# ---- cic_interpolator ----
===== src/rtl/cic_interpolator.sv =====
// Five-stage CIC interpolator: low-rate comb section, zero-stuff by R, five
// full-rate integrators, then arithmetic scaling and 8-bit saturation.
module cic_interpolator #(
  parameter int WIDTH = 64
) (
  input  logic              clk,
  input  logic              rst,
  input  logic [15:0]       interpolation_ratio,
  input  logic [5:0]        gain_shift,
  input  logic signed [7:0] d_in,
  output logic              d_req,
  output logic signed [7:0] d_out,
  output logic              sat
);

  localparam int N = 5;
  typedef logic signed [WIDTH-1:0] acc_t;
  localparam acc_t MAX_OUT = acc_t'(127);
  localparam acc_t MIN_OUT = acc_t'(-128);

  logic [15:0]       r_eff;
  logic [15:0]       count_q, count_d;
  logic              d_req_q, d_req_d;
  logic              stuff_q, stuff_d;
  acc_t              x_q, x_d;
  acc_t              x_dly_q, x_dly_d;
  acc_t              c_q [N];
  acc_t              c_d [N];
  acc_t              c_dly_q [N-1];
  acc_t              c_dly_d [N-1];
  acc_t              i_q [N];
  acc_t              i_d [N];
  acc_t              u;
  acc_t              s;
  logic signed [7:0] d_out_q, d_out_d;
  logic              sat_q, sat_d;

  // Ratio counter: >= compare keeps a shrinking ratio from locking up.
  always_comb begin
    r_eff = (interpolation_ratio == 16'd0) ? 16'd1 : interpolation_ratio;
    if (count_q >= r_eff - 16'd1) begin
      count_d = '0;
      d_req_d = 1'b1;
    end else begin
      count_d = count_q + 16'd1;
      d_req_d = 1'b0;
    end
    stuff_d = d_req_q;
  end

  always_comb begin
    x_d     = x_q;
    x_dly_d = x_dly_q;
    c_d     = c_q;
    c_dly_d = c_dly_q;
    if (d_req_q) begin
      x_d        = {{(WIDTH-8){d_in[7]}}, d_in};
      x_dly_d    = x_q;
      c_d[0]     = x_q - x_dly_q;
      c_dly_d[0] = c_q[0];
      for (int k = 1; k < N; k++) begin
        c_d[k] = c_q[k-1] - c_dly_q[k-1];
        if (k < N - 1) c_dly_d[k] = c_q[k];
      end
    end
  end

  always_comb begin
    u      = stuff_q ? c_q[N-1] : '0;
    i_d[0] = i_q[0] + u;
    for (int k = 1; k < N; k++) i_d[k] = i_q[k] + i_q[k-1];
  end

  always_comb begin
    s       = i_q[N-1] >>> gain_shift;
    d_out_d = s[7:0];
    sat_d   = 1'b0;
    if (s > MAX_OUT) begin
      d_out_d = 8'sd127;
      sat_d   = 1'b1;
    end else if (s < MIN_OUT) begin
      d_out_d = -8'sd128;
      sat_d   = 1'b1;
    end
  end

  always_ff @(posedge clk) begin
    if (rst) begin
      count_q <= '0;
      d_req_q <= 1'b0;
      stuff_q <= 1'b0;
      x_q     <= '0;
      x_dly_q <= '0;
      for (int k = 0; k < N; k++) begin
        c_q[k] <= '0;
        i_q[k] <= '0;
      end
      for (int k = 0; k < N - 1; k++) c_dly_q[k] <= '0;
      d_out_q <= '0;
      sat_q   <= 1'b0;
    end else begin
      count_q <= count_d;
      d_req_q <= d_req_d;
      stuff_q <= stuff_d;
      x_q     <= x_d;
      x_dly_q <= x_dly_d;
      for (int k = 0; k < N; k++) begin
        c_q[k] <= c_d[k];
        i_q[k] <= i_d[k];
      end
      for (int k = 0; k < N - 1; k++) c_dly_q[k] <= c_dly_d[k];
      d_out_q <= d_out_d;
      sat_q   <= sat_d;
    end
  end

  assign d_req = d_req_q;
  assign d_out = d_out_q;
  assign sat   = sat_q;

endmodule

===== config.mk =====
export PLATFORM = sky130hd
export DESIGN_NAME = cic_interpolator
export DESIGN_NICKNAME = d
export VERILOG_FILES = /design/src/rtl/cic_interpolator.sv
export SDC_FILE = /design/constraint.sdc
export NUM_CORES = 2
export LEC_CHECK = 0
export ABC_CLOCK_PERIOD_IN_PS = 4300
export CAP_MARGIN = 0
export CORE_ASPECT_RATIO = 0.7
export CORE_MARGIN = 2
export CORE_UTILIZATION = 50
export CTS_BUF_LIST = sky130_fd_sc_hd__clkbuf_8
export CTS_CLUSTER_DIAMETER = 80
export CTS_CLUSTER_SIZE = 8
export DETAILED_ROUTE_END_ITERATION = 10
export GPL_TIMING_DRIVEN = 0
export PLACE_DENSITY = 0.73
export SLEW_MARGIN = 0
export SYNTH_ARGS = -nofsm -noshare
export SYNTH_HDL_FRONTEND = slang
export SYNTH_SLANG_ARGS = --single-unit

===== constraint.sdc =====
create_clock -name clk -period 4.3 [get_ports clk]
set_clock_uncertainty 0.15 [all_clocks]
set_input_delay 0.86 -clock clk [delete_from_list [all_inputs] [get_ports clk]]
set_output_delay 0.86 -clock clk [all_outputs]
set_load 0.005 [all_outputs]

# ---- wbagu ----
**config.mk**
```make
export PLATFORM = sky130hd
export DESIGN_NAME = wbagu
export DESIGN_NICKNAME = d
export VERILOG_FILES = /design/src/rtl/wbagu.sv
export SDC_FILE = /design/constraint.sdc
export NUM_CORES = 1
export LEC_CHECK = 0
export ABC_AREA = 1
export CORE_ASPECT_RATIO = 0.8
export CORE_MARGIN = 4
export CORE_UTILIZATION = 50
export CTS_CLUSTER_SIZE = 8
export DETAILED_ROUTE_END_ITERATION = 7
export GPL_ROUTABILITY_DRIVEN = 0
export MAX_ROUTING_LAYER = met4
export PLACE_DENSITY = 0.81
export SYNTH_ARGS = -nofsm -noshare
export SYNTH_HDL_FRONTEND = slang
export SYNTH_SLANG_ARGS = --single-unit
```
**constraint.sdc**
```tcl
create_clock -name clk -period 9 [get_ports clk]
set_clock_uncertainty 0.1 [all_clocks]
set_input_delay 2.7 -clock clk [delete_from_list [all_inputs] [get_ports clk]]
set_output_delay 2.7 -clock clk [all_outputs]
set_load 0.01 [all_outputs]
```
**src/rtl/wbagu.sv**
```systemverilog
// Write-back address generation unit: streams result words to memory, walking
// a five-level nested address pattern (four inner loops plus an outer repeat).
module wbagu #(
  parameter int BWADDR   = 21,
  parameter int BWLENGTH = 8,
  parameter int BWDATA   = 64,
  parameter int NJUMPS   = 5
) (
  input  logic                clk,
  input  logic                clr,
  input  logic                start,
  input  logic [BWADDR-1:0]   baseaddr,
  input  logic [BWLENGTH-1:0] count,
  input  logic [BWLENGTH-1:0] l1,
  input  logic [BWLENGTH-1:0] l2,
  input  logic [BWLENGTH-1:0] l3,
  input  logic [BWLENGTH-1:0] l4,
  input  logic [BWADDR-1:0]   j0,
  input  logic [BWADDR-1:0]   j1,
  input  logic [BWADDR-1:0]   j2,
  input  logic [BWADDR-1:0]   j3,
  input  logic [BWADDR-1:0]   j4,
  input  logic                in_valid,
  input  logic [BWDATA-1:0]   in_data,
  output logic                in_ready,
  output logic                mem_we,
  output logic [BWADDR-1:0]   mem_addr,
  output logic [BWDATA-1:0]   mem_wdata,
  input  logic                mem_gnt,
  output logic                busy,
  output logic                done
);

  typedef enum logic [1:0] {S_IDLE, S_RUN, S_DRAIN, S_DONE} state_t;

  state_t                           state_q, state_d;
  logic [BWADDR-1:0]                cur_addr_q, cur_addr_d;
  logic [BWLENGTH-1:0]              oc_q, oc_d;
  logic [NJUMPS-1:0][BWADDR-1:0]    jmp_q, jmp_d;
  logic                             mem_we_q, mem_we_d;
  logic [BWADDR-1:0]                mem_addr_q, mem_addr_d;
  logic [BWDATA-1:0]                mem_wdata_q, mem_wdata_d;

  logic [4:1][BWLENGTH-1:0]         l_in;
  logic [NJUMPS-1:0][BWADDR-1:0]    j_in;
  logic [4:1]                       z;
  logic [2:0]                       sel;
  logic                             start_ok;
  logic                             accept;
  logic                             last_word;

  assign l_in = {l4, l3, l2, l1};
  assign j_in = {j4, j3, j2, j1, j0};

  assign in_ready  = (state_q == S_RUN) & (~mem_we_q | mem_gnt);
  assign accept    = in_valid & in_ready;
  assign start_ok  = start & (state_q == S_IDLE);
  assign last_word = accept & (sel == 3'd0) & (oc_q == BWLENGTH'(1));

  // sel names the innermost loop that is NOT exhausted; 0 means all four wrapped.
  always_comb begin
    sel = 3'd4;
    if (z[4] & z[3] & z[2] & z[1]) sel = 3'd0;
    else if (z[4] & z[3] & z[2])   sel = 3'd1;
    else if (z[4] & z[3])          sel = 3'd2;
    else if (z[4])                 sel = 3'd3;
  end

  // Loop counter X reloads when any outer level advances and counts down when it is the active level.
  for (genvar gi = 1; gi <= 4; gi++) begin : g_cnt
    logic [BWLENGTH-1:0] len_q, len_d;
    logic [BWLENGTH-1:0] cnt_q, cnt_d;

    always_comb begin
      len_d = len_q;
      cnt_d = cnt_q;
      if (start_ok) begin
        len_d = l_in[gi];
        cnt_d = l_in[gi];
      end else if (accept) begin
        if (sel < 3'(gi))       cnt_d = len_q;
        else if (sel == 3'(gi)) cnt_d = cnt_q - BWLENGTH'(1);
      end
    end

    always_ff @(posedge clk) begin
      if (clr) begin
        len_q <= '0;
        cnt_q <= '0;
      end else begin
        len_q <= len_d;
        cnt_q <= cnt_d;
      end
    end

    assign z[gi] = (cnt_q == '0);
  end

  always_comb begin
    cur_addr_d = cur_addr_q;
    oc_d       = oc_q;
    jmp_d      = jmp_q;
    if (start_ok) begin
      cur_addr_d = baseaddr;
      oc_d       = count;
      jmp_d      = j_in;
    end else if (accept) begin
      cur_addr_d = cur_addr_q + jmp_q[sel];
      if (sel == 3'd0) oc_d = oc_q - BWLENGTH'(1);
    end
  end

  // The write request register holds through a stall; a fresh accept replaces it in the grant cycle.
  always_comb begin
    mem_we_d    = mem_we_q;
    mem_addr_d  = mem_addr_q;
    mem_wdata_d = mem_wdata_q;
    if (accept) begin
      mem_we_d    = 1'b1;
      mem_addr_d  = cur_addr_q;
      mem_wdata_d = in_data;
    end else if (mem_gnt) begin
      mem_we_d    = 1'b0;
    end
  end

  always_comb begin
    state_d = state_q;
    case (state_q)
      S_IDLE: begin
        if (start) state_d = (count != '0) ? S_RUN : S_DONE;
      end
      S_RUN: begin
        if (last_word) state_d = S_DRAIN;
      end
      S_DRAIN: begin
        if (mem_we_q & mem_gnt) state_d = S_DONE;
      end
      S_DONE: begin
        state_d = S_IDLE;
      end
      default: state_d = S_IDLE;
    endcase
  end

  always_ff @(posedge clk) begin
    if (clr) begin
      state_q     <= S_IDLE;
      cur_addr_q  <= '0;
      oc_q        <= '0;
      jmp_q       <= '0;
      mem_we_q    <= 1'b0;
      mem_addr_q  <= '0;
      mem_wdata_q <= '0;
    end else begin
      state_q     <= state_d;
      cur_addr_q  <= cur_addr_d;
      oc_q        <= oc_d;
      jmp_q       <= jmp_d;
      mem_we_q    <= mem_we_d;
      mem_addr_q  <= mem_addr_d;
      mem_wdata_q <= mem_wdata_d;
    end
  end

  assign mem_we    = mem_we_q;
  assign mem_addr  = mem_addr_q;
  assign mem_wdata = mem_wdata_q;
  assign busy      = (state_q != S_IDLE);
  assign done      = (state_q == S_DONE);

endmodule

```

==> screenshots <==
The metal 1 layer.
image #1
Bar = 50 um.
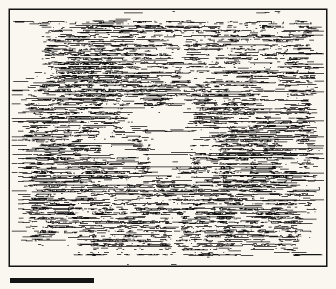
image #2
Bar = 100 um.
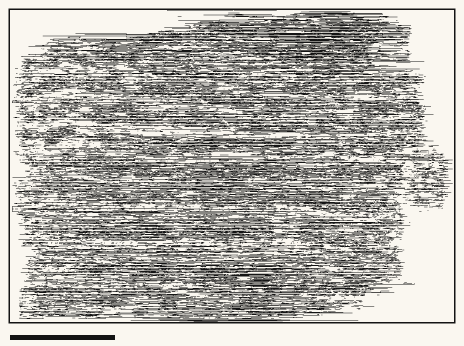
The one with the largest die is image #2.
| picture | from |
|---|---|
| image #1 | wbagu |
| image #2 | cic_interpolator |

Key to image #1:
share of all routed wire: 42%
main direction: horizontal
longest straight run: 38.6 um
wire length on this layer: 17500 um

Fig. 1: cic_interpolator, metal 2
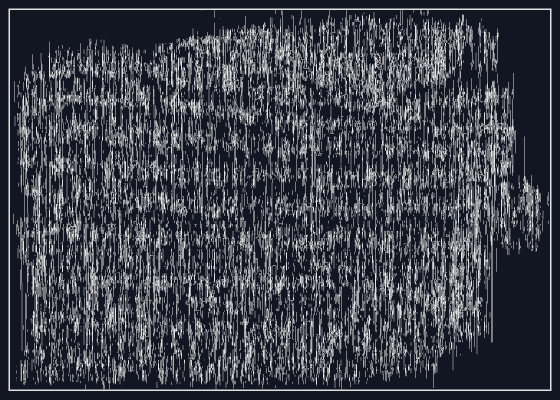
nets with wire on the layer: 7073
main direction: vertical
longest straight run: 122 um
wire length on this layer: 70.7 mm
total length of routed wires: 200 mm
met2 GRT Util: 0.393
vias: 57400

==> impl_metrics.yaml, cic_interpolator <==
# generated from flow reports
detailed_routing:
  vias_per_cell: 6.17
  drc: 0
job:
  cap_violations: 1
  warning_count: 57
critical_path:
  crit_end: "d_out[2]"
  cp_top_family: "buffers and inverters"
  reg2reg_from: "i_q[0][313]"
  rrSetupSlack_ns: 0.04
  slowest_delay_ns: 0.59
  cp_data_required_time_ns: 4.93
  crit_start: "gain_shift[2]"
sta:
  worst_slack_ns: -0.0824
  setup_violations: 7
  tightest_slew_ns: 1.52
  min_period_ns: 4.38
  final.period_utilization: 1.02
  grt_setup_unrepaired: "true"
  drv_slew: 11
  whs_ns: 0.301
floorplan:
  coreArea_sq_mm: 0.121
pwr:
  switchingPower_w: 0.00444
  top_power_group: "sequential cells"
  p_int_w: 0.0106
synth:
  ys_types: 87
  yosys.area_share.aoi: 0.215
  syn-cell-area_sq_mm: 0.0610
  yosys-top-cells-area: "dfxtp_1, ha_1, mux2i_1"
  adder_share: 0.124
  xor_share: 0.0659
outcome:
  status: "complete, but fails checks"
  violations: "capacitance limit, slew limit, setup timing"
final_layout:
  fill_cells: 11500
  seq_area_sq_mm: 0.0162
clock_network:
  clk_pin_slew_ns: 0.06
  h-tree-depth: 3
grt:
  grt_overflow_total: 0
place:
  place_area_sq_mm: 0.0635
  dp_hpwl_mm: 156
[cic_interpolator: state kept, by name, indices dropped and copies added (netlist names)]
register and cells:
i_q 320, c_q 254, c_dly_q 190, count_q 16
d_out 8, x_dly_q 8, x_q 8, d_req 1
sat 1, stuff_q 1
[cic_interpolator: per-layer routing]
metal | share of wire | up-vias
met5 | 0.0021 | -
met4 | 0.018 | 18
met3 | 0.13 | 278
met2 | 0.35 | 2564
met1 | 0.49 | 27400
li1 | - | 27100
Fig. 2: wbagu, metal 2
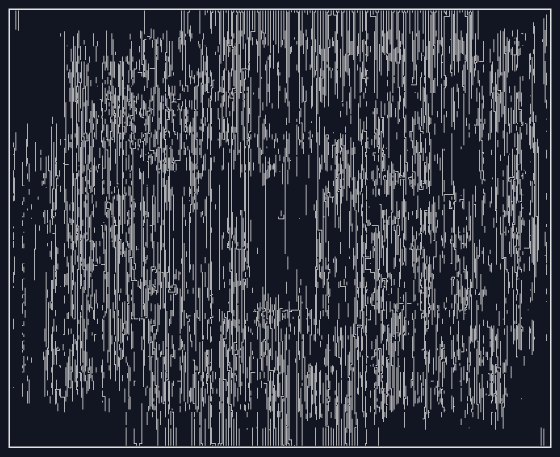
main direction: vertical
nets with wire on the layer: 1922
wire length on this layer: 19400 um
vias: 13200
met2 GRT Util: 0.457
total length of routed wires: 41.3 mm

==> impl_metrics.yaml, wbagu <==
# generated from flow reports
final_layout:
  logic_gate_count: 1348
  area_delta_synth_final_pct: 33.4
  diodes: 2
  sh_comb_area: 0.382
  clk_share: 0.0627
  final_layout_top_logic_cells: "nand2_1, clkdlybuf4s50_1, dfxtp_1"
  nClkBuffers: 44
  buffer_area_frac: 0.187
  signal_buffers: 330
  largest-register: "jmp_q"
floorplan:
  rows: 52
  tapCellCount: 351
  fp.dieArea_sq_mm: 0.0289
synth:
  top_cell: "nand2_1"
  numSynthFlops: 286
  synth_nets: 2082
  yosys_warnings: 0
  yosys-stat-cells: 1813
  synth-edff-count: 0
  synth-async-reset-ratio: 0
grt:
  grt_pass1_vias: 12700
  use_met3: 0.0499
critical_path:
  worstSetupPathType: "in -> out"
  reg2reg_from: "g_cnt[4].cnt_q[0]"
  crit_start: "mem_gnt"
  cp-start-kind: "input port"
  cp_data_required_time_ns: 6.20
  end_kind: "output port"
  reg2reg_depth: 17
detailed_routing:
  highest_layer: "met4"
  firstDrtPassIters: 5
  drtIter0Drc: 1191
pwr:
  combinationalPowerShare: 0.451
  switchingPower_w: 0.00235
  seq_power_share: 0.308
outcome:
  status: "finished, final reports clean"
clock_network:
  post_cts_buffers: 0
  cts_resized: 0
  ctsHoldBuffers: 0
hold_path:
  min_from: "jmp_q[41]"
  hold_path_end: "jmp_q[41]"
sta:
  grt_setup_unrepaired: "false"
place:
  dp_hpwl_mm: 28.4
## wbagu: stage by stage
| step | util | hold WS [ns] | std cells |
|---|---|---|---|
| 2_1_floorplan | - | 0.330 | 1813 |
| 3_3_place_gp | 0.642 | 0.348 | 2387 |
| 3_5_place_dp | 0.642 | 0.353 | 2387 |
| 4_1_cts | 0.685 | 0.360 | 2432 |
| 5_1_grt | 0.685 | 0.378 | 2434 |
| 6_report | 0.685 | 0.355 | 2434 |
## wbagu: critical path, stage by stage
cell	delay, ns
clkdlybuf4s50_1	0.48
nor2_1	0.06
nor2_1	0.17
clkdlybuf4s50_1	0.59

# ---- button_chord_encoder ----
Fig. 3: button_chord_encoder, metal 2
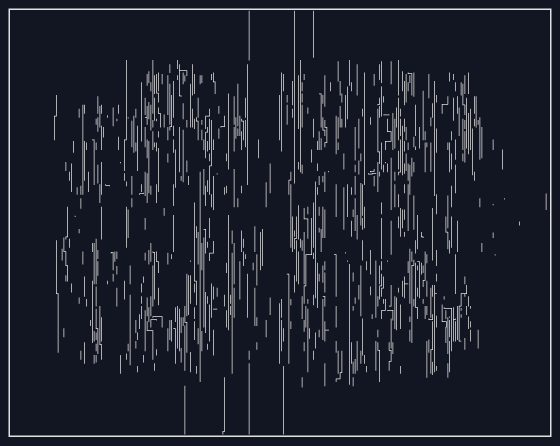

<file path="src/rtl/button_chord_encoder_pkg.sv">
// Shared types and codes for the button chord encoder.
// Contents:
//   btn_code_t     - 4-bit command code on the decoder bus
//   chord_state_t  - chord collection FSM states
//   CODE_IDLE      - bus value when no command is present
//   CODE_MUTE      - chord of keys 0, 1 and 2
package button_pkg;

  typedef logic [3:0] btn_code_t;

  typedef enum logic [1:0] {
    IDLE    = 2'd0,
    COLLECT = 2'd1,
    EMIT    = 2'd2,
    ABORT   = 2'd3
  } chord_state_t;

  localparam btn_code_t CODE_IDLE = 4'h0;
  localparam btn_code_t CODE_MUTE = 4'h7;

endpackage

</file>
<file path="src/rtl/button_chord_encoder_key_debounce.sv">
// key_debounce: synchroniser and debouncer for one active-low pushbutton.
// Ports:
//   clk_i     - 48 MHz system clock
//   rst_i     - synchronous active-high reset
//   key_n_i   - raw pushbutton, active-low, asynchronous to clk_i
//   key_db_o  - debounced level, active-high (1 = pressed)
// The debounced level flips only after the synchronised level has disagreed
// with it for DEBOUNCE_CYCLES consecutive cycles.
module key_debounce #(
  parameter int unsigned DEBOUNCE_CYCLES = 480_000
) (
  input  logic clk_i,
  input  logic rst_i,
  input  logic key_n_i,
  output logic key_db_o
);

  localparam int unsigned CNT_W = (DEBOUNCE_CYCLES > 1) ? $clog2(DEBOUNCE_CYCLES) : 1;
  localparam logic [CNT_W-1:0] CNT_LAST = CNT_W'(DEBOUNCE_CYCLES - 1);

  logic             sync1_q;
  logic             sync2_q;
  logic             pressed;
  logic             db_q;
  logic             db_d;
  logic [CNT_W-1:0] cnt_q;
  logic [CNT_W-1:0] cnt_d;

  // Synchronised level converted to active-high.
  assign pressed = ~sync2_q;

  always_comb begin
    db_d  = db_q;
    cnt_d = '0;
    if (pressed != db_q) begin
      if (cnt_q == CNT_LAST) begin
        db_d  = ~db_q;
        cnt_d = '0;
      end else begin
        cnt_d = cnt_q + CNT_W'(1);
      end
    end
  end

  always_ff @(posedge clk_i) begin
    if (rst_i) begin
      sync1_q <= 1'b1;
      sync2_q <= 1'b1;
      db_q    <= 1'b0;
      cnt_q   <= '0;
    end else begin
      sync1_q <= key_n_i;
      sync2_q <= sync1_q;
      db_q    <= db_d;
      cnt_q   <= cnt_d;
    end
  end

  assign key_db_o = db_q;

endmodule

</file>
<file path="src/rtl/button_chord_encoder.sv">
// button_chord_encoder: debounces four active-low pushbuttons, collects the
// OR of every key pressed while any key is held, and on full release puts the
// chord code on the decoder bus for exactly one cycle.
// Ports:
//   clk_48      - 48 MHz system clock, single domain
//   reset       - synchronous active-high reset
//   key_n       - raw pushbuttons, active-low, asynchronous
//   buttons     - command code to the decoder, 4'h0 when idle
//   code_valid  - one-cycle strobe, high exactly when buttons != 0
//   busy        - high while a chord is being collected or aborted
//   key_db      - debounced key levels, active-high
// Build option: define CHORD_TIMEOUT_EN to abort chords held longer than
// TIMEOUT_CYCLES; aborted chords emit nothing.
module button_chord_encoder
  import button_pkg::*;
#(
  parameter int unsigned DEBOUNCE_CYCLES = 480_000,
  parameter int unsigned TIMEOUT_CYCLES  = 96_000_000
) (
  input  logic       clk_48,
  input  logic       reset,
  input  logic [3:0] key_n,
  output btn_code_t  buttons,
  output logic       code_valid,
  output logic       busy,
  output logic [3:0] key_db
);

  logic [3:0]   key_db_w;
  chord_state_t state_q;
  chord_state_t state_d;
  btn_code_t    chord_q;
  btn_code_t    chord_d;
  btn_code_t    buttons_q;
  btn_code_t    buttons_d;
  logic         valid_q;
  logic         valid_d;
  logic         busy_q;
  logic         busy_d;

  for (genvar k = 0; k < 4; k++) begin : g_key
    key_debounce #(
      .DEBOUNCE_CYCLES(DEBOUNCE_CYCLES)
    ) u_debounce (
      .clk_i   (clk_48),
      .rst_i   (reset),
      .key_n_i (key_n[k]),
      .key_db_o(key_db_w[k])
    );
  end

`ifdef CHORD_TIMEOUT_EN
  localparam int unsigned TMO_W = (TIMEOUT_CYCLES > 1) ? $clog2(TIMEOUT_CYCLES) : 1;
  localparam logic [TMO_W-1:0] TMO_LAST = TMO_W'(TIMEOUT_CYCLES - 1);

  logic [TMO_W-1:0] tmo_q;
  logic [TMO_W-1:0] tmo_d;
`else
  localparam int unsigned timeout_unused = TIMEOUT_CYCLES;
`endif

  // Outputs are computed from the next state so they leave flops directly.
  always_comb begin
    state_d   = state_q;
    chord_d   = chord_q;
    buttons_d = CODE_IDLE;
    valid_d   = 1'b0;
`ifdef CHORD_TIMEOUT_EN
    tmo_d     = tmo_q;
`endif
    case (state_q)
      IDLE: begin
        if (key_db_w != CODE_IDLE) begin
          state_d = COLLECT;
          chord_d = key_db_w;
`ifdef CHORD_TIMEOUT_EN
          tmo_d   = '0;
`endif
        end
      end
      COLLECT: begin
        chord_d = chord_q | key_db_w;
        if (key_db_w == CODE_IDLE) begin
          // Chord entered COLLECT with a key down, so it cannot be empty here.
          state_d   = EMIT;
          buttons_d = chord_q;
          valid_d   = 1'b1;
        end
`ifdef CHORD_TIMEOUT_EN
        else if (tmo_q == TMO_LAST) begin
          state_d = ABORT;
          chord_d = CODE_IDLE;
        end else begin
          tmo_d = tmo_q + TMO_W'(1);
        end
`endif
      end
      EMIT: begin
        // Keys seen this cycle are picked up from IDLE on the next one.
        state_d = IDLE;
        chord_d = CODE_IDLE;
      end
`ifdef CHORD_TIMEOUT_EN
      ABORT: begin
        if (key_db_w == CODE_IDLE) begin
          state_d = IDLE;
        end
      end
`endif
      default: begin
        state_d = IDLE;
        chord_d = CODE_IDLE;
      end
    endcase
    busy_d = (state_d == COLLECT) || (state_d == ABORT);
  end

  always_ff @(posedge clk_48) begin
    if (reset) begin
      state_q   <= IDLE;
      chord_q   <= CODE_IDLE;
      buttons_q <= CODE_IDLE;
      valid_q   <= 1'b0;
      busy_q    <= 1'b0;
`ifdef CHORD_TIMEOUT_EN
      tmo_q     <= '0;
`endif
    end else begin
      state_q   <= state_d;
      chord_q   <= chord_d;
      buttons_q <= buttons_d;
      valid_q   <= valid_d;
      busy_q    <= busy_d;
`ifdef CHORD_TIMEOUT_EN
      tmo_q     <= tmo_d;
`endif
    end
  end

  assign buttons    = buttons_q;
  assign code_valid = valid_q;
  assign busy       = busy_q;
  assign key_db     = key_db_w;

endmodule

</file>
<file path="config.mk">
export PLATFORM = sky130hd
export DESIGN_NAME = button_chord_encoder
export DESIGN_NICKNAME = d
export VERILOG_FILES = /design/src/rtl/button_chord_encoder_pkg.sv /design/src/rtl/button_chord_encoder_key_debounce.sv /design/src/rtl/button_chord_encoder.sv
export SDC_FILE = /design/constraint.sdc
export NUM_CORES = 1
export LEC_CHECK = 0
export CAP_MARGIN = 20
export CELL_PAD_IN_SITES_DETAIL_PLACEMENT = 0
export CELL_PAD_IN_SITES_GLOBAL_PLACEMENT = 1
export CORE_ASPECT_RATIO = 0.75
export CORE_MARGIN = 10
export CORE_UTILIZATION = 47
export CTS_CLUSTER_DIAMETER = 50
export DETAILED_ROUTE_END_ITERATION = 7
export PLACE_DENSITY = 0.77
export SLEW_MARGIN = 20
export SYNTH_ARGS = -nofsm -noshare
export SYNTH_HDL_FRONTEND = slang
export SYNTH_HIERARCHICAL = 1
export SYNTH_SLANG_ARGS = --single-unit
</file>
<file path="constraint.sdc">
create_clock -name clk_48 -period 2.12 [get_ports clk_48]
set_input_delay 0.318 -clock clk_48 [delete_from_list [all_inputs] [get_ports clk_48]]
set_output_delay 0.318 -clock clk_48 [all_outputs]
set_load 0.05 [all_outputs]
</file>
# ---- v_fir ----
### src/rtl/v_fir.sv
// 21-tap linear-phase raised-cosine pulse-shaping FIR, one sample in and one
// registered sample out per clock; symmetric taps share a single multiplier.
module v_fir #(
    parameter int IN_W  = 4,
    parameter int OUT_W = 16
) (
    input  logic                    clk,
    input  logic                    nrst,
    input  logic signed [IN_W-1:0]  x_in,
    output logic signed [OUT_W-1:0] y_out
);

    localparam int TAPS  = 21;
    localparam int HALF  = 10;
    // Sum of |h| is 657 < 2^10, so IN_W + 10 magnitude bits + sign hold any y.
    localparam int ACC_W = IN_W + 11;

    // Half of the symmetric response: h[k] = h[20-k], centre tap at k = 10.
    localparam logic signed [7:0] H [0:HALF] = '{
        8'sd2, 8'sd3, 8'sd0, -8'sd7, -8'sd15, -8'sd16,
        8'sd0, 8'sd33, 8'sd76, 8'sd113, 8'sd127
    };

    logic signed [IN_W-1:0]  d_q [1:TAPS-1];
    logic signed [IN_W-1:0]  tap [0:TAPS-1];
    logic signed [IN_W:0]    pre;
    logic signed [ACC_W-1:0] acc;
    logic signed [OUT_W-1:0] y_q;
    logic signed [OUT_W-1:0] y_d;

    always_comb begin
        // NOTE: every variable written here gets a default first, so no latch is inferred.
        pre = '0;
        acc = '0;
        tap[0] = x_in;
        for (int k = 1; k < TAPS; k++) begin
            tap[k] = d_q[k];
        end
        // Pre-add mirrored taps: the sum of two IN_W-bit values fits IN_W+1 bits.
        for (int k = 0; k < HALF; k++) begin
            pre = $signed({tap[k][IN_W-1], tap[k]})
                + $signed({tap[TAPS-1-k][IN_W-1], tap[TAPS-1-k]});
            acc = acc + ACC_W'(pre) * ACC_W'(H[k]);
        end
        acc = acc + ACC_W'(tap[HALF]) * ACC_W'(H[HALF]);
        y_d = OUT_W'(acc);
    end

    // NOTE: the delay line is reset along with the output, because a mid-stream
    // reset must leave no trace of pre-reset samples in later outputs.
    always_ff @(posedge clk or negedge nrst) begin
        if (!nrst) begin
            y_q <= '0;
            for (int k = 1; k < TAPS; k++) begin
                d_q[k] <= '0;
            end
        end else begin
            // NOTE: non-blocking updates let every stage shift from its pre-edge neighbour.
            y_q    <= y_d;
            d_q[1] <= x_in;
            for (int k = 2; k < TAPS; k++) begin
                d_q[k] <= d_q[k-1];
            end
        end
    end

    assign y_out = y_q;

endmodule

### config.mk
export PLATFORM = sky130hd
export DESIGN_NAME = v_fir
export DESIGN_NICKNAME = d
export VERILOG_FILES = /design/src/rtl/v_fir.sv
export SDC_FILE = /design/constraint.sdc
export NUM_CORES = 1
export LEC_CHECK = 0
export CELL_PAD_IN_SITES_DETAIL_PLACEMENT = 1
export CELL_PAD_IN_SITES_GLOBAL_PLACEMENT = 2
export CORE_MARGIN = 3
export CORE_UTILIZATION = 48
export DETAILED_ROUTE_END_ITERATION = 8
export PLACE_DENSITY_LB_ADDON = 0.1
export SLEW_MARGIN = 25
export SYNTH_ARGS = -nofsm -noshare
export SYNTH_HDL_FRONTEND = slang
export SYNTH_SLANG_ARGS = --single-unit
### constraint.sdc
create_clock -name clk -period 20 [get_ports clk]
set_input_delay 6 -clock clk [delete_from_list [all_inputs] [get_ports clk]]
set_output_delay 6 -clock clk [all_outputs]
set_load 0.005 [all_outputs]
# ---- gate_unit_arbiter ----
`config.mk`:
```
export PLATFORM = sky130hd
export DESIGN_NAME = gate_unit_arbiter
export DESIGN_NICKNAME = d
export VERILOG_FILES = /design/src/rtl/gate_unit_arbiter.sv
export SDC_FILE = /design/constraint.sdc
export NUM_CORES = 1
export LEC_CHECK = 0
export CORE_AREA = 2 2 71 73
export DETAILED_ROUTE_END_ITERATION = 10
export DIE_AREA = 0 0 73 75
export PLACE_DENSITY = 0.78
export SLEW_MARGIN = 5
export SYNTH_ARGS = -nofsm -noshare
export SYNTH_HDL_FRONTEND = slang
export SYNTH_SLANG_ARGS = --single-unit
```
`constraint.sdc`:
```
create_clock -name clk -period 1.9 [get_ports clk]
set_clock_uncertainty 0.1 [all_clocks]
set_input_delay 0.285 -clock clk [delete_from_list [all_inputs] [get_ports clk]]
set_output_delay 0.285 -clock clk [all_outputs]
set_load 0.05 [all_outputs]
```
`src/rtl/gate_unit_arbiter.sv`:
```
// Two-requester round-robin arbiter in front of a registered bitwise gate unit (IDLE -> EXEC -> RESP).
// Define GATE_ARB_STATS_EN to add saturating per-requester completion counters (stat_cnt0/stat_cnt1).
module gate_unit_arbiter #(
    parameter int WIDTH = 8
) (
    input  logic             clk,
    input  logic             rst,
    input  logic             req0_valid,
    output logic             req0_ready,
    input  logic [2:0]       req0_op,
    input  logic [WIDTH-1:0] req0_a,
    input  logic [WIDTH-1:0] req0_b,
    input  logic             req1_valid,
    output logic             req1_ready,
    input  logic [2:0]       req1_op,
    input  logic [WIDTH-1:0] req1_a,
    input  logic [WIDTH-1:0] req1_b,
    output logic             rsp_valid,
    input  logic             rsp_ready,
    output logic             rsp_id,
    output logic [WIDTH-1:0] rsp_data,
    output logic             rsp_err,
`ifdef GATE_ARB_STATS_EN
    output logic [7:0]       stat_cnt0,
    output logic [7:0]       stat_cnt1,
`endif
    output logic             busy
);

    typedef enum logic [1:0] {IDLE, EXEC, RESP} state_e;

    state_e           state_q, state_d;
    logic             ptr_q, ptr_d;
    logic [2:0]       op_q, op_d;
    logic [WIDTH-1:0] a_q, a_d, b_q, b_d;
    logic             id_q, id_d;
    logic [WIDTH-1:0] rspData_q, rspData_d;
    logic             rspId_q, rspId_d;
    logic             rspErr_q, rspErr_d;
    logic             grant0, grant1;
    logic [WIDTH-1:0] gateResult;
    logic             gateErr;

    always_comb begin
        gateResult = '0;
        gateErr    = 1'b0;
        case (op_q)
            3'd0:    gateResult = ~b_q;
            3'd1:    gateResult = a_q & b_q;
            3'd2:    gateResult = a_q | b_q;
            3'd3:    gateResult = ~(a_q & b_q);
            3'd4:    gateResult = ~(a_q | b_q);
            3'd5:    gateResult = a_q ^ b_q;
            3'd6:    gateResult = ~(a_q ^ b_q);
            default: gateErr    = 1'b1;
        endcase
    end

    always_comb begin
        state_d   = state_q;
        ptr_d     = ptr_q;
        op_d      = op_q;
        a_d       = a_q;
        b_d       = b_q;
        id_d      = id_q;
        rspData_d = rspData_q;
        rspId_d   = rspId_q;
        rspErr_d  = rspErr_q;
        grant0    = 1'b0;
        grant1    = 1'b0;
        case (state_q)
            IDLE: begin
                // The pointer only breaks ties; a lone requester always wins.
                if (!rst) begin
                    if (req0_valid && (!req1_valid || !ptr_q)) begin
                        grant0 = 1'b1;
                    end else if (req1_valid) begin
                        grant1 = 1'b1;
                    end
                end
                if (grant0) begin
                    op_d    = req0_op;
                    a_d     = req0_a;
                    b_d     = req0_b;
                    id_d    = 1'b0;
                    state_d = EXEC;
                end else if (grant1) begin
                    op_d    = req1_op;
                    a_d     = req1_a;
                    b_d     = req1_b;
                    id_d    = 1'b1;
                    state_d = EXEC;
                end
            end
            EXEC: begin
                rspData_d = gateResult;
                rspErr_d  = gateErr;
                rspId_d   = id_q;
                state_d   = RESP;
            end
            RESP: begin
                if (rsp_ready) begin
                    ptr_d   = ~rspId_q;
                    state_d = IDLE;
                end
            end
            default: state_d = IDLE;
        endcase
    end

    always_ff @(posedge clk) begin
        if (rst) begin
            state_q   <= IDLE;
            ptr_q     <= 1'b0;
            op_q      <= '0;
            a_q       <= '0;
            b_q       <= '0;
            id_q      <= 1'b0;
            rspData_q <= '0;
            rspId_q   <= 1'b0;
            rspErr_q  <= 1'b0;
        end else begin
            state_q   <= state_d;
            ptr_q     <= ptr_d;
            op_q      <= op_d;
            a_q       <= a_d;
            b_q       <= b_d;
            id_q      <= id_d;
            rspData_q <= rspData_d;
            rspId_q   <= rspId_d;
            rspErr_q  <= rspErr_d;
        end
    end

    assign req0_ready = grant0;
    assign req1_ready = grant1;
    assign rsp_valid  = (state_q == RESP);
    assign rsp_id     = rspId_q;
    assign rsp_data   = rspData_q;
    assign rsp_err    = rspErr_q;
    assign busy       = (state_q != IDLE);

`ifdef GATE_ARB_STATS_EN
    logic [7:0] cnt0_q, cnt1_q;

    // Counters advance on each completed response handshake and stick at 255.
    always_ff @(posedge clk) begin
        if (rst) begin
            cnt0_q <= 8'd0;
            cnt1_q <= 8'd0;
        end else if ((state_q == RESP) && rsp_ready) begin
            if (!rspId_q) begin
                if (cnt0_q != 8'hFF) cnt0_q <= cnt0_q + 8'd1;
            end else begin
                if (cnt1_q != 8'hFF) cnt1_q <= cnt1_q + 8'd1;
            end
        end
    end

    assign stat_cnt0 = cnt0_q;
    assign stat_cnt1 = cnt1_q;
`endif

endmodule
```
# ---- div16seq ----
==> config.mk <==
export PLATFORM = sky130hd
export DESIGN_NAME = div16seq
export DESIGN_NICKNAME = d
export VERILOG_FILES = /design/src/rtl/div16seq.sv
export SDC_FILE = /design/constraint.sdc
export NUM_CORES = 1
export LEC_CHECK = 0
export CAP_MARGIN = 0
export CORE_UTILIZATION = 26
export DETAILED_ROUTE_END_ITERATION = 12
export PLACE_DENSITY_LB_ADDON = 0.05
export SLEW_MARGIN = 15
export SYNTH_ARGS = -nofsm -noshare
export SYNTH_HDL_FRONTEND = slang
export SYNTH_SLANG_ARGS = --single-unit
==> constraint.sdc <==
create_clock -name clk -period 2.6 [get_ports clk]
set_input_delay 0.26 -clock clk [delete_from_list [all_inputs] [get_ports clk]]
set_output_delay 0.26 -clock clk [all_outputs]
set_load 0.01 [all_outputs]
==> src/rtl/div16seq.sv <==
// ---------------------------------------------------------------------------
// div16seq -- sequential 16-bit shift-and-subtract divider (one bit/cycle)
//
// Ports:
//   clk         in   rising-edge clock
//   rst         in   synchronous, active-high reset
//   start       in   request pulse, accepted only while idle
//   dividend    in   [15:0] numerator, sampled on the accepting edge
//   divisor     in   [15:0] denominator, sampled on the accepting edge
//   busy        out  high while iterating
//   done        out  one-cycle pulse, results valid
//   quotient    out  [15:0] result, held until overwritten by a later result
//   remainder   out  [15:0] result, held until overwritten by a later result
//   div_by_zero out  set with the result when the divisor was 0
//
// Build option: define DIV16_SIGNED_EN for two's-complement operands
// (magnitudes divided unsigned, signs restored on the final iteration).
// ---------------------------------------------------------------------------
module div16seq (
  input  logic        clk,
  input  logic        rst,
  input  logic        start,
  input  logic [15:0] dividend,
  input  logic [15:0] divisor,
  output logic        busy,
  output logic        done,
  output logic [15:0] quotient,
  output logic [15:0] remainder,
  output logic        div_by_zero
);

  typedef enum logic [1:0] {IDLE, RUN, FIN} state_t;

  state_t      state_q, state_d;
  logic [15:0] r_q, r_d;          // partial remainder
  logic [15:0] q_q, q_d;          // dividend shifting out / quotient shifting in
  logic [15:0] d_q, d_d;          // latched divisor (magnitude)
  logic [3:0]  cnt_q, cnt_d;
  logic        busy_q, busy_d;
  logic        done_q, done_d;
  logic [15:0] quot_q, quot_d;
  logic [15:0] rem_q, rem_d;
  logic        dbz_q, dbz_d;

  // Trial subtract {R,Q[15]} - D done as add-with-inverse; bit 17 is the
  // carry out, which is 1 when no borrow occurs. The full 17-bit shifted
  // remainder is kept so divisors above 16'h8000 stay exact.
  logic [17:0] trial;
  logic        no_borrow;
  logic [15:0] r_next, q_next;

`ifdef DIV16_SIGNED_EN
  logic neg_q_q, neg_q_d;         // quotient sign: operand signs differ
  logic neg_r_q, neg_r_d;         // remainder sign: dividend negative

  function automatic logic [15:0] twos(input logic [15:0] x);
    return ~x + 16'd1;
  endfunction
`endif

  always_comb begin
    trial     = {1'b0, r_q, q_q[15]} + {2'b01, ~d_q} + 18'd1;
    no_borrow = trial[17];
    if (no_borrow) begin
      r_next = trial[15:0];
      q_next = {q_q[14:0], 1'b1};
    end else begin
      r_next = {r_q[14:0], q_q[15]};
      q_next = {q_q[14:0], 1'b0};
    end
  end

  always_comb begin
    state_d = state_q;
    r_d     = r_q;
    q_d     = q_q;
    d_d     = d_q;
    cnt_d   = cnt_q;
    busy_d  = busy_q;
    done_d  = 1'b0;
    quot_d  = quot_q;
    rem_d   = rem_q;
    dbz_d   = dbz_q;
`ifdef DIV16_SIGNED_EN
    neg_q_d = neg_q_q;
    neg_r_d = neg_r_q;
`endif
    case (state_q)
      IDLE: begin
        if (start) begin
          if (divisor == '0) begin
            state_d = FIN;
            quot_d  = '1;
            rem_d   = dividend;
            dbz_d   = 1'b1;
          end else begin
            state_d = RUN;
            busy_d  = 1'b1;
            dbz_d   = 1'b0;
            r_d     = '0;
            cnt_d   = '0;
`ifdef DIV16_SIGNED_EN
            q_d     = dividend[15] ? twos(dividend) : dividend;
            d_d     = divisor[15]  ? twos(divisor)  : divisor;
            neg_q_d = dividend[15] ^ divisor[15];
            neg_r_d = dividend[15];
`else
            q_d     = dividend;
            d_d     = divisor;
`endif
          end
        end
      end
      RUN: begin
        r_d   = r_next;
        q_d   = q_next;
        cnt_d = cnt_q + 4'd1;
        if (cnt_q == 4'd15) begin
          state_d = FIN;
          busy_d  = 1'b0;
`ifdef DIV16_SIGNED_EN
          quot_d  = neg_q_q ? twos(q_next) : q_next;
          rem_d   = neg_r_q ? twos(r_next) : r_next;
`else
          quot_d  = q_next;
          rem_d   = r_next;
`endif
        end
      end
      FIN: begin
        // done is registered, so it is high in the cycle after FIN.
        state_d = IDLE;
        done_d  = 1'b1;
      end
      default: state_d = IDLE;
    endcase
  end

  always_ff @(posedge clk) begin
    if (rst) begin
      state_q <= IDLE;
      r_q     <= '0;
      q_q     <= '0;
      d_q     <= '0;
      cnt_q   <= '0;
      busy_q  <= 1'b0;
      done_q  <= 1'b0;
      quot_q  <= '0;
      rem_q   <= '0;
      dbz_q   <= 1'b0;
`ifdef DIV16_SIGNED_EN
      neg_q_q <= 1'b0;
      neg_r_q <= 1'b0;
`endif
    end else begin
      state_q <= state_d;
      r_q     <= r_d;
      q_q     <= q_d;
      d_q     <= d_d;
      cnt_q   <= cnt_d;
      busy_q  <= busy_d;
      done_q  <= done_d;
      quot_q  <= quot_d;
      rem_q   <= rem_d;
      dbz_q   <= dbz_d;
`ifdef DIV16_SIGNED_EN
      neg_q_q <= neg_q_d;
      neg_r_q <= neg_r_d;
`endif
    end
  end

  assign busy        = busy_q;
  assign done        = done_q;
  assign quotient    = quot_q;
  assign remainder   = rem_q;
  assign div_by_zero = dbz_q;

endmodule

# ---- rom_loader ----
[src/rtl/rom_loader.sv]
// Boot-time ROM programmer: parses SYNC/LEN/data/CSUM byte frames from the serial
// receiver, issues 16-bit ROM writes and keeps the ROM write-protected outside a load.
module rom_loader #(
    parameter int                 WIDTH     = 16,
    parameter logic [WIDTH-1:0]   ROM_START = 16'h0000,
    parameter int                 DEPTH     = 32768,
    parameter logic [7:0]         SYNC_BYTE = 8'hB4
) (
    input  logic             clk,
    input  logic             reset,
    input  logic             enable,
    input  logic [7:0]       rx_data,
    input  logic             rx_valid,
    output logic             rx_ready,
    output logic [WIDTH-1:0] wr_addr,
    output logic [WIDTH-1:0] wr_data,
    output logic             wr_en,
    input  logic             wr_ready,
    output logic             write_protect,
    output logic             busy,
    output logic             done,
    output logic             error,
    output logic [WIDTH-1:0] words_written
);

    typedef enum logic [3:0] {
        S_IDLE,
        S_LEN_LO,
        S_LEN_HI,
        S_DATA_LO,
        S_DATA_HI,
        S_WRITE,
        S_CSUM_LO,
        S_CSUM_HI,
        S_DONE,
        S_ERROR
    } state_t;

    state_t           state_q, state_d;
    logic [WIDTH-1:0] len_q, len_d;
    logic [7:0]       lo_q, lo_d;
    logic [WIDTH-1:0] csum_q, csum_d;
    logic [WIDTH-1:0] wr_addr_q, wr_addr_d;
    logic [WIDTH-1:0] wr_data_q, wr_data_d;
    logic             wr_en_q, wr_en_d;
    logic             wp_q, wp_d;
    logic             done_q, done_d;
    logic             error_q, error_d;
    logic [WIDTH-1:0] ww_q, ww_d;
    logic             rx_ready_c;
    logic             accept;
    logic [WIDTH-1:0] rx_word;

    function automatic logic [WIDTH-1:0] csum_add(input logic [WIDTH-1:0] acc,
                                                  input logic [WIDTH-1:0] word);
        return acc + word;
    endfunction

    function automatic logic len_over(input logic [WIDTH-1:0] len);
        return 32'(len) > 32'(DEPTH);
    endfunction

    // Frame fields are little-endian: the byte on rx_data is always the high half.
    assign rx_word = {rx_data, lo_q};

    always_comb begin
        rx_ready_c = 1'b0;
        case (state_q)
            S_IDLE, S_DONE, S_ERROR:      rx_ready_c = enable;
            S_LEN_LO, S_LEN_HI,
            S_DATA_LO, S_DATA_HI,
            S_CSUM_LO, S_CSUM_HI:         rx_ready_c = 1'b1;
            default:                      rx_ready_c = 1'b0;
        endcase
    end

    assign accept = rx_valid && rx_ready_c;

    always_comb begin
        state_d   = state_q;
        len_d     = len_q;
        lo_d      = lo_q;
        csum_d    = csum_q;
        wr_addr_d = wr_addr_q;
        wr_data_d = wr_data_q;
        wr_en_d   = wr_en_q;
        wp_d      = wp_q;
        done_d    = done_q;
        error_d   = error_q;
        ww_d      = ww_q;

        case (state_q)
            S_IDLE, S_DONE, S_ERROR: begin
                if (accept && rx_data == SYNC_BYTE) begin
                    state_d = S_LEN_LO;
                    done_d  = 1'b0;
                    error_d = 1'b0;
                    ww_d    = '0;
                    csum_d  = '0;
                end
            end
            S_LEN_LO: begin
                if (accept) begin
                    lo_d    = rx_data;
                    state_d = S_LEN_HI;
                end
            end
            S_LEN_HI: begin
                if (accept) begin
                    len_d = rx_word;
                    if (len_over(rx_word)) begin
                        state_d = S_ERROR;
                        error_d = 1'b1;
                    end else if (rx_word == '0) begin
                        state_d = S_CSUM_LO;
                    end else begin
                        // ROM becomes writable only once the length is known to fit.
                        wp_d    = 1'b0;
                        state_d = S_DATA_LO;
                    end
                end
            end
            S_DATA_LO: begin
                if (accept) begin
                    lo_d    = rx_data;
                    state_d = S_DATA_HI;
                end
            end
            S_DATA_HI: begin
                if (accept) begin
                    wr_data_d = rx_word;
                    wr_addr_d = ROM_START + ww_q;
                    wr_en_d   = 1'b1;
                    state_d   = S_WRITE;
                end
            end
            S_WRITE: begin
                if (wr_ready) begin
                    wr_en_d = 1'b0;
                    ww_d    = ww_q + WIDTH'(1);
                    csum_d  = csum_add(csum_q, wr_data_q);
                    state_d = ((ww_q + WIDTH'(1)) == len_q) ? S_CSUM_LO : S_DATA_LO;
                end
            end
            S_CSUM_LO: begin
                if (accept) begin
                    lo_d    = rx_data;
                    state_d = S_CSUM_HI;
                end
            end
            S_CSUM_HI: begin
                if (accept) begin
                    wp_d = 1'b1;
                    if (rx_word == csum_q) begin
                        state_d = S_DONE;
                        done_d  = 1'b1;
                    end else begin
                        state_d = S_ERROR;
                        error_d = 1'b1;
                    end
                end
            end
            default: begin
                state_d = S_IDLE;
                wp_d    = 1'b1;
                wr_en_d = 1'b0;
            end
        endcase
    end

    always_ff @(posedge clk) begin
        if (reset) begin
            state_q   <= S_IDLE;
            wr_addr_q <= ROM_START;
            wr_data_q <= '0;
            wr_en_q   <= 1'b0;
            wp_q      <= 1'b1;
            done_q    <= 1'b0;
            error_q   <= 1'b0;
            ww_q      <= '0;
        end else begin
            state_q   <= state_d;
            wr_addr_q <= wr_addr_d;
            wr_data_q <= wr_data_d;
            wr_en_q   <= wr_en_d;
            wp_q      <= wp_d;
            done_q    <= done_d;
            error_q   <= error_d;
            ww_q      <= ww_d;
        end
    end

    // Scratch fields are always written before use within a frame.
    always_ff @(posedge clk) begin
        len_q  <= len_d;
        lo_q   <= lo_d;
        csum_q <= csum_d;
    end

    assign rx_ready      = rx_ready_c;
    assign wr_addr       = wr_addr_q;
    assign wr_data       = wr_data_q;
    assign wr_en         = wr_en_q;
    assign write_protect = wp_q;
    assign busy          = !(state_q == S_IDLE || state_q == S_DONE || state_q == S_ERROR);
    assign done          = done_q;
    assign error         = error_q;
    assign words_written = ww_q;

endmodule

[config.mk]
export PLATFORM = sky130hd
export DESIGN_NAME = rom_loader
export DESIGN_NICKNAME = d
export VERILOG_FILES = /design/src/rtl/rom_loader.sv
export SDC_FILE = /design/constraint.sdc
export NUM_CORES = 1
export LEC_CHECK = 0
export CORE_AREA = 2 2 105 107
export DETAILED_ROUTE_END_ITERATION = 8
export DIE_AREA = 0 0 107 109
export PLACE_DENSITY = 0.74
export SKIP_LAST_GASP = 1
export SLEW_MARGIN = 15
export SYNTH_ARGS = -nofsm -noshare
export SYNTH_HDL_FRONTEND = slang
export SYNTH_SLANG_ARGS = --single-unit
[constraint.sdc]
create_clock -name clk -period 2.75 [get_ports clk]
set_input_delay 0.6875 -clock clk [delete_from_list [all_inputs] [get_ports clk]]
set_output_delay 0.6875 -clock clk [all_outputs]
set_load 0.01 [all_outputs]

==> gallery <==
The metal 1 layer.
Plate I
Bar = 50 um.
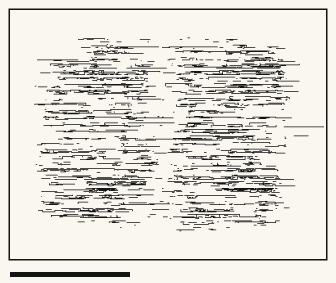
Plate II
Bar = 50 um.
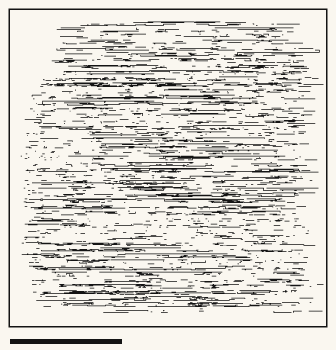
Plate III
Bar = 50 um.
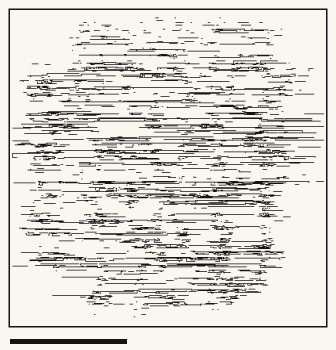
Plate IV
Bar = 20 um.
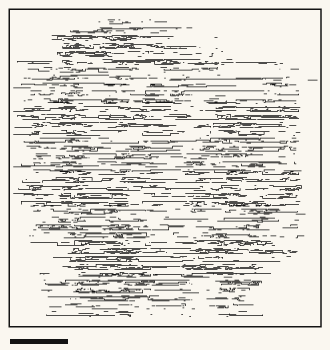
Plate V
Bar = 20 um.
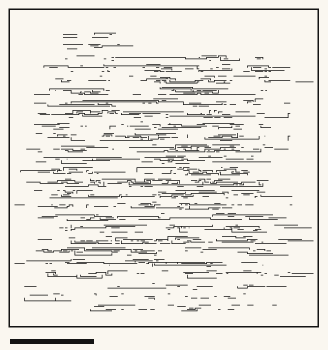
- Plate V = gate_unit_arbiter
- Plate IV = rom_loader
- Plate II = v_fir
- Plate I = button_chord_encoder
- Plate III = div16seq
Of these, smallest die: Plate V

Fig. 4: rom_loader, signal wires on met3
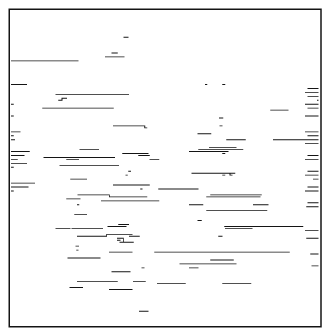
longest straight run: 46.5 um
wire length on this layer: 788 um
nets with wire on the layer: 81
share of all routed wire: 5.7%
vias: 4662
GR Util met3: 0.0365
total length of routed wires: 13.9 mm

==> impl_metrics.yaml, rom_loader <==
# generated from flow reports
outcome:
  status: "finished, final reports clean"
synth:
  synth-edff-count: 40
floorplan:
  die_h_um: 109
  coreArea_sq_mm: 0.0106
critical_path:
  reg2reg_from: "csum_q[0]"
  slowest_delay_ns: 0.48
  crit_start: "csum_q[0]"
  cp.depth: 10
hold_path:
  whs_path_depth: 2
clock_network:
  ctsHoldBuffers: 0
  cts_resized: 2
  h-tree-depth: 3
grt:
  grt_overflow_total: 0
detailed_routing:
  wl_per_cell_um: 17.0
  ant_nets: 0
sta:
  fmax_ghz: 0.371
  min_period_ns: 2.69
final_layout:
  logic_gate_count: 443
  area_delta_synth_final_pct: 27.3
  clk_share: 0.0338
  drive_above_1_share: 0.134
==> rom_loader: per-layer routing <==
metal  vias up  GRT usage  wire (um)  part of all wire
met4         0      0.107        359             0.026
met3        31     0.0365        787             0.056
met2       170      0.441       7030              0.50
met1      2204      0.305       5770              0.41
li1       2257          -          -                 -
met5         -          0          0                 0
==> rom_loader: registers in the layout, indices dropped and copies added, names as in the netlist <==
register,flops
csum_q,16
len_q,16
words_written,16
wr_addr,16
wr_data,16
lo_q,8
state_q,4
done,1
error,1
wr_en,1
write_protect,1
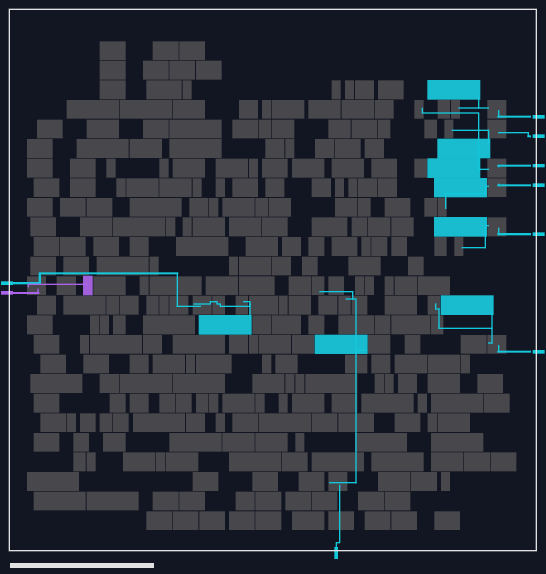
Fig. 5. Nets reached from selected ports (gate_unit_arbiter).
Bar = 20 um.
legend:
  purple:
    port: req1_ready
    bits: 1
    direction: output
    edge: west
    end_cells: 1
    buffers: 1
    wire: 12.6 um
  cyan:
    port: rsp_data
    bits: 8
    direction: output
    edge: 6 east, 1 south, 1 west
    end_cells: 8
    buffers: 8
    wire: 183 um
# IOs: 57
port bufs: 56

==> impl_metrics.yaml, gate_unit_arbiter <==
# generated from flow reports
final_layout:
  signal_buffers: 70
  sh_comb_area: 0.475
  diodes: 0
  clk_share: 0.0302
  nClkBuffers: 6
  design_area_sq_mm: 0.00298
  post-route-util: 0.640
detailed_routing:
  met3_length_um: 285
floorplan:
  coreArea_sq_mm: 0.00466
  die_h_um: 75
synth:
  ys_area_sq_mm: 0.00225
  adder_share: 0.0888
critical_path:
  crit_end: "req0_ready"
  crit_start: "req0_valid"
  rrSetupSlack_ns: 0.26
  cp.depth: 5
  worstPathMaxFanout: 3
hold_path:
  min_from: "rsp_data[6]"
place:
  dp_hpwl_mm: 3.90
  dpl.cell_count: 348
sta:
  finalSetupTns_ns: 0
  setup_violations: 0
clock_network:
  ctsHoldBuffers: 0
  cts_resized: 0
  cts-root-buf: "clkbuf_8"
  clk_path_buf_depth: 2
  post_cts_buffers: 0
outcome:
  status: "finished, final reports clean"
## gate_unit_arbiter: synthesized netlist by cell type, types with 2 or more instances
cell      count  area [sq um]
buf_4         2          15.0
mux2_2        2          22.5
mux2i_1      27           270
nor2_1       26          97.6
a211oi_1     10          75.1
a21oi_1      14          70.1
ha_1         16           200
o21ai_1       5          25.0
nand2b_1      6          37.5
a31oi_1       3          18.8
inv_1        17          63.8
nand2_1       9          33.8
xnor2_1       4          35.0
nor2b_1       4          25.0
dfxtp_1      33           661
o32ai_1       7          61.3
buf_6         5          56.3
a211oi_2     23           288
buf_2        11          55.1
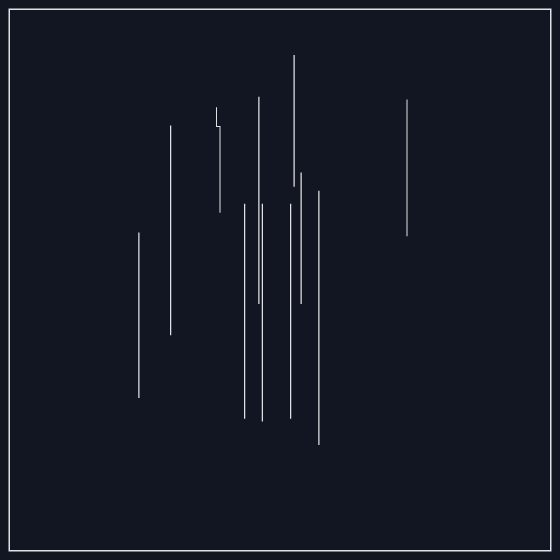
Fig. 6. M4 wires (v_fir).
nets with wire on the layer: 9
main direction: vertical
vias: 4963
total length of routed wires: 19.4 mm

Fig. 7: v_fir, congestion heat map
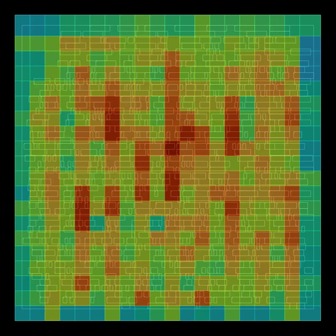
GR Util All Layers: 0.214
met2 GRT Util: 0.372

==> impl_metrics.yaml, v_fir <==
# generated from flow reports
floorplan:
  pin_count: 22
critical_path:
  reg2reg_depth: 31
  rrSetupSlack_ns: 11.19
clock_network:
  numClockSinks: 95
  cts-root-buf: "clkbuf_16"
synth:
  seq_area_frac_synth: 0.273
  syn-cell-area_sq_mm: 0.00872
  yosys-top-cells-area: "fa_1, dfrtp_1, ha_1"
sta:
  worst_slack_ns: 6.83
  fmax_ghz: 0.0759
  min_period_ns: 13.17
  final.period_utilization: 0.658
grt:
  grt_pass1_vias: 5898
place:
  io_buffers: 21
  place_ws_ns: 6.48
outcome:
  status: "finished, final reports clean"
final_layout:
  largest_reg_flops: 80
  lay_top_count: "inv_1"
hold_path:
  hold_path_end: "d_q[23]"
==> v_fir: layout make-up <==
type,instances,area [sq um],area share
Multi-Input combinational cell,430,5570,0.585
Sequential cell,95,2380,0.250
Inverter,204,766,0.0805
Tap cell,225,282,0.0296
Clock buffer,10,239,0.0251
Timing Repair Buffer,22,219,0.0230
Clock inverter,6,63.8,0.00671
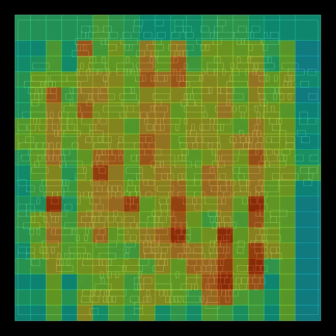
Fig. 8. Congestion heat map (div16seq).
WL/cell: 16.5 um
GR Util All Layers: 0.173

==> impl_metrics.yaml, div16seq <==
# generated from flow reports
outcome:
  status: "finished, final reports clean"
critical_path:
  reg2reg_from: "d_q[14]"
  crit_slowest_cell: "or4b_2"
  cp_data_arrival_time_ns: 2.72
floorplan:
  tapCellCount: 225
final_layout:
  layout.area.top_class: "logic gates"
  fill_cells: 1824
  seq_area_sq_mm: 0.00178
sta:
  fmax_ghz: 0.400
  slew_headroom: 0.396
  setup_violations: 0
  drv_slew: 0
place:
  dp_hpwl_mm: 11.6
  io_buffers: 69
  gp_congestion: 0.880
  dpl.cell_count: 904
detailed_routing:
  vias_per_cell: 4.97
grt:
  grt_pass1_vias: 4499
hold_path:
  whs_path_depth: 2
synth:
  top_cells_by_count: "dfxtp_1, nand2_1, nor2_1, a21oi_1, nor3_1"
  yosys-stat-cells: 583
## div16seq: state kept, by name, summed over array words and instances, names as in the netlist, 2 cells and up
signal     flops
cnt_q          4
r_q           16
d_q           16
q_q           16
quotient      16
remainder     16
state_q        2
## div16seq: cells by family after synthesis
family / after synthesis / synth area share
and+or+nand+nor: 247 / 0.244
AOI/OAI and AO/OA: 161 / 0.244
DFF: 89 / 0.385
buffers and inverters: 55 / 0.0508
adders and majority gates: 18 / 0.0502
xor gates and xnor gates: 9 / 0.0170
muxes: 4 / 0.00891
Fig. 9: button_chord_encoder, signal wires on met3
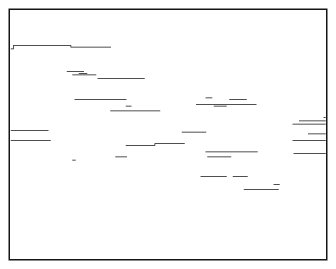
share of all routed wire: 4.2%
nets with wire on the layer: 22
wire length on this layer: 361 um
main direction: horizontal
longest straight run: 24.8 um
vias: 3391
GR Util met3: 0.0434
total length of routed wires: 8.58 mm

Notes on Fig. 3 above:
main direction: vertical
longest straight run: 51.0 um
nets with wire on the layer: 418
share of all routed wire: 42%
wire length on this layer: 3610 um
met2 GRT Util: 0.187

==> impl_metrics.yaml, button_chord_encoder <==
# generated from flow reports
outcome:
  status: "finished, final reports clean"
critical_path:
  cp.depth: 1
  crit_end: "key_db[3]"
  r2r_end: "g_key[3].u_debounce/cnt_q[18]"
sta:
  hold_violations: 0
  setup_violations: 0
final_layout:
  signal_buffers: 28
  largest_reg_flops: 76
  comb_area_sq_mm: 0.00225
place:
  io_buffers: 15
  gp_congestion: 0.775
grt:
  busiest_layer: "met2"
  antenna_found_initial: 0
synth:
  synth.avg_cell_area_sq_um: 8.92
  synth-edff-count: 0
  top_cells_by_count: "dfxtp_1, nor2_1, xnor2_1, nand2_1, nand3_1"
clock_network:
  cts-root-buf: "clkbuf_16"
  cts_tree: "built"
detailed_routing:
  ant_nets: 0
-- button_chord_encoder: through the flow --
stage / utilization / cells / setup slack (ns)
6_report: 0.555 / 652 / 0.0678
5_1_grt: 0.555 / 652 / 0.00113
4_1_cts: 0.554 / 652 / 0.0501
3_5_place_dp: 0.522 / 636 / 0.130
3_3_place_gp: 0.522 / 636 / 0.189
2_1_floorplan: - / 490 / 0.280

# ---- pid_pwm ----
Fig. 10: pid_pwm, congestion heat map
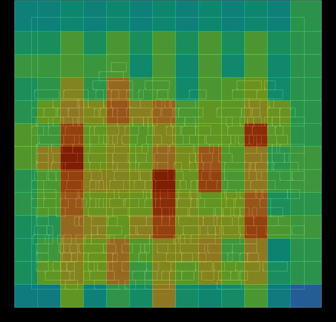

--- src/rtl/pid_pwm_pkg.sv ---
// Shared types and the load-time conversion for pid_pwm: fixed-point PID output to a clamped PWM duty.
package PidPwmPkg;

  localparam int DUTY_W = 16;

  typedef logic [DUTY_W-1:0] count_t;

  typedef struct packed {
    logic   sat;
    count_t value;
  } clamp_t;

  // Clamping happens on the full-width signed integer part; only the in-range result is narrowed.
  function automatic clamp_t clamp_duty(input logic signed [63:0] in, input int fw, input int period);
    logic signed [63:0] q;
    clamp_t r;
    q = in >>> fw;
    r.sat = 1'b1;
    if (q < 64'sd0)
      r.value = '0;
    else if (q > 64'(period))
      r.value = count_t'(period);
    else begin
      r.value = count_t'(q);
      r.sat = 1'b0;
    end
    return r;
  endfunction

endpackage

--- src/rtl/pid_pwm_deadtime.sv ---
// Rising-edge delay for one PWM leg: output rises DT clocks after the input, falls with it.
module pwm_deadtime #(
  parameter int DT = 4
) (
  input  logic clk,
  input  logic rst,
  input  logic i,
  output logic o
);

  localparam int DW = (DT < 1) ? 1 : $clog2(DT + 1);

  logic [DW-1:0] wait_cnt;

  // Held at DT while the input is low, so every new pulse must survive DT clocks before showing.
  always_ff @(posedge clk) begin
    if (rst || !i)
      wait_cnt <= DW'(DT);
    else if (wait_cnt != '0)
      wait_cnt <= wait_cnt - DW'(1);
  end

  assign o = i && (wait_cnt == '0);

endmodule

--- src/rtl/pid_pwm.sv ---
// Edge-aligned PWM stage and loop timebase for the PID controller, with double-buffered duty.
// Define PWM_DEADTIME_EN to add the complementary pwm_n output with DT-clock dead-time.
module pid_pwm
  import PidPwmPkg::*;
#(
  parameter int W      = 32,
  parameter int FW     = 16,
  parameter int PERIOD = 1000,
  parameter int CW     = 16,
  parameter int DIV    = 2
`ifdef PWM_DEADTIME_EN
  ,
  parameter int DT     = 4
`endif
) (
  input  logic                clk,
  input  logic                rst,
  input  logic signed [W-1:0] in,
  input  logic                load,
  output logic                pwm,
`ifdef PWM_DEADTIME_EN
  output logic                pwm_n,
`endif
  output logic                sample,
  output logic                sat,
  output logic [CW-1:0]       duty
);

  logic [CW-1:0] cnt;
  logic [CW-1:0] shadow;
  logic [CW-1:0] load_duty;
  logic [7:0]    per_cnt;
  logic          boundary;
  logic          last_div;
  logic          pwm_next;
  clamp_t        cl;

  always_comb begin
    cl        = clamp_duty(64'(in), FW, PERIOD);
    load_duty = CW'(cl.value);
  end

  assign boundary = (cnt == CW'(PERIOD - 1));
  assign last_div = (per_cnt == 8'(DIV - 1));
  assign pwm_next = (cnt < duty);

  // A load on the boundary cycle bypasses the shadow so it still lands in the next period.
  always_ff @(posedge clk) begin
    if (rst) begin
      cnt     <= '0;
      per_cnt <= '0;
      shadow  <= '0;
      duty    <= '0;
      sample  <= 1'b0;
      sat     <= 1'b0;
    end else begin
      cnt    <= boundary ? '0 : cnt + CW'(1);
      sample <= boundary && last_div;
      if (boundary)
        per_cnt <= last_div ? '0 : per_cnt + 8'd1;
      if (load) begin
        shadow <= load_duty;
        sat    <= cl.sat;
      end
      if (boundary)
        duty <= load ? load_duty : shadow;
    end
  end

`ifdef PWM_DEADTIME_EN
  logic raw_hi;
  logic raw_lo;

  always_ff @(posedge clk) begin
    if (rst) begin
      raw_hi <= 1'b0;
      raw_lo <= 1'b0;
    end else begin
      raw_hi <= pwm_next;
      raw_lo <= !pwm_next;
    end
  end

  pwm_deadtime #(.DT(DT)) u_dt_hi (.clk(clk), .rst(rst), .i(raw_hi), .o(pwm));
  pwm_deadtime #(.DT(DT)) u_dt_lo (.clk(clk), .rst(rst), .i(raw_lo), .o(pwm_n));
`else
  always_ff @(posedge clk) begin
    if (rst)
      pwm <= 1'b0;
    else
      pwm <= pwm_next;
  end
`endif

endmodule

--- config.mk ---
export PLATFORM = sky130hd
export DESIGN_NAME = pid_pwm
export DESIGN_NICKNAME = d
export VERILOG_FILES = /design/src/rtl/pid_pwm_pkg.sv /design/src/rtl/pid_pwm_deadtime.sv /design/src/rtl/pid_pwm.sv
export SDC_FILE = /design/constraint.sdc
export NUM_CORES = 1
export LEC_CHECK = 0
export CORE_MARGIN = 5
export CORE_UTILIZATION = 40
export DETAILED_ROUTE_END_ITERATION = 8
export GPL_ROUTABILITY_DRIVEN = 0
export HOLD_SLACK_MARGIN = 0.05
export PLACE_DENSITY = 0.72
export SYNTH_ARGS = -nofsm -noshare
export SYNTH_HDL_FRONTEND = slang
export SYNTH_SLANG_ARGS = --single-unit
--- constraint.sdc ---
create_clock -name clk -period 3.18 [get_ports clk]
set_clock_uncertainty 0.2 [all_clocks]
set_input_delay 0.477 -clock clk [delete_from_list [all_inputs] [get_ports clk]]
set_output_delay 0.477 -clock clk [all_outputs]
set_load 0.05 [all_outputs]
# ---- life_seed_loader ----
--- src/rtl/life_pkg.sv ---
// Shared constants and types for the Game of Life seed loader.
// Holds board geometry, built-in patterns, mode and state encodings.
package life_pkg;

    localparam int BOARD_W = 8;
    localparam int BOARD_H = 8;
    localparam int CELLS   = BOARD_W * BOARD_H;

    // Built-in boards, bit i = cell i, row-major.
    localparam logic [63:0] PAT_UW     = 64'h50A8_8888_0609_0909;
    localparam logic [63:0] PAT_GLIDER = 64'h0000_0000_0007_0402;

    // Galois LFSR feedback mask, right-shifting.
    localparam logic [15:0] LFSR_TAPS = 16'hB400;

    typedef enum logic [1:0] {
        MODE_UW     = 2'd0,
        MODE_GLIDER = 2'd1,
        MODE_RANDOM = 2'd2,
        MODE_SERIAL = 2'd3
    } mode_t;

    typedef enum logic [1:0] {
        ST_IDLE       = 2'd0,
        ST_GATHER     = 2'd1,
        ST_WAIT_FRAME = 2'd2,
        ST_OFFER      = 2'd3
    } state_t;

    function automatic logic [15:0] lfsr_next(input logic [15:0] s);
        return (s >> 1) ^ (s[0] ? LFSR_TAPS : 16'h0000);
    endfunction

endpackage

--- src/rtl/pin_sync_edge.sv ---
// Multi-flop synchroniser for an asynchronous pin plus a registered
// rising-edge pulse.
// Ports: clk, rst_n, pin (async in), level (synced), rise (1-cycle pulse).
module pin_sync_edge #(
    parameter int STAGES = 2
) (
    input  logic clk,
    input  logic rst_n,
    input  logic pin,
    output logic level,
    output logic rise
);

    logic [STAGES-1:0] sync;
    logic              prev;

    // A pin rise in cycle 0 reaches the top sync flop in cycle 2 and
    // shows up as a registered pulse in cycle 3.
    always_ff @(posedge clk or negedge rst_n) begin
        if (!rst_n) begin
            sync <= '0;
            prev <= 1'b0;
            rise <= 1'b0;
        end else begin
            sync <= {sync[STAGES-2:0], pin};
            prev <= sync[STAGES-1];
            rise <= sync[STAGES-1] & ~prev;
        end
    end

    assign level = sync[STAGES-1];

endmodule

--- src/rtl/life_seed_loader.sv ---
// Seed board source for the Life engine: builds a 64-cell board from a
// built-in pattern, LFSR fill or serial pins, and offers it on a frame edge.
// Ports: clk, rst_n, mode, load_req, ser_clk, ser_data, ser_latch,
//        frame_tick, seed_valid/seed_ready/seed_data, busy, frame_err.
module life_seed_loader #(
    parameter int          CELLS       = 64,
    parameter int          SYNC_STAGES = 2,
    parameter logic [15:0] LFSR_SEED   = 16'hACE1
) (
    input  logic             clk,
    input  logic             rst_n,
    input  logic [1:0]       mode,
    input  logic             load_req,
    input  logic             ser_clk,
    input  logic             ser_data,
    input  logic             ser_latch,
    input  logic             frame_tick,
    output logic             seed_valid,
    input  logic             seed_ready,
    output logic [CELLS-1:0] seed_data,
    output logic             busy,
    output logic             frame_err
);

    import life_pkg::*;

    localparam logic [6:0] CNT_FULL = 7'(CELLS);

    logic load_rise;
    logic ser_clk_rise;
    logic ser_data_lvl;
    logic latch_rise;

    logic load_lvl_unused;
    logic ser_clk_lvl_unused;
    logic ser_data_rise_unused;
    logic latch_lvl_unused;

    pin_sync_edge #(.STAGES(SYNC_STAGES)) u_load (
        .clk   (clk),
        .rst_n (rst_n),
        .pin   (load_req),
        .level (load_lvl_unused),
        .rise  (load_rise)
    );

    pin_sync_edge #(.STAGES(SYNC_STAGES)) u_sclk (
        .clk   (clk),
        .rst_n (rst_n),
        .pin   (ser_clk),
        .level (ser_clk_lvl_unused),
        .rise  (ser_clk_rise)
    );

    pin_sync_edge #(.STAGES(SYNC_STAGES)) u_sdat (
        .clk   (clk),
        .rst_n (rst_n),
        .pin   (ser_data),
        .level (ser_data_lvl),
        .rise  (ser_data_rise_unused)
    );

    pin_sync_edge #(.STAGES(SYNC_STAGES)) u_latch (
        .clk   (clk),
        .rst_n (rst_n),
        .pin   (ser_latch),
        .level (latch_lvl_unused),
        .rise  (latch_rise)
    );

    // Free-running LFSR; the random fill samples whatever phase it is in.
    logic [15:0] lfsr;

    always_ff @(posedge clk or negedge rst_n) begin
        if (!rst_n) begin
            lfsr <= LFSR_SEED;
        end else begin
            lfsr <= lfsr_next(lfsr);
        end
    end

    // Serial shifter runs in every state so a board can be shifted in
    // while a previous one is still being offered.
    logic [CELLS-1:0] shift_reg;
    logic [6:0]       bit_cnt;

    always_ff @(posedge clk or negedge rst_n) begin
        if (!rst_n) begin
            shift_reg <= '0;
        end else if (ser_clk_rise) begin
            shift_reg <= {shift_reg[CELLS-2:0], ser_data_lvl};
        end
    end

    // A latch edge always restarts the count, even when it is ignored.
    always_ff @(posedge clk or negedge rst_n) begin
        if (!rst_n) begin
            bit_cnt <= '0;
        end else if (latch_rise) begin
            bit_cnt <= '0;
        end else if (ser_clk_rise && bit_cnt != CNT_FULL) begin
            bit_cnt <= bit_cnt + 7'd1;
        end
    end

    state_t           state;
    mode_t            lmode;
    logic [CELLS-1:0] stage;
    logic [5:0]       gcnt;
    logic             armed;

    always_ff @(posedge clk or negedge rst_n) begin
        if (!rst_n) begin
            state      <= ST_IDLE;
            lmode      <= MODE_UW;
            stage      <= '0;
            gcnt       <= '0;
            armed      <= 1'b0;
            seed_valid <= 1'b0;
            seed_data  <= '0;
            busy       <= 1'b0;
            frame_err  <= 1'b0;
        end else begin
            frame_err <= 1'b0;
            unique case (state)
                ST_IDLE: begin
                    if (load_rise && mode != MODE_SERIAL) begin
                        lmode <= mode_t'(mode);
                        gcnt  <= '0;
                        state <= ST_GATHER;
                        busy  <= 1'b1;
                    end else if (latch_rise && mode == MODE_SERIAL) begin
                        if (bit_cnt == CNT_FULL) begin
                            stage <= shift_reg;
                            armed <= 1'b0;
                            state <= ST_WAIT_FRAME;
                            busy  <= 1'b1;
                        end else begin
                            frame_err <= 1'b1;
                        end
                    end
                end
                ST_GATHER: begin
                    unique case (lmode)
                        MODE_UW: begin
                            stage <= PAT_UW;
                            armed <= 1'b0;
                            state <= ST_WAIT_FRAME;
                        end
                        MODE_GLIDER: begin
                            stage <= PAT_GLIDER;
                            armed <= 1'b0;
                            state <= ST_WAIT_FRAME;
                        end
                        default: begin
                            // First sampled bit ends up in the top cell.
                            stage <= {stage[CELLS-2:0], lfsr[0]};
                            gcnt  <= gcnt + 6'd1;
                            if (gcnt == 6'd63) begin
                                armed <= 1'b0;
                                state <= ST_WAIT_FRAME;
                            end
                        end
                    endcase
                end
                ST_WAIT_FRAME: begin
                    // A tick in the entry cycle may belong to a frame that
                    // already started, so only later ticks count.
                    armed <= 1'b1;
                    if (frame_tick && armed) begin
                        seed_data  <= stage;
                        seed_valid <= 1'b1;
                        state      <= ST_OFFER;
                    end
                end
                ST_OFFER: begin
                    if (seed_ready) begin
                        seed_valid <= 1'b0;
                        state      <= ST_IDLE;
                        busy       <= 1'b0;
                    end
                end
            endcase
        end
    end

endmodule

--- config.mk ---
export PLATFORM = sky130hd
export DESIGN_NAME = life_seed_loader
export DESIGN_NICKNAME = d
export VERILOG_FILES = /design/src/rtl/life_pkg.sv /design/src/rtl/pin_sync_edge.sv /design/src/rtl/life_seed_loader.sv
export SDC_FILE = /design/constraint.sdc
export NUM_CORES = 1
export LEC_CHECK = 0
export CAP_MARGIN = 15
export CORE_ASPECT_RATIO = 1.4
export CORE_MARGIN = 3
export CORE_UTILIZATION = 55
export DETAILED_ROUTE_END_ITERATION = 8
export PLACE_DENSITY_LB_ADDON = 0.05
export SETUP_SLACK_MARGIN = 0.5
export SKIP_CTS_REPAIR_TIMING = 1
export SYNTH_ARGS = -nofsm -noshare
export SYNTH_HDL_FRONTEND = slang
export SYNTH_SLANG_ARGS = --single-unit
--- constraint.sdc ---
create_clock -name clk -period 2.6 [get_ports clk]
set_input_delay 0.52 -clock clk [delete_from_list [all_inputs] [get_ports clk]]
set_output_delay 0.52 -clock clk [all_outputs]
set_load 0.02 [all_outputs]
Fig. 11: life_seed_loader, metal 2
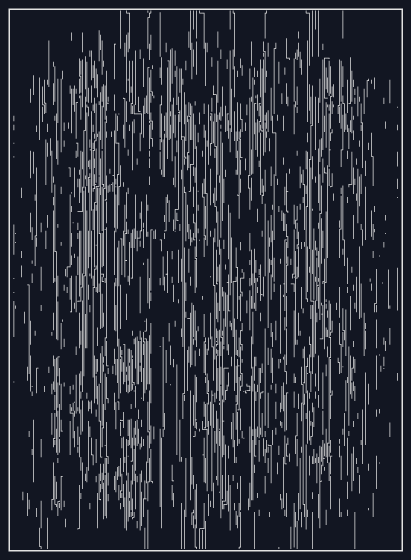
share of all routed wire: 50%
nets with wire on the layer: 764
main direction: vertical
wire length on this layer: 10100 um
longest straight run: 62.6 um
total length of routed wires: 20.0 mm
met2 GRT Util: 0.337

==> impl_metrics.yaml, life_seed_loader <==
# generated from flow reports
pwr:
  p_int_w: 0.00918
  combinationalPowerShare: 0.327
  total_leakage_power_nw: 5.57
  p_per_area_mw_per_mm2: 1170
  power_frac_clock: 0.263
clock_network:
  h-tree-depth: 1
  numClockSinks: 243
  clk_pin_slew_ns: 0.06
synth:
  top_cell_area_share: 0.606
  yosys-top-cells-area: "dfrtp_1, mux2_2, a221oi_1"
  synth-edff-count: 0
  synth.avg_cell_area_sq_um: 12.3
  yosys-stat-cells: 787
  ys_area_sq_mm: 0.00970
  seq_area_frac_synth: 0.628
sta:
  finalSetupTns_ns: 0
  grt_setup_unrepaired: "true"
  hold_violations: 3
  min_period_ns: 2.10
  setup_violations: 0
  whs_ns: -0.00897
grt:
  grt_pass1_vias: 6338
  grt_overflow_total: 0
job:
  warning_count: 32
critical_path:
  reg2reg_depth: 5
  cp_top_family: "AND-OR/OR-AND gates"
final_layout:
  sh_comb_area: 0.286
  comb_area_sq_mm: 0.00339
  buffer_area_frac: 0.0909
  nClkBuffers: 28
  lay_top_count: "dfrtp_1"
detailed_routing:
  vias_per_cell: 5.65
  drtIter0Drc: 307
floorplan:
  pin_count: 77
  fp.dieArea_sq_mm: 0.0193
  rows: 56
outcome:
  violations: "hold timing"
  status: "complete, but fails checks"
place:
  dpl.cell_count: 1059
==> life_seed_loader: routing by layer <==
layer | share of wire | vias up | wire [um] | global-route usage
met5 | 0 | - | 0 | 0
met4 | 0.022 | 0 | 439 | 0.0571
met3 | 0.041 | 36 | 812 | 0.0256
met2 | 0.50 | 140 | 10100 | 0.337
met1 | 0.43 | 3193 | 8670 | 0.268
li1 | - | 2895 | - | -
==> life_seed_loader: cells by family after synthesis <==
kind of cell,count (synthesis),synth area share
simple gates,125,0.0573
xor+xnor,8,0.00723
compound gates,190,0.124
flops,243,0.628
buf+inv,103,0.0462
fa+ha+maj,7,0.00903
mux,111,0.129
Fig. 12: pid_pwm, signal wires on met3
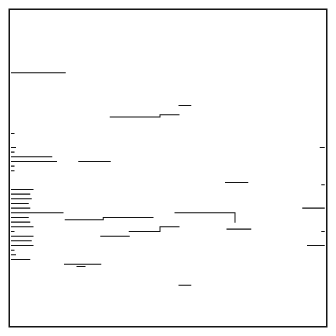
share of all routed wire: 5.1%
main direction: horizontal
longest straight run: 17.5 um
GR Util met3: 0.0623
total length of routed wires: 5.46 mm
vias: 2060

Notes on Fig. 10 above:
WL/cell: 13.6 um
Layout Utilization: 0.492
grt peak-use layer: met2

==> impl_metrics.yaml, pid_pwm <==
# generated from flow reports
outcome:
  status: "finished, final reports clean"
grt:
  antenna_found_initial: 0
  grt_max_degree: 27
  grt_pass1_vias: 2097
  grt_overflow_total: 0
floorplan:
  fp.dieArea_sq_mm: 0.00848
  die_h_um: 92.1
  coreArea_sq_mm: 0.00668
place:
  place_ws_ns: 0.690
critical_path:
  r2r_end: "cnt[3]"
  worstSetupPathType: "reg -> reg"
  crit_end: "cnt[3]"
  cp-start-kind: "flop"
  cp_data_required_time_ns: 3.20
  reg2reg_from: "cnt[0]"
final_layout:
  nNonClkInverters: 17
  clk_share: 0.0526
  lay_top_count: "dfxtp_1"
  comb_area_sq_mm: 0.00138
  diodes: 0
detailed_routing:
  met3_length_um: 276
  met1_length_mm: 2.53
  drtIter0Drc: 75
sta:
  tightest_slew_ns: 0.708
  slew_headroom: 0.528
  worst_slack_ns: 0.762
  min_period_ns: 2.42
clock_network:
  cts-root-buf: "clkbuf_8"
  cts_inserted_buffers: 9
  h-tree-depth: 3
  ctsHoldBuffers: 0
synth:
  yosys.area_share.aoi: 0.117
  yosys-top-cells-area: "dfxtp_1, ha_1, o22a_1"
  synth-main-ff-cell: "dfxtp_1"
  synth_nets: 327
  yosys-stat-cells: 274
  seq_area_frac_synth: 0.438
  synthMuxAreaShare: 0.00743
  ys_types: 45
  yosysTopAreaCell: "dfxtp_1"
  top_cell: "dfxtp_1"
pwr:
  total_leakage_power_nw: 1.31
  p_per_area_mw_per_mm2: 437
hold_path:
  hold_path_end: "shadow[7]"
[pid_pwm: sequential cells by signal, summed over array words and instances (netlist names)]
register and count:
shadow 16, duty 16, pwm 1, sample 1
per_cnt 8, sat 1, cnt 16
[pid_pwm: where the power goes]
group / switching (W) / internal (W) / total, W
Combinational: 0.0000442 / 0.0000397 / 0.0000839
Clock: 0.000274 / 0.000324 / 0.000598
Sequential: 0.00000568 / 0.000749 / 0.000755
[pid_pwm: worst max-delay path, cell delays in order, from the launching register on]
cell and delay [ns]:
dfxtp_1 0.39, ha_1 0.23, and3_1 0.23, and4_4 0.46
or2_1 0.40, buf_4 0.32, nor2_1 0.07

==> layout pictures side by side <==
The metal 1 layer.
Bar = 20 um.
picture 1
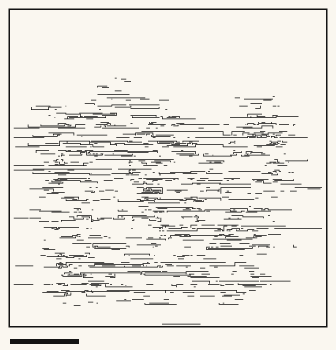
picture 2
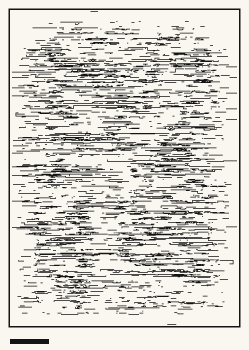
- largest die: picture 2
life_seed_loader: picture 2
pid_pwm: picture 1

Key to picture 2:
main direction: horizontal
nets with wire on the layer: 812


# ---- fetch_issue_unit ----
Fig. 13: fetch_issue_unit, signal wires on met3
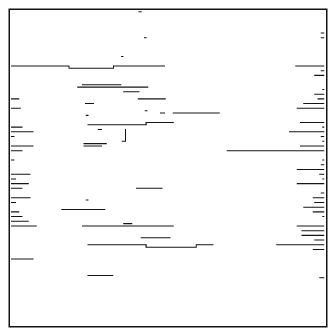

## src/rtl/fetch_issue_unit.sv

```systemverilog
// Fetch/issue front end: owns the PC, handshakes with instruction memory and queues words for decode.
// Optional: define FETCH_ALIGN_CHK_EN to trap odd redirect targets (sticky err, unit halts).
module fetch_issue_unit #(
  parameter logic [15:0] RESET_PC = 16'h0000,
  parameter int          QDEPTH   = 2,
  parameter logic [15:0] NOP_WORD = 16'h0800
) (
  input  logic        clk,
  input  logic        rst,
  output logic        imem_req,
  output logic [15:0] imem_addr,
  input  logic        imem_done,
  input  logic [15:0] imem_data,
  input  logic        redirect,
  input  logic [15:0] redirect_pc,
  input  logic        instr_ready,
  output logic        instr_valid,
  output logic [15:0] instr,
  output logic [15:0] instr_pc_inc,
  output logic        halted,
  output logic        err
);
  localparam int AW = $clog2(QDEPTH);
  localparam int CW = AW + 1;
  localparam logic [CW-1:0] QFULL = CW'(QDEPTH);

  typedef enum logic [1:0] {S_FETCH = 2'd0, S_DROP = 2'd1, S_HALT = 2'd2} state_t;

  state_t        state, state_nxt;
  logic [15:0]   pc, pc_inc, drop_addr, tgt_pc;
  logic [15:0]   q_word  [QDEPTH];
  logic [15:0]   q_pcinc [QDEPTH];
  logic [AW-1:0] rd_ptr, wr_ptr;
  logic [CW-1:0] count;
  logic          deq, enq, misalign, is_halt_op;

  assign pc_inc     = pc + 16'd2;
  assign is_halt_op = (imem_data[15:11] == 5'b00000);

`ifdef FETCH_ALIGN_CHK_EN
  logic err_q;
  assign tgt_pc   = redirect_pc;
  assign misalign = redirect && redirect_pc[0];
  always_ff @(posedge clk) begin
    if (rst)           err_q <= 1'b0;
    else if (misalign) err_q <= 1'b1;
  end
  assign err = err_q;
`else
  assign tgt_pc   = redirect_pc & 16'hFFFE;
  assign misalign = 1'b0;
  assign err      = 1'b0;
`endif

  assign instr_valid  = !rst && (count != '0);
  assign deq          = instr_valid && instr_ready;
  assign enq          = (state == S_FETCH) && imem_req && imem_done && !redirect;
  assign instr        = instr_valid ? q_word[rd_ptr]  : NOP_WORD;
  assign instr_pc_inc = instr_valid ? q_pcinc[rd_ptr] : 16'h0000;

  always_ff @(posedge clk) begin
    if (rst) state <= S_FETCH;
    else     state <= state_nxt;
  end

  // Redirect overrides everything; an unanswered request must be drained before refetching.
  always_comb begin
    state_nxt = state;
    if (redirect) begin
      if (misalign)                   state_nxt = S_HALT;
      else if (imem_req && !imem_done) state_nxt = S_DROP;
      else                            state_nxt = S_FETCH;
    end else begin
      case (state)
        S_FETCH: if (enq && is_halt_op) state_nxt = S_HALT;
        S_DROP:  if (imem_done)         state_nxt = S_FETCH;
        default: ;
      endcase
    end
  end

  always_comb begin
    imem_req  = 1'b0;
    imem_addr = (state == S_DROP) ? drop_addr : pc;
    halted    = 1'b0;
    if (!rst) begin
      case (state)
        S_FETCH: imem_req = (count != QFULL) || deq;
        S_DROP:  imem_req = 1'b1;
        S_HALT:  halted   = (count == '0);
        default: ;
      endcase
    end
  end

  always_ff @(posedge clk) begin
    if (rst) begin
      pc     <= RESET_PC;
      count  <= '0;
      rd_ptr <= '0;
      wr_ptr <= '0;
    end else if (redirect) begin
      count  <= '0;
      rd_ptr <= '0;
      wr_ptr <= '0;
      if (!misalign) pc <= tgt_pc;
    end else begin
      if (enq) begin
        pc     <= pc_inc;
        wr_ptr <= wr_ptr + AW'(1);
      end
      if (deq) rd_ptr <= rd_ptr + AW'(1);
      if (enq && !deq)      count <= count + CW'(1);
      else if (deq && !enq) count <= count - CW'(1);
    end
  end

  // Queue storage and the abandoned fetch address carry no reset.
  always_ff @(posedge clk) begin
    if (enq) begin
      q_word[wr_ptr]  <= imem_data;
      q_pcinc[wr_ptr] <= pc_inc;
    end
    if (redirect && state == S_FETCH && imem_req && !imem_done) drop_addr <= pc;
  end

endmodule

```

## config.mk

```make
export PLATFORM = sky130hd
export DESIGN_NAME = fetch_issue_unit
export DESIGN_NICKNAME = d
export VERILOG_FILES = /design/src/rtl/fetch_issue_unit.sv
export SDC_FILE = /design/constraint.sdc
export NUM_CORES = 1
export LEC_CHECK = 0
export CORE_UTILIZATION = 55
export DETAILED_ROUTE_END_ITERATION = 10
export PLACE_DENSITY = 0.85
export SLEW_MARGIN = 20
export SYNTH_ARGS = -nofsm -noshare
export SYNTH_HDL_FRONTEND = slang
export SYNTH_SLANG_ARGS = --single-unit
```

## constraint.sdc

```tcl
create_clock -name clk -period 9.09 [get_ports clk]
set_clock_uncertainty 0.2 [all_clocks]
set_input_delay 0.909 -clock clk [delete_from_list [all_inputs] [get_ports clk]]
set_output_delay 0.909 -clock clk [all_outputs]
set_load 0.05 [all_outputs]
```

# ---- vend_token_arbiter ----
### src/rtl/vend_pkg.sv
// Shared types and constants for the vending-core token arbiter.
package vend_pkg;

   typedef enum logic [1:0] {
      ST_IDLE  = 2'd0,
      ST_ISSUE = 2'd1,
      ST_RESP  = 2'd2
   } arbState_t;

   localparam int NREQ_MAX = 8;

   function automatic int idxWidth(input int n);
      return (n <= 1) ? 1 : $clog2(n);
   endfunction

endpackage

### src/rtl/vend_rr_pick.sv
// Combinational round-robin picker: first valid requester at or after ptr, wrapping.
module vend_rr_pick
   import vend_pkg::*;
#(
   parameter int NREQ = 4,
   parameter int IW   = idxWidth(NREQ)
) (
   input  logic [NREQ-1:0] req_valid,
   input  logic [IW-1:0]   ptr,
   output logic [NREQ-1:0] grant,
   output logic [IW-1:0]   idx,
   output logic            any
);

   always_comb begin
      logic [IW-1:0] cand;
      grant = '0;
      idx   = '0;
      any   = 1'b0;
      cand  = '0;
      for (int i = 0; i < NREQ; i++) begin
         cand = IW'((int'(ptr) + i) % NREQ);
         if (!any && req_valid[cand]) begin
            any         = 1'b1;
            grant[cand] = 1'b1;
            idx         = cand;
         end
      end
   end

endmodule

### src/rtl/vend_token_arbiter.sv
// Round-robin arbiter sharing one vending core among NREQ token requesters.
// Optional ownership lock is compiled in with VEND_ARB_LOCK_EN.
module vend_token_arbiter
   import vend_pkg::*;
#(
   parameter int  NREQ     = 4,
   parameter int  LOCK_MAX = 4,
   localparam int IW       = idxWidth(NREQ)
) (
   input  logic            clk,
   input  logic            rst,
   input  logic [NREQ-1:0] req_valid,
   input  logic [NREQ-1:0] req_t,
   input  logic [NREQ-1:0] req_lock,
   output logic [NREQ-1:0] req_ready,
   output logic [NREQ-1:0] rsp_valid,
   output logic            rsp_a,
   output logic            rsp_p,
   output logic            vm_en,
   output logic            vm_t,
   input  logic            vm_a,
   input  logic            vm_p,
   output logic            busy,
   output logic [IW-1:0]   owner
);

   if (NREQ < 1 || NREQ > NREQ_MAX) begin : g_badNreq
      $error("vend_token_arbiter: NREQ out of range");
   end

   arbState_t       r_state;
   arbState_t       w_next;
   logic [IW-1:0]   r_ptr;
   logic [IW-1:0]   r_owner;
   logic            r_tok;
   logic            r_a;
   logic            r_p;
   logic [NREQ-1:0] w_grant;
   logic [IW-1:0]   w_idx;
   logic            w_any;
   logic [IW-1:0]   w_ownerNext;
   logic [IW-1:0]   w_ptrNext;

   vend_rr_pick #(
      .NREQ (NREQ),
      .IW   (IW)
   ) u_pick (
      .req_valid (req_valid),
      .ptr       (r_ptr),
      .grant     (w_grant),
      .idx       (w_idx),
      .any       (w_any)
   );

   assign w_ownerNext = (r_owner == IW'(NREQ - 1)) ? '0 : r_owner + 1'b1;

`ifdef VEND_ARB_LOCK_EN
   localparam int CW = $clog2(LOCK_MAX + 1);

   logic [CW-1:0] r_lockCnt;
   logic          w_lockHold;

   assign w_lockHold = req_lock[r_owner] && (r_lockCnt < CW'(LOCK_MAX));
   assign w_ptrNext  = w_lockHold ? r_owner : w_ownerNext;

   // Count consecutive locked transactions; any change of owner restarts the run.
   always_ff @(posedge clk or posedge rst) begin
      if (rst) begin
         r_lockCnt <= '0;
      end else if (r_state == ST_IDLE && w_any && w_idx != r_owner) begin
         r_lockCnt <= '0;
      end else if (r_state == ST_RESP) begin
         r_lockCnt <= w_lockHold ? r_lockCnt + 1'b1 : '0;
      end
   end
`else
   logic w_unusedLock;

   assign w_unusedLock = ^{req_lock, (LOCK_MAX > 0)};
   assign w_ptrNext    = w_ownerNext;
`endif

   always_ff @(posedge clk or posedge rst) begin
      if (rst) begin
         r_state <= ST_IDLE;
      end else begin
         r_state <= w_next;
      end
   end

   // req_ready is forced low during reset so every output reads zero immediately.
   always_comb begin
      w_next    = r_state;
      req_ready = '0;
      rsp_valid = '0;
      vm_en     = 1'b0;
      vm_t      = 1'b0;
      busy      = 1'b0;
      case (r_state)
         ST_IDLE: begin
            if (w_any) begin
               w_next = ST_ISSUE;
            end
            if (!rst) begin
               req_ready = w_grant;
            end
         end
         ST_ISSUE: begin
            w_next = ST_RESP;
            vm_en  = 1'b1;
            vm_t   = r_tok;
            busy   = 1'b1;
         end
         ST_RESP: begin
            w_next    = ST_IDLE;
            rsp_valid = NREQ'(1) << r_owner;
            busy      = 1'b1;
         end
         default: begin
            w_next = ST_IDLE;
         end
      endcase
   end

   always_ff @(posedge clk or posedge rst) begin
      if (rst) begin
         r_ptr   <= '0;
         r_owner <= '0;
         r_tok   <= 1'b0;
         r_a     <= 1'b0;
         r_p     <= 1'b0;
      end else begin
         case (r_state)
            ST_IDLE: begin
               if (w_any) begin
                  r_owner <= w_idx;
                  r_tok   <= req_t[w_idx];
               end
            end
            ST_ISSUE: begin
               r_a <= vm_a;
               r_p <= vm_p;
            end
            ST_RESP: begin
               r_ptr <= w_ptrNext;
            end
            default: begin
            end
         endcase
      end
   end

   assign rsp_a = r_a;
   assign rsp_p = r_p;
   assign owner = r_owner;

endmodule

### config.mk
export PLATFORM = sky130hd
export DESIGN_NAME = vend_token_arbiter
export DESIGN_NICKNAME = d
export VERILOG_FILES = /design/src/rtl/vend_pkg.sv /design/src/rtl/vend_rr_pick.sv /design/src/rtl/vend_token_arbiter.sv
export SDC_FILE = /design/constraint.sdc
export NUM_CORES = 1
export LEC_CHECK = 0
export ABC_CLOCK_PERIOD_IN_PS = 5500
export CAP_MARGIN = 20
export CORE_ASPECT_RATIO = 1.75
export CORE_MARGIN = 4
export CORE_UTILIZATION = 35
export DETAILED_ROUTE_END_ITERATION = 12
export SLEW_MARGIN = 20
export SYNTH_ARGS = -nofsm -noshare
export SYNTH_HDL_FRONTEND = slang
export SYNTH_SLANG_ARGS = --single-unit
export TNS_END_PERCENT = 5
### constraint.sdc
create_clock -name clk -period 5.5 [get_ports clk]
set_clock_uncertainty 0.15 [all_clocks]
set_input_delay 0.825 -clock clk [delete_from_list [all_inputs] [get_ports clk]]
set_output_delay 0.825 -clock clk [all_outputs]
set_load 0.05 [all_outputs]
# ---- xr_port_ctrl ----
<file path="config.mk">
export PLATFORM = sky130hd
export DESIGN_NAME = xr_port_ctrl
export DESIGN_NICKNAME = d
export VERILOG_FILES = /design/src/rtl/xosera_pkg.sv /design/src/rtl/xr_port_ctrl.sv
export SDC_FILE = /design/constraint.sdc
export NUM_CORES = 1
export LEC_CHECK = 0
export CAP_MARGIN = 10
export CELL_PAD_IN_SITES_DETAIL_PLACEMENT = 1
export CELL_PAD_IN_SITES_GLOBAL_PLACEMENT = 2
export CORE_ASPECT_RATIO = 0.5
export CORE_MARGIN = 1.5
export CORE_UTILIZATION = 33
export DETAILED_ROUTE_END_ITERATION = 6
export PLACE_DENSITY_LB_ADDON = 0.1
export SKIP_LAST_GASP = 1
export SYNTH_ARGS = -nofsm -noshare
export SYNTH_HDL_FRONTEND = slang
export SYNTH_SLANG_ARGS = --single-unit
</file>
<file path="constraint.sdc">
create_clock -name clk -period 2.9 [get_ports clk]
set_input_delay 0.29 -clock clk [delete_from_list [all_inputs] [get_ports clk]]
set_output_delay 0.29 -clock clk [all_outputs]
set_load 0.03 [all_outputs]
</file>
<file path="src/rtl/xosera_pkg.sv">
// Shared Xosera types: XR bus address/word types and port-controller constants.
package xosera_pkg;

  typedef logic [15:0] addr_t;
  typedef logic [15:0] word_t;

  localparam addr_t INCR_RESET = 16'h0001;

endpackage

</file>
<file path="src/rtl/xr_port_ctrl.sv">
// Host-to-XR port controller: posts host writes and prefetches the word at the current address.
// Optional XR_PORT_AUTOINC_EN makes the post-access increment a host-loadable register.
module xr_port_ctrl
  import xosera_pkg::*;
(
  input  logic  clk,
  input  logic  reset_i,
  input  logic  wr_addr_stb_i,
  input  logic  wr_data_stb_i,
`ifdef XR_PORT_AUTOINC_EN
  input  logic  wr_incr_stb_i,
`endif
  input  logic  rd_data_stb_i,
  input  word_t host_data_i,
  output word_t rd_data_o,
  output logic  busy_o,
  output logic  overrun_o,
  output logic  xr_sel_o,
  output logic  xr_wr_o,
  output addr_t xr_addr_o,
  output word_t xr_data_o,
  input  logic  xr_ack_i,
  input  word_t xr_data_i
);

  typedef enum logic [1:0] {
    IDLE   = 2'd0,
    WR_REQ = 2'd1,
    RD_REQ = 2'd2
  } state_t;

  state_t state, state_n;
  addr_t  addr, addr_n;
  word_t  wdata, wdata_n;
  logic   wr_pend, wr_pend_n;
  logic   rd_pend, rd_pend_n;
  logic   overrun_n;
  logic   sel_n, wr_n;
  addr_t  xaddr_n;
  word_t  xdata_n;
  word_t  rd_data_n;
  addr_t  incr;
  logic   incr_stb;
  logic   stb_any;

`ifdef XR_PORT_AUTOINC_EN
  addr_t  incr_n;
  assign incr_stb = wr_incr_stb_i;
`else
  assign incr_stb = 1'b0;
  assign incr     = INCR_RESET;
`endif

  assign busy_o  = (state != IDLE) | wr_pend | rd_pend;
  assign stb_any = wr_addr_stb_i | wr_data_stb_i | rd_data_stb_i | incr_stb;

  always_comb begin
    state_n   = state;
    addr_n    = addr;
    wdata_n   = wdata;
    wr_pend_n = wr_pend;
    rd_pend_n = rd_pend;
    overrun_n = overrun_o;
    sel_n     = xr_sel_o;
    wr_n      = xr_wr_o;
    xaddr_n   = xr_addr_o;
    xdata_n   = xr_data_o;
    rd_data_n = rd_data_o;
`ifdef XR_PORT_AUTOINC_EN
    incr_n    = incr;
`endif

    // Host strobes: only one is honoured per idle cycle; anything else is an overrun.
    if (busy_o) begin
      if (stb_any) overrun_n = 1'b1;
    end else if (wr_addr_stb_i) begin
      addr_n    = host_data_i;
      rd_pend_n = 1'b1;
      overrun_n = wr_data_stb_i | rd_data_stb_i | incr_stb;
    end else if (wr_data_stb_i) begin
      wdata_n   = host_data_i;
      wr_pend_n = 1'b1;
      if (rd_data_stb_i | incr_stb) overrun_n = 1'b1;
    end else if (rd_data_stb_i) begin
      addr_n    = addr + incr;
      rd_pend_n = 1'b1;
      if (incr_stb) overrun_n = 1'b1;
    end else if (incr_stb) begin
`ifdef XR_PORT_AUTOINC_EN
      incr_n    = host_data_i;
`endif
    end

    // XR request sequencing; the pending write always goes out before the prefetch.
    case (state)
      IDLE: begin
        if (wr_pend) begin
          state_n = WR_REQ;
          sel_n   = 1'b1;
          wr_n    = 1'b1;
          xaddr_n = addr;
          xdata_n = wdata;
        end else if (rd_pend) begin
          state_n = RD_REQ;
          sel_n   = 1'b1;
          wr_n    = 1'b0;
          xaddr_n = addr;
        end
      end
      WR_REQ: begin
        if (xr_ack_i) begin
          state_n   = IDLE;
          sel_n     = 1'b0;
          wr_n      = 1'b0;
          wr_pend_n = 1'b0;
          addr_n    = addr + incr;
          rd_pend_n = 1'b1;
        end
      end
      RD_REQ: begin
        if (xr_ack_i) begin
          state_n   = IDLE;
          sel_n     = 1'b0;
          rd_data_n = xr_data_i;
          rd_pend_n = 1'b0;
        end
      end
      default: begin
        state_n = IDLE;
        sel_n   = 1'b0;
        wr_n    = 1'b0;
      end
    endcase
  end

  always_ff @(posedge clk or posedge reset_i) begin
    if (reset_i) begin
      state     <= IDLE;
      addr      <= '0;
      wdata     <= '0;
      wr_pend   <= 1'b0;
      rd_pend   <= 1'b0;
      overrun_o <= 1'b0;
      xr_sel_o  <= 1'b0;
      xr_wr_o   <= 1'b0;
      xr_addr_o <= '0;
      xr_data_o <= '0;
      rd_data_o <= '0;
    end else begin
      state     <= state_n;
      addr      <= addr_n;
      wdata     <= wdata_n;
      wr_pend   <= wr_pend_n;
      rd_pend   <= rd_pend_n;
      overrun_o <= overrun_n;
      xr_sel_o  <= sel_n;
      xr_wr_o   <= wr_n;
      xr_addr_o <= xaddr_n;
      xr_data_o <= xdata_n;
      rd_data_o <= rd_data_n;
    end
  end

`ifdef XR_PORT_AUTOINC_EN
  always_ff @(posedge clk or posedge reset_i) begin
    if (reset_i) incr <= INCR_RESET;
    else         incr <= incr_n;
  end
`endif

endmodule
</file>

## Gallery

The metal 1 layer.
panel A
Bar = 20 um.
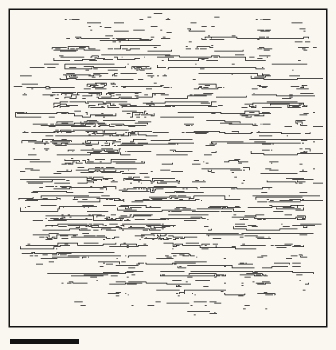
panel B
Bar = 50 um.
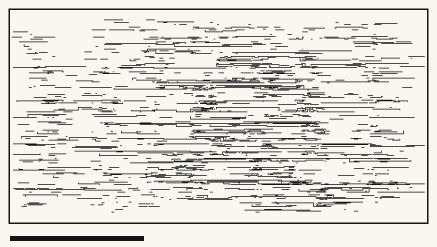
panel C
Bar = 10 um.
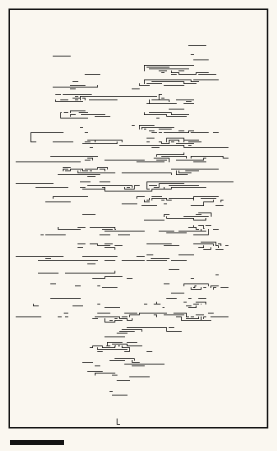
- largest die: panel B
- smallest die: panel C
xr_port_ctrl -> panel B
vend_token_arbiter -> panel C
fetch_issue_unit -> panel A

Key to panel B:
share of all routed wire: 49%
main direction: horizontal
nets with wire on the layer: 391
longest straight run: 53.8 um
wire length on this layer: 5180 um

Fig. 14: xr_port_ctrl, congestion heat map
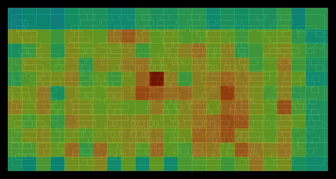
GR Util All Layers: 0.186
Layout Utilization: 0.473
WL/cell: 18.7 um

==> impl_metrics.yaml, xr_port_ctrl <==
# generated from flow reports
clock_network:
  clk_path_buf_depth: 2
  cts_resized: 0
  cts_inserted_buffers: 9
  numClockSinks: 87
  post_cts_buffers: 0
pwr:
  top_power_group: "combinational logic"
  seq_power_share: 0.336
  vdd_drop_max_mv: 0.475
  combinationalPowerShare: 0.463
  p_per_area_mw_per_mm2: 1260
  powerClk_w: 0.00134
final_layout:
  nClkBuffers: 10
  final_cells: 561
  area_delta_synth_final_pct: 37.3
  seq_area_frac: 0.412
  nNonClkInverters: 8
detailed_routing:
  met3_length_um: 746
  drc: 0
  drt-total-wl_mm: 10.5
  met1_length_mm: 5.18
grt:
  busiest_layer: "met2"
  grt_pass1_vias: 3088
  grt_pass1_wl_mm: 17.2
critical_path:
  cp_data_required_time_ns: 2.61
  reg2reg_depth: 6
  cp_top_family: "buffers and inverters"
  worstPathMaxFanout: 6
synth:
  synth_nets: 348
  numSynthFlops: 87
  xor_share: 0.0182
  simple_gate_area_frac: 0.0878
  synth-edff-count: 0
  top_cell_area_share: 0.566
  ys_area_sq_mm: 0.00385
  yosys.area_share.aoi: 0.109
sta:
  grt_setup_unrepaired: "false"
  hold_violations: 0
  drv_slew: 0
  whs_ns: 0.232
floorplan:
  rows: 27
  fp_util: 0.344
outcome:
  status: "finished, final reports clean"
-- xr_port_ctrl: synth_stat cells (all sizes together), types with 4 or more instances --
cell    number
nor3         4
o21ai       16
inv          8
clkbuf       8
mux2        62
nor2        11
a32oi        7
buf          7
xnor2        5
ha           4
a21oi       11
nand3        9
dfrtp       87
nand2       16
o22ai        4
-- xr_port_ctrl: through the flow --
stage	cell area, sq um	setup WS (ns)
after floorplan	3850	0.360
after global placement	4940	0.519
after detailed placement	4940	0.411
after CTS	5290	0.526
after global routing	5290	0.448
final	5290	0.536
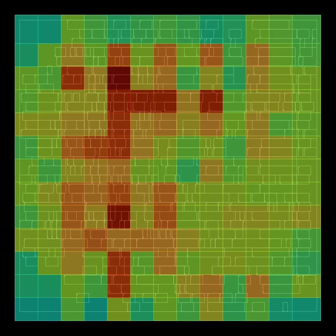
Fig. 15. Congestion heat map (fetch_issue_unit).
grt peak-use layer: met2
Layout Utilization: 0.706
GR Util All Layers: 0.214

## Picture notes: Fig. 13
nets with wire on the layer: 69
wire length on this layer: 475 um
longest straight run: 27.8 um
share of all routed wire: 5.6%
total length of routed wires: 8.44 mm
GR Util met3: 0.0469
vias: 2902

==> impl_metrics.yaml, fetch_issue_unit <==
# generated from flow reports
final_layout:
  largest_reg_flops: 32
  diodes: 0
  fill_cells: 545
  sh_comb_area: 0.273
outcome:
  status: "finished, final reports clean"
detailed_routing:
  vias_per_cell: 5.48
  drc: 0
synth:
  yosys-stat-cells: 349
  yosys-top-cells-area: "edfxtp_1, dfxtp_1, mux2i_1"
  top_cell: "edfxtp_1"
  seq_area_frac_synth: 0.627
  syn-cell-area_sq_mm: 0.00439
grt:
  grt_max_degree: 32
clock_network:
  clkLatencyLatePin_ns: 0.36
  cts-root-buf: "clkbuf_8"
place:
  io_buffers: 84
critical_path:
  end_kind: "output port"
  cp_data_required_time_ns: 7.98
sta:
  grt_setup_unrepaired: "false"
==> fetch_issue_unit: critical path, delay by kind of cell <==
kind	cells	cell delay [ns]
AND/OR/NAND/NOR	2	0.66
buffers and inverters	4	1.75
==> fetch_issue_unit: final timing paths <==
path / startpoint / endpoint / depth (start not counted)
setup / recovery: rst / instr[11] / 6
hold / removal: pc[12] / drop_addr[12] / 0
setup reg to reg: state[1] / q_pcinc[0][10] / 4
hold reg to reg: pc[12] / drop_addr[12] / 0
==> fetch_issue_unit: per-layer routing <==
layer  vias up  routed length, um
li1       1414                  -
met1      1376               3710
met2        99               4140
met3        13                474
met4         0                123
met5         -                  0
Fig. 16: vend_token_arbiter, signal wires on met3
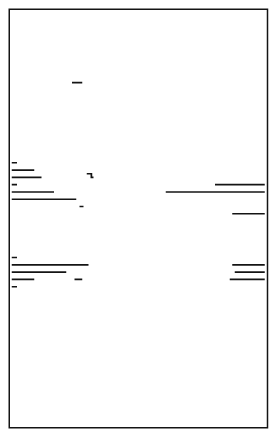
wire length on this layer: 114 um
longest straight run: 18.2 um
nets with wire on the layer: 19
total length of routed wires: 2.30 mm
vias: 891

Fig. 17: vend_token_arbiter, congestion heat map
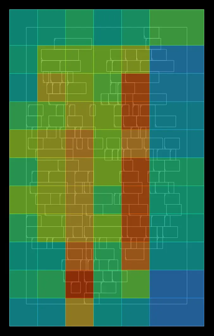
met1 Track Usage GR: 0.164
met2 GRT Util: 0.244

==> impl_metrics.yaml, vend_token_arbiter <==
# generated from flow reports
hold_path:
  hold_path_end: "rsp_p"
  min_from: "rsp_p"
  whs_path_depth: 1
clock_network:
  post_cts_buffers: 0
  cts_resized: 0
  cts_tree: "built"
  cts_inserted_buffers: 3
final_layout:
  seq_area_frac: 0.172
  comb_area_sq_um: 698
  final_layout_top_logic_cells: "clkdlybuf4s50_1, nor2_1, ha_1"
  buffer_area_frac: 0.205
  drive_above_1_share: 0.109
  nNonClkInverters: 10
  design_area_sq_mm: 0.00131
  final_cells: 165
pwr:
  power_frac_clock: 0.090
  power_w: 0.000867
  total_leakage_power_nw: 0.579
  comb_power_w: 0.000655
  combinationalPowerShare: 0.755
synth:
  yosys-stat-cells: 110
  synth-edff-count: 0
  yosys_warnings: 0
  seq_area_frac_synth: 0.231
  top_cells_by_count: "ha_1, nor2_1, inv_1, dfrtp_1, nand2_1"
  synth_nets: 140
  syn-cell-area_sq_um: 975
  synthCells: 110
floorplan:
  pin_count: 31
  fp_util: 0.362
  fp.dieArea_sq_mm: 0.00373
critical_path:
  crit_chain: "inv_1 > ha_1 > mux4_2 > nor3_1 > a221oi_1 > nor2_1 > clkdlybuf4s50_1"
  end_kind: "output port"
place:
  dp_hpwl_mm: 1.88
  gp_congestion: 0.785
sta:
  min_period_ns: 4.57
  slew_headroom: 0.655
  fmax_ghz: 0.219
outcome:
  status: "finished, final reports clean"
detailed_routing:
  ant_nets: 0
  drc: 0
## vend_token_arbiter: routing by layer
layer  share of wire  global-route usage  wire length [um]  vias up
met5               0                   0                 0        -
met4           0.016              0.0566                36        0
met3           0.049              0.0255               113        3
met2            0.54               0.244              1230       22
met1            0.40               0.164               918      418
li1                -                   -                 -      448
## vend_token_arbiter: cells by family after synthesis
family                     share of synthesized area
and+or+nand+nor                                0.173
buffers and inverters                         0.0526
xor gates and xnor gates                     0.00899
AOI/OAI and AO/OA                              0.187
adders and majority gates                      0.180
muxes                                          0.167
DFF                                            0.231

# ---- mlp_fixed_mac ----
Fig. 18: mlp_fixed_mac, metal 2
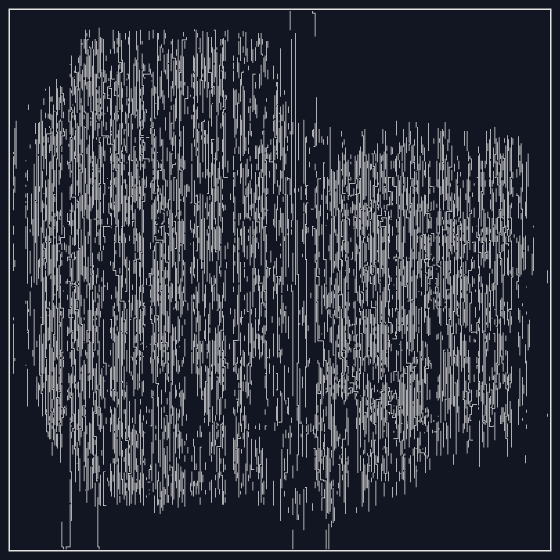

File: src/rtl/mlp_fixed_pkg.sv
// mlp_fixed_pkg
// Shared fixed-point format helpers for the MLP datapath blocks
// (MAC, activation, pooling).
//   fx_w       : storage width of a fixed-point word (int + frac bits)
//   fx_prod_w  : width of a full-precision product of two words
//   fx_acc_w   : accumulator width (product width + guard MSBs)
//   fx_max/min : signed saturation limits for a given word width
//   DEF_*      : limits for the default Q11.5 format
//   ROUND_*    : encodings of the output rounding mode
package mlp_fixed_pkg;

  localparam int ROUND_TRUNC   = 0;
  localparam int ROUND_HALF_UP = 1;

  function automatic int fx_w(input int int_digit, input int dec_digit);
    return int_digit + dec_digit;
  endfunction

  function automatic int fx_prod_w(input int w);
    return 2 * w;
  endfunction

  function automatic int fx_acc_w(input int w, input int guard_bits);
    return 2 * w + guard_bits;
  endfunction

  function automatic longint fx_max(input int w);
    return (64'sd1 <<< (w - 1)) - 64'sd1;
  endfunction

  function automatic longint fx_min(input int w);
    return -(64'sd1 <<< (w - 1));
  endfunction

  localparam int     DEF_W   = fx_w(11, 5);
  localparam longint DEF_MAX = fx_max(DEF_W);
  localparam longint DEF_MIN = fx_min(DEF_W);

endpackage

File: src/rtl/mlp_fixed_round_sat.sv
// mlp_fixed_round_sat
// Combinational finalize stage: takes a full-precision accumulator value
// (2*DECIMAL_DIGIT fraction bits), optionally rounds half-up, shifts back
// to DECIMAL_DIGIT fraction bits and saturates to a W-bit signed word.
// Ports:
//   i_x   : ACC_W-bit signed accumulator value
//   o_y   : W-bit signed result, same format as the MAC operands
//   o_sat : result was clamped to MAX or MIN
module mlp_fixed_round_sat
  import mlp_fixed_pkg::*;
#(
  parameter int W             = 16,
  parameter int DECIMAL_DIGIT = 5,
  parameter int GUARD_BITS    = 8,
  parameter int ROUND         = ROUND_HALF_UP,
  localparam int ACC_W        = fx_acc_w(W, GUARD_BITS)
) (
  input  logic [ACC_W-1:0] i_x,
  output logic [W-1:0]     o_y,
  output logic             o_sat
);

  // One extra MSB so the rounding increment can never wrap.
  localparam int EXT_W = ACC_W + 1;

  localparam logic signed [EXT_W-1:0] HALF =
    (ROUND == ROUND_HALF_UP) ? (EXT_W'(1) <<< (DECIMAL_DIGIT - 1)) : '0;
  localparam logic signed [EXT_W-1:0] MAX_EXT = EXT_W'(fx_max(W));
  localparam logic signed [EXT_W-1:0] MIN_EXT = EXT_W'(fx_min(W));

  logic signed [EXT_W-1:0] w_rnd;
  logic signed [EXT_W-1:0] w_shf;

  assign w_rnd = $signed({i_x[ACC_W-1], i_x}) + HALF;
  // Arithmetic shift floors toward minus infinity, which is what the
  // truncate mode wants.
  assign w_shf = w_rnd >>> DECIMAL_DIGIT;

  always_comb begin
    o_y   = w_shf[W-1:0];
    o_sat = 1'b0;
    if (w_shf > MAX_EXT) begin
      o_y   = MAX_EXT[W-1:0];
      o_sat = 1'b1;
    end else if (w_shf < MIN_EXT) begin
      o_y   = MIN_EXT[W-1:0];
      o_sat = 1'b1;
    end
  end

endmodule

File: src/rtl/mlp_fixed_mac.sv
// mlp_fixed_mac
// Streaming fixed-point dot-product engine, one per neuron lane.
// Operand pairs are multiplied at full precision (S1), accumulated with
// guard bits (S2), and each vector terminated by in_last produces one
// rounded and saturated result.
// Optional build macro MLP_FIXED_MAC_RELU_EN: clamp negative results to 0
// (with o_out_sat cleared) after saturation.
// Ports:
//   clk, rst_n        : clock (rising edge), async active-low reset
//   i_in_valid/o_in_ready : operand handshake
//   i_in_a, i_in_b    : W-bit signed operands (Q INT_DIGIT.DECIMAL_DIGIT)
//   i_in_last         : final term of the current vector
//   o_out_valid/i_out_ready : result handshake
//   o_out_data        : W-bit signed result, same format as the operands
//   o_out_sat         : result was clamped, qualified by o_out_valid
module mlp_fixed_mac
  import mlp_fixed_pkg::*;
#(
  parameter int INT_DIGIT     = 11,
  parameter int DECIMAL_DIGIT = 5,
  parameter int GUARD_BITS    = 8,
  parameter int ROUND         = ROUND_HALF_UP,
  localparam int W            = fx_w(INT_DIGIT, DECIMAL_DIGIT)
) (
  input  logic         clk,
  input  logic         rst_n,
  input  logic         i_in_valid,
  output logic         o_in_ready,
  input  logic [W-1:0] i_in_a,
  input  logic [W-1:0] i_in_b,
  input  logic         i_in_last,
  output logic         o_out_valid,
  input  logic         i_out_ready,
  output logic [W-1:0] o_out_data,
  output logic         o_out_sat
);

  localparam int PROD_W = fx_prod_w(W);
  localparam int ACC_W  = fx_acc_w(W, GUARD_BITS);

  logic              r_rst_done;
  logic              r_s1_valid;
  logic              r_s1_last;
  logic [PROD_W-1:0] r_p;
  logic [ACC_W-1:0]  r_acc;
  logic              r_out_valid;
  logic [W-1:0]      r_out_data;
  logic              r_out_sat;

  logic              w_advance;
  logic              w_in_ready;
  logic              w_accept;
  logic [PROD_W-1:0] w_prod;
  logic [ACC_W-1:0]  w_sum;
  logic [W-1:0]      w_fin_y;
  logic              w_fin_sat;
  logic [W-1:0]      w_res_y;
  logic              w_res_sat;

  // The whole pipeline moves as one; a held result stalls everything.
  assign w_advance  = !r_out_valid || i_out_ready;
  // Input side stays closed for the first cycle after reset release.
  assign w_in_ready = w_advance && r_rst_done;
  assign w_accept   = i_in_valid && w_in_ready;

  // Low 2W bits of the sign-extended product are the exact signed product.
  assign w_prod = {{W{i_in_a[W-1]}}, i_in_a} * {{W{i_in_b[W-1]}}, i_in_b};
  assign w_sum  = r_acc + {{GUARD_BITS{r_p[PROD_W-1]}}, r_p};

  mlp_fixed_round_sat #(
    .W             (W),
    .DECIMAL_DIGIT (DECIMAL_DIGIT),
    .GUARD_BITS    (GUARD_BITS),
    .ROUND         (ROUND)
  ) u_round_sat (
    .i_x   (w_sum),
    .o_y   (w_fin_y),
    .o_sat (w_fin_sat)
  );

`ifdef MLP_FIXED_MAC_RELU_EN
  always_comb begin
    w_res_y   = w_fin_y;
    w_res_sat = w_fin_sat;
    if (w_fin_y[W-1]) begin
      w_res_y   = '0;
      w_res_sat = 1'b0;
    end
  end
`else
  assign w_res_y   = w_fin_y;
  assign w_res_sat = w_fin_sat;
`endif

  always_ff @(posedge clk or negedge rst_n) begin
    if (!rst_n) begin
      r_rst_done <= 1'b0;
    end else begin
      r_rst_done <= 1'b1;
    end
  end

  // S1: product register
  always_ff @(posedge clk or negedge rst_n) begin
    if (!rst_n) begin
      r_s1_valid <= 1'b0;
      r_s1_last  <= 1'b0;
      r_p        <= '0;
    end else if (w_accept) begin
      r_s1_valid <= 1'b1;
      r_s1_last  <= i_in_last;
      r_p        <= w_prod;
    end else if (w_advance) begin
      r_s1_valid <= 1'b0;
    end
  end

  // S2: accumulate, and on the last term finalize into the output register
  always_ff @(posedge clk or negedge rst_n) begin
    if (!rst_n) begin
      r_acc       <= '0;
      r_out_valid <= 1'b0;
      r_out_data  <= '0;
      r_out_sat   <= 1'b0;
    end else if (w_advance) begin
      if (r_s1_valid && r_s1_last) begin
        r_acc       <= '0;
        r_out_data  <= w_res_y;
        r_out_sat   <= w_res_sat;
        r_out_valid <= 1'b1;
      end else begin
        if (r_s1_valid) begin
          r_acc <= w_sum;
        end
        r_out_valid <= 1'b0;
      end
    end
  end

  assign o_in_ready  = w_in_ready;
  assign o_out_valid = r_out_valid;
  assign o_out_data  = r_out_data;
  assign o_out_sat   = r_out_sat;

endmodule
File: config.mk
export PLATFORM = sky130hd
export DESIGN_NAME = mlp_fixed_mac
export DESIGN_NICKNAME = d
export VERILOG_FILES = /design/src/rtl/mlp_fixed_pkg.sv /design/src/rtl/mlp_fixed_round_sat.sv /design/src/rtl/mlp_fixed_mac.sv
export SDC_FILE = /design/constraint.sdc
export NUM_CORES = 1
export LEC_CHECK = 0
export CORE_MARGIN = 5
export CORE_UTILIZATION = 60
export CTS_CLUSTER_DIAMETER = 50
export DETAILED_ROUTE_END_ITERATION = 8
export GPL_ROUTABILITY_DRIVEN = 0
export PLACE_DENSITY = 0.87
export SLEW_MARGIN = 10
export SYNTH_ARGS = -nofsm -noshare
export SYNTH_HDL_FRONTEND = slang
export SYNTH_SLANG_ARGS = --single-unit
File: constraint.sdc
create_clock -name clk -period 8.1 [get_ports clk]
set_clock_uncertainty 0.15 [all_clocks]
set_input_delay 1.62 -clock clk [delete_from_list [all_inputs] [get_ports clk]]
set_output_delay 1.62 -clock clk [all_outputs]
set_load 0.02 [all_outputs]
# ---- bp_writeback_scheduler_flat ----
`config.mk`:
```
export PLATFORM = sky130hd
export DESIGN_NAME = bp_writeback_scheduler_flat
export DESIGN_NICKNAME = d
export VERILOG_FILES = /design/src/rtl/bp_writeback_scheduler_pkg.sv /design/src/rtl/bp_writeback_scheduler_if.sv /design/src/rtl/bp_wb_addr_gen.sv /design/src/rtl/bp_writeback_scheduler.sv /design/src/flat_wrapper.sv
export SDC_FILE = /design/constraint.sdc
export NUM_CORES = 1
export LEC_CHECK = 0
export ABC_AREA = 1
export CAP_MARGIN = 5
export CORE_MARGIN = 1.5
export CORE_UTILIZATION = 54
export CTS_CLUSTER_DIAMETER = 40
export DETAILED_ROUTE_END_ITERATION = 12
export PLACE_DENSITY = 0.85
export SETUP_SLACK_MARGIN = 0.15
export SLEW_MARGIN = 20
export SYNTH_ARGS = -nofsm -noshare
export SYNTH_HDL_FRONTEND = slang
export SYNTH_SLANG_ARGS = --single-unit
```
`constraint.sdc`:
```
create_clock -name clk -period 2.5 [get_ports clk]
set_input_delay 0.625 -clock clk [delete_from_list [all_inputs] [get_ports clk]]
set_output_delay 0.625 -clock clk [all_outputs]
set_load 0.05 [all_outputs]
```
`src/rtl/bp_writeback_scheduler_pkg.sv`:
```
// Shared types and constants for the BP-to-DDR writeback scheduler.
// Job field widths, FSM state encoding and pass byte-count helper.
package bp_writeback_scheduler_pkg;

   localparam int DDR_ADDR_LEN = 32;
   localparam int ADDR_LEN = 16;
   localparam int SINGLE_LEN = 24;

   localparam int BYTES_PER_WORD_LOG2 = 6;
   localparam int LINES_PER_PASS = 2;
   localparam int PASS_SHIFT =
      BYTES_PER_WORD_LOG2 + $clog2(LINES_PER_PASS);

   typedef enum logic [2:0] {
      S_IDLE,
      S_ISSUE,
      S_WAIT_ACK,
      S_WAIT_IDLE,
      S_WAIT_DDR,
      S_NEXT,
      S_FINISH
   } state_t;

   // Two MAC lines of 64-byte words per pass; wraps at SINGLE_LEN.
   function automatic logic [SINGLE_LEN-1:0] pass_bytes(
      input logic [SINGLE_LEN-1:0] lw
   );
      return lw << PASS_SHIFT;
   endfunction

endpackage

```
`src/rtl/bp_writeback_scheduler_if.sv`:
```
// Scheduler <-> BP write controller / DDR writer handshake bundle.
// master = scheduler side, slave = controller side.
interface bp_writeback_scheduler_if;
   import bp_writeback_scheduler_pkg::*;

   logic                    wc_conf;
   logic [DDR_ADDR_LEN-1:0] wc_ddr_st_addr;
   logic [SINGLE_LEN-1:0]   wc_data_ddr_byte;
   logic [ADDR_LEN-1:0]     wc_bp_st_addr;
   logic [1:0]              wc_bp_st_num;
   logic [SINGLE_LEN-1:0]   wc_line_width;
   logic                    wc_idle;
   logic                    ddr_wr_done;

   modport master (
      output wc_conf,
      output wc_ddr_st_addr,
      output wc_data_ddr_byte,
      output wc_bp_st_addr,
      output wc_bp_st_num,
      output wc_line_width,
      input  wc_idle,
      input  ddr_wr_done
   );

   modport slave (
      input  wc_conf,
      input  wc_ddr_st_addr,
      input  wc_data_ddr_byte,
      input  wc_bp_st_addr,
      input  wc_bp_st_num,
      input  wc_line_width,
      output wc_idle,
      output ddr_wr_done
   );

endinterface

```
`src/rtl/bp_wb_addr_gen.sv`:
```
// Running DDR/BP address accumulators and pass counter.
// BP address advances once per pass pair (after odd passes).
module bp_wb_addr_gen
   import bp_writeback_scheduler_pkg::*;
(
   input  logic                    clk,
   input  logic                    rst_n,
   input  logic                    i_init,
   input  logic                    i_step,
   input  logic [DDR_ADDR_LEN-1:0] i_ddr_base,
   input  logic [DDR_ADDR_LEN-1:0] i_ddr_stride,
   input  logic [ADDR_LEN-1:0]     i_bp_base,
   input  logic [ADDR_LEN-1:0]     i_bp_stride,
   input  logic [SINGLE_LEN-1:0]   i_pass_num,
   output logic [DDR_ADDR_LEN-1:0] o_ddr_addr,
   output logic [ADDR_LEN-1:0]     o_bp_addr,
   output logic                    o_pass_odd,
   output logic                    o_last
);

   logic [DDR_ADDR_LEN-1:0] r_ddr_acc;
   logic [DDR_ADDR_LEN-1:0] r_ddr_stride;
   logic [ADDR_LEN-1:0]     r_bp_acc;
   logic [ADDR_LEN-1:0]     r_bp_stride;
   logic [SINGLE_LEN-1:0]   r_pass;
   logic [SINGLE_LEN-1:0]   r_pass_num;

   always_ff @(posedge clk) begin
      if (!rst_n) begin
         r_ddr_acc    <= '0;
         r_ddr_stride <= '0;
         r_bp_acc     <= '0;
         r_bp_stride  <= '0;
         r_pass       <= '0;
         r_pass_num   <= '0;
      end else if (i_init) begin
         r_ddr_acc    <= i_ddr_base;
         r_ddr_stride <= i_ddr_stride;
         r_bp_acc     <= i_bp_base;
         r_bp_stride  <= i_bp_stride;
         r_pass       <= '0;
         r_pass_num   <= i_pass_num;
      end else if (i_step) begin
         r_pass    <= r_pass + SINGLE_LEN'(1);
         r_ddr_acc <= r_ddr_acc + r_ddr_stride;
         if (r_pass[0])
            r_bp_acc <= r_bp_acc + r_bp_stride;
      end
   end

   assign o_ddr_addr = r_ddr_acc;
   assign o_bp_addr  = r_bp_acc;
   assign o_pass_odd = r_pass[0];
   assign o_last     = (r_pass == r_pass_num);

endmodule

```
`src/rtl/bp_writeback_scheduler.sv`:
```
// Per-pass sequencer for a BP-buffer-to-DDR writeback job.
// Issues one controller config per pass and waits for DDR completion.
module bp_writeback_scheduler
   import bp_writeback_scheduler_pkg::*;
(
   input  logic                    clk,
   input  logic                    rst_n,
   input  logic                    i_start,
   input  logic                    i_abort,
   input  logic [DDR_ADDR_LEN-1:0] i_job_ddr_base,
   input  logic [DDR_ADDR_LEN-1:0] i_job_ddr_stride,
   input  logic [ADDR_LEN-1:0]     i_job_bp_base,
   input  logic [ADDR_LEN-1:0]     i_job_bp_stride,
   input  logic [SINGLE_LEN-1:0]   i_job_pass_num,
   input  logic [SINGLE_LEN-1:0]   i_job_line_width,
   bp_writeback_scheduler_if.master wc,
   output logic                    o_busy,
   output logic                    o_done,
   output logic                    o_err
);

   state_t                  r_state;
   logic [SINGLE_LEN-1:0]   r_line_width;
   logic                    r_ddr_seen;
   logic                    r_conf;
   logic [DDR_ADDR_LEN-1:0] r_ddr_addr;
   logic [SINGLE_LEN-1:0]   r_bytes;
   logic [ADDR_LEN-1:0]     r_bp_addr;
   logic [1:0]              r_st_num;
   logic [SINGLE_LEN-1:0]   r_lw_out;
   logic                    r_busy;
   logic                    r_done;
   logic                    r_err;

   logic                    w_init;
   logic                    w_step;
   logic [DDR_ADDR_LEN-1:0] w_ddr_addr;
   logic [ADDR_LEN-1:0]     w_bp_addr;
   logic                    w_pass_odd;
   logic                    w_last;
   logic                    w_in_pass;

   assign w_init = (r_state == S_IDLE) && i_start;
   assign w_step = (r_state == S_WAIT_DDR) && r_ddr_seen;
   assign w_in_pass = (r_state == S_WAIT_ACK) ||
                      (r_state == S_WAIT_IDLE) ||
                      (r_state == S_WAIT_DDR);

   bp_wb_addr_gen u_addr_gen (
      .clk          (clk),
      .rst_n        (rst_n),
      .i_init       (w_init),
      .i_step       (w_step),
      .i_ddr_base   (i_job_ddr_base),
      .i_ddr_stride (i_job_ddr_stride),
      .i_bp_base    (i_job_bp_base),
      .i_bp_stride  (i_job_bp_stride),
      .i_pass_num   (i_job_pass_num),
      .o_ddr_addr   (w_ddr_addr),
      .o_bp_addr    (w_bp_addr),
      .o_pass_odd   (w_pass_odd),
      .o_last       (w_last)
   );

   // Accumulators step on leaving WAIT_DDR, so NEXT already sees p+1.
   always_ff @(posedge clk) begin
      if (!rst_n) begin
         r_state      <= S_IDLE;
         r_line_width <= '0;
         r_ddr_seen   <= 1'b0;
         r_conf       <= 1'b0;
         r_ddr_addr   <= '0;
         r_bytes      <= '0;
         r_bp_addr    <= '0;
         r_st_num     <= '0;
         r_lw_out     <= '0;
         r_busy       <= 1'b0;
         r_done       <= 1'b0;
         r_err        <= 1'b0;
      end else begin
         r_conf <= 1'b0;
         r_done <= 1'b0;
         if (w_in_pass && wc.ddr_wr_done)
            r_ddr_seen <= 1'b1;
         unique case (r_state)
            S_IDLE: begin
               if (i_start) begin
                  r_line_width <= i_job_line_width;
                  r_ddr_seen   <= 1'b0;
                  r_err        <= 1'b0;
                  r_busy       <= 1'b1;
                  if (i_job_pass_num == '0) begin
                     r_state <= S_FINISH;
                  end else if (i_job_line_width == '0) begin
                     r_err   <= 1'b1;
                     r_state <= S_FINISH;
                  end else begin
                     r_conf     <= 1'b1;
                     r_ddr_addr <= i_job_ddr_base;
                     r_bp_addr  <= i_job_bp_base;
                     r_st_num   <= 2'b00;
                     r_lw_out   <= i_job_line_width;
                     r_bytes    <= pass_bytes(i_job_line_width);
                     r_state    <= S_ISSUE;
                  end
               end
            end
            S_ISSUE: r_state <= S_WAIT_ACK;
            S_WAIT_ACK: begin
               if (!wc.wc_idle)
                  r_state <= S_WAIT_IDLE;
            end
            S_WAIT_IDLE: begin
               if (wc.wc_idle)
                  r_state <= S_WAIT_DDR;
            end
            S_WAIT_DDR: begin
               if (r_ddr_seen) begin
                  r_ddr_seen <= 1'b0;
                  r_state    <= S_NEXT;
               end
            end
            S_NEXT: begin
               if (w_last || i_abort) begin
                  r_state <= S_FINISH;
               end else begin
                  r_conf     <= 1'b1;
                  r_ddr_addr <= w_ddr_addr;
                  r_bp_addr  <= w_bp_addr;
                  r_st_num   <= {w_pass_odd, 1'b0};
                  r_lw_out   <= r_line_width;
                  r_bytes    <= pass_bytes(r_line_width);
                  r_state    <= S_ISSUE;
               end
            end
            S_FINISH: begin
               r_done  <= 1'b1;
               r_busy  <= 1'b0;
               r_state <= S_IDLE;
            end
            default: r_state <= S_IDLE;
         endcase
      end
   end

   assign wc.wc_conf          = r_conf;
   assign wc.wc_ddr_st_addr   = r_ddr_addr;
   assign wc.wc_data_ddr_byte = r_bytes;
   assign wc.wc_bp_st_addr    = r_bp_addr;
   assign wc.wc_bp_st_num     = r_st_num;
   assign wc.wc_line_width    = r_lw_out;
   assign o_busy = r_busy;
   assign o_done = r_done;
   assign o_err  = r_err;

endmodule

```
`src/flat_wrapper.sv`:
```
// flat-port wrapper written by rule: the top's interface ports become plain ports
module bp_writeback_scheduler_flat import bp_writeback_scheduler_pkg::*;
  (clk, rst_n, i_start, i_abort, i_job_ddr_base, i_job_ddr_stride, i_job_bp_base, i_job_bp_stride, i_job_pass_num, i_job_line_width, o_busy, o_done, o_err, wc_wc_conf, wc_wc_ddr_st_addr, wc_wc_data_ddr_byte, wc_wc_bp_st_addr, wc_wc_bp_st_num, wc_wc_line_width, wc_wc_idle, wc_ddr_wr_done);
  bp_writeback_scheduler_if wc_i ();
  input  logic clk;
  input  logic rst_n;
  input  logic i_start;
  input  logic i_abort;
  input  logic [DDR_ADDR_LEN-1:0] i_job_ddr_base;
  input  logic [DDR_ADDR_LEN-1:0] i_job_ddr_stride;
  input  logic [ADDR_LEN-1:0] i_job_bp_base;
  input  logic [ADDR_LEN-1:0] i_job_bp_stride;
  input  logic [SINGLE_LEN-1:0] i_job_pass_num;
  input  logic [SINGLE_LEN-1:0] i_job_line_width;
  output logic o_busy;
  output logic o_done;
  output logic o_err;
  output wire logic [$bits(wc_i.wc_conf)-1:0] wc_wc_conf;
  output wire logic [$bits(wc_i.wc_ddr_st_addr)-1:0] wc_wc_ddr_st_addr;
  output wire logic [$bits(wc_i.wc_data_ddr_byte)-1:0] wc_wc_data_ddr_byte;
  output wire logic [$bits(wc_i.wc_bp_st_addr)-1:0] wc_wc_bp_st_addr;
  output wire logic [$bits(wc_i.wc_bp_st_num)-1:0] wc_wc_bp_st_num;
  output wire logic [$bits(wc_i.wc_line_width)-1:0] wc_wc_line_width;
  input wire logic [$bits(wc_i.wc_idle)-1:0] wc_wc_idle;
  input wire logic [$bits(wc_i.ddr_wr_done)-1:0] wc_ddr_wr_done;
  assign wc_wc_conf = wc_i.wc_conf;
  assign wc_wc_ddr_st_addr = wc_i.wc_ddr_st_addr;
  assign wc_wc_data_ddr_byte = wc_i.wc_data_ddr_byte;
  assign wc_wc_bp_st_addr = wc_i.wc_bp_st_addr;
  assign wc_wc_bp_st_num = wc_i.wc_bp_st_num;
  assign wc_wc_line_width = wc_i.wc_line_width;
  assign wc_i.wc_idle = wc_wc_idle;
  assign wc_i.ddr_wr_done = wc_ddr_wr_done;
  bp_writeback_scheduler u_core (.clk(clk), .rst_n(rst_n), .i_start(i_start), .i_abort(i_abort), .i_job_ddr_base(i_job_ddr_base), .i_job_ddr_stride(i_job_ddr_stride), .i_job_bp_base(i_job_bp_base), .i_job_bp_stride(i_job_bp_stride), .i_job_pass_num(i_job_pass_num), .i_job_line_width(i_job_line_width), .wc(wc_i), .o_busy(o_busy), .o_done(o_done), .o_err(o_err));
endmodule
```
# ---- writeback_unit ----
$ cat src/rtl/wb_pkg.sv
// Shared widths and the write-port entry type for the writeback unit.
package wb_pkg;
   localparam int DATA_W   = 48;
   localparam int ADR_W    = 2;
   localparam int NUM_REGS = 1 << ADR_W;

   typedef struct packed {
      logic [ADR_W-1:0]  adr;
      logic [DATA_W-1:0] data;
   } wb_entry_t;
endpackage

$ cat src/rtl/wb_fifo.sv
// Synchronous FIFO of write-port entries; the head entry is visible combinationally.
module wb_fifo
   import wb_pkg::*;
#(
   parameter int DEPTH = 2
) (
   input  logic      clk,
   input  logic      rst,
   input  logic      push,
   input  logic      pop,
   input  wb_entry_t din,
   output wb_entry_t dout,
   output logic      full,
   output logic      empty
);
   localparam int PW = (DEPTH > 1) ? $clog2(DEPTH) : 1;
   localparam int CW = $clog2(DEPTH + 1);

   wb_entry_t       mem [DEPTH];
   logic [PW-1:0]   wr_ptr, rd_ptr;
   logic [CW-1:0]   count;
   logic            push_ok, pop_ok;

   assign full    = (count == CW'(DEPTH));
   assign empty   = (count == '0);
   assign push_ok = push && !full;
   assign pop_ok  = pop && !empty;
   assign dout    = mem[rd_ptr];

   // DEPTH is a power of two, so the pointers wrap on their own.
   always_ff @(posedge clk or posedge rst) begin
      if (rst) begin
         wr_ptr <= '0;
         rd_ptr <= '0;
         count  <= '0;
      end else begin
         if (push_ok) wr_ptr <= wr_ptr + 1'b1;
         if (pop_ok)  rd_ptr <= rd_ptr + 1'b1;
         case ({push_ok, pop_ok})
            2'b10:   count <= count + 1'b1;
            2'b01:   count <= count - 1'b1;
            default: ;
         endcase
      end
   end

   always_ff @(posedge clk) begin
      if (push_ok) mem[wr_ptr] <= din;
   end
endmodule

$ cat src/rtl/writeback_unit.sv
// Register-file write port arbiter: ALU first, buffered loads otherwise, plus load scoreboard.
// Optional WB_FORWARD_EN adds write-cycle bypass hit outputs.
module writeback_unit #(
   parameter int DATA_W       = 48,
   parameter int ADR_W        = 2,
   parameter int FIFO_DEPTH   = 2,
   parameter int STARVE_LIMIT = 4
) (
   input  logic                  clk,
   input  logic                  rst,
   input  logic                  alu_valid,
   input  logic [ADR_W-1:0]      alu_adr,
   input  logic [DATA_W-1:0]     alu_data,
   output logic                  alu_stall,
   input  logic                  mem_valid,
   output logic                  mem_ready,
   input  logic [ADR_W-1:0]      mem_adr,
   input  logic [DATA_W-1:0]     mem_data,
   input  logic                  issue_en,
   input  logic                  issue_mem,
   input  logic [ADR_W-1:0]      issue_adr,
   output logic [0:2**ADR_W-1]   pending,
`ifdef WB_FORWARD_EN
   input  logic [ADR_W-1:0]      fwd_adr_a,
   input  logic [ADR_W-1:0]      fwd_adr_b,
   output logic                  fwd_hit_a,
   output logic                  fwd_hit_b,
`endif
   output logic                  write_en,
   output logic [ADR_W-1:0]      write_adr,
   output logic [0:DATA_W-1]     write_data
);
   import wb_pkg::*;

   localparam int NUM_REGS = 2**ADR_W;
   localparam int CNT_W    = $clog2(STARVE_LIMIT + 1);

   wb_entry_t            head, push_ent, sel;
   logic                 fifo_full, fifo_empty, push, pop;
   logic [CNT_W-1:0]     starve_cnt, starve_nxt;
   logic [0:NUM_REGS-1]  pend_nxt;

   assign mem_ready = !fifo_full;
   assign push      = mem_valid && !fifo_full;
   assign pop       = !alu_valid && !fifo_empty;
   assign push_ent  = '{adr: mem_adr, data: mem_data};

   wb_fifo #(.DEPTH(FIFO_DEPTH)) u_fifo (
      .clk   (clk),
      .rst   (rst),
      .push  (push),
      .pop   (pop),
      .din   (push_ent),
      .dout  (head),
      .full  (fifo_full),
      .empty (fifo_empty)
   );

   always_comb begin
      sel = head;
      if (alu_valid) sel = '{adr: alu_adr, data: alu_data};
   end

   // Counts cycles the buffered head was passed over; any pop or an empty FIFO restarts it.
   assign starve_nxt = (pop || fifo_empty) ? '0 : starve_cnt + 1'b1;

   // Clear before set so an issue to the register being popped stays pending.
   always_comb begin
      pend_nxt = pending;
      if (pop) pend_nxt[head.adr] = 1'b0;
      if (issue_en && issue_mem) pend_nxt[issue_adr] = 1'b1;
   end

   always_ff @(posedge clk or posedge rst) begin
      if (rst) begin
         starve_cnt <= '0;
         alu_stall  <= 1'b0;
         pending    <= '0;
         write_en   <= 1'b0;
         write_adr  <= '0;
         write_data <= '0;
      end else begin
         starve_cnt <= starve_nxt;
         alu_stall  <= (starve_nxt == CNT_W'(STARVE_LIMIT));
         pending    <= pend_nxt;
         write_en   <= alu_valid || !fifo_empty;
         if (alu_valid || !fifo_empty) begin
            write_adr  <= sel.adr;
            write_data <= sel.data;
         end
      end
   end

`ifdef WB_FORWARD_EN
   assign fwd_hit_a = write_en && (write_adr == fwd_adr_a);
   assign fwd_hit_b = write_en && (write_adr == fwd_adr_b);
`endif
endmodule
$ cat config.mk
export PLATFORM = sky130hd
export DESIGN_NAME = writeback_unit
export DESIGN_NICKNAME = d
export VERILOG_FILES = /design/src/rtl/wb_pkg.sv /design/src/rtl/wb_fifo.sv /design/src/rtl/writeback_unit.sv
export SDC_FILE = /design/constraint.sdc
export NUM_CORES = 1
export LEC_CHECK = 0
export CELL_PAD_IN_SITES_DETAIL_PLACEMENT = 1
export CELL_PAD_IN_SITES_GLOBAL_PLACEMENT = 1
export CORE_ASPECT_RATIO = 2
export CORE_MARGIN = 2
export CORE_UTILIZATION = 40
export CTS_BUF_LIST = sky130_fd_sc_hd__clkbuf_4
export CTS_CLUSTER_SIZE = 30
export DETAILED_ROUTE_END_ITERATION = 8
export PLACE_DENSITY_LB_ADDON = 0.1
export SLEW_MARGIN = 20
export SYNTH_ARGS = -nofsm -noshare
export SYNTH_HDL_FRONTEND = slang
export SYNTH_SLANG_ARGS = --single-unit
export TNS_END_PERCENT = 20
$ cat constraint.sdc
create_clock -name clk -period 4.04 [get_ports clk]
set_clock_uncertainty 0.15 [all_clocks]
set_input_delay 0.808 -clock clk [delete_from_list [all_inputs] [get_ports clk]]
set_output_delay 0.808 -clock clk [all_outputs]
set_load 0.02 [all_outputs]
Fig. 19: writeback_unit, congestion heat map
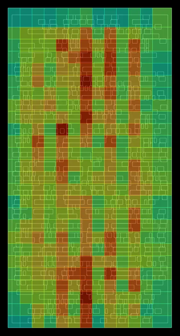
met1 Track Usage GR: 0.216
Layout Utilization: 0.540
GR Util met3: 0.0369

==> impl_metrics.yaml, writeback_unit <==
# generated from flow reports
outcome:
  status: "finished, final reports clean"
floorplan:
  die_w_um: 93.7
  fp_util: 0.408
final_layout:
  comb_area_sq_mm: 0.00168
  nets: 749
  largest-register: "u_fifo.mem"
  final_cells: 857
  top_regs: "u_fifo.mem x100, write_data x48, pending x4"
place:
  place_area_sq_mm: 0.00825
  dpl.cell_count: 821
detailed_routing:
  vias: 4416
  met3_length_um: 654
  drt-total-wl_mm: 16.1
grt:
  busiest_layer: "met2"
  grt_overflow_total: 0
  grt_pass1_vias: 4858
synth:
  numSynthFlops: 163
  yosys-top-cells-area: "edfxtp_1, dfrtp_1, a211oi_1"
  ys_types: 33
  top_cell_area_share: 0.466
  top_cells_by_count: "edfxtp_1, dfrtp_1, nand2_1, nor2_1"
  top_cell: "edfxtp_1"
critical_path:
  slowest_delay_ns: 0.63
  reg2reg_from: "u_fifo.count[0]"
sta:
  setup_violations: 0
  hold_violations: 0
  tightest_slew_ns: 0.900
  drv_slew: 0
clock_network:
  clk_path_buf_depth: 2
  cts-root-buf: "clkbuf_4"
hold_path:
  whs_path_depth: 1
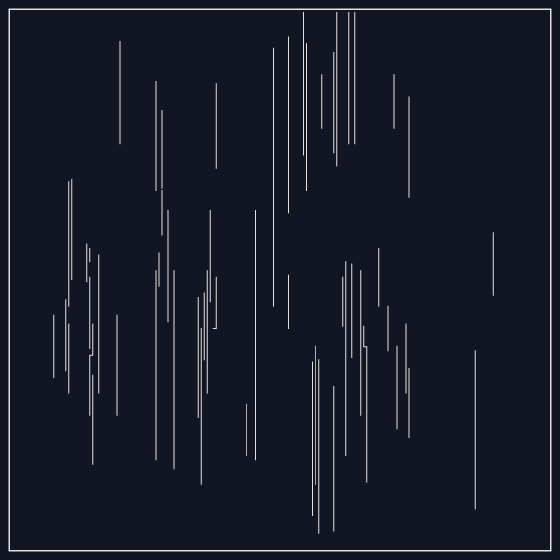
Fig. 20. M4 wires (bp_writeback_scheduler_flat).
main direction: vertical
share of all routed wire: 4.3%
nets with wire on the layer: 47
wire length on this layer: 1870 um
longest straight run: 78.9 um
vias: 15100
total length of routed wires: 43.8 mm

==> impl_metrics.yaml, bp_writeback_scheduler_flat <==
# generated from flow reports
sta:
  slew_headroom: 0.438
  final.period_utilization: 0.933
final_layout:
  final_cells: 2820
  buffer_area_frac: 0.162
  clk_share: 0.0704
  flops: 249
synth:
  top_cell_area_share: 0.352
  top_cells_by_count: "nand2_1, inv_1, nor2_1, dfxtp_1, o21ai_0"
  yosys-top-cells-area: "dfxtp_1, nand2_1, inv_1"
  yosysTopAreaCell: "dfxtp_1"
  yosys_warnings: 0
outcome:
  status: "finished, final reports clean"
critical_path:
  worstPathMaxFanout: 2
  crit_slowest_cell: "clkdlybuf4s50_1"
  cp_top_family: "buffers and inverters"
place:
  place_ws_ns: -0.187
clock_network:
  post_cts_buffers: 0
  clkLatencyLatePin_ns: 0.53
grt:
  antenna_found_initial: 0
detailed_routing:
  highest_layer: "met4"
[bp_writeback_scheduler_flat: kinds of logic after synthesis]
| logic type | synth area share |
|---|---|
| AND-OR/OR-AND | 0.128 |
| other | 0.000265 |
| AND/OR/NAND/NOR | 0.338 |
| XOR/XNOR | 0.0185 |
| adder cells (fa/ha/maj) | 0.0443 |
| flip-flops | 0.352 |
| buffers and inverters | 0.119 |
[bp_writeback_scheduler_flat: per-layer routing]
metal | vias to the layer above | track usage
li1 | 7498 | -
met2 | 580 | 0.539
met3 | 121 | 0.0610
met1 | 6876 | 0.387
met4 | 0 | 0.152
met5 | - | 0
Fig. 21: mlp_fixed_mac, M4 wires
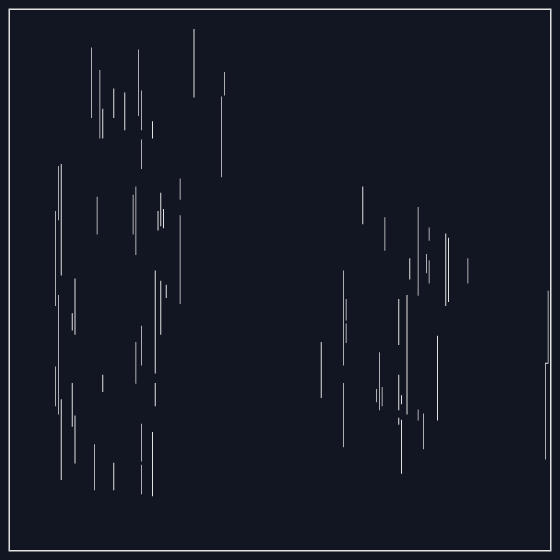
longest straight run: 39.4 um
nets with wire on the layer: 62
main direction: vertical
share of all routed wire: 2.6%
wire length on this layer: 1100 um
total length of routed wires: 43.0 mm
vias: 14200

Fig. 22: mlp_fixed_mac, congestion heat map
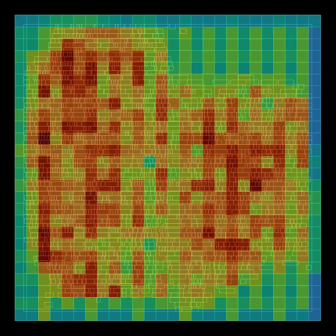
met2 GRT Util: 0.466
met1 Track Usage GR: 0.344
GR Util All Layers: 0.269
Layout Utilization: 0.672

About Fig. 18:
share of all routed wire: 50%
main direction: vertical
wire length on this layer: 21.5 mm
longest straight run: 83.6 um
nets with wire on the layer: 2147

==> impl_metrics.yaml, mlp_fixed_mac <==
# generated from flow reports
floorplan:
  die_h_um: 180
  rows: 62
synth:
  synth.avg_cell_area_sq_um: 9.00
  ys_area_sq_mm: 0.0173
  xor_share: 0.0450
  numSynthFlops: 93
clock_network:
  clk_path_buf_depth: 2
  clkLatencyLatePin_ns: 0.36
  cts_tree: "built"
grt:
  busiest_layer: "met2"
outcome:
  status: "finished, final reports clean"
final_layout:
  design_area_sq_mm: 0.0192
  nNonClkInverters: 333
  layout.area.top_class: "logic gates"
  drive_above_1_share: 0.105
detailed_routing:
  route.met2.wl_mm: 21.5
sta:
  hold_violations: 0
## mlp_fixed_mac: state kept, by name, summed over array words and instances (netlist names)
register,cells
r_acc,40
r_p,32
o_out_data,16
o_out_sat,1
o_out_valid,1
r_rst_done,1
r_s1_last,1
r_s1_valid,1

# ---- mul_unit ----
$ cat src/rtl/mul_unit.sv
// Iterative shift-add multiplier feeding the register file write port; one multiplier bit per cycle, N cycles.
// Define MUL_EARLY_EXIT_EN to finish as soon as the remaining multiplier bits are zero.
module mul_unit #(
  parameter int N  = 64,
  parameter int AW = 5
) (
  input  logic          clk,
  input  logic          reset_n,
  input  logic          start,
  input  logic [N-1:0]  a,
  input  logic [N-1:0]  b,
  input  logic [AW-1:0] dst,
  output logic          busy,
  output logic          done,
  output logic [N-1:0]  result,
  output logic [AW-1:0] wa,
  output logic          we
);

  localparam int            CW   = $clog2(N + 1);
  localparam logic [CW-1:0] LAST = CW'(N);
  localparam logic [AW-1:0] XZR  = '1;

  typedef enum logic [1:0] {
    IDLE = 2'd0,
    RUN  = 2'd1,
    DONE = 2'd2
  } state_t;

  state_t        r_state;
  state_t        w_state_next;
  logic [N-1:0]  r_acc;
  logic [N-1:0]  r_mcand;
  logic [N-1:0]  r_mplr;
  logic [CW-1:0] r_cnt;
  logic [AW-1:0] r_dst;
  logic [N-1:0]  r_result;
  logic [AW-1:0] r_wa;
  logic          r_done;
  logic          r_we;

  logic [N-1:0]  w_acc_next;
  logic [N-1:0]  w_mcand_next;
  logic [N-1:0]  w_mplr_next;
  logic [CW-1:0] w_cnt_next;
  logic          w_last;
  logic          w_accept;
  logic          w_finish;

  // One partial-product step; the sum wraps modulo 2^N by construction.
  always_comb begin
    w_acc_next   = r_mplr[0] ? (r_acc + r_mcand) : r_acc;
    w_mcand_next = r_mcand << 1;
    w_mplr_next  = r_mplr >> 1;
    w_cnt_next   = r_cnt + CW'(1);
`ifdef MUL_EARLY_EXIT_EN
    w_last       = (w_cnt_next == LAST) || (w_mplr_next == '0);
`else
    w_last       = (w_cnt_next == LAST);
`endif
  end

  always_comb begin
    w_state_next = r_state;
    w_accept     = 1'b0;
    w_finish     = 1'b0;
    case (r_state)
      IDLE: begin
        if (start) begin
          w_accept     = 1'b1;
          w_state_next = RUN;
        end
      end
      RUN: begin
        if (w_last) begin
          w_finish     = 1'b1;
          w_state_next = DONE;
        end
      end
      DONE: begin
        // Accepting here gives back-to-back operation with no idle bubble.
        if (start) begin
          w_accept     = 1'b1;
          w_state_next = RUN;
        end else begin
          w_state_next = IDLE;
        end
      end
      default: w_state_next = IDLE;
    endcase
  end

  always_ff @(posedge clk or negedge reset_n) begin
    if (!reset_n) begin
      r_state <= IDLE;
    end else begin
      r_state <= w_state_next;
    end
  end

  always_ff @(posedge clk or negedge reset_n) begin
    if (!reset_n) begin
      r_acc    <= '0;
      r_mcand  <= '0;
      r_mplr   <= '0;
      r_cnt    <= '0;
      r_dst    <= '0;
      r_result <= '0;
      r_wa     <= '0;
      r_done   <= 1'b0;
      r_we     <= 1'b0;
    end else begin
      r_done <= w_finish;
      r_we   <= w_finish && (r_dst != XZR);
      if (w_accept) begin
        r_acc   <= '0;
        r_mcand <= a;
        r_mplr  <= b;
        r_cnt   <= '0;
        r_dst   <= dst;
      end else if (r_state == RUN) begin
        r_acc   <= w_acc_next;
        r_mcand <= w_mcand_next;
        r_mplr  <= w_mplr_next;
        r_cnt   <= w_cnt_next;
      end
      // result/wa hold until the next completion.
      if (w_finish) begin
        r_result <= w_acc_next;
        r_wa     <= r_dst;
      end
    end
  end

  assign busy   = (r_state == RUN);
  assign done   = r_done;
  assign we     = r_we;
  assign result = r_result;
  assign wa     = r_wa;

endmodule

$ cat config.mk
export PLATFORM = sky130hd
export DESIGN_NAME = mul_unit
export DESIGN_NICKNAME = d
export VERILOG_FILES = /design/src/rtl/mul_unit.sv
export SDC_FILE = /design/constraint.sdc
export NUM_CORES = 1
export LEC_CHECK = 0
export ABC_CLOCK_PERIOD_IN_PS = 4350
export CORE_MARGIN = 2
export CORE_UTILIZATION = 41
export CTS_BUF_LIST = sky130_fd_sc_hd__clkbuf_16
export CTS_CLUSTER_DIAMETER = 80
export DETAILED_ROUTE_END_ITERATION = 10
export PLACE_DENSITY = 0.64
export SLEW_MARGIN = 5
export SYNTH_ARGS = -nofsm -noshare
export SYNTH_HDL_FRONTEND = slang
export SYNTH_SLANG_ARGS = --single-unit
$ cat constraint.sdc
create_clock -name clk -period 4.35 [get_ports clk]
set_clock_uncertainty 0.15 [all_clocks]
set_input_delay 0.87 -clock clk [delete_from_list [all_inputs] [get_ports clk]]
set_output_delay 0.87 -clock clk [all_outputs]
set_load 0.01 [all_outputs]
# ---- button_debounce_multi ----
<file path="config.mk">
export PLATFORM = sky130hd
export DESIGN_NAME = button_debounce_multi
export DESIGN_NICKNAME = d
export VERILOG_FILES = /design/src/rtl/button_debounce_multi.sv
export SDC_FILE = /design/constraint.sdc
export NUM_CORES = 1
export LEC_CHECK = 0
export CAP_MARGIN = 20
export CORE_MARGIN = 2
export CORE_UTILIZATION = 60
export DETAILED_ROUTE_END_ITERATION = 10
export MAX_ROUTING_LAYER = met4
export PLACE_DENSITY = 0.85
export REMOVE_ABC_BUFFERS = 1
export SYNTH_ARGS = -nofsm -noshare
export SYNTH_HDL_FRONTEND = slang
export SYNTH_SLANG_ARGS = --single-unit
</file>
<file path="constraint.sdc">
create_clock -name clk -period 12.8 [get_ports clk]
set_input_delay 3.2 -clock clk [delete_from_list [all_inputs] [get_ports clk]]
set_output_delay 3.2 -clock clk [all_outputs]
set_load 0.01 [all_outputs]
</file>
<file path="src/rtl/button_debounce_multi.sv">
// Multi-channel push-button debouncer: clean levels, press/release edges and
// long-press / auto-repeat events, one identical channel per button pin.
//
// Hold FSM states:
//   state        | meaning
//   ST_IDLE      | released, or long-press disabled
//   ST_HELD      | pressed, counting toward the long-press event
//   ST_REPEATING | long press seen, emitting periodic repeat events
module button_debounce_multi #(
   parameter int CLK_FREQ       = 50_000_000,
   parameter int STABLE_TIME_MS = 10,
   parameter int N_BUTTONS      = 4,
   parameter int ACTIVE_LOW     = 0,
   parameter int LONG_PRESS_MS  = 1000,
   parameter int REPEAT_MS      = 200
) (
   input  logic                 clk,
   input  logic                 rst,
   input  logic [N_BUTTONS-1:0] button_in,
   output logic [N_BUTTONS-1:0] btn_level,
   output logic [N_BUTTONS-1:0] press_pulse,
   output logic [N_BUTTONS-1:0] release_pulse,
   output logic [N_BUTTONS-1:0] long_press_pulse,
   output logic [N_BUTTONS-1:0] repeat_pulse
);

   localparam int CYC_PER_MS    = CLK_FREQ / 1000;
   localparam int DB_CYCLES     = STABLE_TIME_MS * CYC_PER_MS;
   localparam int LONG_CYCLES   = LONG_PRESS_MS * CYC_PER_MS;
   localparam int REPEAT_CYCLES = REPEAT_MS * CYC_PER_MS;

   localparam int DB_W   = (DB_CYCLES > 1) ? $clog2(DB_CYCLES) : 1;
   localparam int HOLD_W = (LONG_CYCLES > 0) ? $clog2(LONG_CYCLES + 1) : 1;
   localparam int REP_W  = (REPEAT_CYCLES > 0) ? $clog2(REPEAT_CYCLES + 1) : 1;

   localparam logic [DB_W-1:0]   DB_TC   = DB_W'((DB_CYCLES > 1) ? DB_CYCLES - 1 : 0);
   localparam logic [HOLD_W-1:0] HOLD_TC = HOLD_W'((LONG_CYCLES > 0) ? LONG_CYCLES - 1 : 0);
   localparam logic [REP_W-1:0]  REP_TC  = REP_W'((REPEAT_CYCLES > 0) ? REPEAT_CYCLES - 1 : 0);

   localparam bit LONG_EN   = (LONG_CYCLES > 0);
   localparam bit REPEAT_EN = (REPEAT_CYCLES > 0);

   localparam logic [N_BUTTONS-1:0] POL_MASK = (ACTIVE_LOW != 0) ? '1 : '0;

   typedef enum logic [1:0] {
      ST_IDLE      = 2'd0,
      ST_HELD      = 2'd1,
      ST_REPEATING = 2'd2
   } hold_state_e;

   // Internal convention: 1 = pressed, regardless of pin polarity.
   logic [N_BUTTONS-1:0] btn_pol;
   assign btn_pol = button_in ^ POL_MASK;

   for (genvar g = 0; g < N_BUTTONS; g++) begin : g_ch
      logic              s1_q, s1_d;
      logic              s2_q, s2_d;
      logic              level_q, level_d;
      logic [DB_W-1:0]   db_cnt_q, db_cnt_d;
      logic              update;
      logic              press_q, press_d;
      logic              release_q, release_d;
      logic              long_q, long_d;
      logic              rep_q, rep_d;
      hold_state_e       state_q, state_d;
      logic [HOLD_W-1:0] hold_cnt_q, hold_cnt_d;
      logic [REP_W-1:0]  rep_cnt_q, rep_cnt_d;

      assign s1_d = btn_pol[g];
      assign s2_d = s1_q;

      always_comb begin
         level_d  = level_q;
         db_cnt_d = '0;
         update   = 1'b0;
         if (s2_q != level_q) begin
            if (db_cnt_q == DB_TC) begin
               update  = 1'b1;
               level_d = s2_q;
            end else begin
               db_cnt_d = db_cnt_q + 1'b1;
            end
         end
         press_d   = update & s2_q;
         release_d = update & ~s2_q;
      end

      // Release wins over any terminal count landing on the same edge.
      always_comb begin
         state_d    = state_q;
         hold_cnt_d = hold_cnt_q;
         rep_cnt_d  = rep_cnt_q;
         long_d     = 1'b0;
         rep_d      = 1'b0;
         if (release_d) begin
            state_d    = ST_IDLE;
            hold_cnt_d = '0;
            rep_cnt_d  = '0;
         end else begin
            case (state_q)
               ST_IDLE: begin
                  if (press_d && LONG_EN) begin
                     state_d    = ST_HELD;
                     hold_cnt_d = '0;
                  end
               end
               ST_HELD: begin
                  if (hold_cnt_q == HOLD_TC) begin
                     long_d    = 1'b1;
                     rep_cnt_d = '0;
                     state_d   = ST_REPEATING;
                  end else begin
                     hold_cnt_d = hold_cnt_q + 1'b1;
                  end
               end
               ST_REPEATING: begin
                  if (REPEAT_EN) begin
                     if (rep_cnt_q == REP_TC) begin
                        rep_d     = 1'b1;
                        rep_cnt_d = '0;
                     end else begin
                        rep_cnt_d = rep_cnt_q + 1'b1;
                     end
                  end
               end
               default: begin
                  state_d    = ST_IDLE;
                  hold_cnt_d = '0;
                  rep_cnt_d  = '0;
               end
            endcase
         end
      end

      always_ff @(posedge clk or posedge rst) begin
         if (rst) begin
            s1_q       <= 1'b0;
            s2_q       <= 1'b0;
            level_q    <= 1'b0;
            db_cnt_q   <= '0;
            press_q    <= 1'b0;
            release_q  <= 1'b0;
            long_q     <= 1'b0;
            rep_q      <= 1'b0;
            state_q    <= ST_IDLE;
            hold_cnt_q <= '0;
            rep_cnt_q  <= '0;
         end else begin
            s1_q       <= s1_d;
            s2_q       <= s2_d;
            level_q    <= level_d;
            db_cnt_q   <= db_cnt_d;
            press_q    <= press_d;
            release_q  <= release_d;
            long_q     <= long_d;
            rep_q      <= rep_d;
            state_q    <= state_d;
            hold_cnt_q <= hold_cnt_d;
            rep_cnt_q  <= rep_cnt_d;
         end
      end

      assign btn_level[g]        = level_q;
      assign press_pulse[g]      = press_q;
      assign release_pulse[g]    = release_q;
      assign long_press_pulse[g] = long_q;
      assign repeat_pulse[g]     = rep_q;
   end

endmodule

</file>
# ---- sparc_fetch_unit ----
File: src/rtl/sparc_fetch_unit.sv
// SPARC instruction-fetch initiator: PC/nPC pair with delayed-branch sequencing and an IF/ID latch.
// Optional macro FETCH_ANNUL_EN adds an annul input that squashes the delay slot.
module sparc_fetch_unit #(
  parameter int unsigned          ADDR_WIDTH = 9,
  parameter logic [ADDR_WIDTH-1:0] RESET_PC  = '0,
  parameter logic [31:0]          NOP_WORD   = 32'h0100_0000
) (
  input  logic                  clk,
  input  logic                  clr,
`ifdef FETCH_ANNUL_EN
  input  logic                  annul,
`endif
  output logic [ADDR_WIDTH-1:0] mem_addr,
  input  logic [31:0]           mem_data,
  input  logic                  stall,
  input  logic                  take_branch,
  input  logic [ADDR_WIDTH-1:0] branch_target,
  output logic [31:0]           instr,
  output logic [ADDR_WIDTH-1:0] instr_pc,
  output logic                  instr_valid,
  output logic [ADDR_WIDTH-1:0] pc,
  output logic [ADDR_WIDTH-1:0] npc,
  output logic                  misalign_err
);

  localparam logic [ADDR_WIDTH-1:0] WORD_STEP = ADDR_WIDTH'(4);

  logic [ADDR_WIDTH-1:0] pc_q, pc_d;
  logic [ADDR_WIDTH-1:0] npc_q, npc_d;
  logic [31:0]           instr_q, instr_d;
  logic [ADDR_WIDTH-1:0] instr_pc_q, instr_pc_d;
  logic                  instr_valid_q, instr_valid_d;
  logic                  misalign_q, misalign_d;
  logic                  kill_q, kill_d;
  logic                  kill_use;
  logic                  annul_req;

`ifdef FETCH_ANNUL_EN
  assign annul_req = annul;
  assign kill_use  = kill_q;
`else
  assign annul_req = 1'b0;
  assign kill_use  = 1'b0;
`endif

  // Next-state: a stalled edge freezes everything except the misalign pulse.
  always_comb begin
    pc_d          = pc_q;
    npc_d         = npc_q;
    instr_d       = instr_q;
    instr_pc_d    = instr_pc_q;
    instr_valid_d = instr_valid_q;
    misalign_d    = 1'b0;
    kill_d        = kill_q;
    if (!stall) begin
      pc_d          = npc_q;
      npc_d         = take_branch ? {branch_target[ADDR_WIDTH-1:2], 2'b00} : npc_q + WORD_STEP;
      instr_d       = kill_use ? NOP_WORD : mem_data;
      instr_pc_d    = pc_q;
      instr_valid_d = !kill_use;
      misalign_d    = take_branch && (branch_target[1:0] != 2'b00);
      kill_d        = annul_req;
    end
  end

  always_ff @(posedge clk or posedge clr) begin
    if (clr) begin
      pc_q          <= RESET_PC;
      npc_q         <= RESET_PC + WORD_STEP;
      instr_q       <= NOP_WORD;
      instr_pc_q    <= '0;
      instr_valid_q <= 1'b0;
      misalign_q    <= 1'b0;
      kill_q        <= 1'b0;
    end else begin
      pc_q          <= pc_d;
      npc_q         <= npc_d;
      instr_q       <= instr_d;
      instr_pc_q    <= instr_pc_d;
      instr_valid_q <= instr_valid_d;
      misalign_q    <= misalign_d;
      kill_q        <= kill_d;
    end
  end

  assign mem_addr     = pc_q;
  assign pc           = pc_q;
  assign npc          = npc_q;
  assign instr        = instr_q;
  assign instr_pc     = instr_pc_q;
  assign instr_valid  = instr_valid_q;
  assign misalign_err = misalign_q;

endmodule

File: config.mk
export PLATFORM = sky130hd
export DESIGN_NAME = sparc_fetch_unit
export DESIGN_NICKNAME = d
export VERILOG_FILES = /design/src/rtl/sparc_fetch_unit.sv
export SDC_FILE = /design/constraint.sdc
export NUM_CORES = 1
export LEC_CHECK = 0
export ABC_AREA = 1
export CAP_MARGIN = 20
export CORE_UTILIZATION = 45
export CTS_BUF_LIST = sky130_fd_sc_hd__clkbuf_4 sky130_fd_sc_hd__clkbuf_8
export CTS_CLUSTER_SIZE = 40
export DETAILED_ROUTE_END_ITERATION = 10
export GPL_TIMING_DRIVEN = 1
export PLACE_DENSITY = 0.88
export SLEW_MARGIN = 25
export SYNTH_ARGS = -nofsm -noshare
export SYNTH_HDL_FRONTEND = slang
export SYNTH_SLANG_ARGS = --single-unit
export TNS_END_PERCENT = 1
File: constraint.sdc
create_clock -name clk -period 2.7 [get_ports clk]
set_input_delay 0.405 -clock clk [delete_from_list [all_inputs] [get_ports clk]]
set_output_delay 0.405 -clock clk [all_outputs]
set_load 0.02 [all_outputs]
# ---- spram_byte_ctrl ----
==> config.mk <==
export PLATFORM = sky130hd
export DESIGN_NAME = spram_byte_ctrl
export DESIGN_NICKNAME = d
export VERILOG_FILES = /design/src/rtl/spram_byte_ctrl.sv
export SDC_FILE = /design/constraint.sdc
export NUM_CORES = 1
export LEC_CHECK = 0
export CORE_MARGIN = 1
export CORE_UTILIZATION = 30
export CTS_BUF_LIST = sky130_fd_sc_hd__clkbuf_8 sky130_fd_sc_hd__clkbuf_16
export CTS_CLUSTER_SIZE = 28
export DETAILED_ROUTE_END_ITERATION = 6
export PLACE_DENSITY = 0.65
export SLEW_MARGIN = 0
export SYNTH_ARGS = -nofsm -noshare
export SYNTH_HDL_FRONTEND = slang
export SYNTH_SLANG_ARGS = --single-unit
==> constraint.sdc <==
create_clock -name clk -period 4.1 [get_ports clk]
set_clock_uncertainty 0.1 [all_clocks]
set_input_delay 0.41 -clock clk [delete_from_list [all_inputs] [get_ports clk]]
set_output_delay 0.41 -clock clk [all_outputs]
set_load 0.01 [all_outputs]
==> src/rtl/spram_byte_ctrl.sv <==
// Byte-wide valid/ready front end for one SB_SPRAM256KA (16K x 16), with
// nibble-masked lane writes and idle-driven STANDBY parking.
module spram_byte_ctrl #(
    parameter int IDLE_CYCLES = 64,
    parameter int WAKE_CYCLES = 2
) (
    input  logic        clk,
    input  logic        reset,
    input  logic        req,
    input  logic        we,
    input  logic [14:0] addr,
    input  logic [7:0]  wdata,
    output logic        ready,
    output logic        ack,
    output logic [7:0]  rdata,
    output logic [13:0] ram_addr,
    output logic [15:0] ram_datain,
    output logic [3:0]  ram_maskwren,
    output logic        ram_wren,
    output logic        ram_cs,
    output logic        ram_standby,
    output logic        ram_sleep,
    output logic        ram_poweroff,
    input  logic [15:0] ram_dataout
);

    localparam logic [2:0] S_IDLE    = 3'd0;
    localparam logic [2:0] S_ACCESS  = 3'd1;
    localparam logic [2:0] S_CAPTURE = 3'd2;
    localparam logic [2:0] S_STBY    = 3'd3;
    localparam logic [2:0] S_WAKE    = 3'd4;

    localparam int IW = (IDLE_CYCLES > 1) ? $clog2(IDLE_CYCLES) : 1;
    localparam int WW = (WAKE_CYCLES > 1) ? $clog2(WAKE_CYCLES + 1) : 1;
    localparam logic [IW-1:0] IDLE_LAST = IW'((IDLE_CYCLES > 0) ? IDLE_CYCLES - 1 : 0);
    localparam logic [WW-1:0] WAKE_LOAD = WW'(WAKE_CYCLES);

    logic [2:0]    state;
    logic [IW-1:0] idle_cnt;
    logic [WW-1:0] wake_cnt;

    logic        cmd_we;
    logic [14:0] cmd_addr;
    logic [7:0]  cmd_wdata;

    logic        accept;
    logic        launch;
    logic        l_we;
    logic [14:0] l_addr;
    logic [7:0]  l_wdata;

    function automatic logic [3:0] lane_mask(input logic wr, input logic lane);
        if (!wr)
            return 4'b0000;
        return lane ? 4'b1100 : 4'b0011;
    endfunction

    function automatic logic [7:0] lane_byte(input logic [15:0] word, input logic lane);
        return lane ? word[15:8] : word[7:0];
    endfunction

    assign ram_sleep    = 1'b0;
    assign ram_poweroff = 1'b1;

    // A launch drives the SPRAM either straight from the host (IDLE) or from
    // the command parked while STANDBY was being released (WAKE).
    always_comb begin
        accept  = req & ready;
        launch  = ((state == S_IDLE) & accept) |
                  ((state == S_WAKE) & (wake_cnt == WW'(1)));
        l_we    = (state == S_IDLE) ? we    : cmd_we;
        l_addr  = (state == S_IDLE) ? addr  : cmd_addr;
        l_wdata = (state == S_IDLE) ? wdata : cmd_wdata;
    end

    always_ff @(posedge clk) begin
        if (accept) begin
            cmd_we    <= we;
            cmd_addr  <= addr;
            cmd_wdata <= wdata;
        end
    end

    always_ff @(posedge clk or posedge reset) begin
        if (reset) begin
            state        <= S_IDLE;
            idle_cnt     <= '0;
            wake_cnt     <= '0;
            ready        <= 1'b1;
            ack          <= 1'b0;
            rdata        <= '0;
            ram_cs       <= 1'b0;
            ram_wren     <= 1'b0;
            ram_maskwren <= '0;
            ram_addr     <= '0;
            ram_datain   <= '0;
            ram_standby  <= 1'b0;
        end else begin
            ack <= 1'b0;
            if (launch) begin
                ram_cs       <= 1'b1;
                ram_wren     <= l_we;
                ram_addr     <= l_addr[14:1];
                ram_datain   <= {l_wdata, l_wdata};
                ram_maskwren <= lane_mask(l_we, l_addr[0]);
                ready        <= 1'b0;
                idle_cnt     <= '0;
                state        <= S_ACCESS;
            end else begin
                case (state)
                    S_IDLE: begin
                        if (IDLE_CYCLES != 0) begin
                            if (idle_cnt == IDLE_LAST) begin
                                ram_standby <= 1'b1;
                                idle_cnt    <= '0;
                                state       <= S_STBY;
                            end else begin
                                idle_cnt <= idle_cnt + IW'(1);
                            end
                        end
                    end
                    // SPRAM samples the command on this edge; release the bus.
                    S_ACCESS: begin
                        ram_cs       <= 1'b0;
                        ram_wren     <= 1'b0;
                        ram_maskwren <= '0;
                        if (cmd_we) begin
                            ack   <= 1'b1;
                            ready <= 1'b1;
                            state <= S_IDLE;
                        end else begin
                            state <= S_CAPTURE;
                        end
                    end
                    S_CAPTURE: begin
                        rdata <= lane_byte(ram_dataout, cmd_addr[0]);
                        ack   <= 1'b1;
                        ready <= 1'b1;
                        state <= S_IDLE;
                    end
                    S_STBY: begin
                        if (accept) begin
                            ram_standby <= 1'b0;
                            wake_cnt    <= WAKE_LOAD;
                            ready       <= 1'b0;
                            state       <= S_WAKE;
                        end
                    end
                    S_WAKE: begin
                        wake_cnt <= wake_cnt - WW'(1);
                    end
                    default: begin
                        state <= S_IDLE;
                        ready <= 1'b1;
                    end
                endcase
            end
        end
    end

endmodule


==> gallery <==
Congestion heat map.
(a)
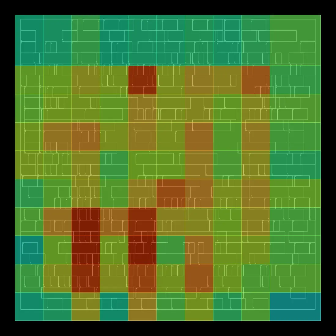
(b)
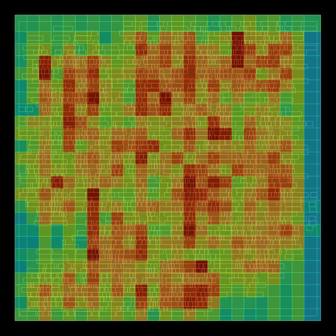
(c)
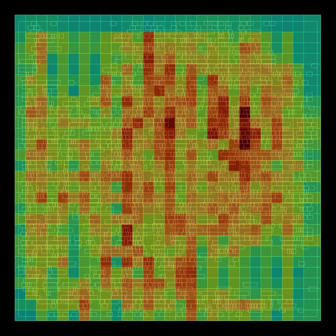
(d)
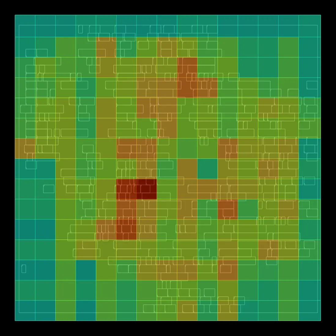
For button_debounce_multi, see (b).
For spram_byte_ctrl, see (d).
For mul_unit, see (c).
For sparc_fetch_unit, see (a).

Fig. 23: button_debounce_multi, the metal 1 layer
Bar = 50 um.
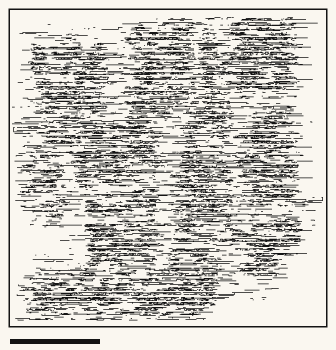
wire length on this layer: 17400 um
nets with wire on the layer: 1764
vias: 15200
met1 Track Usage GR: 0.343
total length of routed wires: 39.2 mm

==> impl_metrics.yaml, button_debounce_multi <==
# generated from flow reports
outcome:
  status: "finished, final reports clean"
sta:
  finalSetupTns_ns: 0
  hold_violations: 0
critical_path:
  reg2reg_depth: 5
  worstPathMaxFanout: 189
  cp-start-kind: "input port"
  cp.depth: 3
  crit_chain: "clkdlybuf4s50_1 > inv_8 > buf_12"
clock_network:
  clk_path_buf_depth: 3
  post_cts_buffers: 0
  ctsHoldBuffers: 0
  numClockSinks: 312
final_layout:
  layout.area.top_class: "logic gates"
  comb_area_sq_mm: 0.00911
  sh_comb_area: 0.477
  largest_reg_flops: 104
grt:
  use_met3: 0.0305
  antenna_found_initial: 0
  grt_overflow_total: 0
synth:
  top_cells_by_count: "dfrtp_1, nand3_1, nor2_1, nand2_1, nand4_1"
  xor_share: 0.0464
  yosysTopAreaCell: "dfrtp_1"
  synth-main-ff-cell: "dfrtp_1"
  synth.avg_cell_area_sq_um: 9.27
  adder_share: 0.00855
place:
  place_ws_ns: 7.42
  dpl.cell_count: 2205
  place_area_sq_mm: 0.0179
detailed_routing:
  drc: 0
  highest_layer: "met4"
hold_path:
  min_from: "g_ch[2].s1_q"
  whs_path_depth: 0
floorplan:
  fp_util: 0.610
  fp.dieArea_sq_mm: 0.0307
  pin_count: 26
pwr:
  total_leakage_power_nw: 8.08
  combinationalPowerShare: 0.016
button_debounce_multi: power groups by stage:
| stage | combinational (W) | clock, W | sequential [W] |
|---|---|---|---|
| detailed placement | 0.0000333 | 0 | 0.00101 |
| global placement | 0.0000326 | 0 | 0.00101 |
| CTS | 0.0000336 | 0.00103 | 0.000995 |
| finish | 0.0000316 | 0.00101 | 0.000995 |
| floorplan | 0.0000228 | 0 | 0.00101 |
| global route | 0.0000379 | 0.00107 | 0.000995 |
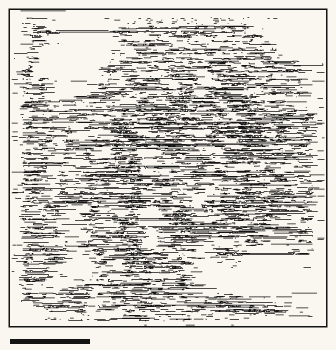
Fig. 24. The metal 1 layer (mul_unit).
Bar = 50 um.
longest straight run: 48.8 um
main direction: horizontal
nets with wire on the layer: 1887
share of all routed wire: 45%
wire length on this layer: 19500 um
met1 Track Usage GR: 0.297
total length of routed wires: 43.6 mm

==> impl_metrics.yaml, mul_unit <==
# generated from flow reports
detailed_routing:
  vias: 13300
  ant_nets: 0
  drtIter0Drc: 880
sta:
  drv_slew: 0
  slew_headroom: 0.320
  min_period_ns: 3.95
  grt_setup_unrepaired: "false"
  whs_ns: 0.253
  final.period_utilization: 0.908
  fmax_ghz: 0.253
  tightest_slew_ns: 1.02
synth:
  yosys.area_share.aoi: 0.221
  seq_area_frac_synth: 0.453
  yosysTopAreaCell: "dfrtp_1"
  top_cell: "nand2_1"
  synth-edff-count: 0
  yosys_warnings: 0
  yosys-stat-cells: 1729
  ys_area_sq_mm: 0.0153
  top_cells_by_count: "nand2_1, dfrtp_1, a22oi_1, o21ai_0, a21oi_1"
final_layout:
  layout.area.top_class: "logic gates"
  drive_above_1_share: 0.0572
  clk_share: 0.0587
  area_delta_synth_final_pct: 23.0
  signal_buffers: 225
floorplan:
  die_w_um: 197
  fp_util: 0.417
  die_h_um: 197
clock_network:
  clkLatencyLatePin_ns: 0.52
  h-tree-depth: 2
  cts_resized: 0
critical_path:
  crit_chain: "ha_1 > inv_1 > fa_1 > nand2b_1 > a21oi_1 > o21ai_0 > o21ai_0 > a221oi_1 > o31ai_1 > nor3b_1 > a41oi_1 > o21ai_0 > xnor2_1 > o21ai_0"
  r2r_end: "r_acc[32]"
outcome:
  status: "finished, final reports clean"
pwr:
  power_frac_clock: 0.366
  seq_power_share: 0.392
place:
  dp_hpwl_mm: 29.0
mul_unit: layer usage:
layer  wire length (um)  track usage
met1              19500        0.297
met2              20300        0.362
met3               2760       0.0483
met4               1060       0.0685
met5                  0            0
mul_unit: metrics by stage:
step	util	area [sq um]	cells	total power, W	setup slack (ns)
2_1_floorplan	-	15300	1729	0.00438	0.959
3_3_place_gp	0.483	17700	2301	0.00491	0.612
3_5_place_dp	0.483	17700	2301	0.00495	0.499
4_1_cts	0.513	18800	2356	0.00784	0.478
5_1_grt	0.513	18800	2356	0.00819	0.152
6_report	0.513	18800	2356	0.00778	0.400
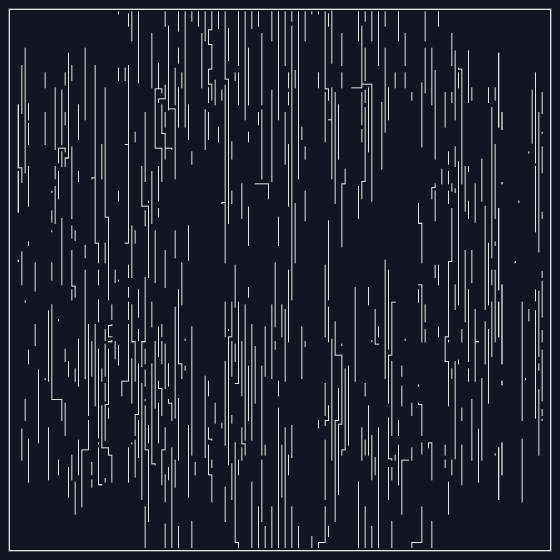
Fig. 25. Metal 2 (sparc_fetch_unit).
main direction: vertical
nets with wire on the layer: 339
share of all routed wire: 51%
longest straight run: 37.7 um
total length of routed wires: 5.48 mm
vias: 2031
met2 GRT Util: 0.352

==> impl_metrics.yaml, sparc_fetch_unit <==
# generated from flow reports
outcome:
  status: "finished, final reports clean"
place:
  gp_congestion: 0.904
pwr:
  seq_power_share: 0.482
  comb_power_w: 0.000623
  seq-power_w: 0.000995
clock_network:
  cts-root-buf: "clkbuf_8"
  numClockSinks: 55
synth:
  yosys_warnings: 0
  simple_gate_area_frac: 0.261
floorplan:
  pin_count: 115
  die_h_um: 74.5
  fp_util: 0.466
final_layout:
  nNonClkInverters: 12
  fill_cells: 421
  seq_area_frac: 0.401
grt:
  grt_overflow_total: 0
critical_path:
  worstPathMaxFanout: 5
==> sparc_fetch_unit: flip-flops by register name (all words and copies together) (netlist names) <==
register,count
instr,32
instr_pc,7
instr_valid,1
mem_addr,7
misalign_err,1
npc,7
==> sparc_fetch_unit: synthesized netlist by cell type (2+ instances only) <==
master / number
inv_1: 9
dfrtp_1: 53
buf_4: 20
nand3_1: 5
buf_6: 4
o21ai_0: 8
inv_2: 3
clkbuf_1: 2
dfstp_2: 2
o21ai_1: 2
nand2_1: 136
nor2_1: 13
o21bai_1: 2
a21oi_1: 4
Fig. 26: spram_byte_ctrl, nets reached from selected ports
Bar = 20 um.
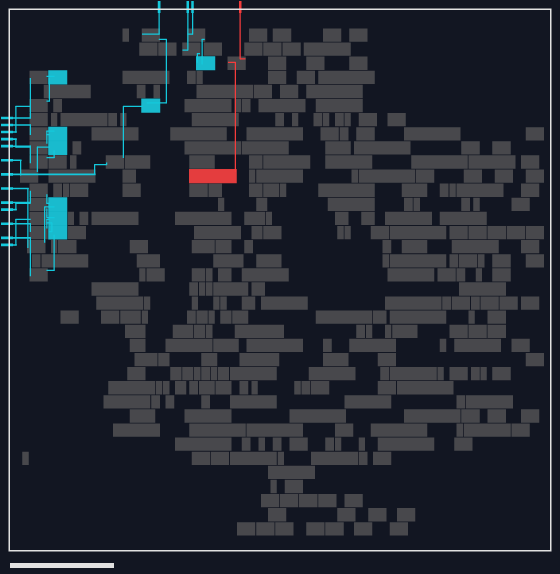
legend:
  cyan:
    port: ram_dataout
    bits: 16
    direction: input
    edge: 13 west, 3 north
    end_cells: 8
    buffers: 16
    wire: 217 um
  red:
    port: ack
    bits: 1
    direction: output
    edge: north
    end_cells: 1
    buffers: 1
    wire: 32.4 um
# IOs: 92
port bufs: 89

==> impl_metrics.yaml, spram_byte_ctrl <==
# generated from flow reports
outcome:
  status: "finished, final reports clean"
detailed_routing:
  highest_layer: "met4"
grt:
  use_met3: 0.0564
  use_met2: 0.212
clock_network:
  clk_path_buf_depth: 2
synth:
  top_cell: "dfrtp_1"
  top_logic_kind: "AND-OR/OR-AND gates"
  yosys-stat-cells: 258
final_layout:
  nets: 381
  nNonClkInverters: 6
  area_delta_synth_final_pct: 36.6
job:
  cap_violations: 0
pwr:
  switchingPower_w: 0.00108
  p_per_area_mw_per_mm2: 745
hold_path:
  whs_path_depth: 1
spram_byte_ctrl: through the flow:
step	hold slack, ns	power [W]	cell area (sq um)	util
6_report	0.411	0.00318	4270	0.429
5_1_grt	0.441	0.00340	4270	0.429
4_1_cts	0.411	0.00323	4270	0.429
3_5_place_dp	0.396	0.00260	4050	0.407
3_3_place_gp	0.393	0.00255	4050	0.407
2_1_floorplan	0.356	0.00203	3130	-
spram_byte_ctrl: kinds of logic after synthesis:
kind of cell / count (synthesis)
buf+inv: 30
other cells: 2
compound gates: 56
flops: 72
mux: 35
xor+xnor: 1
simple gates: 60
fa+ha+maj: 2

# ---- uart_tx_cfg ----
Fig. 27: uart_tx_cfg, metal 2
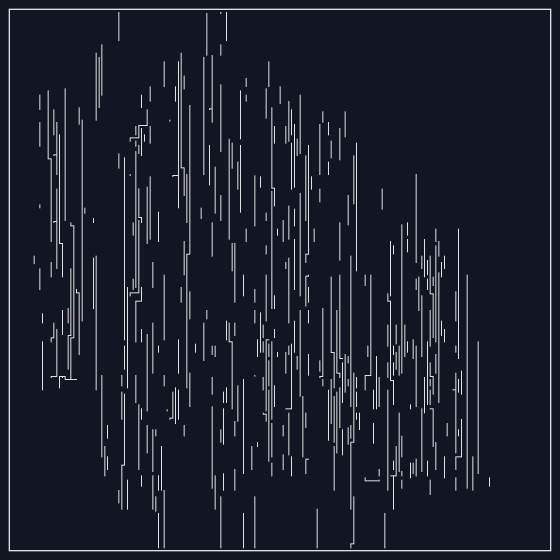

$ cat src/rtl/uart_tx_cfg.sv
// Configurable UART transmitter with a small transmit FIFO.
// Frame: start bit, DATA_BITS data bits LSB first, optional parity, STOP_BITS stop bits.
// Back-to-back frames are sent with no idle cycle while the FIFO holds words.
module uart_tx_cfg #(
    parameter int CLOCKS_PER_PULSE = 16,
    parameter int DATA_BITS        = 8,
    parameter int PARITY           = 0,
    parameter int STOP_BITS        = 1,
    parameter int FIFO_DEPTH       = 4
) (
    input  logic                                 clk,
    input  logic                                 rst,
    input  logic [DATA_BITS-1:0]                 data_in,
    input  logic                                 data_valid,
    output logic                                 data_ready,
    output logic                                 tx,
    output logic                                 tx_busy,
    output logic [$clog2(FIFO_DEPTH+1)-1:0]      fifo_count
);

    localparam int CNT_W   = $clog2(FIFO_DEPTH + 1);
    localparam int PTR_W   = $clog2(FIFO_DEPTH);
    localparam int PULSE_W = (CLOCKS_PER_PULSE > 1) ? $clog2(CLOCKS_PER_PULSE) : 1;
    localparam int BIT_W   = 4;
    localparam bit PAR_EN  = (PARITY == 1) || (PARITY == 2);
    localparam bit PAR_ODD = (PARITY == 1);

    typedef enum logic [2:0] {
        S_IDLE,
        S_START,
        S_DATA,
        S_PARITY,
        S_STOP
    } state_t;

    state_t               state_q, state_d;
    logic [PULSE_W-1:0]   pulse_q, pulse_d;
    logic [BIT_W-1:0]     bit_q, bit_d;
    logic [DATA_BITS-1:0] shift_q, shift_d;
    logic                 parity_q, parity_d;
    logic                 tx_q, tx_d;
    logic [PTR_W-1:0]     wr_ptr_q, wr_ptr_d;
    logic [PTR_W-1:0]     rd_ptr_q, rd_ptr_d;
    logic [CNT_W-1:0]     count_q, count_d;
    logic [DATA_BITS-1:0] mem_q [FIFO_DEPTH];

    logic                 push;
    logic                 pop;
    logic                 load;
    logic                 pulse_last;
    logic [DATA_BITS-1:0] head;
    logic                 head_parity;

    assign head        = mem_q[rd_ptr_q];
    assign head_parity = PAR_ODD ? ~(^head) : (^head);
    assign pulse_last  = (pulse_q == PULSE_W'(CLOCKS_PER_PULSE - 1));

    assign data_ready  = (count_q != CNT_W'(FIFO_DEPTH));
    assign push        = data_valid && data_ready;
    assign tx          = tx_q;
    assign tx_busy     = (state_q != S_IDLE);
    assign fifo_count  = count_q;

    // FIFO pointer and occupancy update; a simultaneous push and pop leaves the count alone.
    always_comb begin
        // NOTE: every always_comb output gets a default first so no path can infer a latch.
        wr_ptr_d = wr_ptr_q;
        rd_ptr_d = rd_ptr_q;
        count_d  = count_q;
        if (push) wr_ptr_d = wr_ptr_q + PTR_W'(1);
        if (pop)  rd_ptr_d = rd_ptr_q + PTR_W'(1);
        case ({push, pop})
            2'b10:   count_d = count_q + CNT_W'(1);
            2'b01:   count_d = count_q - CNT_W'(1);
            default: count_d = count_q;
        endcase
    end

    // Frame sequencer: next state, bit timing and the registered serial line value.
    always_comb begin
        state_d  = state_q;
        pulse_d  = pulse_q;
        bit_d    = bit_q;
        shift_d  = shift_q;
        parity_d = parity_q;
        tx_d     = tx_q;
        load     = 1'b0;
        pop      = 1'b0;

        if (state_q != S_IDLE) begin
            pulse_d = pulse_last ? '0 : pulse_q + PULSE_W'(1);
        end

        unique case (state_q)
            S_IDLE: begin
                if (count_q != '0) load = 1'b1;
            end
            S_START: begin
                if (pulse_last) begin
                    state_d = S_DATA;
                    bit_d   = '0;
                    tx_d    = shift_q[0];
                    shift_d = shift_q >> 1;
                end
            end
            S_DATA: begin
                if (pulse_last) begin
                    if (bit_q == BIT_W'(DATA_BITS - 1)) begin
                        bit_d = '0;
                        if (PAR_EN) begin
                            state_d = S_PARITY;
                            tx_d    = parity_q;
                        end else begin
                            state_d = S_STOP;
                            tx_d    = 1'b1;
                        end
                    end else begin
                        bit_d   = bit_q + BIT_W'(1);
                        tx_d    = shift_q[0];
                        shift_d = shift_q >> 1;
                    end
                end
            end
            S_PARITY: begin
                if (pulse_last) begin
                    state_d = S_STOP;
                    bit_d   = '0;
                    tx_d    = 1'b1;
                end
            end
            S_STOP: begin
                if (pulse_last) begin
                    if (bit_q == BIT_W'(STOP_BITS - 1)) begin
                        bit_d = '0;
                        if (count_q != '0) begin
                            load = 1'b1;
                        end else begin
                            state_d = S_IDLE;
                            tx_d    = 1'b1;
                        end
                    end else begin
                        bit_d = bit_q + BIT_W'(1);
                    end
                end
            end
            default: begin
                state_d = S_IDLE;
                tx_d    = 1'b1;
            end
        endcase

        // Starting a frame captures the whole head word, so later pushes cannot disturb it.
        if (load) begin
            pop      = 1'b1;
            shift_d  = head;
            parity_d = head_parity;
            tx_d     = 1'b0;
            pulse_d  = '0;
            bit_d    = '0;
            state_d  = S_START;
        end
    end

    // State, counters and FIFO bookkeeping registers with synchronous reset.
    always_ff @(posedge clk) begin
        // NOTE: sequential state uses non-blocking assignments so every flop samples pre-edge values.
        if (rst) begin
            state_q  <= S_IDLE;
            pulse_q  <= '0;
            bit_q    <= '0;
            shift_q  <= '0;
            parity_q <= 1'b0;
            tx_q     <= 1'b1;
            wr_ptr_q <= '0;
            rd_ptr_q <= '0;
            count_q  <= '0;
        end else begin
            state_q  <= state_d;
            pulse_q  <= pulse_d;
            bit_q    <= bit_d;
            shift_q  <= shift_d;
            parity_q <= parity_d;
            tx_q     <= tx_d;
            wr_ptr_q <= wr_ptr_d;
            rd_ptr_q <= rd_ptr_d;
            count_q  <= count_d;
        end
    end

    // FIFO storage write port.
    always_ff @(posedge clk) begin
        // NOTE: storage is not reset; flushing the pointers and count makes its contents unreachable.
        if (!rst && push) begin
            mem_q[wr_ptr_q] <= data_in;
        end
    end

endmodule

$ cat config.mk
export PLATFORM = sky130hd
export DESIGN_NAME = uart_tx_cfg
export DESIGN_NICKNAME = d
export VERILOG_FILES = /design/src/rtl/uart_tx_cfg.sv
export SDC_FILE = /design/constraint.sdc
export NUM_CORES = 1
export LEC_CHECK = 0
export CAP_MARGIN = 20
export CORE_MARGIN = 3
export CORE_UTILIZATION = 40
export CTS_CLUSTER_SIZE = 28
export DETAILED_ROUTE_END_ITERATION = 10
export SYNTH_ARGS = -nofsm -noshare
export SYNTH_HDL_FRONTEND = slang
export SYNTH_SLANG_ARGS = --single-unit
$ cat constraint.sdc
create_clock -name clk -period 3.8 [get_ports clk]
set_input_delay 0.38 -clock clk [delete_from_list [all_inputs] [get_ports clk]]
set_output_delay 0.38 -clock clk [all_outputs]
set_load 0.02 [all_outputs]
# ---- imem_loader ----
===== src/rtl/imem_loader.sv =====
// Byte-stream instruction-memory loader: length header, then big-endian 16-bit words written to IMEM.
// Build option: define IMEM_LOADER_CHECKSUM_EN to require a trailing XOR checksum byte.
module imem_loader #(
   parameter int MEM_DEPTH  = 4096,
   parameter int ADDR_WIDTH = $clog2(MEM_DEPTH)
) (
   input  logic                  clk,
   input  logic                  reset,
   input  logic                  start,
   input  logic                  in_valid,
   input  logic [7:0]            in_data,
   output logic                  in_ready,
   output logic                  mem_en,
   output logic                  mem_wr_en,
   output logic                  mem_rd_en,
   output logic [ADDR_WIDTH-1:0] mem_addr,
   output logic [15:0]           mem_din,
   output logic                  cpu_hold,
   output logic                  busy,
   output logic                  done,
   output logic                  err
);

   localparam logic [3:0] S_IDLE    = 4'd0;
   localparam logic [3:0] S_LEN_HI  = 4'd1;
   localparam logic [3:0] S_LEN_LO  = 4'd2;
   localparam logic [3:0] S_DATA_HI = 4'd3;
   localparam logic [3:0] S_DATA_LO = 4'd4;
   localparam logic [3:0] S_WRITE   = 4'd5;
   localparam logic [3:0] S_DONE    = 4'd6;
   localparam logic [3:0] S_ERR     = 4'd7;
`ifdef IMEM_LOADER_CHECKSUM_EN
   localparam logic [3:0] S_CSUM    = 4'd8;
   localparam logic [3:0] S_FIN     = S_CSUM;
`else
   localparam logic [3:0] S_FIN     = S_DONE;
`endif

   logic [3:0]            state_q, state_d;
   logic [15:0]           len_q, len_d;
   logic [ADDR_WIDTH-1:0] cnt_q, cnt_d;
   logic [7:0]            hi_q, hi_d;
   logic [7:0]            lo_q, lo_d;
   logic                  accept;
   logic [15:0]           len_rx;
   logic [ADDR_WIDTH-1:0] last_idx;
`ifdef IMEM_LOADER_CHECKSUM_EN
   logic [7:0]            csum_q, csum_d;
`endif

   assign len_rx   = {hi_q, in_data};
   // len_q never exceeds MEM_DEPTH in a data phase, so N-1 always fits the counter width.
   assign last_idx = ADDR_WIDTH'(len_q - 16'd1);
   assign accept   = in_valid && in_ready;

   always_comb begin
      in_ready = 1'b0;
      busy     = 1'b0;
      unique case (state_q)
         S_LEN_HI, S_LEN_LO, S_DATA_HI, S_DATA_LO: begin
            in_ready = 1'b1;
            busy     = 1'b1;
         end
`ifdef IMEM_LOADER_CHECKSUM_EN
         S_CSUM: begin
            in_ready = 1'b1;
            busy     = 1'b1;
         end
`endif
         S_WRITE: busy = 1'b1;
         default: ;
      endcase
   end

   always_comb begin
      state_d = state_q;
      len_d   = len_q;
      cnt_d   = cnt_q;
      hi_d    = hi_q;
      lo_d    = lo_q;
`ifdef IMEM_LOADER_CHECKSUM_EN
      csum_d  = csum_q;
`endif
      case (state_q)
         S_IDLE, S_DONE, S_ERR: begin
            if (start) begin
               state_d = S_LEN_HI;
               cnt_d   = '0;
`ifdef IMEM_LOADER_CHECKSUM_EN
               csum_d  = 8'h00;
`endif
            end
         end
         S_LEN_HI: begin
            if (accept) begin
               hi_d    = in_data;
               state_d = S_LEN_LO;
            end
         end
         S_LEN_LO: begin
            if (accept) begin
               len_d = len_rx;
               if (len_rx == 16'd0)
                  state_d = S_FIN;
               else if (32'(len_rx) > MEM_DEPTH)
                  state_d = S_ERR;
               else
                  state_d = S_DATA_HI;
            end
         end
         S_DATA_HI: begin
            if (accept) begin
               hi_d    = in_data;
               state_d = S_DATA_LO;
`ifdef IMEM_LOADER_CHECKSUM_EN
               csum_d  = csum_q ^ in_data;
`endif
            end
         end
         S_DATA_LO: begin
            if (accept) begin
               lo_d    = in_data;
               state_d = S_WRITE;
`ifdef IMEM_LOADER_CHECKSUM_EN
               csum_d  = csum_q ^ in_data;
`endif
            end
         end
         S_WRITE: begin
            cnt_d   = cnt_q + 1'b1;
            state_d = (cnt_q == last_idx) ? S_FIN : S_DATA_HI;
         end
`ifdef IMEM_LOADER_CHECKSUM_EN
         S_CSUM: begin
            if (accept)
               state_d = (in_data == csum_q) ? S_DONE : S_ERR;
         end
`endif
         default: state_d = S_IDLE;
      endcase
   end

   always_ff @(posedge clk or negedge reset) begin
      if (!reset) begin
         state_q <= S_IDLE;
         len_q   <= 16'd0;
         cnt_q   <= '0;
         hi_q    <= 8'h00;
         lo_q    <= 8'h00;
`ifdef IMEM_LOADER_CHECKSUM_EN
         csum_q  <= 8'h00;
`endif
      end else begin
         state_q <= state_d;
         len_q   <= len_d;
         cnt_q   <= cnt_d;
         hi_q    <= hi_d;
         lo_q    <= lo_d;
`ifdef IMEM_LOADER_CHECKSUM_EN
         csum_q  <= csum_d;
`endif
      end
   end

   assign mem_en    = (state_q == S_WRITE);
   assign mem_wr_en = (state_q == S_WRITE);
   assign mem_rd_en = 1'b0;
   assign mem_addr  = cnt_q;
   assign mem_din   = {hi_q, lo_q};
   assign done      = (state_q == S_DONE);
   assign err       = (state_q == S_ERR);
   // The CPU is released only after a fully verified load.
   assign cpu_hold  = (state_q != S_DONE);

endmodule

===== config.mk =====
export PLATFORM = sky130hd
export DESIGN_NAME = imem_loader
export DESIGN_NICKNAME = d
export VERILOG_FILES = /design/src/rtl/imem_loader.sv
export SDC_FILE = /design/constraint.sdc
export NUM_CORES = 1
export LEC_CHECK = 0
export ABC_AREA = 0
export CAP_MARGIN = 20
export CORE_ASPECT_RATIO = 0.5
export CORE_UTILIZATION = 40
export DETAILED_ROUTE_END_ITERATION = 10
export GPL_TIMING_DRIVEN = 0
export SLEW_MARGIN = 20
export SYNTH_ARGS = -nofsm -noshare
export SYNTH_HDL_FRONTEND = slang
export SYNTH_SLANG_ARGS = --single-unit

===== constraint.sdc =====
create_clock -name clk -period 2.6 [get_ports clk]
set_input_delay 0.26 -clock clk [delete_from_list [all_inputs] [get_ports clk]]
set_output_delay 0.26 -clock clk [all_outputs]
set_load 0.02 [all_outputs]

# ---- ame_num_dispatch ----
===== src/rtl/ame_pkg.sv =====
// Shared types for the numeric dispatch block: operand quad layout, operand
// indices and the dispatcher FSM state encoding.
package ame_pkg;

  localparam int unsigned COMP_DATA_BITS_DEF = 64;

  // Operand positions inside a quad.
  localparam int unsigned M = 3;
  localparam int unsigned D = 2;
  localparam int unsigned L = 1;
  localparam int unsigned C = 0;

  typedef logic [3:0][COMP_DATA_BITS_DEF-1:0] comp_quad_t;

  typedef enum logic [1:0] {
    ST_IDLE  = 2'd0,
    ST_ISSUE = 2'd1,
    ST_WAIT  = 2'd2
  } state_e;

endpackage


===== src/rtl/ame_num_fifo.sv =====
// Synchronous first-word-fall-through FIFO holding compute results.
// DEPTH must be a power of two so the pointers wrap naturally.
module ame_num_fifo #(
  parameter int unsigned DW    = 64,
  parameter int unsigned DEPTH = 8,
  parameter int unsigned AW    = $clog2(DEPTH)
) (
  input  logic          clk_i,
  input  logic          rst_n_i,
  input  logic          wr_en_i,
  input  logic [DW-1:0] wr_data_i,
  input  logic          rd_en_i,
  output logic [DW-1:0] rd_data_o,
  output logic          full_o,
  output logic          empty_o,
  output logic [AW:0]   count_o
);

  localparam logic [AW:0] DEPTH_C = (AW+1)'(DEPTH);

  logic [DW-1:0] mem_q [DEPTH];
  logic [AW-1:0] wr_ptr_q, wr_ptr_d;
  logic [AW-1:0] rd_ptr_q, rd_ptr_d;
  logic [AW:0]   count_q, count_d;
  logic          wr_ok, rd_ok;

  assign full_o    = (count_q == DEPTH_C);
  assign empty_o   = (count_q == '0);
  assign count_o   = count_q;
  assign rd_data_o = mem_q[rd_ptr_q];

  assign wr_ok = wr_en_i && !full_o;
  assign rd_ok = rd_en_i && !empty_o;

  always_comb begin
    wr_ptr_d = wr_ptr_q + AW'(wr_ok);
    rd_ptr_d = rd_ptr_q + AW'(rd_ok);
    count_d  = count_q + (AW+1)'(wr_ok) - (AW+1)'(rd_ok);
  end

  always_ff @(posedge clk_i or negedge rst_n_i) begin
    if (!rst_n_i) begin
      wr_ptr_q <= '0;
      rd_ptr_q <= '0;
      count_q  <= '0;
    end else begin
      wr_ptr_q <= wr_ptr_d;
      rd_ptr_q <= rd_ptr_d;
      count_q  <= count_d;
    end
  end

  // Storage needs no reset: nothing is visible until count_q says so.
  always_ff @(posedge clk_i) begin
    if (wr_ok) mem_q[wr_ptr_q] <= wr_data_i;
  end

endmodule


===== src/rtl/ame_num_dispatch.sv =====
// Credit-based dispatcher: issues operand quads to ame_num_compute and returns
// results in order through a FWFT FIFO. AME_NUM_DISPATCH_ERR_EN adds sticky
// {spurious_done, overflow} error flags; otherwise err_o is tied to zero.
//
// state    | meaning
// ST_IDLE  | nothing in flight, no unread result (cnt == 0)
// ST_ISSUE | comp_init_o high, a quad is being handed to compute
// ST_WAIT  | results outstanding or unread, nothing issued this cycle
module ame_num_dispatch
  import ame_pkg::*;
#(
  parameter int unsigned COMP_DATA_BITS = 64,
  parameter int unsigned RES_DEPTH      = 8
) (
  input  logic                           clk_i,
  input  logic                           rst_n_i,
  input  logic                           in_valid_i,
  output logic                           in_ready_o,
  input  logic [3:0][COMP_DATA_BITS-1:0] in_data_i,
  output logic                           comp_init_o,
  output logic [3:0][COMP_DATA_BITS-1:0] comp_data_o,
  input  logic                           comp_done_i,
  input  logic [COMP_DATA_BITS-1:0]      comp_data_i,
  output logic                           out_valid_o,
  input  logic                           out_ready_i,
  output logic [COMP_DATA_BITS-1:0]      out_data_o,
  output logic                           busy_o,
  output logic [1:0]                     err_o
);

  localparam int unsigned CW      = $clog2(RES_DEPTH) + 1;
  localparam logic [CW-1:0] DEPTH_C = CW'(RES_DEPTH);

  state_e                          state_q, state_d;
  logic [CW-1:0]                   cnt_q, cnt_d;
  logic [3:0][COMP_DATA_BITS-1:0]  comp_data_q, comp_data_d;
  logic [CW-1:0]                   fifo_count;
  logic [CW-1:0]                   inflight;
  logic                            fifo_full, fifo_empty;
  logic                            accept, pop, done_ok;

  assign in_ready_o  = (cnt_q < DEPTH_C);
  assign accept      = in_valid_i && in_ready_o;
  assign pop         = out_valid_o && out_ready_i;
  assign out_valid_o = !fifo_empty;
  assign comp_init_o = (state_q == ST_ISSUE);
  assign comp_data_o = comp_data_q;
  assign busy_o      = (state_q != ST_IDLE);

  // Credits not yet in the FIFO are still at the compute unit.
  assign inflight = cnt_q - fifo_count;
  assign done_ok  = comp_done_i && (inflight != '0) && !fifo_full;

  always_comb begin
    cnt_d       = cnt_q + CW'(accept) - CW'(pop);
    comp_data_d = accept ? in_data_i : comp_data_q;
    state_d     = state_q;
    if (accept)            state_d = ST_ISSUE;
    else if (cnt_d == '0)  state_d = ST_IDLE;
    else                   state_d = ST_WAIT;
  end

  always_ff @(posedge clk_i or negedge rst_n_i) begin
    if (!rst_n_i) begin
      state_q     <= ST_IDLE;
      cnt_q       <= '0;
      comp_data_q <= '0;
    end else begin
      state_q     <= state_d;
      cnt_q       <= cnt_d;
      comp_data_q <= comp_data_d;
    end
  end

  ame_num_fifo #(
    .DW    (COMP_DATA_BITS),
    .DEPTH (RES_DEPTH)
  ) u_fifo (
    .clk_i     (clk_i),
    .rst_n_i   (rst_n_i),
    .wr_en_i   (done_ok),
    .wr_data_i (comp_data_i),
    .rd_en_i   (pop),
    .rd_data_o (out_data_o),
    .full_o    (fifo_full),
    .empty_o   (fifo_empty),
    .count_o   (fifo_count)
  );

`ifdef AME_NUM_DISPATCH_ERR_EN
  logic [1:0] err_q, err_d;

  always_comb begin
    err_d = err_q;
    if (comp_done_i && (inflight == '0)) err_d[1] = 1'b1;
    if (comp_done_i && fifo_full)        err_d[0] = 1'b1;
  end

  always_ff @(posedge clk_i or negedge rst_n_i) begin
    if (!rst_n_i) err_q <= '0;
    else          err_q <= err_d;
  end

  assign err_o = err_q;
`else
  assign err_o = 2'b00;
`endif

endmodule


===== config.mk =====
export PLATFORM = sky130hd
export DESIGN_NAME = ame_num_dispatch
export DESIGN_NICKNAME = d
export VERILOG_FILES = /design/src/rtl/ame_pkg.sv /design/src/rtl/ame_num_fifo.sv /design/src/rtl/ame_num_dispatch.sv
export SDC_FILE = /design/constraint.sdc
export NUM_CORES = 1
export LEC_CHECK = 0
export CORE_AREA = 5 5 229 343
export CTS_BUF_LIST = sky130_fd_sc_hd__clkbuf_16
export CTS_CLUSTER_DIAMETER = 30
export DETAILED_ROUTE_END_ITERATION = 10
export DIE_AREA = 0 0 234 348
export PLACE_DENSITY = 0.68
export SLEW_MARGIN = 0
export SYNTH_ARGS = -nofsm -noshare
export SYNTH_HDL_FRONTEND = slang
export SYNTH_SLANG_ARGS = --single-unit

===== constraint.sdc =====
create_clock -name clk_i -period 4.5 [get_ports clk_i]
set_input_delay 0.45 -clock clk_i [delete_from_list [all_inputs] [get_ports clk_i]]
set_output_delay 0.45 -clock clk_i [all_outputs]
set_load 0.05 [all_outputs]

Fig. 28: ame_num_dispatch, M4 wires
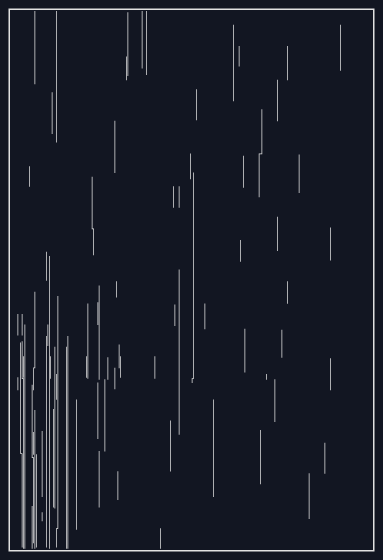
main direction: vertical
share of all routed wire: 3.6%
longest straight run: 188 um
nets with wire on the layer: 52
wire length on this layer: 3610 um
total length of routed wires: 99.1 mm
vias: 18900

Fig. 29: ame_num_dispatch, the metal 1 layer
Bar = 50 um.
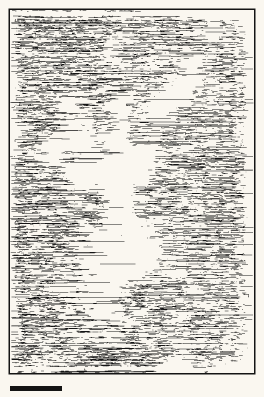
main direction: horizontal
longest straight run: 70.8 um
share of all routed wire: 34%
wire length on this layer: 33.3 mm
nets with wire on the layer: 2733
met1 Track Usage GR: 0.259

==> impl_metrics.yaml, ame_num_dispatch <==
# generated from flow reports
outcome:
  status: "finished, final reports clean"
critical_path:
  cp_data_required_time_ns: 4.05
  end_kind: "output port"
  crit_slowest_cell: "dfrtp_4"
  crit_end: "out_data_o[38]"
  cp-start-kind: "flop"
synth:
  synth-edff-count: 512
  seq_area_frac_synth: 0.745
  adder_share: 0.00849
  top_cell: "nand2_1"
  yosys-top-cells-area: "edfxtp_1, dfrtp_1, nand2_1"
  synth-main-ff-cell: "edfxtp_1"
pwr:
  total_leakage_power_nw: 16.4
  combinationalPowerShare: 0.438
grt:
  grt_pass1_vias: 20400
  antenna_found_initial: 53
clock_network:
  cts_resized: 0
  ctsHoldBuffers: 1
  cts_tree: "built"
sta:
  min_period_ns: 3.89
  tightest_slew_ns: 1.15
  drv_slew: 0
  worst_slack_ns: 0.605
place:
  place_area_sq_mm: 0.0375
final_layout:
  seq_area_sq_mm: 0.0222
  signal_buffers: 688
  buffer_area_frac: 0.165
  largest-register: "u_fifo.mem_q"
  largest_reg_flops: 512
  nets: 2982
detailed_routing:
  met3_length_mm: 10.4
  drtIter0Drc: 1230
floorplan:
  fp_util: 0.395
  die_h_um: 348
hold_path:
  whs_path_depth: 3
ame_num_dispatch: power by group through the flow:
stage | logic, W | registers, W | clock network (W)
after floorplan | 0.00645 | 0.0145 | 0
after global placement | 0.0157 | 0.0109 | 0
after detailed placement | 0.0158 | 0.0110 | 0
after CTS | 0.0159 | 0.0109 | 0.00942
after global routing | 0.0165 | 0.0111 | 0.00976
final | 0.0157 | 0.0109 | 0.00922
Fig. 30: uart_tx_cfg, congestion heat map
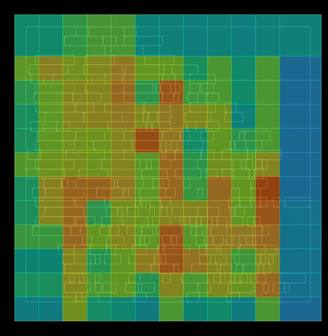
met2 GRT Util: 0.214
GR Util All Layers: 0.138

About Fig. 27:
share of all routed wire: 47%
longest straight run: 34.7 um
total length of routed wires: 4.58 mm
vias: 1676

==> impl_metrics.yaml, uart_tx_cfg <==
# generated from flow reports
outcome:
  status: "finished, final reports clean"
floorplan:
  die_w_um: 87.8
final_layout:
  buffer_area_frac: 0.0632
  flops: 61
  comb_area_sq_mm: 0.00106
  seq_area_frac: 0.493
synth:
  yosys_warnings: 0
  top_logic_kind: "simple AND/OR/NAND/NOR gates"
  simple_gate_area_frac: 0.134
  synthCells: 217
detailed_routing:
  vias_per_cell: 5.22
  drtIter0Drc: 40
critical_path:
  crit_chain: "ha_1 > and3_1 > a21boi_0 > nor2_1 > nand2_1 > fa_1 > a211oi_1 > a31oi_1 > mux2_2"
  worstPathMaxFanout: 6
  slowest_delay_ns: 0.41
  reg2reg_depth: 9
sta:
  slew_headroom: 0.526
hold_path:
  hp-class: "reg -> reg"
  whs_path_depth: 2
pwr:
  switchingPower_w: 0.000639
  p_per_area_mw_per_mm2: 641
uart_tx_cfg: through the flow:
step | total power (W) | utilization | setup WS, ns
after floorplan | 0.00129 | - | 1.38
after global placement | 0.00144 | 0.455 | 1.37
after detailed placement | 0.00144 | 0.455 | 1.27
after CTS | 0.00204 | 0.487 | 1.25
after global routing | 0.00214 | 0.487 | 1.07
final | 0.00200 | 0.487 | 1.25
uart_tx_cfg: sequential cells by signal (all words and copies together) (netlist names), named ones only:
register,count
rd_ptr_q,2
tx,1
bit_q,4
state_q,3
shift_q,8
fifo_count,3
pulse_q,4
mem_q,32
wr_ptr_q,2
Fig. 31: imem_loader, nets reached from selected ports
Bar = 20 um.
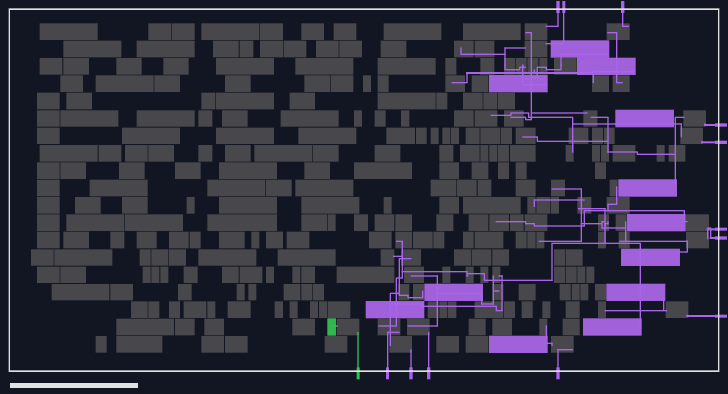
legend:
  green:
    port: done
    bits: 1
    direction: output
    edge: south
    end_cells: 1
    buffers: 1
    wire: 6.30 um
  purple:
    port: mem_addr
    bits: 12
    direction: output
    edge: 5 east, 4 south, 3 north
    end_cells: 12
    buffers: 12
    wire: 519 um
port bufs: 46
# IOs: 48

==> impl_metrics.yaml, imem_loader <==
# generated from flow reports
synth:
  yosys.area_share.aoi: 0.101
  synthCells: 233
sta:
  hold_violations: 0
  setup_violations: 0
  skew_ns: 0.00464
  grt_setup_unrepaired: "false"
detailed_routing:
  wl_per_cell_um: 15.4
  ant_nets: 0
  route.met2.wl_mm: 2.38
final_layout:
  final_cells: 365
  design_area_sq_mm: 0.00314
  buffer_area_frac: 0.180
grt:
  busiest_layer: "met2"
  track_usage: 0.190
  use_met2: 0.280
clock_network:
  cts_tree: "built"
  clkLatencyLatePin_ns: 0.29
critical_path:
  reg2reg_depth: 9
outcome:
  status: "finished, final reports clean"
hold_path:
  hp-class: "in -> async"
floorplan:
  coreArea_sq_mm: 0.00559
  die_h_um: 56.4
  die_w_um: 111
pwr:
  vdd_drop_max_mv: 0.581
==> imem_loader: sequential cells by signal, summed over array words and instances, names as in the netlist <==
signal,flops
len_q,12
mem_addr,12
state_q,3
lo_q,8
hi_q,8
==> imem_loader: synthesized netlist by cell type (5+ instances only) <==
cell       n
xnor2_1    9
clkbuf_1  10
o21ai_0   14
nor2_1    12
mux2i_1    5
dfrtp_1   43
xor2_1     6
nand2_1   19
nor3_1     7
inv_1      7
mux2_2    26
nand3_1   13
nor4_1     5

## Gallery

Signal wires on met3.
shot_01.png
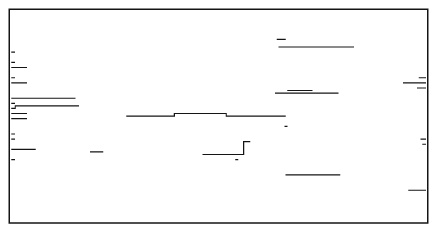
shot_02.png
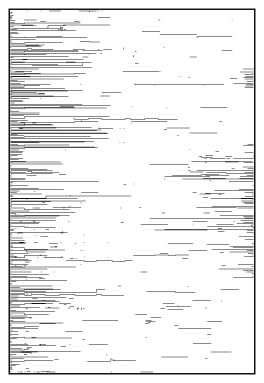
shot_03.png
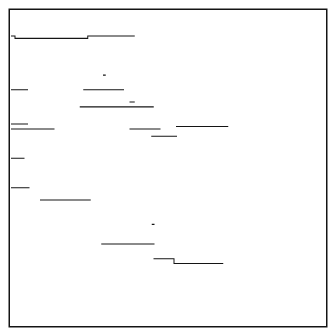
shot_03.png -> uart_tx_cfg
shot_01.png -> imem_loader
shot_02.png -> ame_num_dispatch


# ---- dm_cache_ctrl ----
Fig. 32: dm_cache_ctrl, the metal 1 layer
Bar = 50 um.
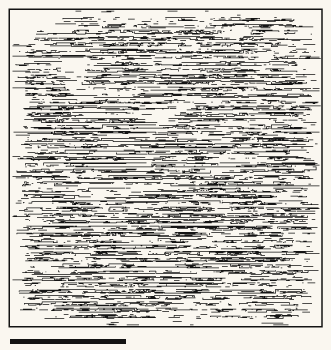

**config.mk**
```make
export PLATFORM = sky130hd
export DESIGN_NAME = dm_cache_ctrl
export DESIGN_NICKNAME = d
export VERILOG_FILES = /design/src/rtl/dm_cache_ctrl.sv
export SDC_FILE = /design/constraint.sdc
export NUM_CORES = 1
export LEC_CHECK = 0
export CORE_AREA = 2 2 132 134
export DETAILED_ROUTE_END_ITERATION = 6
export DIE_AREA = 0 0 134 136
export PLACE_DENSITY_LB_ADDON = 0.2
export SETUP_SLACK_MARGIN = 0.5
export SLEW_MARGIN = 20
export SYNTH_ARGS = -nofsm -noshare
export SYNTH_HDL_FRONTEND = slang
export SYNTH_SLANG_ARGS = --single-unit
```
**constraint.sdc**
```tcl
create_clock -name clk -period 2.1 [get_ports clk]
set_input_delay 0.21 -clock clk [delete_from_list [all_inputs] [get_ports clk]]
set_output_delay 0.21 -clock clk [all_outputs]
set_load 0.005 [all_outputs]
```
**src/rtl/dm_cache_ctrl.sv**
```systemverilog
// Direct-mapped cache controller: write-through, no-write-allocate, whole-line refill on a read miss.
// Drives external valid/tag/data memories, all with 1-cycle registered reads, plus a main-memory request port.
module dm_cache_ctrl #(
  parameter int ADDR_WIDTH     = 32,
  parameter int DATA_WIDTH     = 32,
  parameter int WORDS_PER_LINE = 4,
  parameter int INDEX_LENGTH   = 8,
  parameter int TAG_LENGTH     = ADDR_WIDTH - INDEX_LENGTH - $clog2(WORDS_PER_LINE) - $clog2(DATA_WIDTH/8)
) (
  input  logic                              clk,
  input  logic                              reset,
  input  logic                              cpu_req_valid,
  output logic                              cpu_req_ready,
  input  logic                              cpu_req_we,
  input  logic [ADDR_WIDTH-1:0]             cpu_req_addr,
  input  logic [DATA_WIDTH-1:0]             cpu_req_wdata,
  output logic                              cpu_resp_valid,
  output logic [DATA_WIDTH-1:0]             cpu_resp_rdata,
  output logic                              vm_write,
  output logic [INDEX_LENGTH-1:0]           vm_index,
  input  logic                              vm_valid,
  output logic                              tm_write,
  output logic [INDEX_LENGTH-1:0]           tm_index,
  output logic [TAG_LENGTH-1:0]             tm_wtag,
  input  logic [TAG_LENGTH-1:0]             tm_rtag,
  output logic                              dm_write,
  output logic [INDEX_LENGTH-1:0]           dm_index,
  output logic [$clog2(WORDS_PER_LINE)-1:0] dm_word,
  output logic [DATA_WIDTH-1:0]             dm_wdata,
  input  logic [DATA_WIDTH-1:0]             dm_rdata,
  output logic                              mem_req_valid,
  input  logic                              mem_req_ready,
  output logic                              mem_req_we,
  output logic [ADDR_WIDTH-1:0]             mem_req_addr,
  output logic [DATA_WIDTH-1:0]             mem_req_wdata,
  input  logic                              mem_resp_valid,
  input  logic [DATA_WIDTH-1:0]             mem_resp_rdata
);

  localparam int BO  = $clog2(DATA_WIDTH/8);
  localparam int WB  = $clog2(WORDS_PER_LINE);
  localparam int OFF = WB + BO;
  localparam logic [WB-1:0] LAST_WORD = WB'(WORDS_PER_LINE - 1);

  typedef enum logic [2:0] {IDLE, LOOKUP, MISS_REQ, REFILL, RESP, WR_MEM} state_t;

  state_t                  state_q, state_d;
  logic [ADDR_WIDTH-1:0]   addr_q, addr_d;
  logic                    we_q, we_d;
  logic [DATA_WIDTH-1:0]   wdata_q, wdata_d;
  logic [DATA_WIDTH-1:0]   resp_q, resp_d;
  logic [WB-1:0]           cnt_q, cnt_d;

  logic [TAG_LENGTH-1:0]   lat_tag;
  logic [INDEX_LENGTH-1:0] lat_index;
  logic [WB-1:0]           lat_word;
  logic                    hit;

  assign lat_tag   = addr_q[ADDR_WIDTH-1 -: TAG_LENGTH];
  assign lat_index = addr_q[OFF +: INDEX_LENGTH];
  assign lat_word  = addr_q[BO +: WB];
  assign hit       = vm_valid && (tm_rtag == lat_tag);

  always_ff @(posedge clk) begin
    if (reset) begin
      state_q <= IDLE;
      addr_q  <= '0;
      we_q    <= 1'b0;
      wdata_q <= '0;
      resp_q  <= '0;
      cnt_q   <= '0;
    end else begin
      state_q <= state_d;
      addr_q  <= addr_d;
      we_q    <= we_d;
      wdata_q <= wdata_d;
      resp_q  <= resp_d;
      cnt_q   <= cnt_d;
    end
  end

  always_comb begin
    state_d        = state_q;
    addr_d         = addr_q;
    we_d           = we_q;
    wdata_d        = wdata_q;
    resp_d         = resp_q;
    cnt_d          = cnt_q;
    cpu_req_ready  = 1'b0;
    cpu_resp_valid = 1'b0;
    cpu_resp_rdata = '0;
    vm_write       = 1'b0;
    tm_write       = 1'b0;
    dm_write       = 1'b0;
    vm_index       = lat_index;
    tm_index       = lat_index;
    dm_index       = lat_index;
    dm_word        = lat_word;
    tm_wtag        = '0;
    dm_wdata       = '0;
    mem_req_valid  = 1'b0;
    mem_req_we     = 1'b0;
    mem_req_addr   = '0;
    mem_req_wdata  = '0;

    case (state_q)
      // The memories are indexed straight from the incoming address so their reads land in LOOKUP.
      IDLE: begin
        cpu_req_ready = 1'b1;
        vm_index      = cpu_req_addr[OFF +: INDEX_LENGTH];
        tm_index      = cpu_req_addr[OFF +: INDEX_LENGTH];
        dm_index      = cpu_req_addr[OFF +: INDEX_LENGTH];
        dm_word       = cpu_req_addr[BO +: WB];
        if (cpu_req_valid) begin
          addr_d  = cpu_req_addr;
          we_d    = cpu_req_we;
          wdata_d = cpu_req_wdata;
          state_d = LOOKUP;
        end
      end
      LOOKUP: begin
        if (we_q) begin
          if (hit) begin
            dm_write = 1'b1;
            dm_wdata = wdata_q;
          end
          state_d = WR_MEM;
        end else if (hit) begin
          cpu_resp_valid = 1'b1;
          cpu_resp_rdata = dm_rdata;
          state_d        = IDLE;
        end else begin
          state_d = MISS_REQ;
        end
      end
      MISS_REQ: begin
        mem_req_valid = 1'b1;
        mem_req_addr  = {addr_q[ADDR_WIDTH-1:OFF], {OFF{1'b0}}};
        if (mem_req_ready) begin
          cnt_d   = '0;
          state_d = REFILL;
        end
      end
      // Valid and tag are written only with the last beat, so a partial line never looks valid.
      REFILL: begin
        dm_word = cnt_q;
        if (mem_resp_valid) begin
          dm_write = 1'b1;
          dm_wdata = mem_resp_rdata;
          cnt_d    = cnt_q + 1'b1;
          if (cnt_q == lat_word) resp_d = mem_resp_rdata;
          if (cnt_q == LAST_WORD) begin
            tm_write = 1'b1;
            tm_wtag  = lat_tag;
            vm_write = 1'b1;
            state_d  = RESP;
          end
        end
      end
      RESP: begin
        cpu_resp_valid = 1'b1;
        cpu_resp_rdata = resp_q;
        state_d        = IDLE;
      end
      WR_MEM: begin
        mem_req_valid = 1'b1;
        mem_req_we    = 1'b1;
        mem_req_addr  = addr_q;
        mem_req_wdata = wdata_q;
        if (mem_req_ready) begin
          cpu_resp_valid = 1'b1;
          state_d        = IDLE;
        end
      end
      default: state_d = IDLE;
    endcase
  end

endmodule

```
# ---- complex_mul_pipe ----
<file path="config.mk">
export PLATFORM = sky130hd
export DESIGN_NAME = complex_mul_pipe
export DESIGN_NICKNAME = d
export VERILOG_FILES = /design/src/rtl/complex_mul_pkg.sv /design/src/rtl/complex_mul_narrow.sv /design/src/rtl/complex_mul_pipe.sv
export SDC_FILE = /design/constraint.sdc
export NUM_CORES = 1
export LEC_CHECK = 0
export CAP_MARGIN = 25
export CORE_ASPECT_RATIO = 1.5
export CORE_MARGIN = 2
export CORE_UTILIZATION = 50
export DETAILED_ROUTE_END_ITERATION = 12
export GPL_TIMING_DRIVEN = 0
export PLACE_DENSITY = 0.68
export SLEW_MARGIN = 15
export SYNTH_ARGS = -nofsm -noshare
export SYNTH_HDL_FRONTEND = slang
export SYNTH_SLANG_ARGS = --single-unit
</file>
<file path="constraint.sdc">
create_clock -name clk -period 4.65 [get_ports clk]
set_input_delay 0.93 -clock clk [delete_from_list [all_inputs] [get_ports clk]]
set_output_delay 0.93 -clock clk [all_outputs]
set_load 0.01 [all_outputs]
</file>
<file path="src/rtl/complex_mul_pkg.sv">
// Shared sizing and saturation helpers for the streaming complex multiplier.
// Each pipeline payload width follows from DATA_W. The widths are computed by
// the functions below so that the top module can declare its stage structs.
package complex_mul_pkg;

    // Exact width of one component of the complex product.
    function automatic int full_w(input int data_w);
        return 2 * data_w + 1;
    endfunction

    // Pre-add width: b_im - b_re can reach 2^DATA_W once b_im has been negated.
    function automatic int pre_w(input int data_w);
        return data_w + 2;
    endfunction

    // Width of each of the three partial products (DATA_W x PRE_W).
    function automatic int prod_w(input int data_w);
        return 2 * data_w + 2;
    endfunction

    // Largest value representable in a signed out_w-bit field.
    function automatic longint sat_hi(input int out_w);
        return (longint'(1) <<< (out_w - 1)) - longint'(1);
    endfunction

    // Smallest value representable in a signed out_w-bit field.
    function automatic longint sat_lo(input int out_w);
        return -(longint'(1) <<< (out_w - 1));
    endfunction

endpackage

</file>
<file path="src/rtl/complex_mul_narrow.sv">
// Combinational FULL_W -> OUT_W narrowing of one product component.
// COMPLEX_MUL_PIPE_ROUND_EN defined: round half up, then clamp, and flag clamping.
// COMPLEX_MUL_PIPE_ROUND_EN undefined: keep the top OUT_W bits (floor, wrap), no flag.
module complex_mul_narrow
    import complex_mul_pkg::*;
#(
    parameter int FULL_W = 17,
    parameter int OUT_W  = 17
) (
    input  logic signed [FULL_W-1:0] din,
    output logic signed [OUT_W-1:0]  dout,
    output logic                     sat
);

    localparam int SHIFT = FULL_W - OUT_W;

`ifdef COMPLEX_MUL_PIPE_ROUND_EN
    generate
        if (SHIFT == 0) begin : g_pass
            assign dout = din;
            assign sat  = 1'b0;
        end else begin : g_round
            // One guard bit above FULL_W absorbs the rounding bias without overflow.
            localparam logic signed [FULL_W:0] BIAS = (FULL_W + 1)'(1) << (SHIFT - 1);
            localparam logic signed [FULL_W:0] HI   = (FULL_W + 1)'(sat_hi(OUT_W));
            localparam logic signed [FULL_W:0] LO   = (FULL_W + 1)'(sat_lo(OUT_W));

            logic signed [FULL_W:0] rnd;
            logic signed [FULL_W:0] shf;

            // Round half up, arithmetic shift, then clamp to the output range.
            always_comb begin
                rnd  = (FULL_W + 1)'(din) + BIAS;
                shf  = rnd >>> SHIFT;
                dout = shf[OUT_W-1:0];
                sat  = 1'b0;
                if (shf > HI) begin
                    dout = HI[OUT_W-1:0];
                    sat  = 1'b1;
                end else if (shf < LO) begin
                    dout = LO[OUT_W-1:0];
                    sat  = 1'b1;
                end
            end
        end
    endgenerate
`else
    // Dropped LSBs are intentionally discarded by the floor narrowing.
    logic unused_lsb;
    assign unused_lsb = ^din;
    assign dout       = din[FULL_W-1:SHIFT];
    assign sat        = 1'b0;
`endif

endmodule

</file>
<file path="src/rtl/complex_mul_pipe.sv">
// Streaming 3-multiplier complex multiplier, P = A*B or A*conj(B), with a
// 4-stage valid/ready pipeline and a pass-through tag.
// Optional build macro COMPLEX_MUL_PIPE_ROUND_EN selects round/saturate narrowing;
// without it the output is floor-truncated and m_sat stays 0.
module complex_mul_pipe
    import complex_mul_pkg::*;
#(
    parameter int DATA_W = 8,
    parameter int OUT_W  = full_w(DATA_W),
    parameter int TAG_W  = 1
) (
    input  logic                     clk,
    input  logic                     rst_n,
    input  logic                     s_valid,
    output logic                     s_ready,
    input  logic signed [DATA_W-1:0] s_a_re,
    input  logic signed [DATA_W-1:0] s_a_im,
    input  logic signed [DATA_W-1:0] s_b_re,
    input  logic signed [DATA_W-1:0] s_b_im,
    input  logic                     s_conj,
    input  logic [TAG_W-1:0]         s_tag,
    output logic                     m_valid,
    input  logic                     m_ready,
    output logic signed [OUT_W-1:0]  m_re,
    output logic signed [OUT_W-1:0]  m_im,
    output logic [TAG_W-1:0]         m_tag,
    output logic                     m_sat
);

    localparam int FULL_W = full_w(DATA_W);
    localparam int BIM_W  = DATA_W + 1;
    localparam int PRE_W  = pre_w(DATA_W);
    localparam int PROD_W = prod_w(DATA_W);

    // b_im carries one extra bit so negating the most negative input is exact.
    typedef struct packed {
        logic signed [DATA_W-1:0] a_re;
        logic signed [DATA_W-1:0] a_im;
        logic signed [DATA_W-1:0] b_re;
        logic signed [BIM_W-1:0]  b_im;
        logic [TAG_W-1:0]         tag;
    } op_t;

    typedef struct packed {
        logic signed [DATA_W-1:0] a_re;
        logic signed [DATA_W-1:0] a_im;
        logic signed [DATA_W-1:0] b_re;
        logic signed [PRE_W-1:0]  sa;
        logic signed [PRE_W-1:0]  sd;
        logic signed [PRE_W-1:0]  ss;
        logic [TAG_W-1:0]         tag;
    } pre_t;

    typedef struct packed {
        logic signed [PROD_W-1:0] k1;
        logic signed [PROD_W-1:0] k2;
        logic signed [PROD_W-1:0] k3;
        logic [TAG_W-1:0]         tag;
    } prod_t;

    logic  v1, v2, v3, v4;
    logic  ready1, ready2, ready3, ready4;
    op_t   st1;
    pre_t  st2;
    prod_t st3;

    logic signed [FULL_W-1:0] re_full, im_full;
    logic signed [OUT_W-1:0]  re_nar, im_nar;
    logic                     re_sat, im_sat;

    // A stage may load when it is empty or its successor is loading this edge.
    assign ready4  = !v4 || m_ready;
    assign ready3  = !v3 || ready4;
    assign ready2  = !v2 || ready3;
    assign ready1  = !v1 || ready2;
    assign s_ready = ready1;
    assign m_valid = v4;

    // Both sums fit FULL_W exactly, so dropping the extra product bits is lossless.
    assign re_full = FULL_W'(st3.k1 - st3.k3);
    assign im_full = FULL_W'(st3.k1 + st3.k2);

    complex_mul_narrow #(.FULL_W(FULL_W), .OUT_W(OUT_W)) u_narrow_re (
        .din  (re_full),
        .dout (re_nar),
        .sat  (re_sat)
    );

    complex_mul_narrow #(.FULL_W(FULL_W), .OUT_W(OUT_W)) u_narrow_im (
        .din  (im_full),
        .dout (im_nar),
        .sat  (im_sat)
    );

    // S1: capture operands, folding the conjugate into b_im.
    always_ff @(posedge clk or negedge rst_n) begin
        if (!rst_n) begin
            v1  <= 1'b0;
            st1 <= '0;
        end else if (ready1) begin
            v1 <= s_valid;
            if (s_valid) begin
                st1.a_re <= s_a_re;
                st1.a_im <= s_a_im;
                st1.b_re <= s_b_re;
                st1.b_im <= s_conj ? -BIM_W'(s_b_im) : BIM_W'(s_b_im);
                st1.tag  <= s_tag;
            end
        end
    end

    // S2: the three pre-adds of the 3-multiplier decomposition.
    always_ff @(posedge clk or negedge rst_n) begin
        if (!rst_n) begin
            v2  <= 1'b0;
            st2 <= '0;
        end else if (ready2) begin
            v2 <= v1;
            if (v1) begin
                st2.a_re <= st1.a_re;
                st2.a_im <= st1.a_im;
                st2.b_re <= st1.b_re;
                st2.sa   <= PRE_W'(st1.a_re) + PRE_W'(st1.a_im);
                st2.sd   <= PRE_W'(st1.b_im) - PRE_W'(st1.b_re);
                st2.ss   <= PRE_W'(st1.b_re) + PRE_W'(st1.b_im);
                st2.tag  <= st1.tag;
            end
        end
    end

    // S3: three signed products.
    always_ff @(posedge clk or negedge rst_n) begin
        if (!rst_n) begin
            v3  <= 1'b0;
            st3 <= '0;
        end else if (ready3) begin
            v3 <= v2;
            if (v2) begin
                st3.k1  <= PROD_W'(st2.b_re) * PROD_W'(st2.sa);
                st3.k2  <= PROD_W'(st2.a_re) * PROD_W'(st2.sd);
                st3.k3  <= PROD_W'(st2.a_im) * PROD_W'(st2.ss);
                st3.tag <= st2.tag;
            end
        end
    end

    // S4: post-adds and narrowing, registered straight onto the output port.
    always_ff @(posedge clk or negedge rst_n) begin
        if (!rst_n) begin
            v4    <= 1'b0;
            m_re  <= '0;
            m_im  <= '0;
            m_tag <= '0;
            m_sat <= 1'b0;
        end else if (ready4) begin
            v4 <= v3;
            if (v3) begin
                m_re  <= re_nar;
                m_im  <= im_nar;
                m_tag <= st3.tag;
                m_sat <= re_sat | im_sat;
            end
        end
    end

endmodule

</file>
# ---- telemetry_tx_flat ----
## config.mk

```make
export PLATFORM = sky130hd
export DESIGN_NAME = telemetry_tx_flat
export DESIGN_NICKNAME = d
export VERILOG_FILES = /design/src/rtl/telemetry_tx_if.sv /design/src/rtl/telemetry_tx.sv /design/src/flat_wrapper.sv
export SDC_FILE = /design/constraint.sdc
export NUM_CORES = 1
export LEC_CHECK = 0
export ABC_AREA = 1
export ABC_CLOCK_PERIOD_IN_PS = 6200
export CELL_PAD_IN_SITES_DETAIL_PLACEMENT = 1
export CELL_PAD_IN_SITES_GLOBAL_PLACEMENT = 2
export CORE_MARGIN = 2
export CORE_UTILIZATION = 39
export DETAILED_ROUTE_END_ITERATION = 6
export PLACE_DENSITY_LB_ADDON = 0.1
export SETUP_SLACK_MARGIN = 0.2
export SKIP_CTS_REPAIR_TIMING = 1
export SYNTH_ARGS = -nofsm -noshare
export SYNTH_HDL_FRONTEND = slang
export SYNTH_SLANG_ARGS = --single-unit
export TNS_END_PERCENT = 10
```

## constraint.sdc

```tcl
create_clock -name clk -period 6.2 [get_ports clk]
set_input_delay 0.62 -clock clk [delete_from_list [all_inputs] [get_ports clk]]
set_output_delay 0.62 -clock clk [all_outputs]
set_load 0.1 [all_outputs]
```

## src/rtl/telemetry_tx_if.sv

```systemverilog
// Packet request, payload stream and serial status for the telemetry transmitter.
// The master side is the flight state machine; the slave side is telemetry_tx.
interface telemetry_tx_if;
  logic       pkt_start;
  logic [7:0] pkt_type;
  logic [4:0] pkt_len;
  logic [7:0] pl_data;
  logic       pl_valid;
  logic       pl_ready;
  logic       TxD;
  logic       busy;
  logic       done;
  logic       err;

  modport master (
    output pkt_start, pkt_type, pkt_len, pl_data, pl_valid,
    input  pl_ready, TxD, busy, done, err
  );

  modport slave (
    input  pkt_start, pkt_type, pkt_len, pl_data, pl_valid,
    output pl_ready, TxD, busy, done, err
  );
endinterface

```

## src/rtl/telemetry_tx.sv

```systemverilog
// Framed 8N1 UART telemetry transmitter: AA 55 type len payload csum.
// The packet FSM picks the next byte; the serializer shifts it out at BIT_DIV clocks per bit.
module telemetry_tx #(
  parameter int CLK_FREQ = 50000000,
  parameter int BAUD     = 115200,
  parameter int MAX_LEN  = 16
) (
  input  logic           clk,
  input  logic           reset,
  telemetry_tx_if.slave  bus
);

  localparam int BIT_DIV = (CLK_FREQ + BAUD / 2) / BAUD;
  localparam int CNT_W   = $clog2(BIT_DIV + 1);
  localparam logic [CNT_W-1:0] BIT_LAST  = CNT_W'(BIT_DIV - 1);
  localparam logic [4:0]       MAX_LEN_V = 5'(MAX_LEN);

  typedef enum logic [2:0] {IDLE, SYNC0, SYNC1, TYPE, LEN, PAYLOAD, CSUM} pkt_state_t;
  typedef enum logic [1:0] {S_IDLE, S_START, S_DATA, S_STOP} ser_state_t;

  pkt_state_t       pst, pst_nxt;
  ser_state_t       sst;
  logic [CNT_W-1:0] baud_cnt;
  logic [2:0]       bit_idx;
  logic [7:0]       shifter;
  logic [7:0]       type_q, csum, hold;
  logic [4:0]       len_q, acc_cnt, ld_cnt;
  logic             hold_full, done_q, err_q;

  logic             bit_end, byte_end, accept, reject, hs;
  logic             ld, csum_en, pay_slot, pay_load, done_set;
  logic [7:0]       ld_byte, pay_byte;

  function automatic logic [7:0] csum_add(input logic [7:0] acc, input logic [7:0] b);
    return acc + b;
  endfunction

  assign bit_end  = (baud_cnt == BIT_LAST);
  assign byte_end = (sst == S_STOP) && bit_end;
  assign accept   = (pst == IDLE) && bus.pkt_start && (bus.pkt_len <= MAX_LEN_V);
  assign reject   = (pst == IDLE) && bus.pkt_start && (bus.pkt_len > MAX_LEN_V);

  assign bus.busy     = (pst != IDLE);
  assign bus.pl_ready = bus.busy && (acc_cnt < len_q) && !hold_full;
  assign bus.done     = done_q;
  assign bus.err      = err_q;
  assign hs           = bus.pl_valid && bus.pl_ready;

  // Packet FSM: state register
  always_ff @(posedge clk) begin
    if (reset) pst <= IDLE;
    else       pst <= pst_nxt;
  end

  // Packet FSM: next state
  always_comb begin
    pst_nxt = pst;
    case (pst)
      IDLE:    if (accept)   pst_nxt = SYNC0;
      SYNC0:   if (byte_end) pst_nxt = SYNC1;
      SYNC1:   if (byte_end) pst_nxt = TYPE;
      TYPE:    if (byte_end) pst_nxt = LEN;
      LEN:     if (byte_end) pst_nxt = (len_q == 5'd0) ? CSUM : PAYLOAD;
      PAYLOAD: if (byte_end && ld_cnt == len_q) pst_nxt = CSUM;
      CSUM:    if (byte_end) pst_nxt = IDLE;
      default: pst_nxt = IDLE;
    endcase
  end

  // Packet FSM: byte selection; a waiting payload slot can load straight from pl_data
  always_comb begin
    ld       = 1'b0;
    ld_byte  = 8'h00;
    csum_en  = 1'b0;
    pay_slot = 1'b0;
    pay_load = 1'b0;
    pay_byte = hold_full ? hold : bus.pl_data;
    done_set = (pst == CSUM) && byte_end;
    case (pst)
      IDLE:    if (accept)   begin ld = 1'b1; ld_byte = 8'hAA; end
      SYNC0:   if (byte_end) begin ld = 1'b1; ld_byte = 8'h55; end
      SYNC1:   if (byte_end) begin ld = 1'b1; ld_byte = type_q; csum_en = 1'b1; end
      TYPE:    if (byte_end) begin ld = 1'b1; ld_byte = {3'b000, len_q}; csum_en = 1'b1; end
      LEN: begin
        if (byte_end && len_q == 5'd0) begin ld = 1'b1; ld_byte = csum; end
        else if (byte_end)             pay_slot = 1'b1;
      end
      PAYLOAD: begin
        if (byte_end && ld_cnt == len_q)        begin ld = 1'b1; ld_byte = csum; end
        else if (byte_end || sst == S_IDLE)     pay_slot = 1'b1;
      end
      default: ;
    endcase
    if (pay_slot && (hold_full || hs)) begin
      pay_load = 1'b1;
      ld       = 1'b1;
      ld_byte  = pay_byte;
      csum_en  = 1'b1;
    end
  end

  // Control: checksum, payload counters, holding flag, status pulses
  always_ff @(posedge clk) begin
    if (reset) begin
      csum      <= 8'h00;
      acc_cnt   <= 5'd0;
      ld_cnt    <= 5'd0;
      hold_full <= 1'b0;
      done_q    <= 1'b0;
      err_q     <= 1'b0;
    end else begin
      done_q <= done_set;
      err_q  <= reject;
      if (accept) begin
        csum      <= 8'h00;
        acc_cnt   <= 5'd0;
        ld_cnt    <= 5'd0;
        hold_full <= 1'b0;
      end else begin
        if (csum_en)  csum    <= csum_add(csum, ld_byte);
        if (hs)       acc_cnt <= acc_cnt + 5'd1;
        if (pay_load) ld_cnt  <= ld_cnt + 5'd1;
        if (pay_load && hold_full) hold_full <= 1'b0;
        else if (hs && !pay_load)  hold_full <= 1'b1;
      end
    end
  end

  always_ff @(posedge clk) begin
    if (accept) begin
      type_q <= bus.pkt_type;
      len_q  <= bus.pkt_len;
    end
    if (hs && !pay_load) hold <= bus.pl_data;
  end

  // Serializer: start, 8 data bits LSB first, stop; baud counter restarts on every load
  always_ff @(posedge clk) begin
    if (reset) begin
      sst      <= S_IDLE;
      baud_cnt <= '0;
      bit_idx  <= 3'd0;
    end else if (ld) begin
      sst      <= S_START;
      baud_cnt <= '0;
      bit_idx  <= 3'd0;
    end else if (sst != S_IDLE) begin
      if (bit_end) begin
        baud_cnt <= '0;
        case (sst)
          S_START: sst <= S_DATA;
          S_DATA: begin
            bit_idx <= bit_idx + 3'd1;
            if (bit_idx == 3'd7) sst <= S_STOP;
          end
          default: sst <= S_IDLE;
        endcase
      end else begin
        baud_cnt <= baud_cnt + 1'b1;
      end
    end
  end

  always_ff @(posedge clk) begin
    if (ld)                          shifter <= ld_byte;
    else if (sst == S_DATA && bit_end) shifter <= {1'b0, shifter[7:1]};
  end

  always_comb begin
    case (sst)
      S_START: bus.TxD = 1'b0;
      S_DATA:  bus.TxD = shifter[0];
      default: bus.TxD = 1'b1;
    endcase
  end

endmodule

```

## src/flat_wrapper.sv

```systemverilog
// flat-port wrapper written by rule: the top's interface ports become plain ports
module telemetry_tx_flat 
#(
  parameter int CLK_FREQ = 50000000,
  parameter int BAUD     = 115200,
  parameter int MAX_LEN  = 16
)
  (clk, reset, bus_pkt_start, bus_pkt_type, bus_pkt_len, bus_pl_data, bus_pl_valid, bus_pl_ready, bus_TxD, bus_busy, bus_done, bus_err);
  telemetry_tx_if bus_i ();
  input  logic clk;
  input  logic reset;
  input wire logic [$bits(bus_i.pkt_start)-1:0] bus_pkt_start;
  input wire logic [$bits(bus_i.pkt_type)-1:0] bus_pkt_type;
  input wire logic [$bits(bus_i.pkt_len)-1:0] bus_pkt_len;
  input wire logic [$bits(bus_i.pl_data)-1:0] bus_pl_data;
  input wire logic [$bits(bus_i.pl_valid)-1:0] bus_pl_valid;
  output wire logic [$bits(bus_i.pl_ready)-1:0] bus_pl_ready;
  output wire logic [$bits(bus_i.TxD)-1:0] bus_TxD;
  output wire logic [$bits(bus_i.busy)-1:0] bus_busy;
  output wire logic [$bits(bus_i.done)-1:0] bus_done;
  output wire logic [$bits(bus_i.err)-1:0] bus_err;
  assign bus_i.pkt_start = bus_pkt_start;
  assign bus_i.pkt_type = bus_pkt_type;
  assign bus_i.pkt_len = bus_pkt_len;
  assign bus_i.pl_data = bus_pl_data;
  assign bus_i.pl_valid = bus_pl_valid;
  assign bus_pl_ready = bus_i.pl_ready;
  assign bus_TxD = bus_i.TxD;
  assign bus_busy = bus_i.busy;
  assign bus_done = bus_i.done;
  assign bus_err = bus_i.err;
  telemetry_tx #(.CLK_FREQ(CLK_FREQ), .BAUD(BAUD), .MAX_LEN(MAX_LEN)) u_core (.clk(clk), .reset(reset), .bus(bus_i));
endmodule
```

# ---- blood_tracker_flat ----
<file path="config.mk">
export PLATFORM = sky130hd
export DESIGN_NAME = blood_tracker_flat
export DESIGN_NICKNAME = d
export VERILOG_FILES = /design/src/rtl/blood_tracker_pkg.sv /design/src/rtl/blood_tracker_if.sv /design/src/rtl/blood_tracker_hp_channel.sv /design/src/rtl/blood_tracker.sv /design/src/flat_wrapper.sv
export SDC_FILE = /design/constraint.sdc
export NUM_CORES = 1
export LEC_CHECK = 0
export CORE_ASPECT_RATIO = 1.4
export CORE_MARGIN = 4
export CORE_UTILIZATION = 40
export DETAILED_ROUTE_END_ITERATION = 10
export SETUP_SLACK_MARGIN = 0.02
export SYNTH_ARGS = -nofsm -noshare
export SYNTH_HDL_FRONTEND = slang
export SYNTH_SLANG_ARGS = --single-unit
</file>
<file path="constraint.sdc">
create_clock -name clk -period 3.7 [get_ports clk]
set_input_delay 0.555 -clock clk [delete_from_list [all_inputs] [get_ports clk]]
set_output_delay 0.555 -clock clk [all_outputs]
set_load 0.01 [all_outputs]
</file>
<file path="src/rtl/blood_tracker_pkg.sv">
// Shared types and constants for the fighter health tracker.
// Holds the HP width, the round state encoding, the winner codes and the damage field positions.
package kof_pkg;
    localparam int HP_W     = 8;
    localparam int DMG1_LSB = 0;
    localparam int DMG2_LSB = 8;

    typedef logic [HP_W-1:0] hp_t;

    typedef enum logic [1:0] {
        FIGHT = 2'd0,
        DRAIN = 2'd1,
        DONE  = 2'd2
    } state_t;

    typedef enum logic [1:0] {
        WIN_NONE = 2'b00,
        WIN_P1   = 2'b01,
        WIN_P2   = 2'b10,
        WIN_DRAW = 2'b11
    } winner_t;

    function automatic hp_t sat_sub(input hp_t a, input hp_t b);
        return (a > b) ? hp_t'(a - b) : '0;
    endfunction
endpackage

</file>
<file path="src/rtl/blood_tracker_if.sv">
// Bundle between FSM_Control/graphics and the health tracker.
// The master side drives the round controls; the slave side is the tracker itself.
interface blood_tracker_if;
    import kof_pkg::*;

    logic                restart;
    logic                fight_en;
    logic [2*HP_W-1:0]   blood_dec;
    hp_t                 hp1;
    hp_t                 hp2;
    hp_t                 bar1;
    hp_t                 bar2;
    logic                low1;
    logic                low2;
    logic                over;
    logic [1:0]          winner;

    modport master (
        output restart, fight_en, blood_dec,
        input  hp1, hp2, bar1, bar2, low1, low2, over, winner
    );

    modport slave (
        input  restart, fight_en, blood_dec,
        output hp1, hp2, bar1, bar2, low1, low2, over, winner
    );
endinterface

</file>
<file path="src/rtl/blood_tracker_hp_channel.sv">
// One player's saturating HP register plus the health bar that trails it.
// The bar only moves on a shared drain tick and never goes below the true HP.
module hp_channel
    import kof_pkg::*;
#(
    parameter int HP_MAX = 100,
    parameter int LOW_HP = 20
) (
    input  logic clk,
    input  logic rst_n,
    input  logic restart,
    input  logic apply,
    input  logic tick,
    input  hp_t  dmg,
    output hp_t  hp,
    output hp_t  bar,
    output logic low,
    output logic zero_next
);
    hp_t hp_next;

    always_comb begin
        hp_next = hp;
        if (apply) hp_next = sat_sub(hp, dmg);
    end

    assign zero_next = apply && (hp_next == '0);
    assign low       = (hp != '0) && (hp <= hp_t'(LOW_HP));

    // Comparing the bar against the current hp keeps bar >= hp_next, since damage only lowers hp.
    always_ff @(posedge clk or negedge rst_n) begin
        if (!rst_n) begin
            hp  <= hp_t'(HP_MAX);
            bar <= hp_t'(HP_MAX);
        end else if (restart) begin
            hp  <= hp_t'(HP_MAX);
            bar <= hp_t'(HP_MAX);
        end else begin
            hp <= hp_next;
            if (tick && (bar > hp)) bar <= bar - 1'b1;
        end
    end
endmodule

</file>
<file path="src/rtl/blood_tracker.sv">
// Round health tracker: applies damage, drains the health bars and reports KO.
// Owns the bar drain divider, the FIGHT/DRAIN/DONE sequencer, the winner code and the over pulse.
module blood_tracker
    import kof_pkg::*;
#(
    parameter int HP_MAX    = 100,
    parameter int LOW_HP    = 20,
    parameter int DRAIN_DIV = 4
) (
    input  logic             clk,
    input  logic             rst_n,
    blood_tracker_if.slave   bus
);
    localparam int DIV_W = (DRAIN_DIV > 1) ? $clog2(DRAIN_DIV) : 1;

    state_t           state, state_nxt;
    winner_t          winner, winner_nxt;
    logic             over, over_nxt;
    logic [DIV_W-1:0] div;
    logic             tick, apply, zero1, zero2;

    assign tick  = (div == DIV_W'(DRAIN_DIV - 1));
    assign apply = (state == FIGHT) && bus.fight_en && !bus.restart;

    hp_channel #(.HP_MAX(HP_MAX), .LOW_HP(LOW_HP)) u_ch1 (
        .clk(clk), .rst_n(rst_n), .restart(bus.restart), .apply(apply), .tick(tick),
        .dmg(bus.blood_dec[DMG1_LSB +: HP_W]),
        .hp(bus.hp1), .bar(bus.bar1), .low(bus.low1), .zero_next(zero1)
    );

    hp_channel #(.HP_MAX(HP_MAX), .LOW_HP(LOW_HP)) u_ch2 (
        .clk(clk), .rst_n(rst_n), .restart(bus.restart), .apply(apply), .tick(tick),
        .dmg(bus.blood_dec[DMG2_LSB +: HP_W]),
        .hp(bus.hp2), .bar(bus.bar2), .low(bus.low2), .zero_next(zero2)
    );

    always_comb begin
        state_nxt  = state;
        winner_nxt = winner;
        over_nxt   = 1'b0;
        case (state)
            FIGHT: if (zero1 || zero2) begin
                state_nxt  = DRAIN;
                winner_nxt = (zero1 && zero2) ? WIN_DRAW : (zero2 ? WIN_P1 : WIN_P2);
            end
            DRAIN: if ((bus.bar1 == bus.hp1) && (bus.bar2 == bus.hp2)) begin
                state_nxt = DONE;
                over_nxt  = 1'b1;
            end
            default: ;
        endcase
    end

    always_ff @(posedge clk or negedge rst_n) begin
        if (!rst_n) begin
            state  <= FIGHT;
            winner <= WIN_NONE;
            over   <= 1'b0;
            div    <= '0;
        end else if (bus.restart) begin
            state  <= FIGHT;
            winner <= WIN_NONE;
            over   <= 1'b0;
            div    <= '0;
        end else begin
            state  <= state_nxt;
            winner <= winner_nxt;
            over   <= over_nxt;
            div    <= tick ? '0 : div + 1'b1;
        end
    end

    assign bus.over   = over;
    assign bus.winner = winner;
endmodule

</file>
<file path="src/flat_wrapper.sv">
// flat-port wrapper written by rule: the top's interface ports become plain ports
module blood_tracker_flat import kof_pkg::*;
#(
    parameter int HP_MAX    = 100,
    parameter int LOW_HP    = 20,
    parameter int DRAIN_DIV = 4
)
  (clk, rst_n, bus_restart, bus_fight_en, bus_blood_dec, bus_hp1, bus_hp2, bus_bar1, bus_bar2, bus_low1, bus_low2, bus_over, bus_winner);
  blood_tracker_if bus_i ();
  input  logic clk;
  input  logic rst_n;
  input wire logic [$bits(bus_i.restart)-1:0] bus_restart;
  input wire logic [$bits(bus_i.fight_en)-1:0] bus_fight_en;
  input wire logic [$bits(bus_i.blood_dec)-1:0] bus_blood_dec;
  output wire logic [$bits(bus_i.hp1)-1:0] bus_hp1;
  output wire logic [$bits(bus_i.hp2)-1:0] bus_hp2;
  output wire logic [$bits(bus_i.bar1)-1:0] bus_bar1;
  output wire logic [$bits(bus_i.bar2)-1:0] bus_bar2;
  output wire logic [$bits(bus_i.low1)-1:0] bus_low1;
  output wire logic [$bits(bus_i.low2)-1:0] bus_low2;
  output wire logic [$bits(bus_i.over)-1:0] bus_over;
  output wire logic [$bits(bus_i.winner)-1:0] bus_winner;
  assign bus_i.restart = bus_restart;
  assign bus_i.fight_en = bus_fight_en;
  assign bus_i.blood_dec = bus_blood_dec;
  assign bus_hp1 = bus_i.hp1;
  assign bus_hp2 = bus_i.hp2;
  assign bus_bar1 = bus_i.bar1;
  assign bus_bar2 = bus_i.bar2;
  assign bus_low1 = bus_i.low1;
  assign bus_low2 = bus_i.low2;
  assign bus_over = bus_i.over;
  assign bus_winner = bus_i.winner;
  blood_tracker #(.HP_MAX(HP_MAX), .LOW_HP(LOW_HP), .DRAIN_DIV(DRAIN_DIV)) u_core (.clk(clk), .rst_n(rst_n), .bus(bus_i));
endmodule
</file>

==> notes/layouts.md <==
Pictures saved along the way, in no particular order.

Signal wires on met3.
panel A
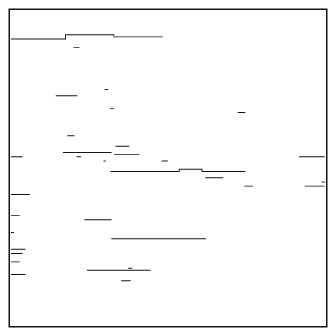
panel B
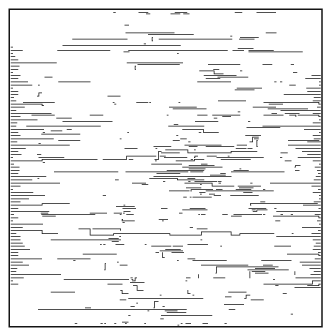
panel C
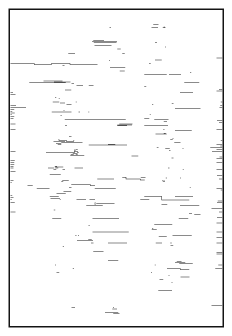
panel D
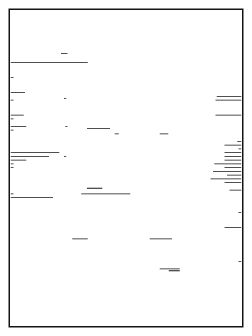
- panel C = complex_mul_pipe
- panel D = blood_tracker_flat
- panel A = telemetry_tx_flat
- panel B = dm_cache_ctrl

Key to panel A:
longest straight run: 30.4 um
nets with wire on the layer: 23

Fig. 33: dm_cache_ctrl, metal 2
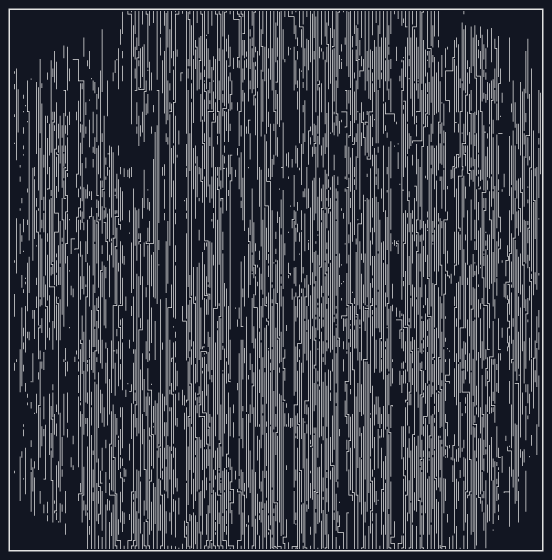
main direction: vertical
nets with wire on the layer: 1337
met2 GRT Util: 0.613
vias: 8761

About Fig. 32:
nets with wire on the layer: 1301
longest straight run: 58.4 um
wire length on this layer: 13900 um
main direction: horizontal
met1 Track Usage GR: 0.397
total length of routed wires: 39.2 mm

==> impl_metrics.yaml, dm_cache_ctrl <==
# generated from flow reports
outcome:
  status: "complete, but fails checks"
  violations: "setup timing"
final_layout:
  top_regs: "addr_q x32, resp_q x32, wdata_q x32"
  lay_top_count: "buf_6"
floorplan:
  fp_util: 0.368
  coreArea_sq_mm: 0.0169
synth:
  yosys-stat-cells: 824
  synth.avg_cell_area_sq_um: 7.54
  yosys-top-cells-area: "dfxtp_1, nand2_1, o41ai_2"
  syn-cell-area_sq_mm: 0.00621
  top_cells_by_count: "nand2_1, dfxtp_1, a21oi_1, clkbuf_1, and2_1"
  yosysTopAreaCell: "dfxtp_1"
job:
  cap_violations: 0
  warning_count: 29
sta:
  slew_headroom: 0.506
  worst_slack_ns: -0.490
  setup_violations: 227
detailed_routing:
  route.met2.wl_mm: 19.2
  highest_layer: "met4"
  firstDrtPassIters: 5
critical_path:
  rrSetupSlack_ns: -0.24
  cp_top_family: "buffers and inverters"
  cp_num_buf_inv: 4
  worstPathMaxFanout: 7
  crit_slowest_cell: "dfxtp_4"
grt:
  grt_pass1_wl_mm: 48.2
  grt_max_degree: 49
clock_network:
  numClockSinks: 102
  cts_inserted_buffers: 9
place:
  place_ws_ns: -0.789
hold_path:
  hp-class: "in -> reg"
  whs_path_depth: 2
  min_from: "reset"
## dm_cache_ctrl: cell type report
cell class	instances	area, sq um
Timing Repair Buffer	564	6300
Antenna cell	3	7.51
Sequential cell	102	2060
Inverter	36	143
Clock buffer	11	233
Tap cell	225	282
Clock inverter	5	60.1
Multi-Input combinational cell	595	5170
Fill cell	918	2620
## dm_cache_ctrl: cells by family after synthesis
kind of cell / share of synthesized area
muxes: 0.0661
buffers and inverters: 0.0977
adders and majority gates: 0.00201
AOI/OAI and AO/OA: 0.176
and+or+nand+nor: 0.299
xor gates and xnor gates: 0.0310
DFF: 0.329
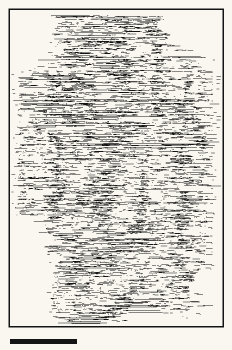
Fig. 34. The metal 1 layer (complex_mul_pipe).
Bar = 50 um.
longest straight run: 41.4 um
share of all routed wire: 39%
nets with wire on the layer: 2208
main direction: horizontal
wire length on this layer: 17000 um
total length of routed wires: 43.8 mm
vias: 13300
met1 Track Usage GR: 0.285

Fig. 35: complex_mul_pipe, metal 2
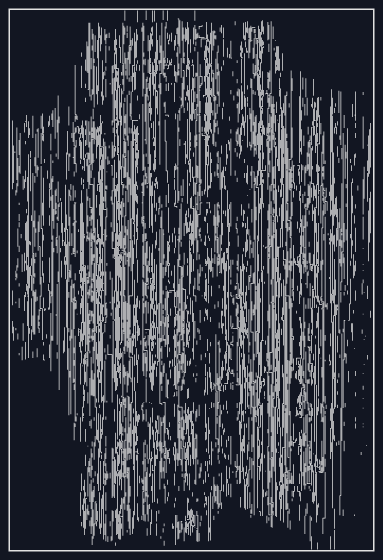
nets with wire on the layer: 2015
wire length on this layer: 22.4 mm
main direction: vertical
met2 GRT Util: 0.433

==> impl_metrics.yaml, complex_mul_pipe <==
# generated from flow reports
outcome:
  status: "finished, final reports clean"
final_layout:
  seq_area_sq_mm: 0.00448
  final_layout_top_logic_cells: "inv_1, nand2_1, fa_1"
  fill_cells: 3177
  largest_reg_flops: 53
  drive_above_1_share: 0.0809
grt:
  track_usage: 0.247
critical_path:
  worstPathMaxFanout: 9
  crit_chain: "nand2_1 > fa_1 > fa_1 > inv_1 > fa_1 > inv_1 > fa_1 > inv_1 > ha_1 > o21a_1 > o31ai_2 > a21oi_1 > a21oi_1 > xor2_1 > o21ai_0"
  cp_num_buf_inv: 3
  r2r_end: "st3[31]"
sta:
  hold_violations: 0
  finalSetupTns_ns: 0
  whs_ns: 0.339
  min_period_ns: 4.51
synth:
  synth.avg_cell_area_sq_um: 9.14
  ys_types: 60
  yosysTopAreaCell: "dfrtp_1"
  adder_share: 0.326
place:
  gp_congestion: 0.899
floorplan:
  die_w_um: 158
hold_path:
  hp-class: "in -> async"
detailed_routing:
  vias_per_cell: 5.31
  met3_length_mm: 1.29
clock_network:
  clk_path_buf_depth: 2
complex_mul_pipe: Yosys cell counts, types with 7 or more instances:
library cell / n
o21ai_0: 122
mux2_2: 40
a21o_1: 22
and2_1: 137
o21a_1: 26
nand2b_1: 24
and3_1: 8
nor2b_1: 8
nor3_1: 28
ha_1: 152
xor2_1: 36
xnor2_1: 45
a21boi_0: 10
a21oi_1: 61
o21bai_1: 7
dfrtp_1: 178
o31ai_1: 22
inv_1: 308
nor2_1: 66
nand2_1: 261
clkbuf_1: 56
nand3_1: 16
a31oi_1: 11
fa_1: 194
a211oi_1: 11
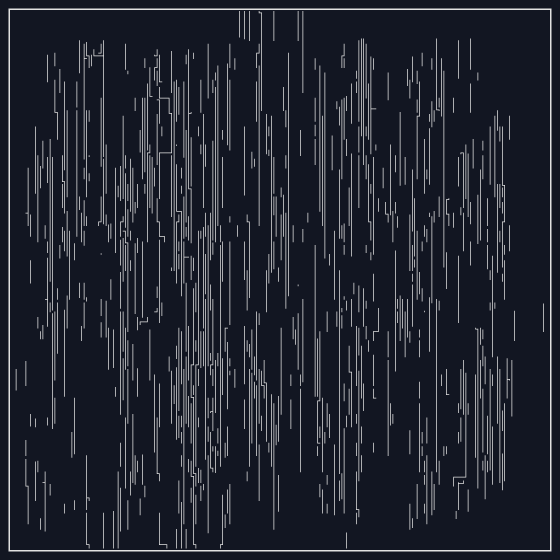
Fig. 36. Metal 2 (telemetry_tx_flat).
share of all routed wire: 48%
wire length on this layer: 4650 um
longest straight run: 45.9 um
nets with wire on the layer: 435
main direction: vertical
met2 GRT Util: 0.338
vias: 2975

==> impl_metrics.yaml, telemetry_tx_flat <==
# generated from flow reports
final_layout:
  drive_above_1_share: 0.141
  seq_area_sq_mm: 0.00163
  seq_area_frac: 0.376
  layout.area.top_class: "logic gates"
  buffer_area_frac: 0.0685
grt:
  grtUsageMet1: 0.269
synth:
  ys_area_sq_mm: 0.00376
  numSynthFlops: 67
  xor_share: 0.0326
  top_logic_kind: "simple AND/OR/NAND/NOR gates"
  synth-edff-count: 29
detailed_routing:
  wl_per_cell_um: 16.4
  highest_layer: "met4"
critical_path:
  worstPathMaxFanout: 11
  crit_chain: "ha_1 > nand2_1 > nor2_1 > nand3_2 > clkinv_2 > nand3_1 > nand2_2 > nand2_4 > nor2_8 > nand2_1 > nor3b_1 > inv_1 > ha_1 > inv_1 > fa_1 > o21ai_0 > a21oi_1 > nor2_1 > nor2_1 > xor2_1 > a21oi_2"
sta:
  drv_slew: 0
job:
  cap_violations: 0
  warning_count: 31
outcome:
  status: "finished, final reports clean"
clock_network:
  clkLatencyLatePin_ns: 0.35
hold_path:
  hold_path_end: "u_core.bit_idx[1]"
floorplan:
  tapCellCount: 129
place:
  gp_congestion: 0.839
telemetry_tx_flat: metrics by stage:
step | hold WS [ns] | instances | util | worst slack, ns
after CTS | 0.481 | 589 | 0.468 | 2.54
after global placement | 0.461 | 573 | 0.448 | 2.68
final | 0.476 | 589 | 0.468 | 2.55
after global routing | 0.492 | 589 | 0.468 | 2.15
after detailed placement | 0.468 | 573 | 0.448 | 2.57
after floorplan | 0.443 | 420 | - | 2.81
Fig. 37: blood_tracker_flat, metal 2
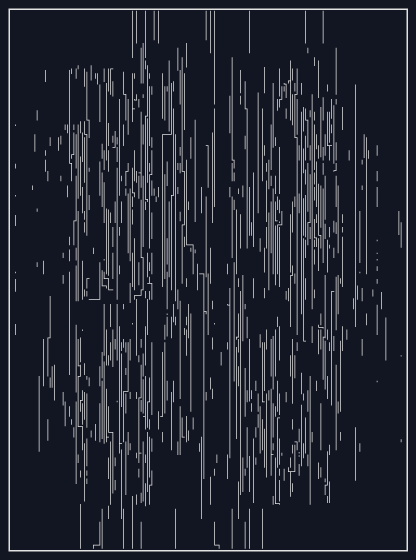
longest straight run: 51.3 um
main direction: vertical
share of all routed wire: 52%
total length of routed wires: 8.16 mm
vias: 2991
met2 GRT Util: 0.308

Fig. 38: blood_tracker_flat, nets reached from selected ports
Bar = 20 um.
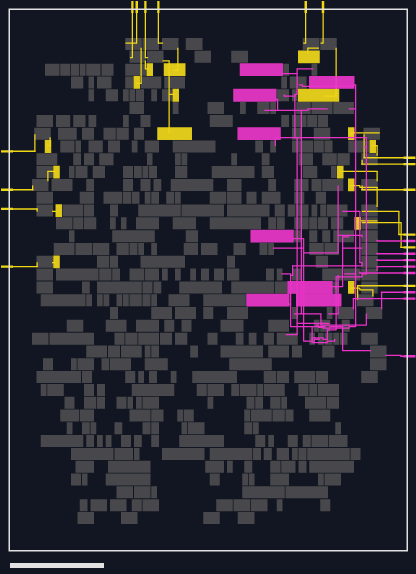
legend:
  yellow:
    port: bus_blood_dec
    bits: 16
    direction: input
    edge: 6 north, 6 east, 4 west
    end_cells: 18
    buffers: 16
    wire: 251 um
  magenta:
    port: bus_hp1
    bits: 8
    direction: output
    edge: east
    end_cells: 8
    buffers: 8
    wire: 537 um
port bufs: 56
# IOs: 57

==> impl_metrics.yaml, blood_tracker_flat <==
# generated from flow reports
final_layout:
  diodes: 0
  lay_top_count: "clkdlybuf4s50_1"
  comb_area_sq_mm: 0.00206
  nets: 494
  fill_cells: 778
  design_area_sq_mm: 0.00403
detailed_routing:
  drtIter0Drc: 79
  met3_length_um: 269
sta:
  worst_slack_ns: 0.788
  min_period_ns: 2.91
  tightest_slew_ns: 0.870
  hold_violations: 0
  final.period_utilization: 0.787
grt:
  grt_max_degree: 47
  antenna_found_initial: 0
  grtUsageMet1: 0.221
  grt_pass1_wl_mm: 14.0
critical_path:
  cp_data_required_time_ns: 3.88
  worstPathMaxFanout: 3
  end_kind: "flop"
  crit_end: "u_core.bus.winner[0]"
  cp_data_arrival_time_ns: 3.09
synth:
  yosys.area_share.aoi: 0.202
  top_cell: "inv_1"
  numSynthFlops: 39
  synth.avg_cell_area_sq_um: 8.47
outcome:
  status: "finished, final reports clean"
clock_network:
  cts_tree: "built"
  clk_pin_slew_ns: 0.09
  clkLatencyLatePin_ns: 0.29
  post_cts_buffers: 0
blood_tracker_flat: final cells by class:
| class | instances | area share |
|---|---|---|
| repair buffers | 59 | 0.144 |
| inverters | 41 | 0.0382 |
| well taps | 100 | 0.0311 |
| flip-flops and latches | 39 | 0.246 |
| clock inverters | 2 | 0.00964 |
| clock buffers | 6 | 0.0205 |
| multi-input cells | 291 | 0.511 |
blood_tracker_flat: critical path, stage by stage:
cell and delay [ns]:
clkdlybuf4s50_1 0.40, ha_1 0.21, fa_1 0.40, nor2b_1 0.19, o31ai_2 0.10, xnor2_1 0.15, or4_1 0.51, a2111o_1 0.33
a41o_1 0.25


==> gallery <==
Nets reached from selected ports.
picture 1
Bar = 50 um.
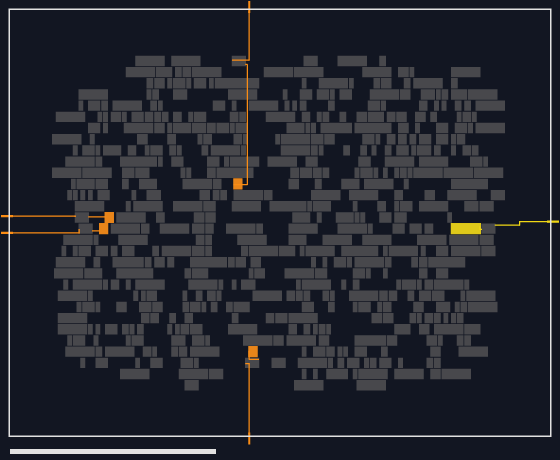
picture 2
Bar = 50 um.
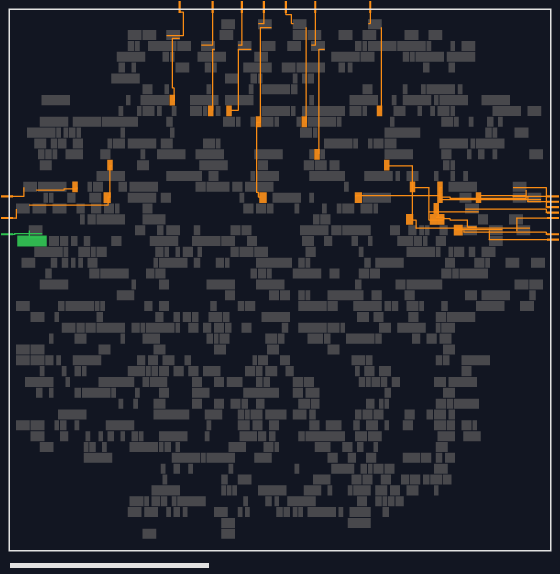
picture 3
Bar = 20 um.
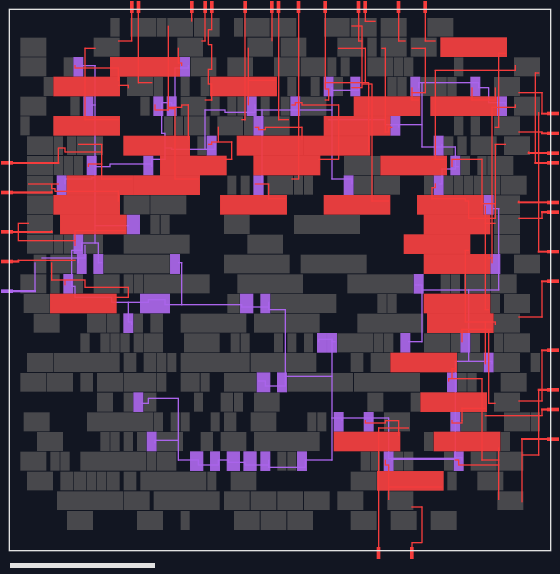
picture 4
Bar = 20 um.
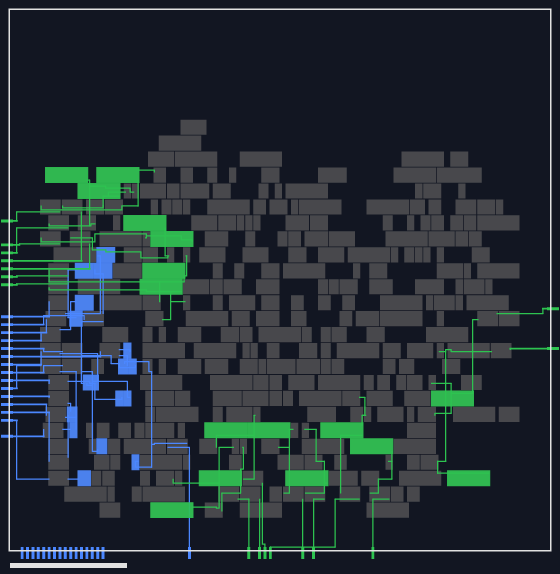
picture 5
Bar = 50 um.
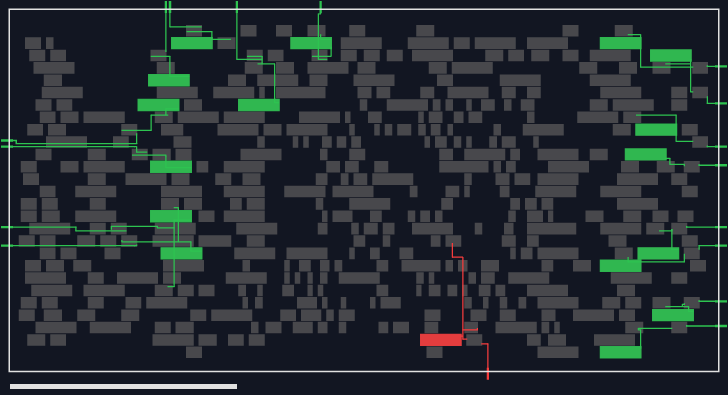
picture 6
Bar = 20 um.
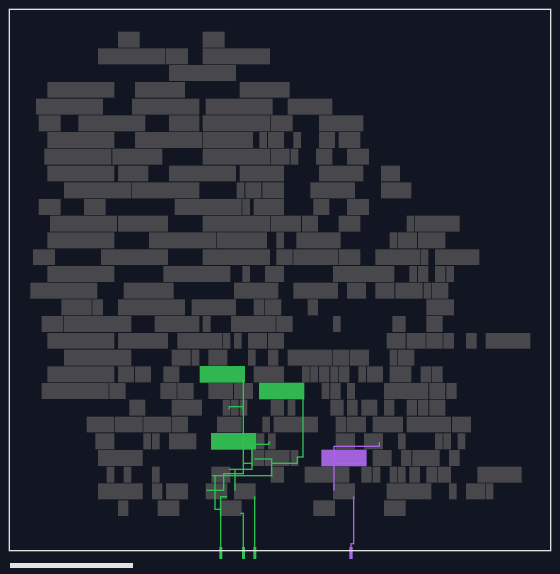
Picture 1 comes from button_chord_encoder.
Picture 6 comes from uart_tx_cfg.
Picture 4 comes from pid_pwm.
Picture 2 comes from div16seq.
Picture 3 comes from sparc_fetch_unit.
Picture 5 comes from xr_port_ctrl.
- most cells: picture 2
- largest die: picture 2


==> notes/layouts.md <==
Pictures saved along the way, in no particular order.

The metal 1 layer.
Bar = 20 um.
panel A
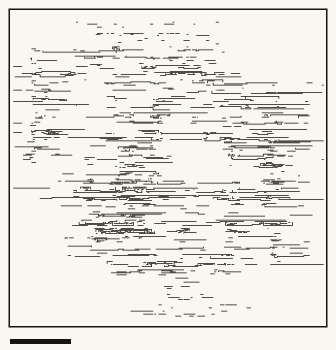
panel B
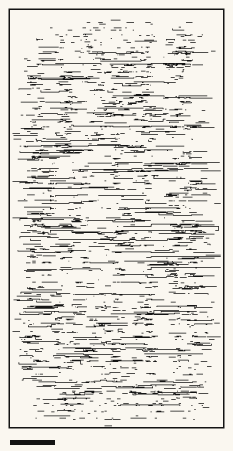
panel C
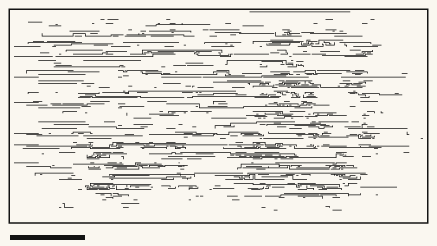
panel D
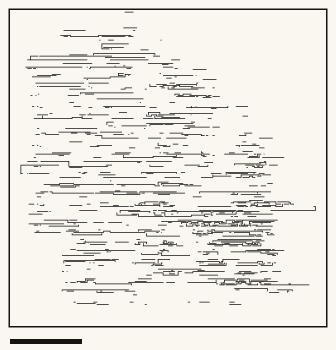
panel E
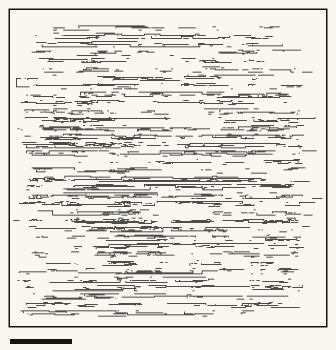
panel F
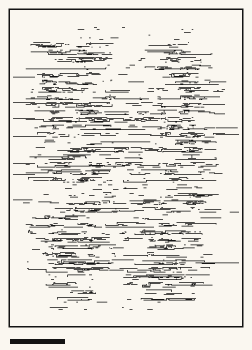
Of these, smallest die: panel C
Of these, largest die: panel B
blood_tracker_flat: panel F
spram_byte_ctrl: panel A
imem_loader: panel C
writeback_unit: panel B
uart_tx_cfg: panel D
telemetry_tx_flat: panel E

Power and IR drop assume default switching activity.
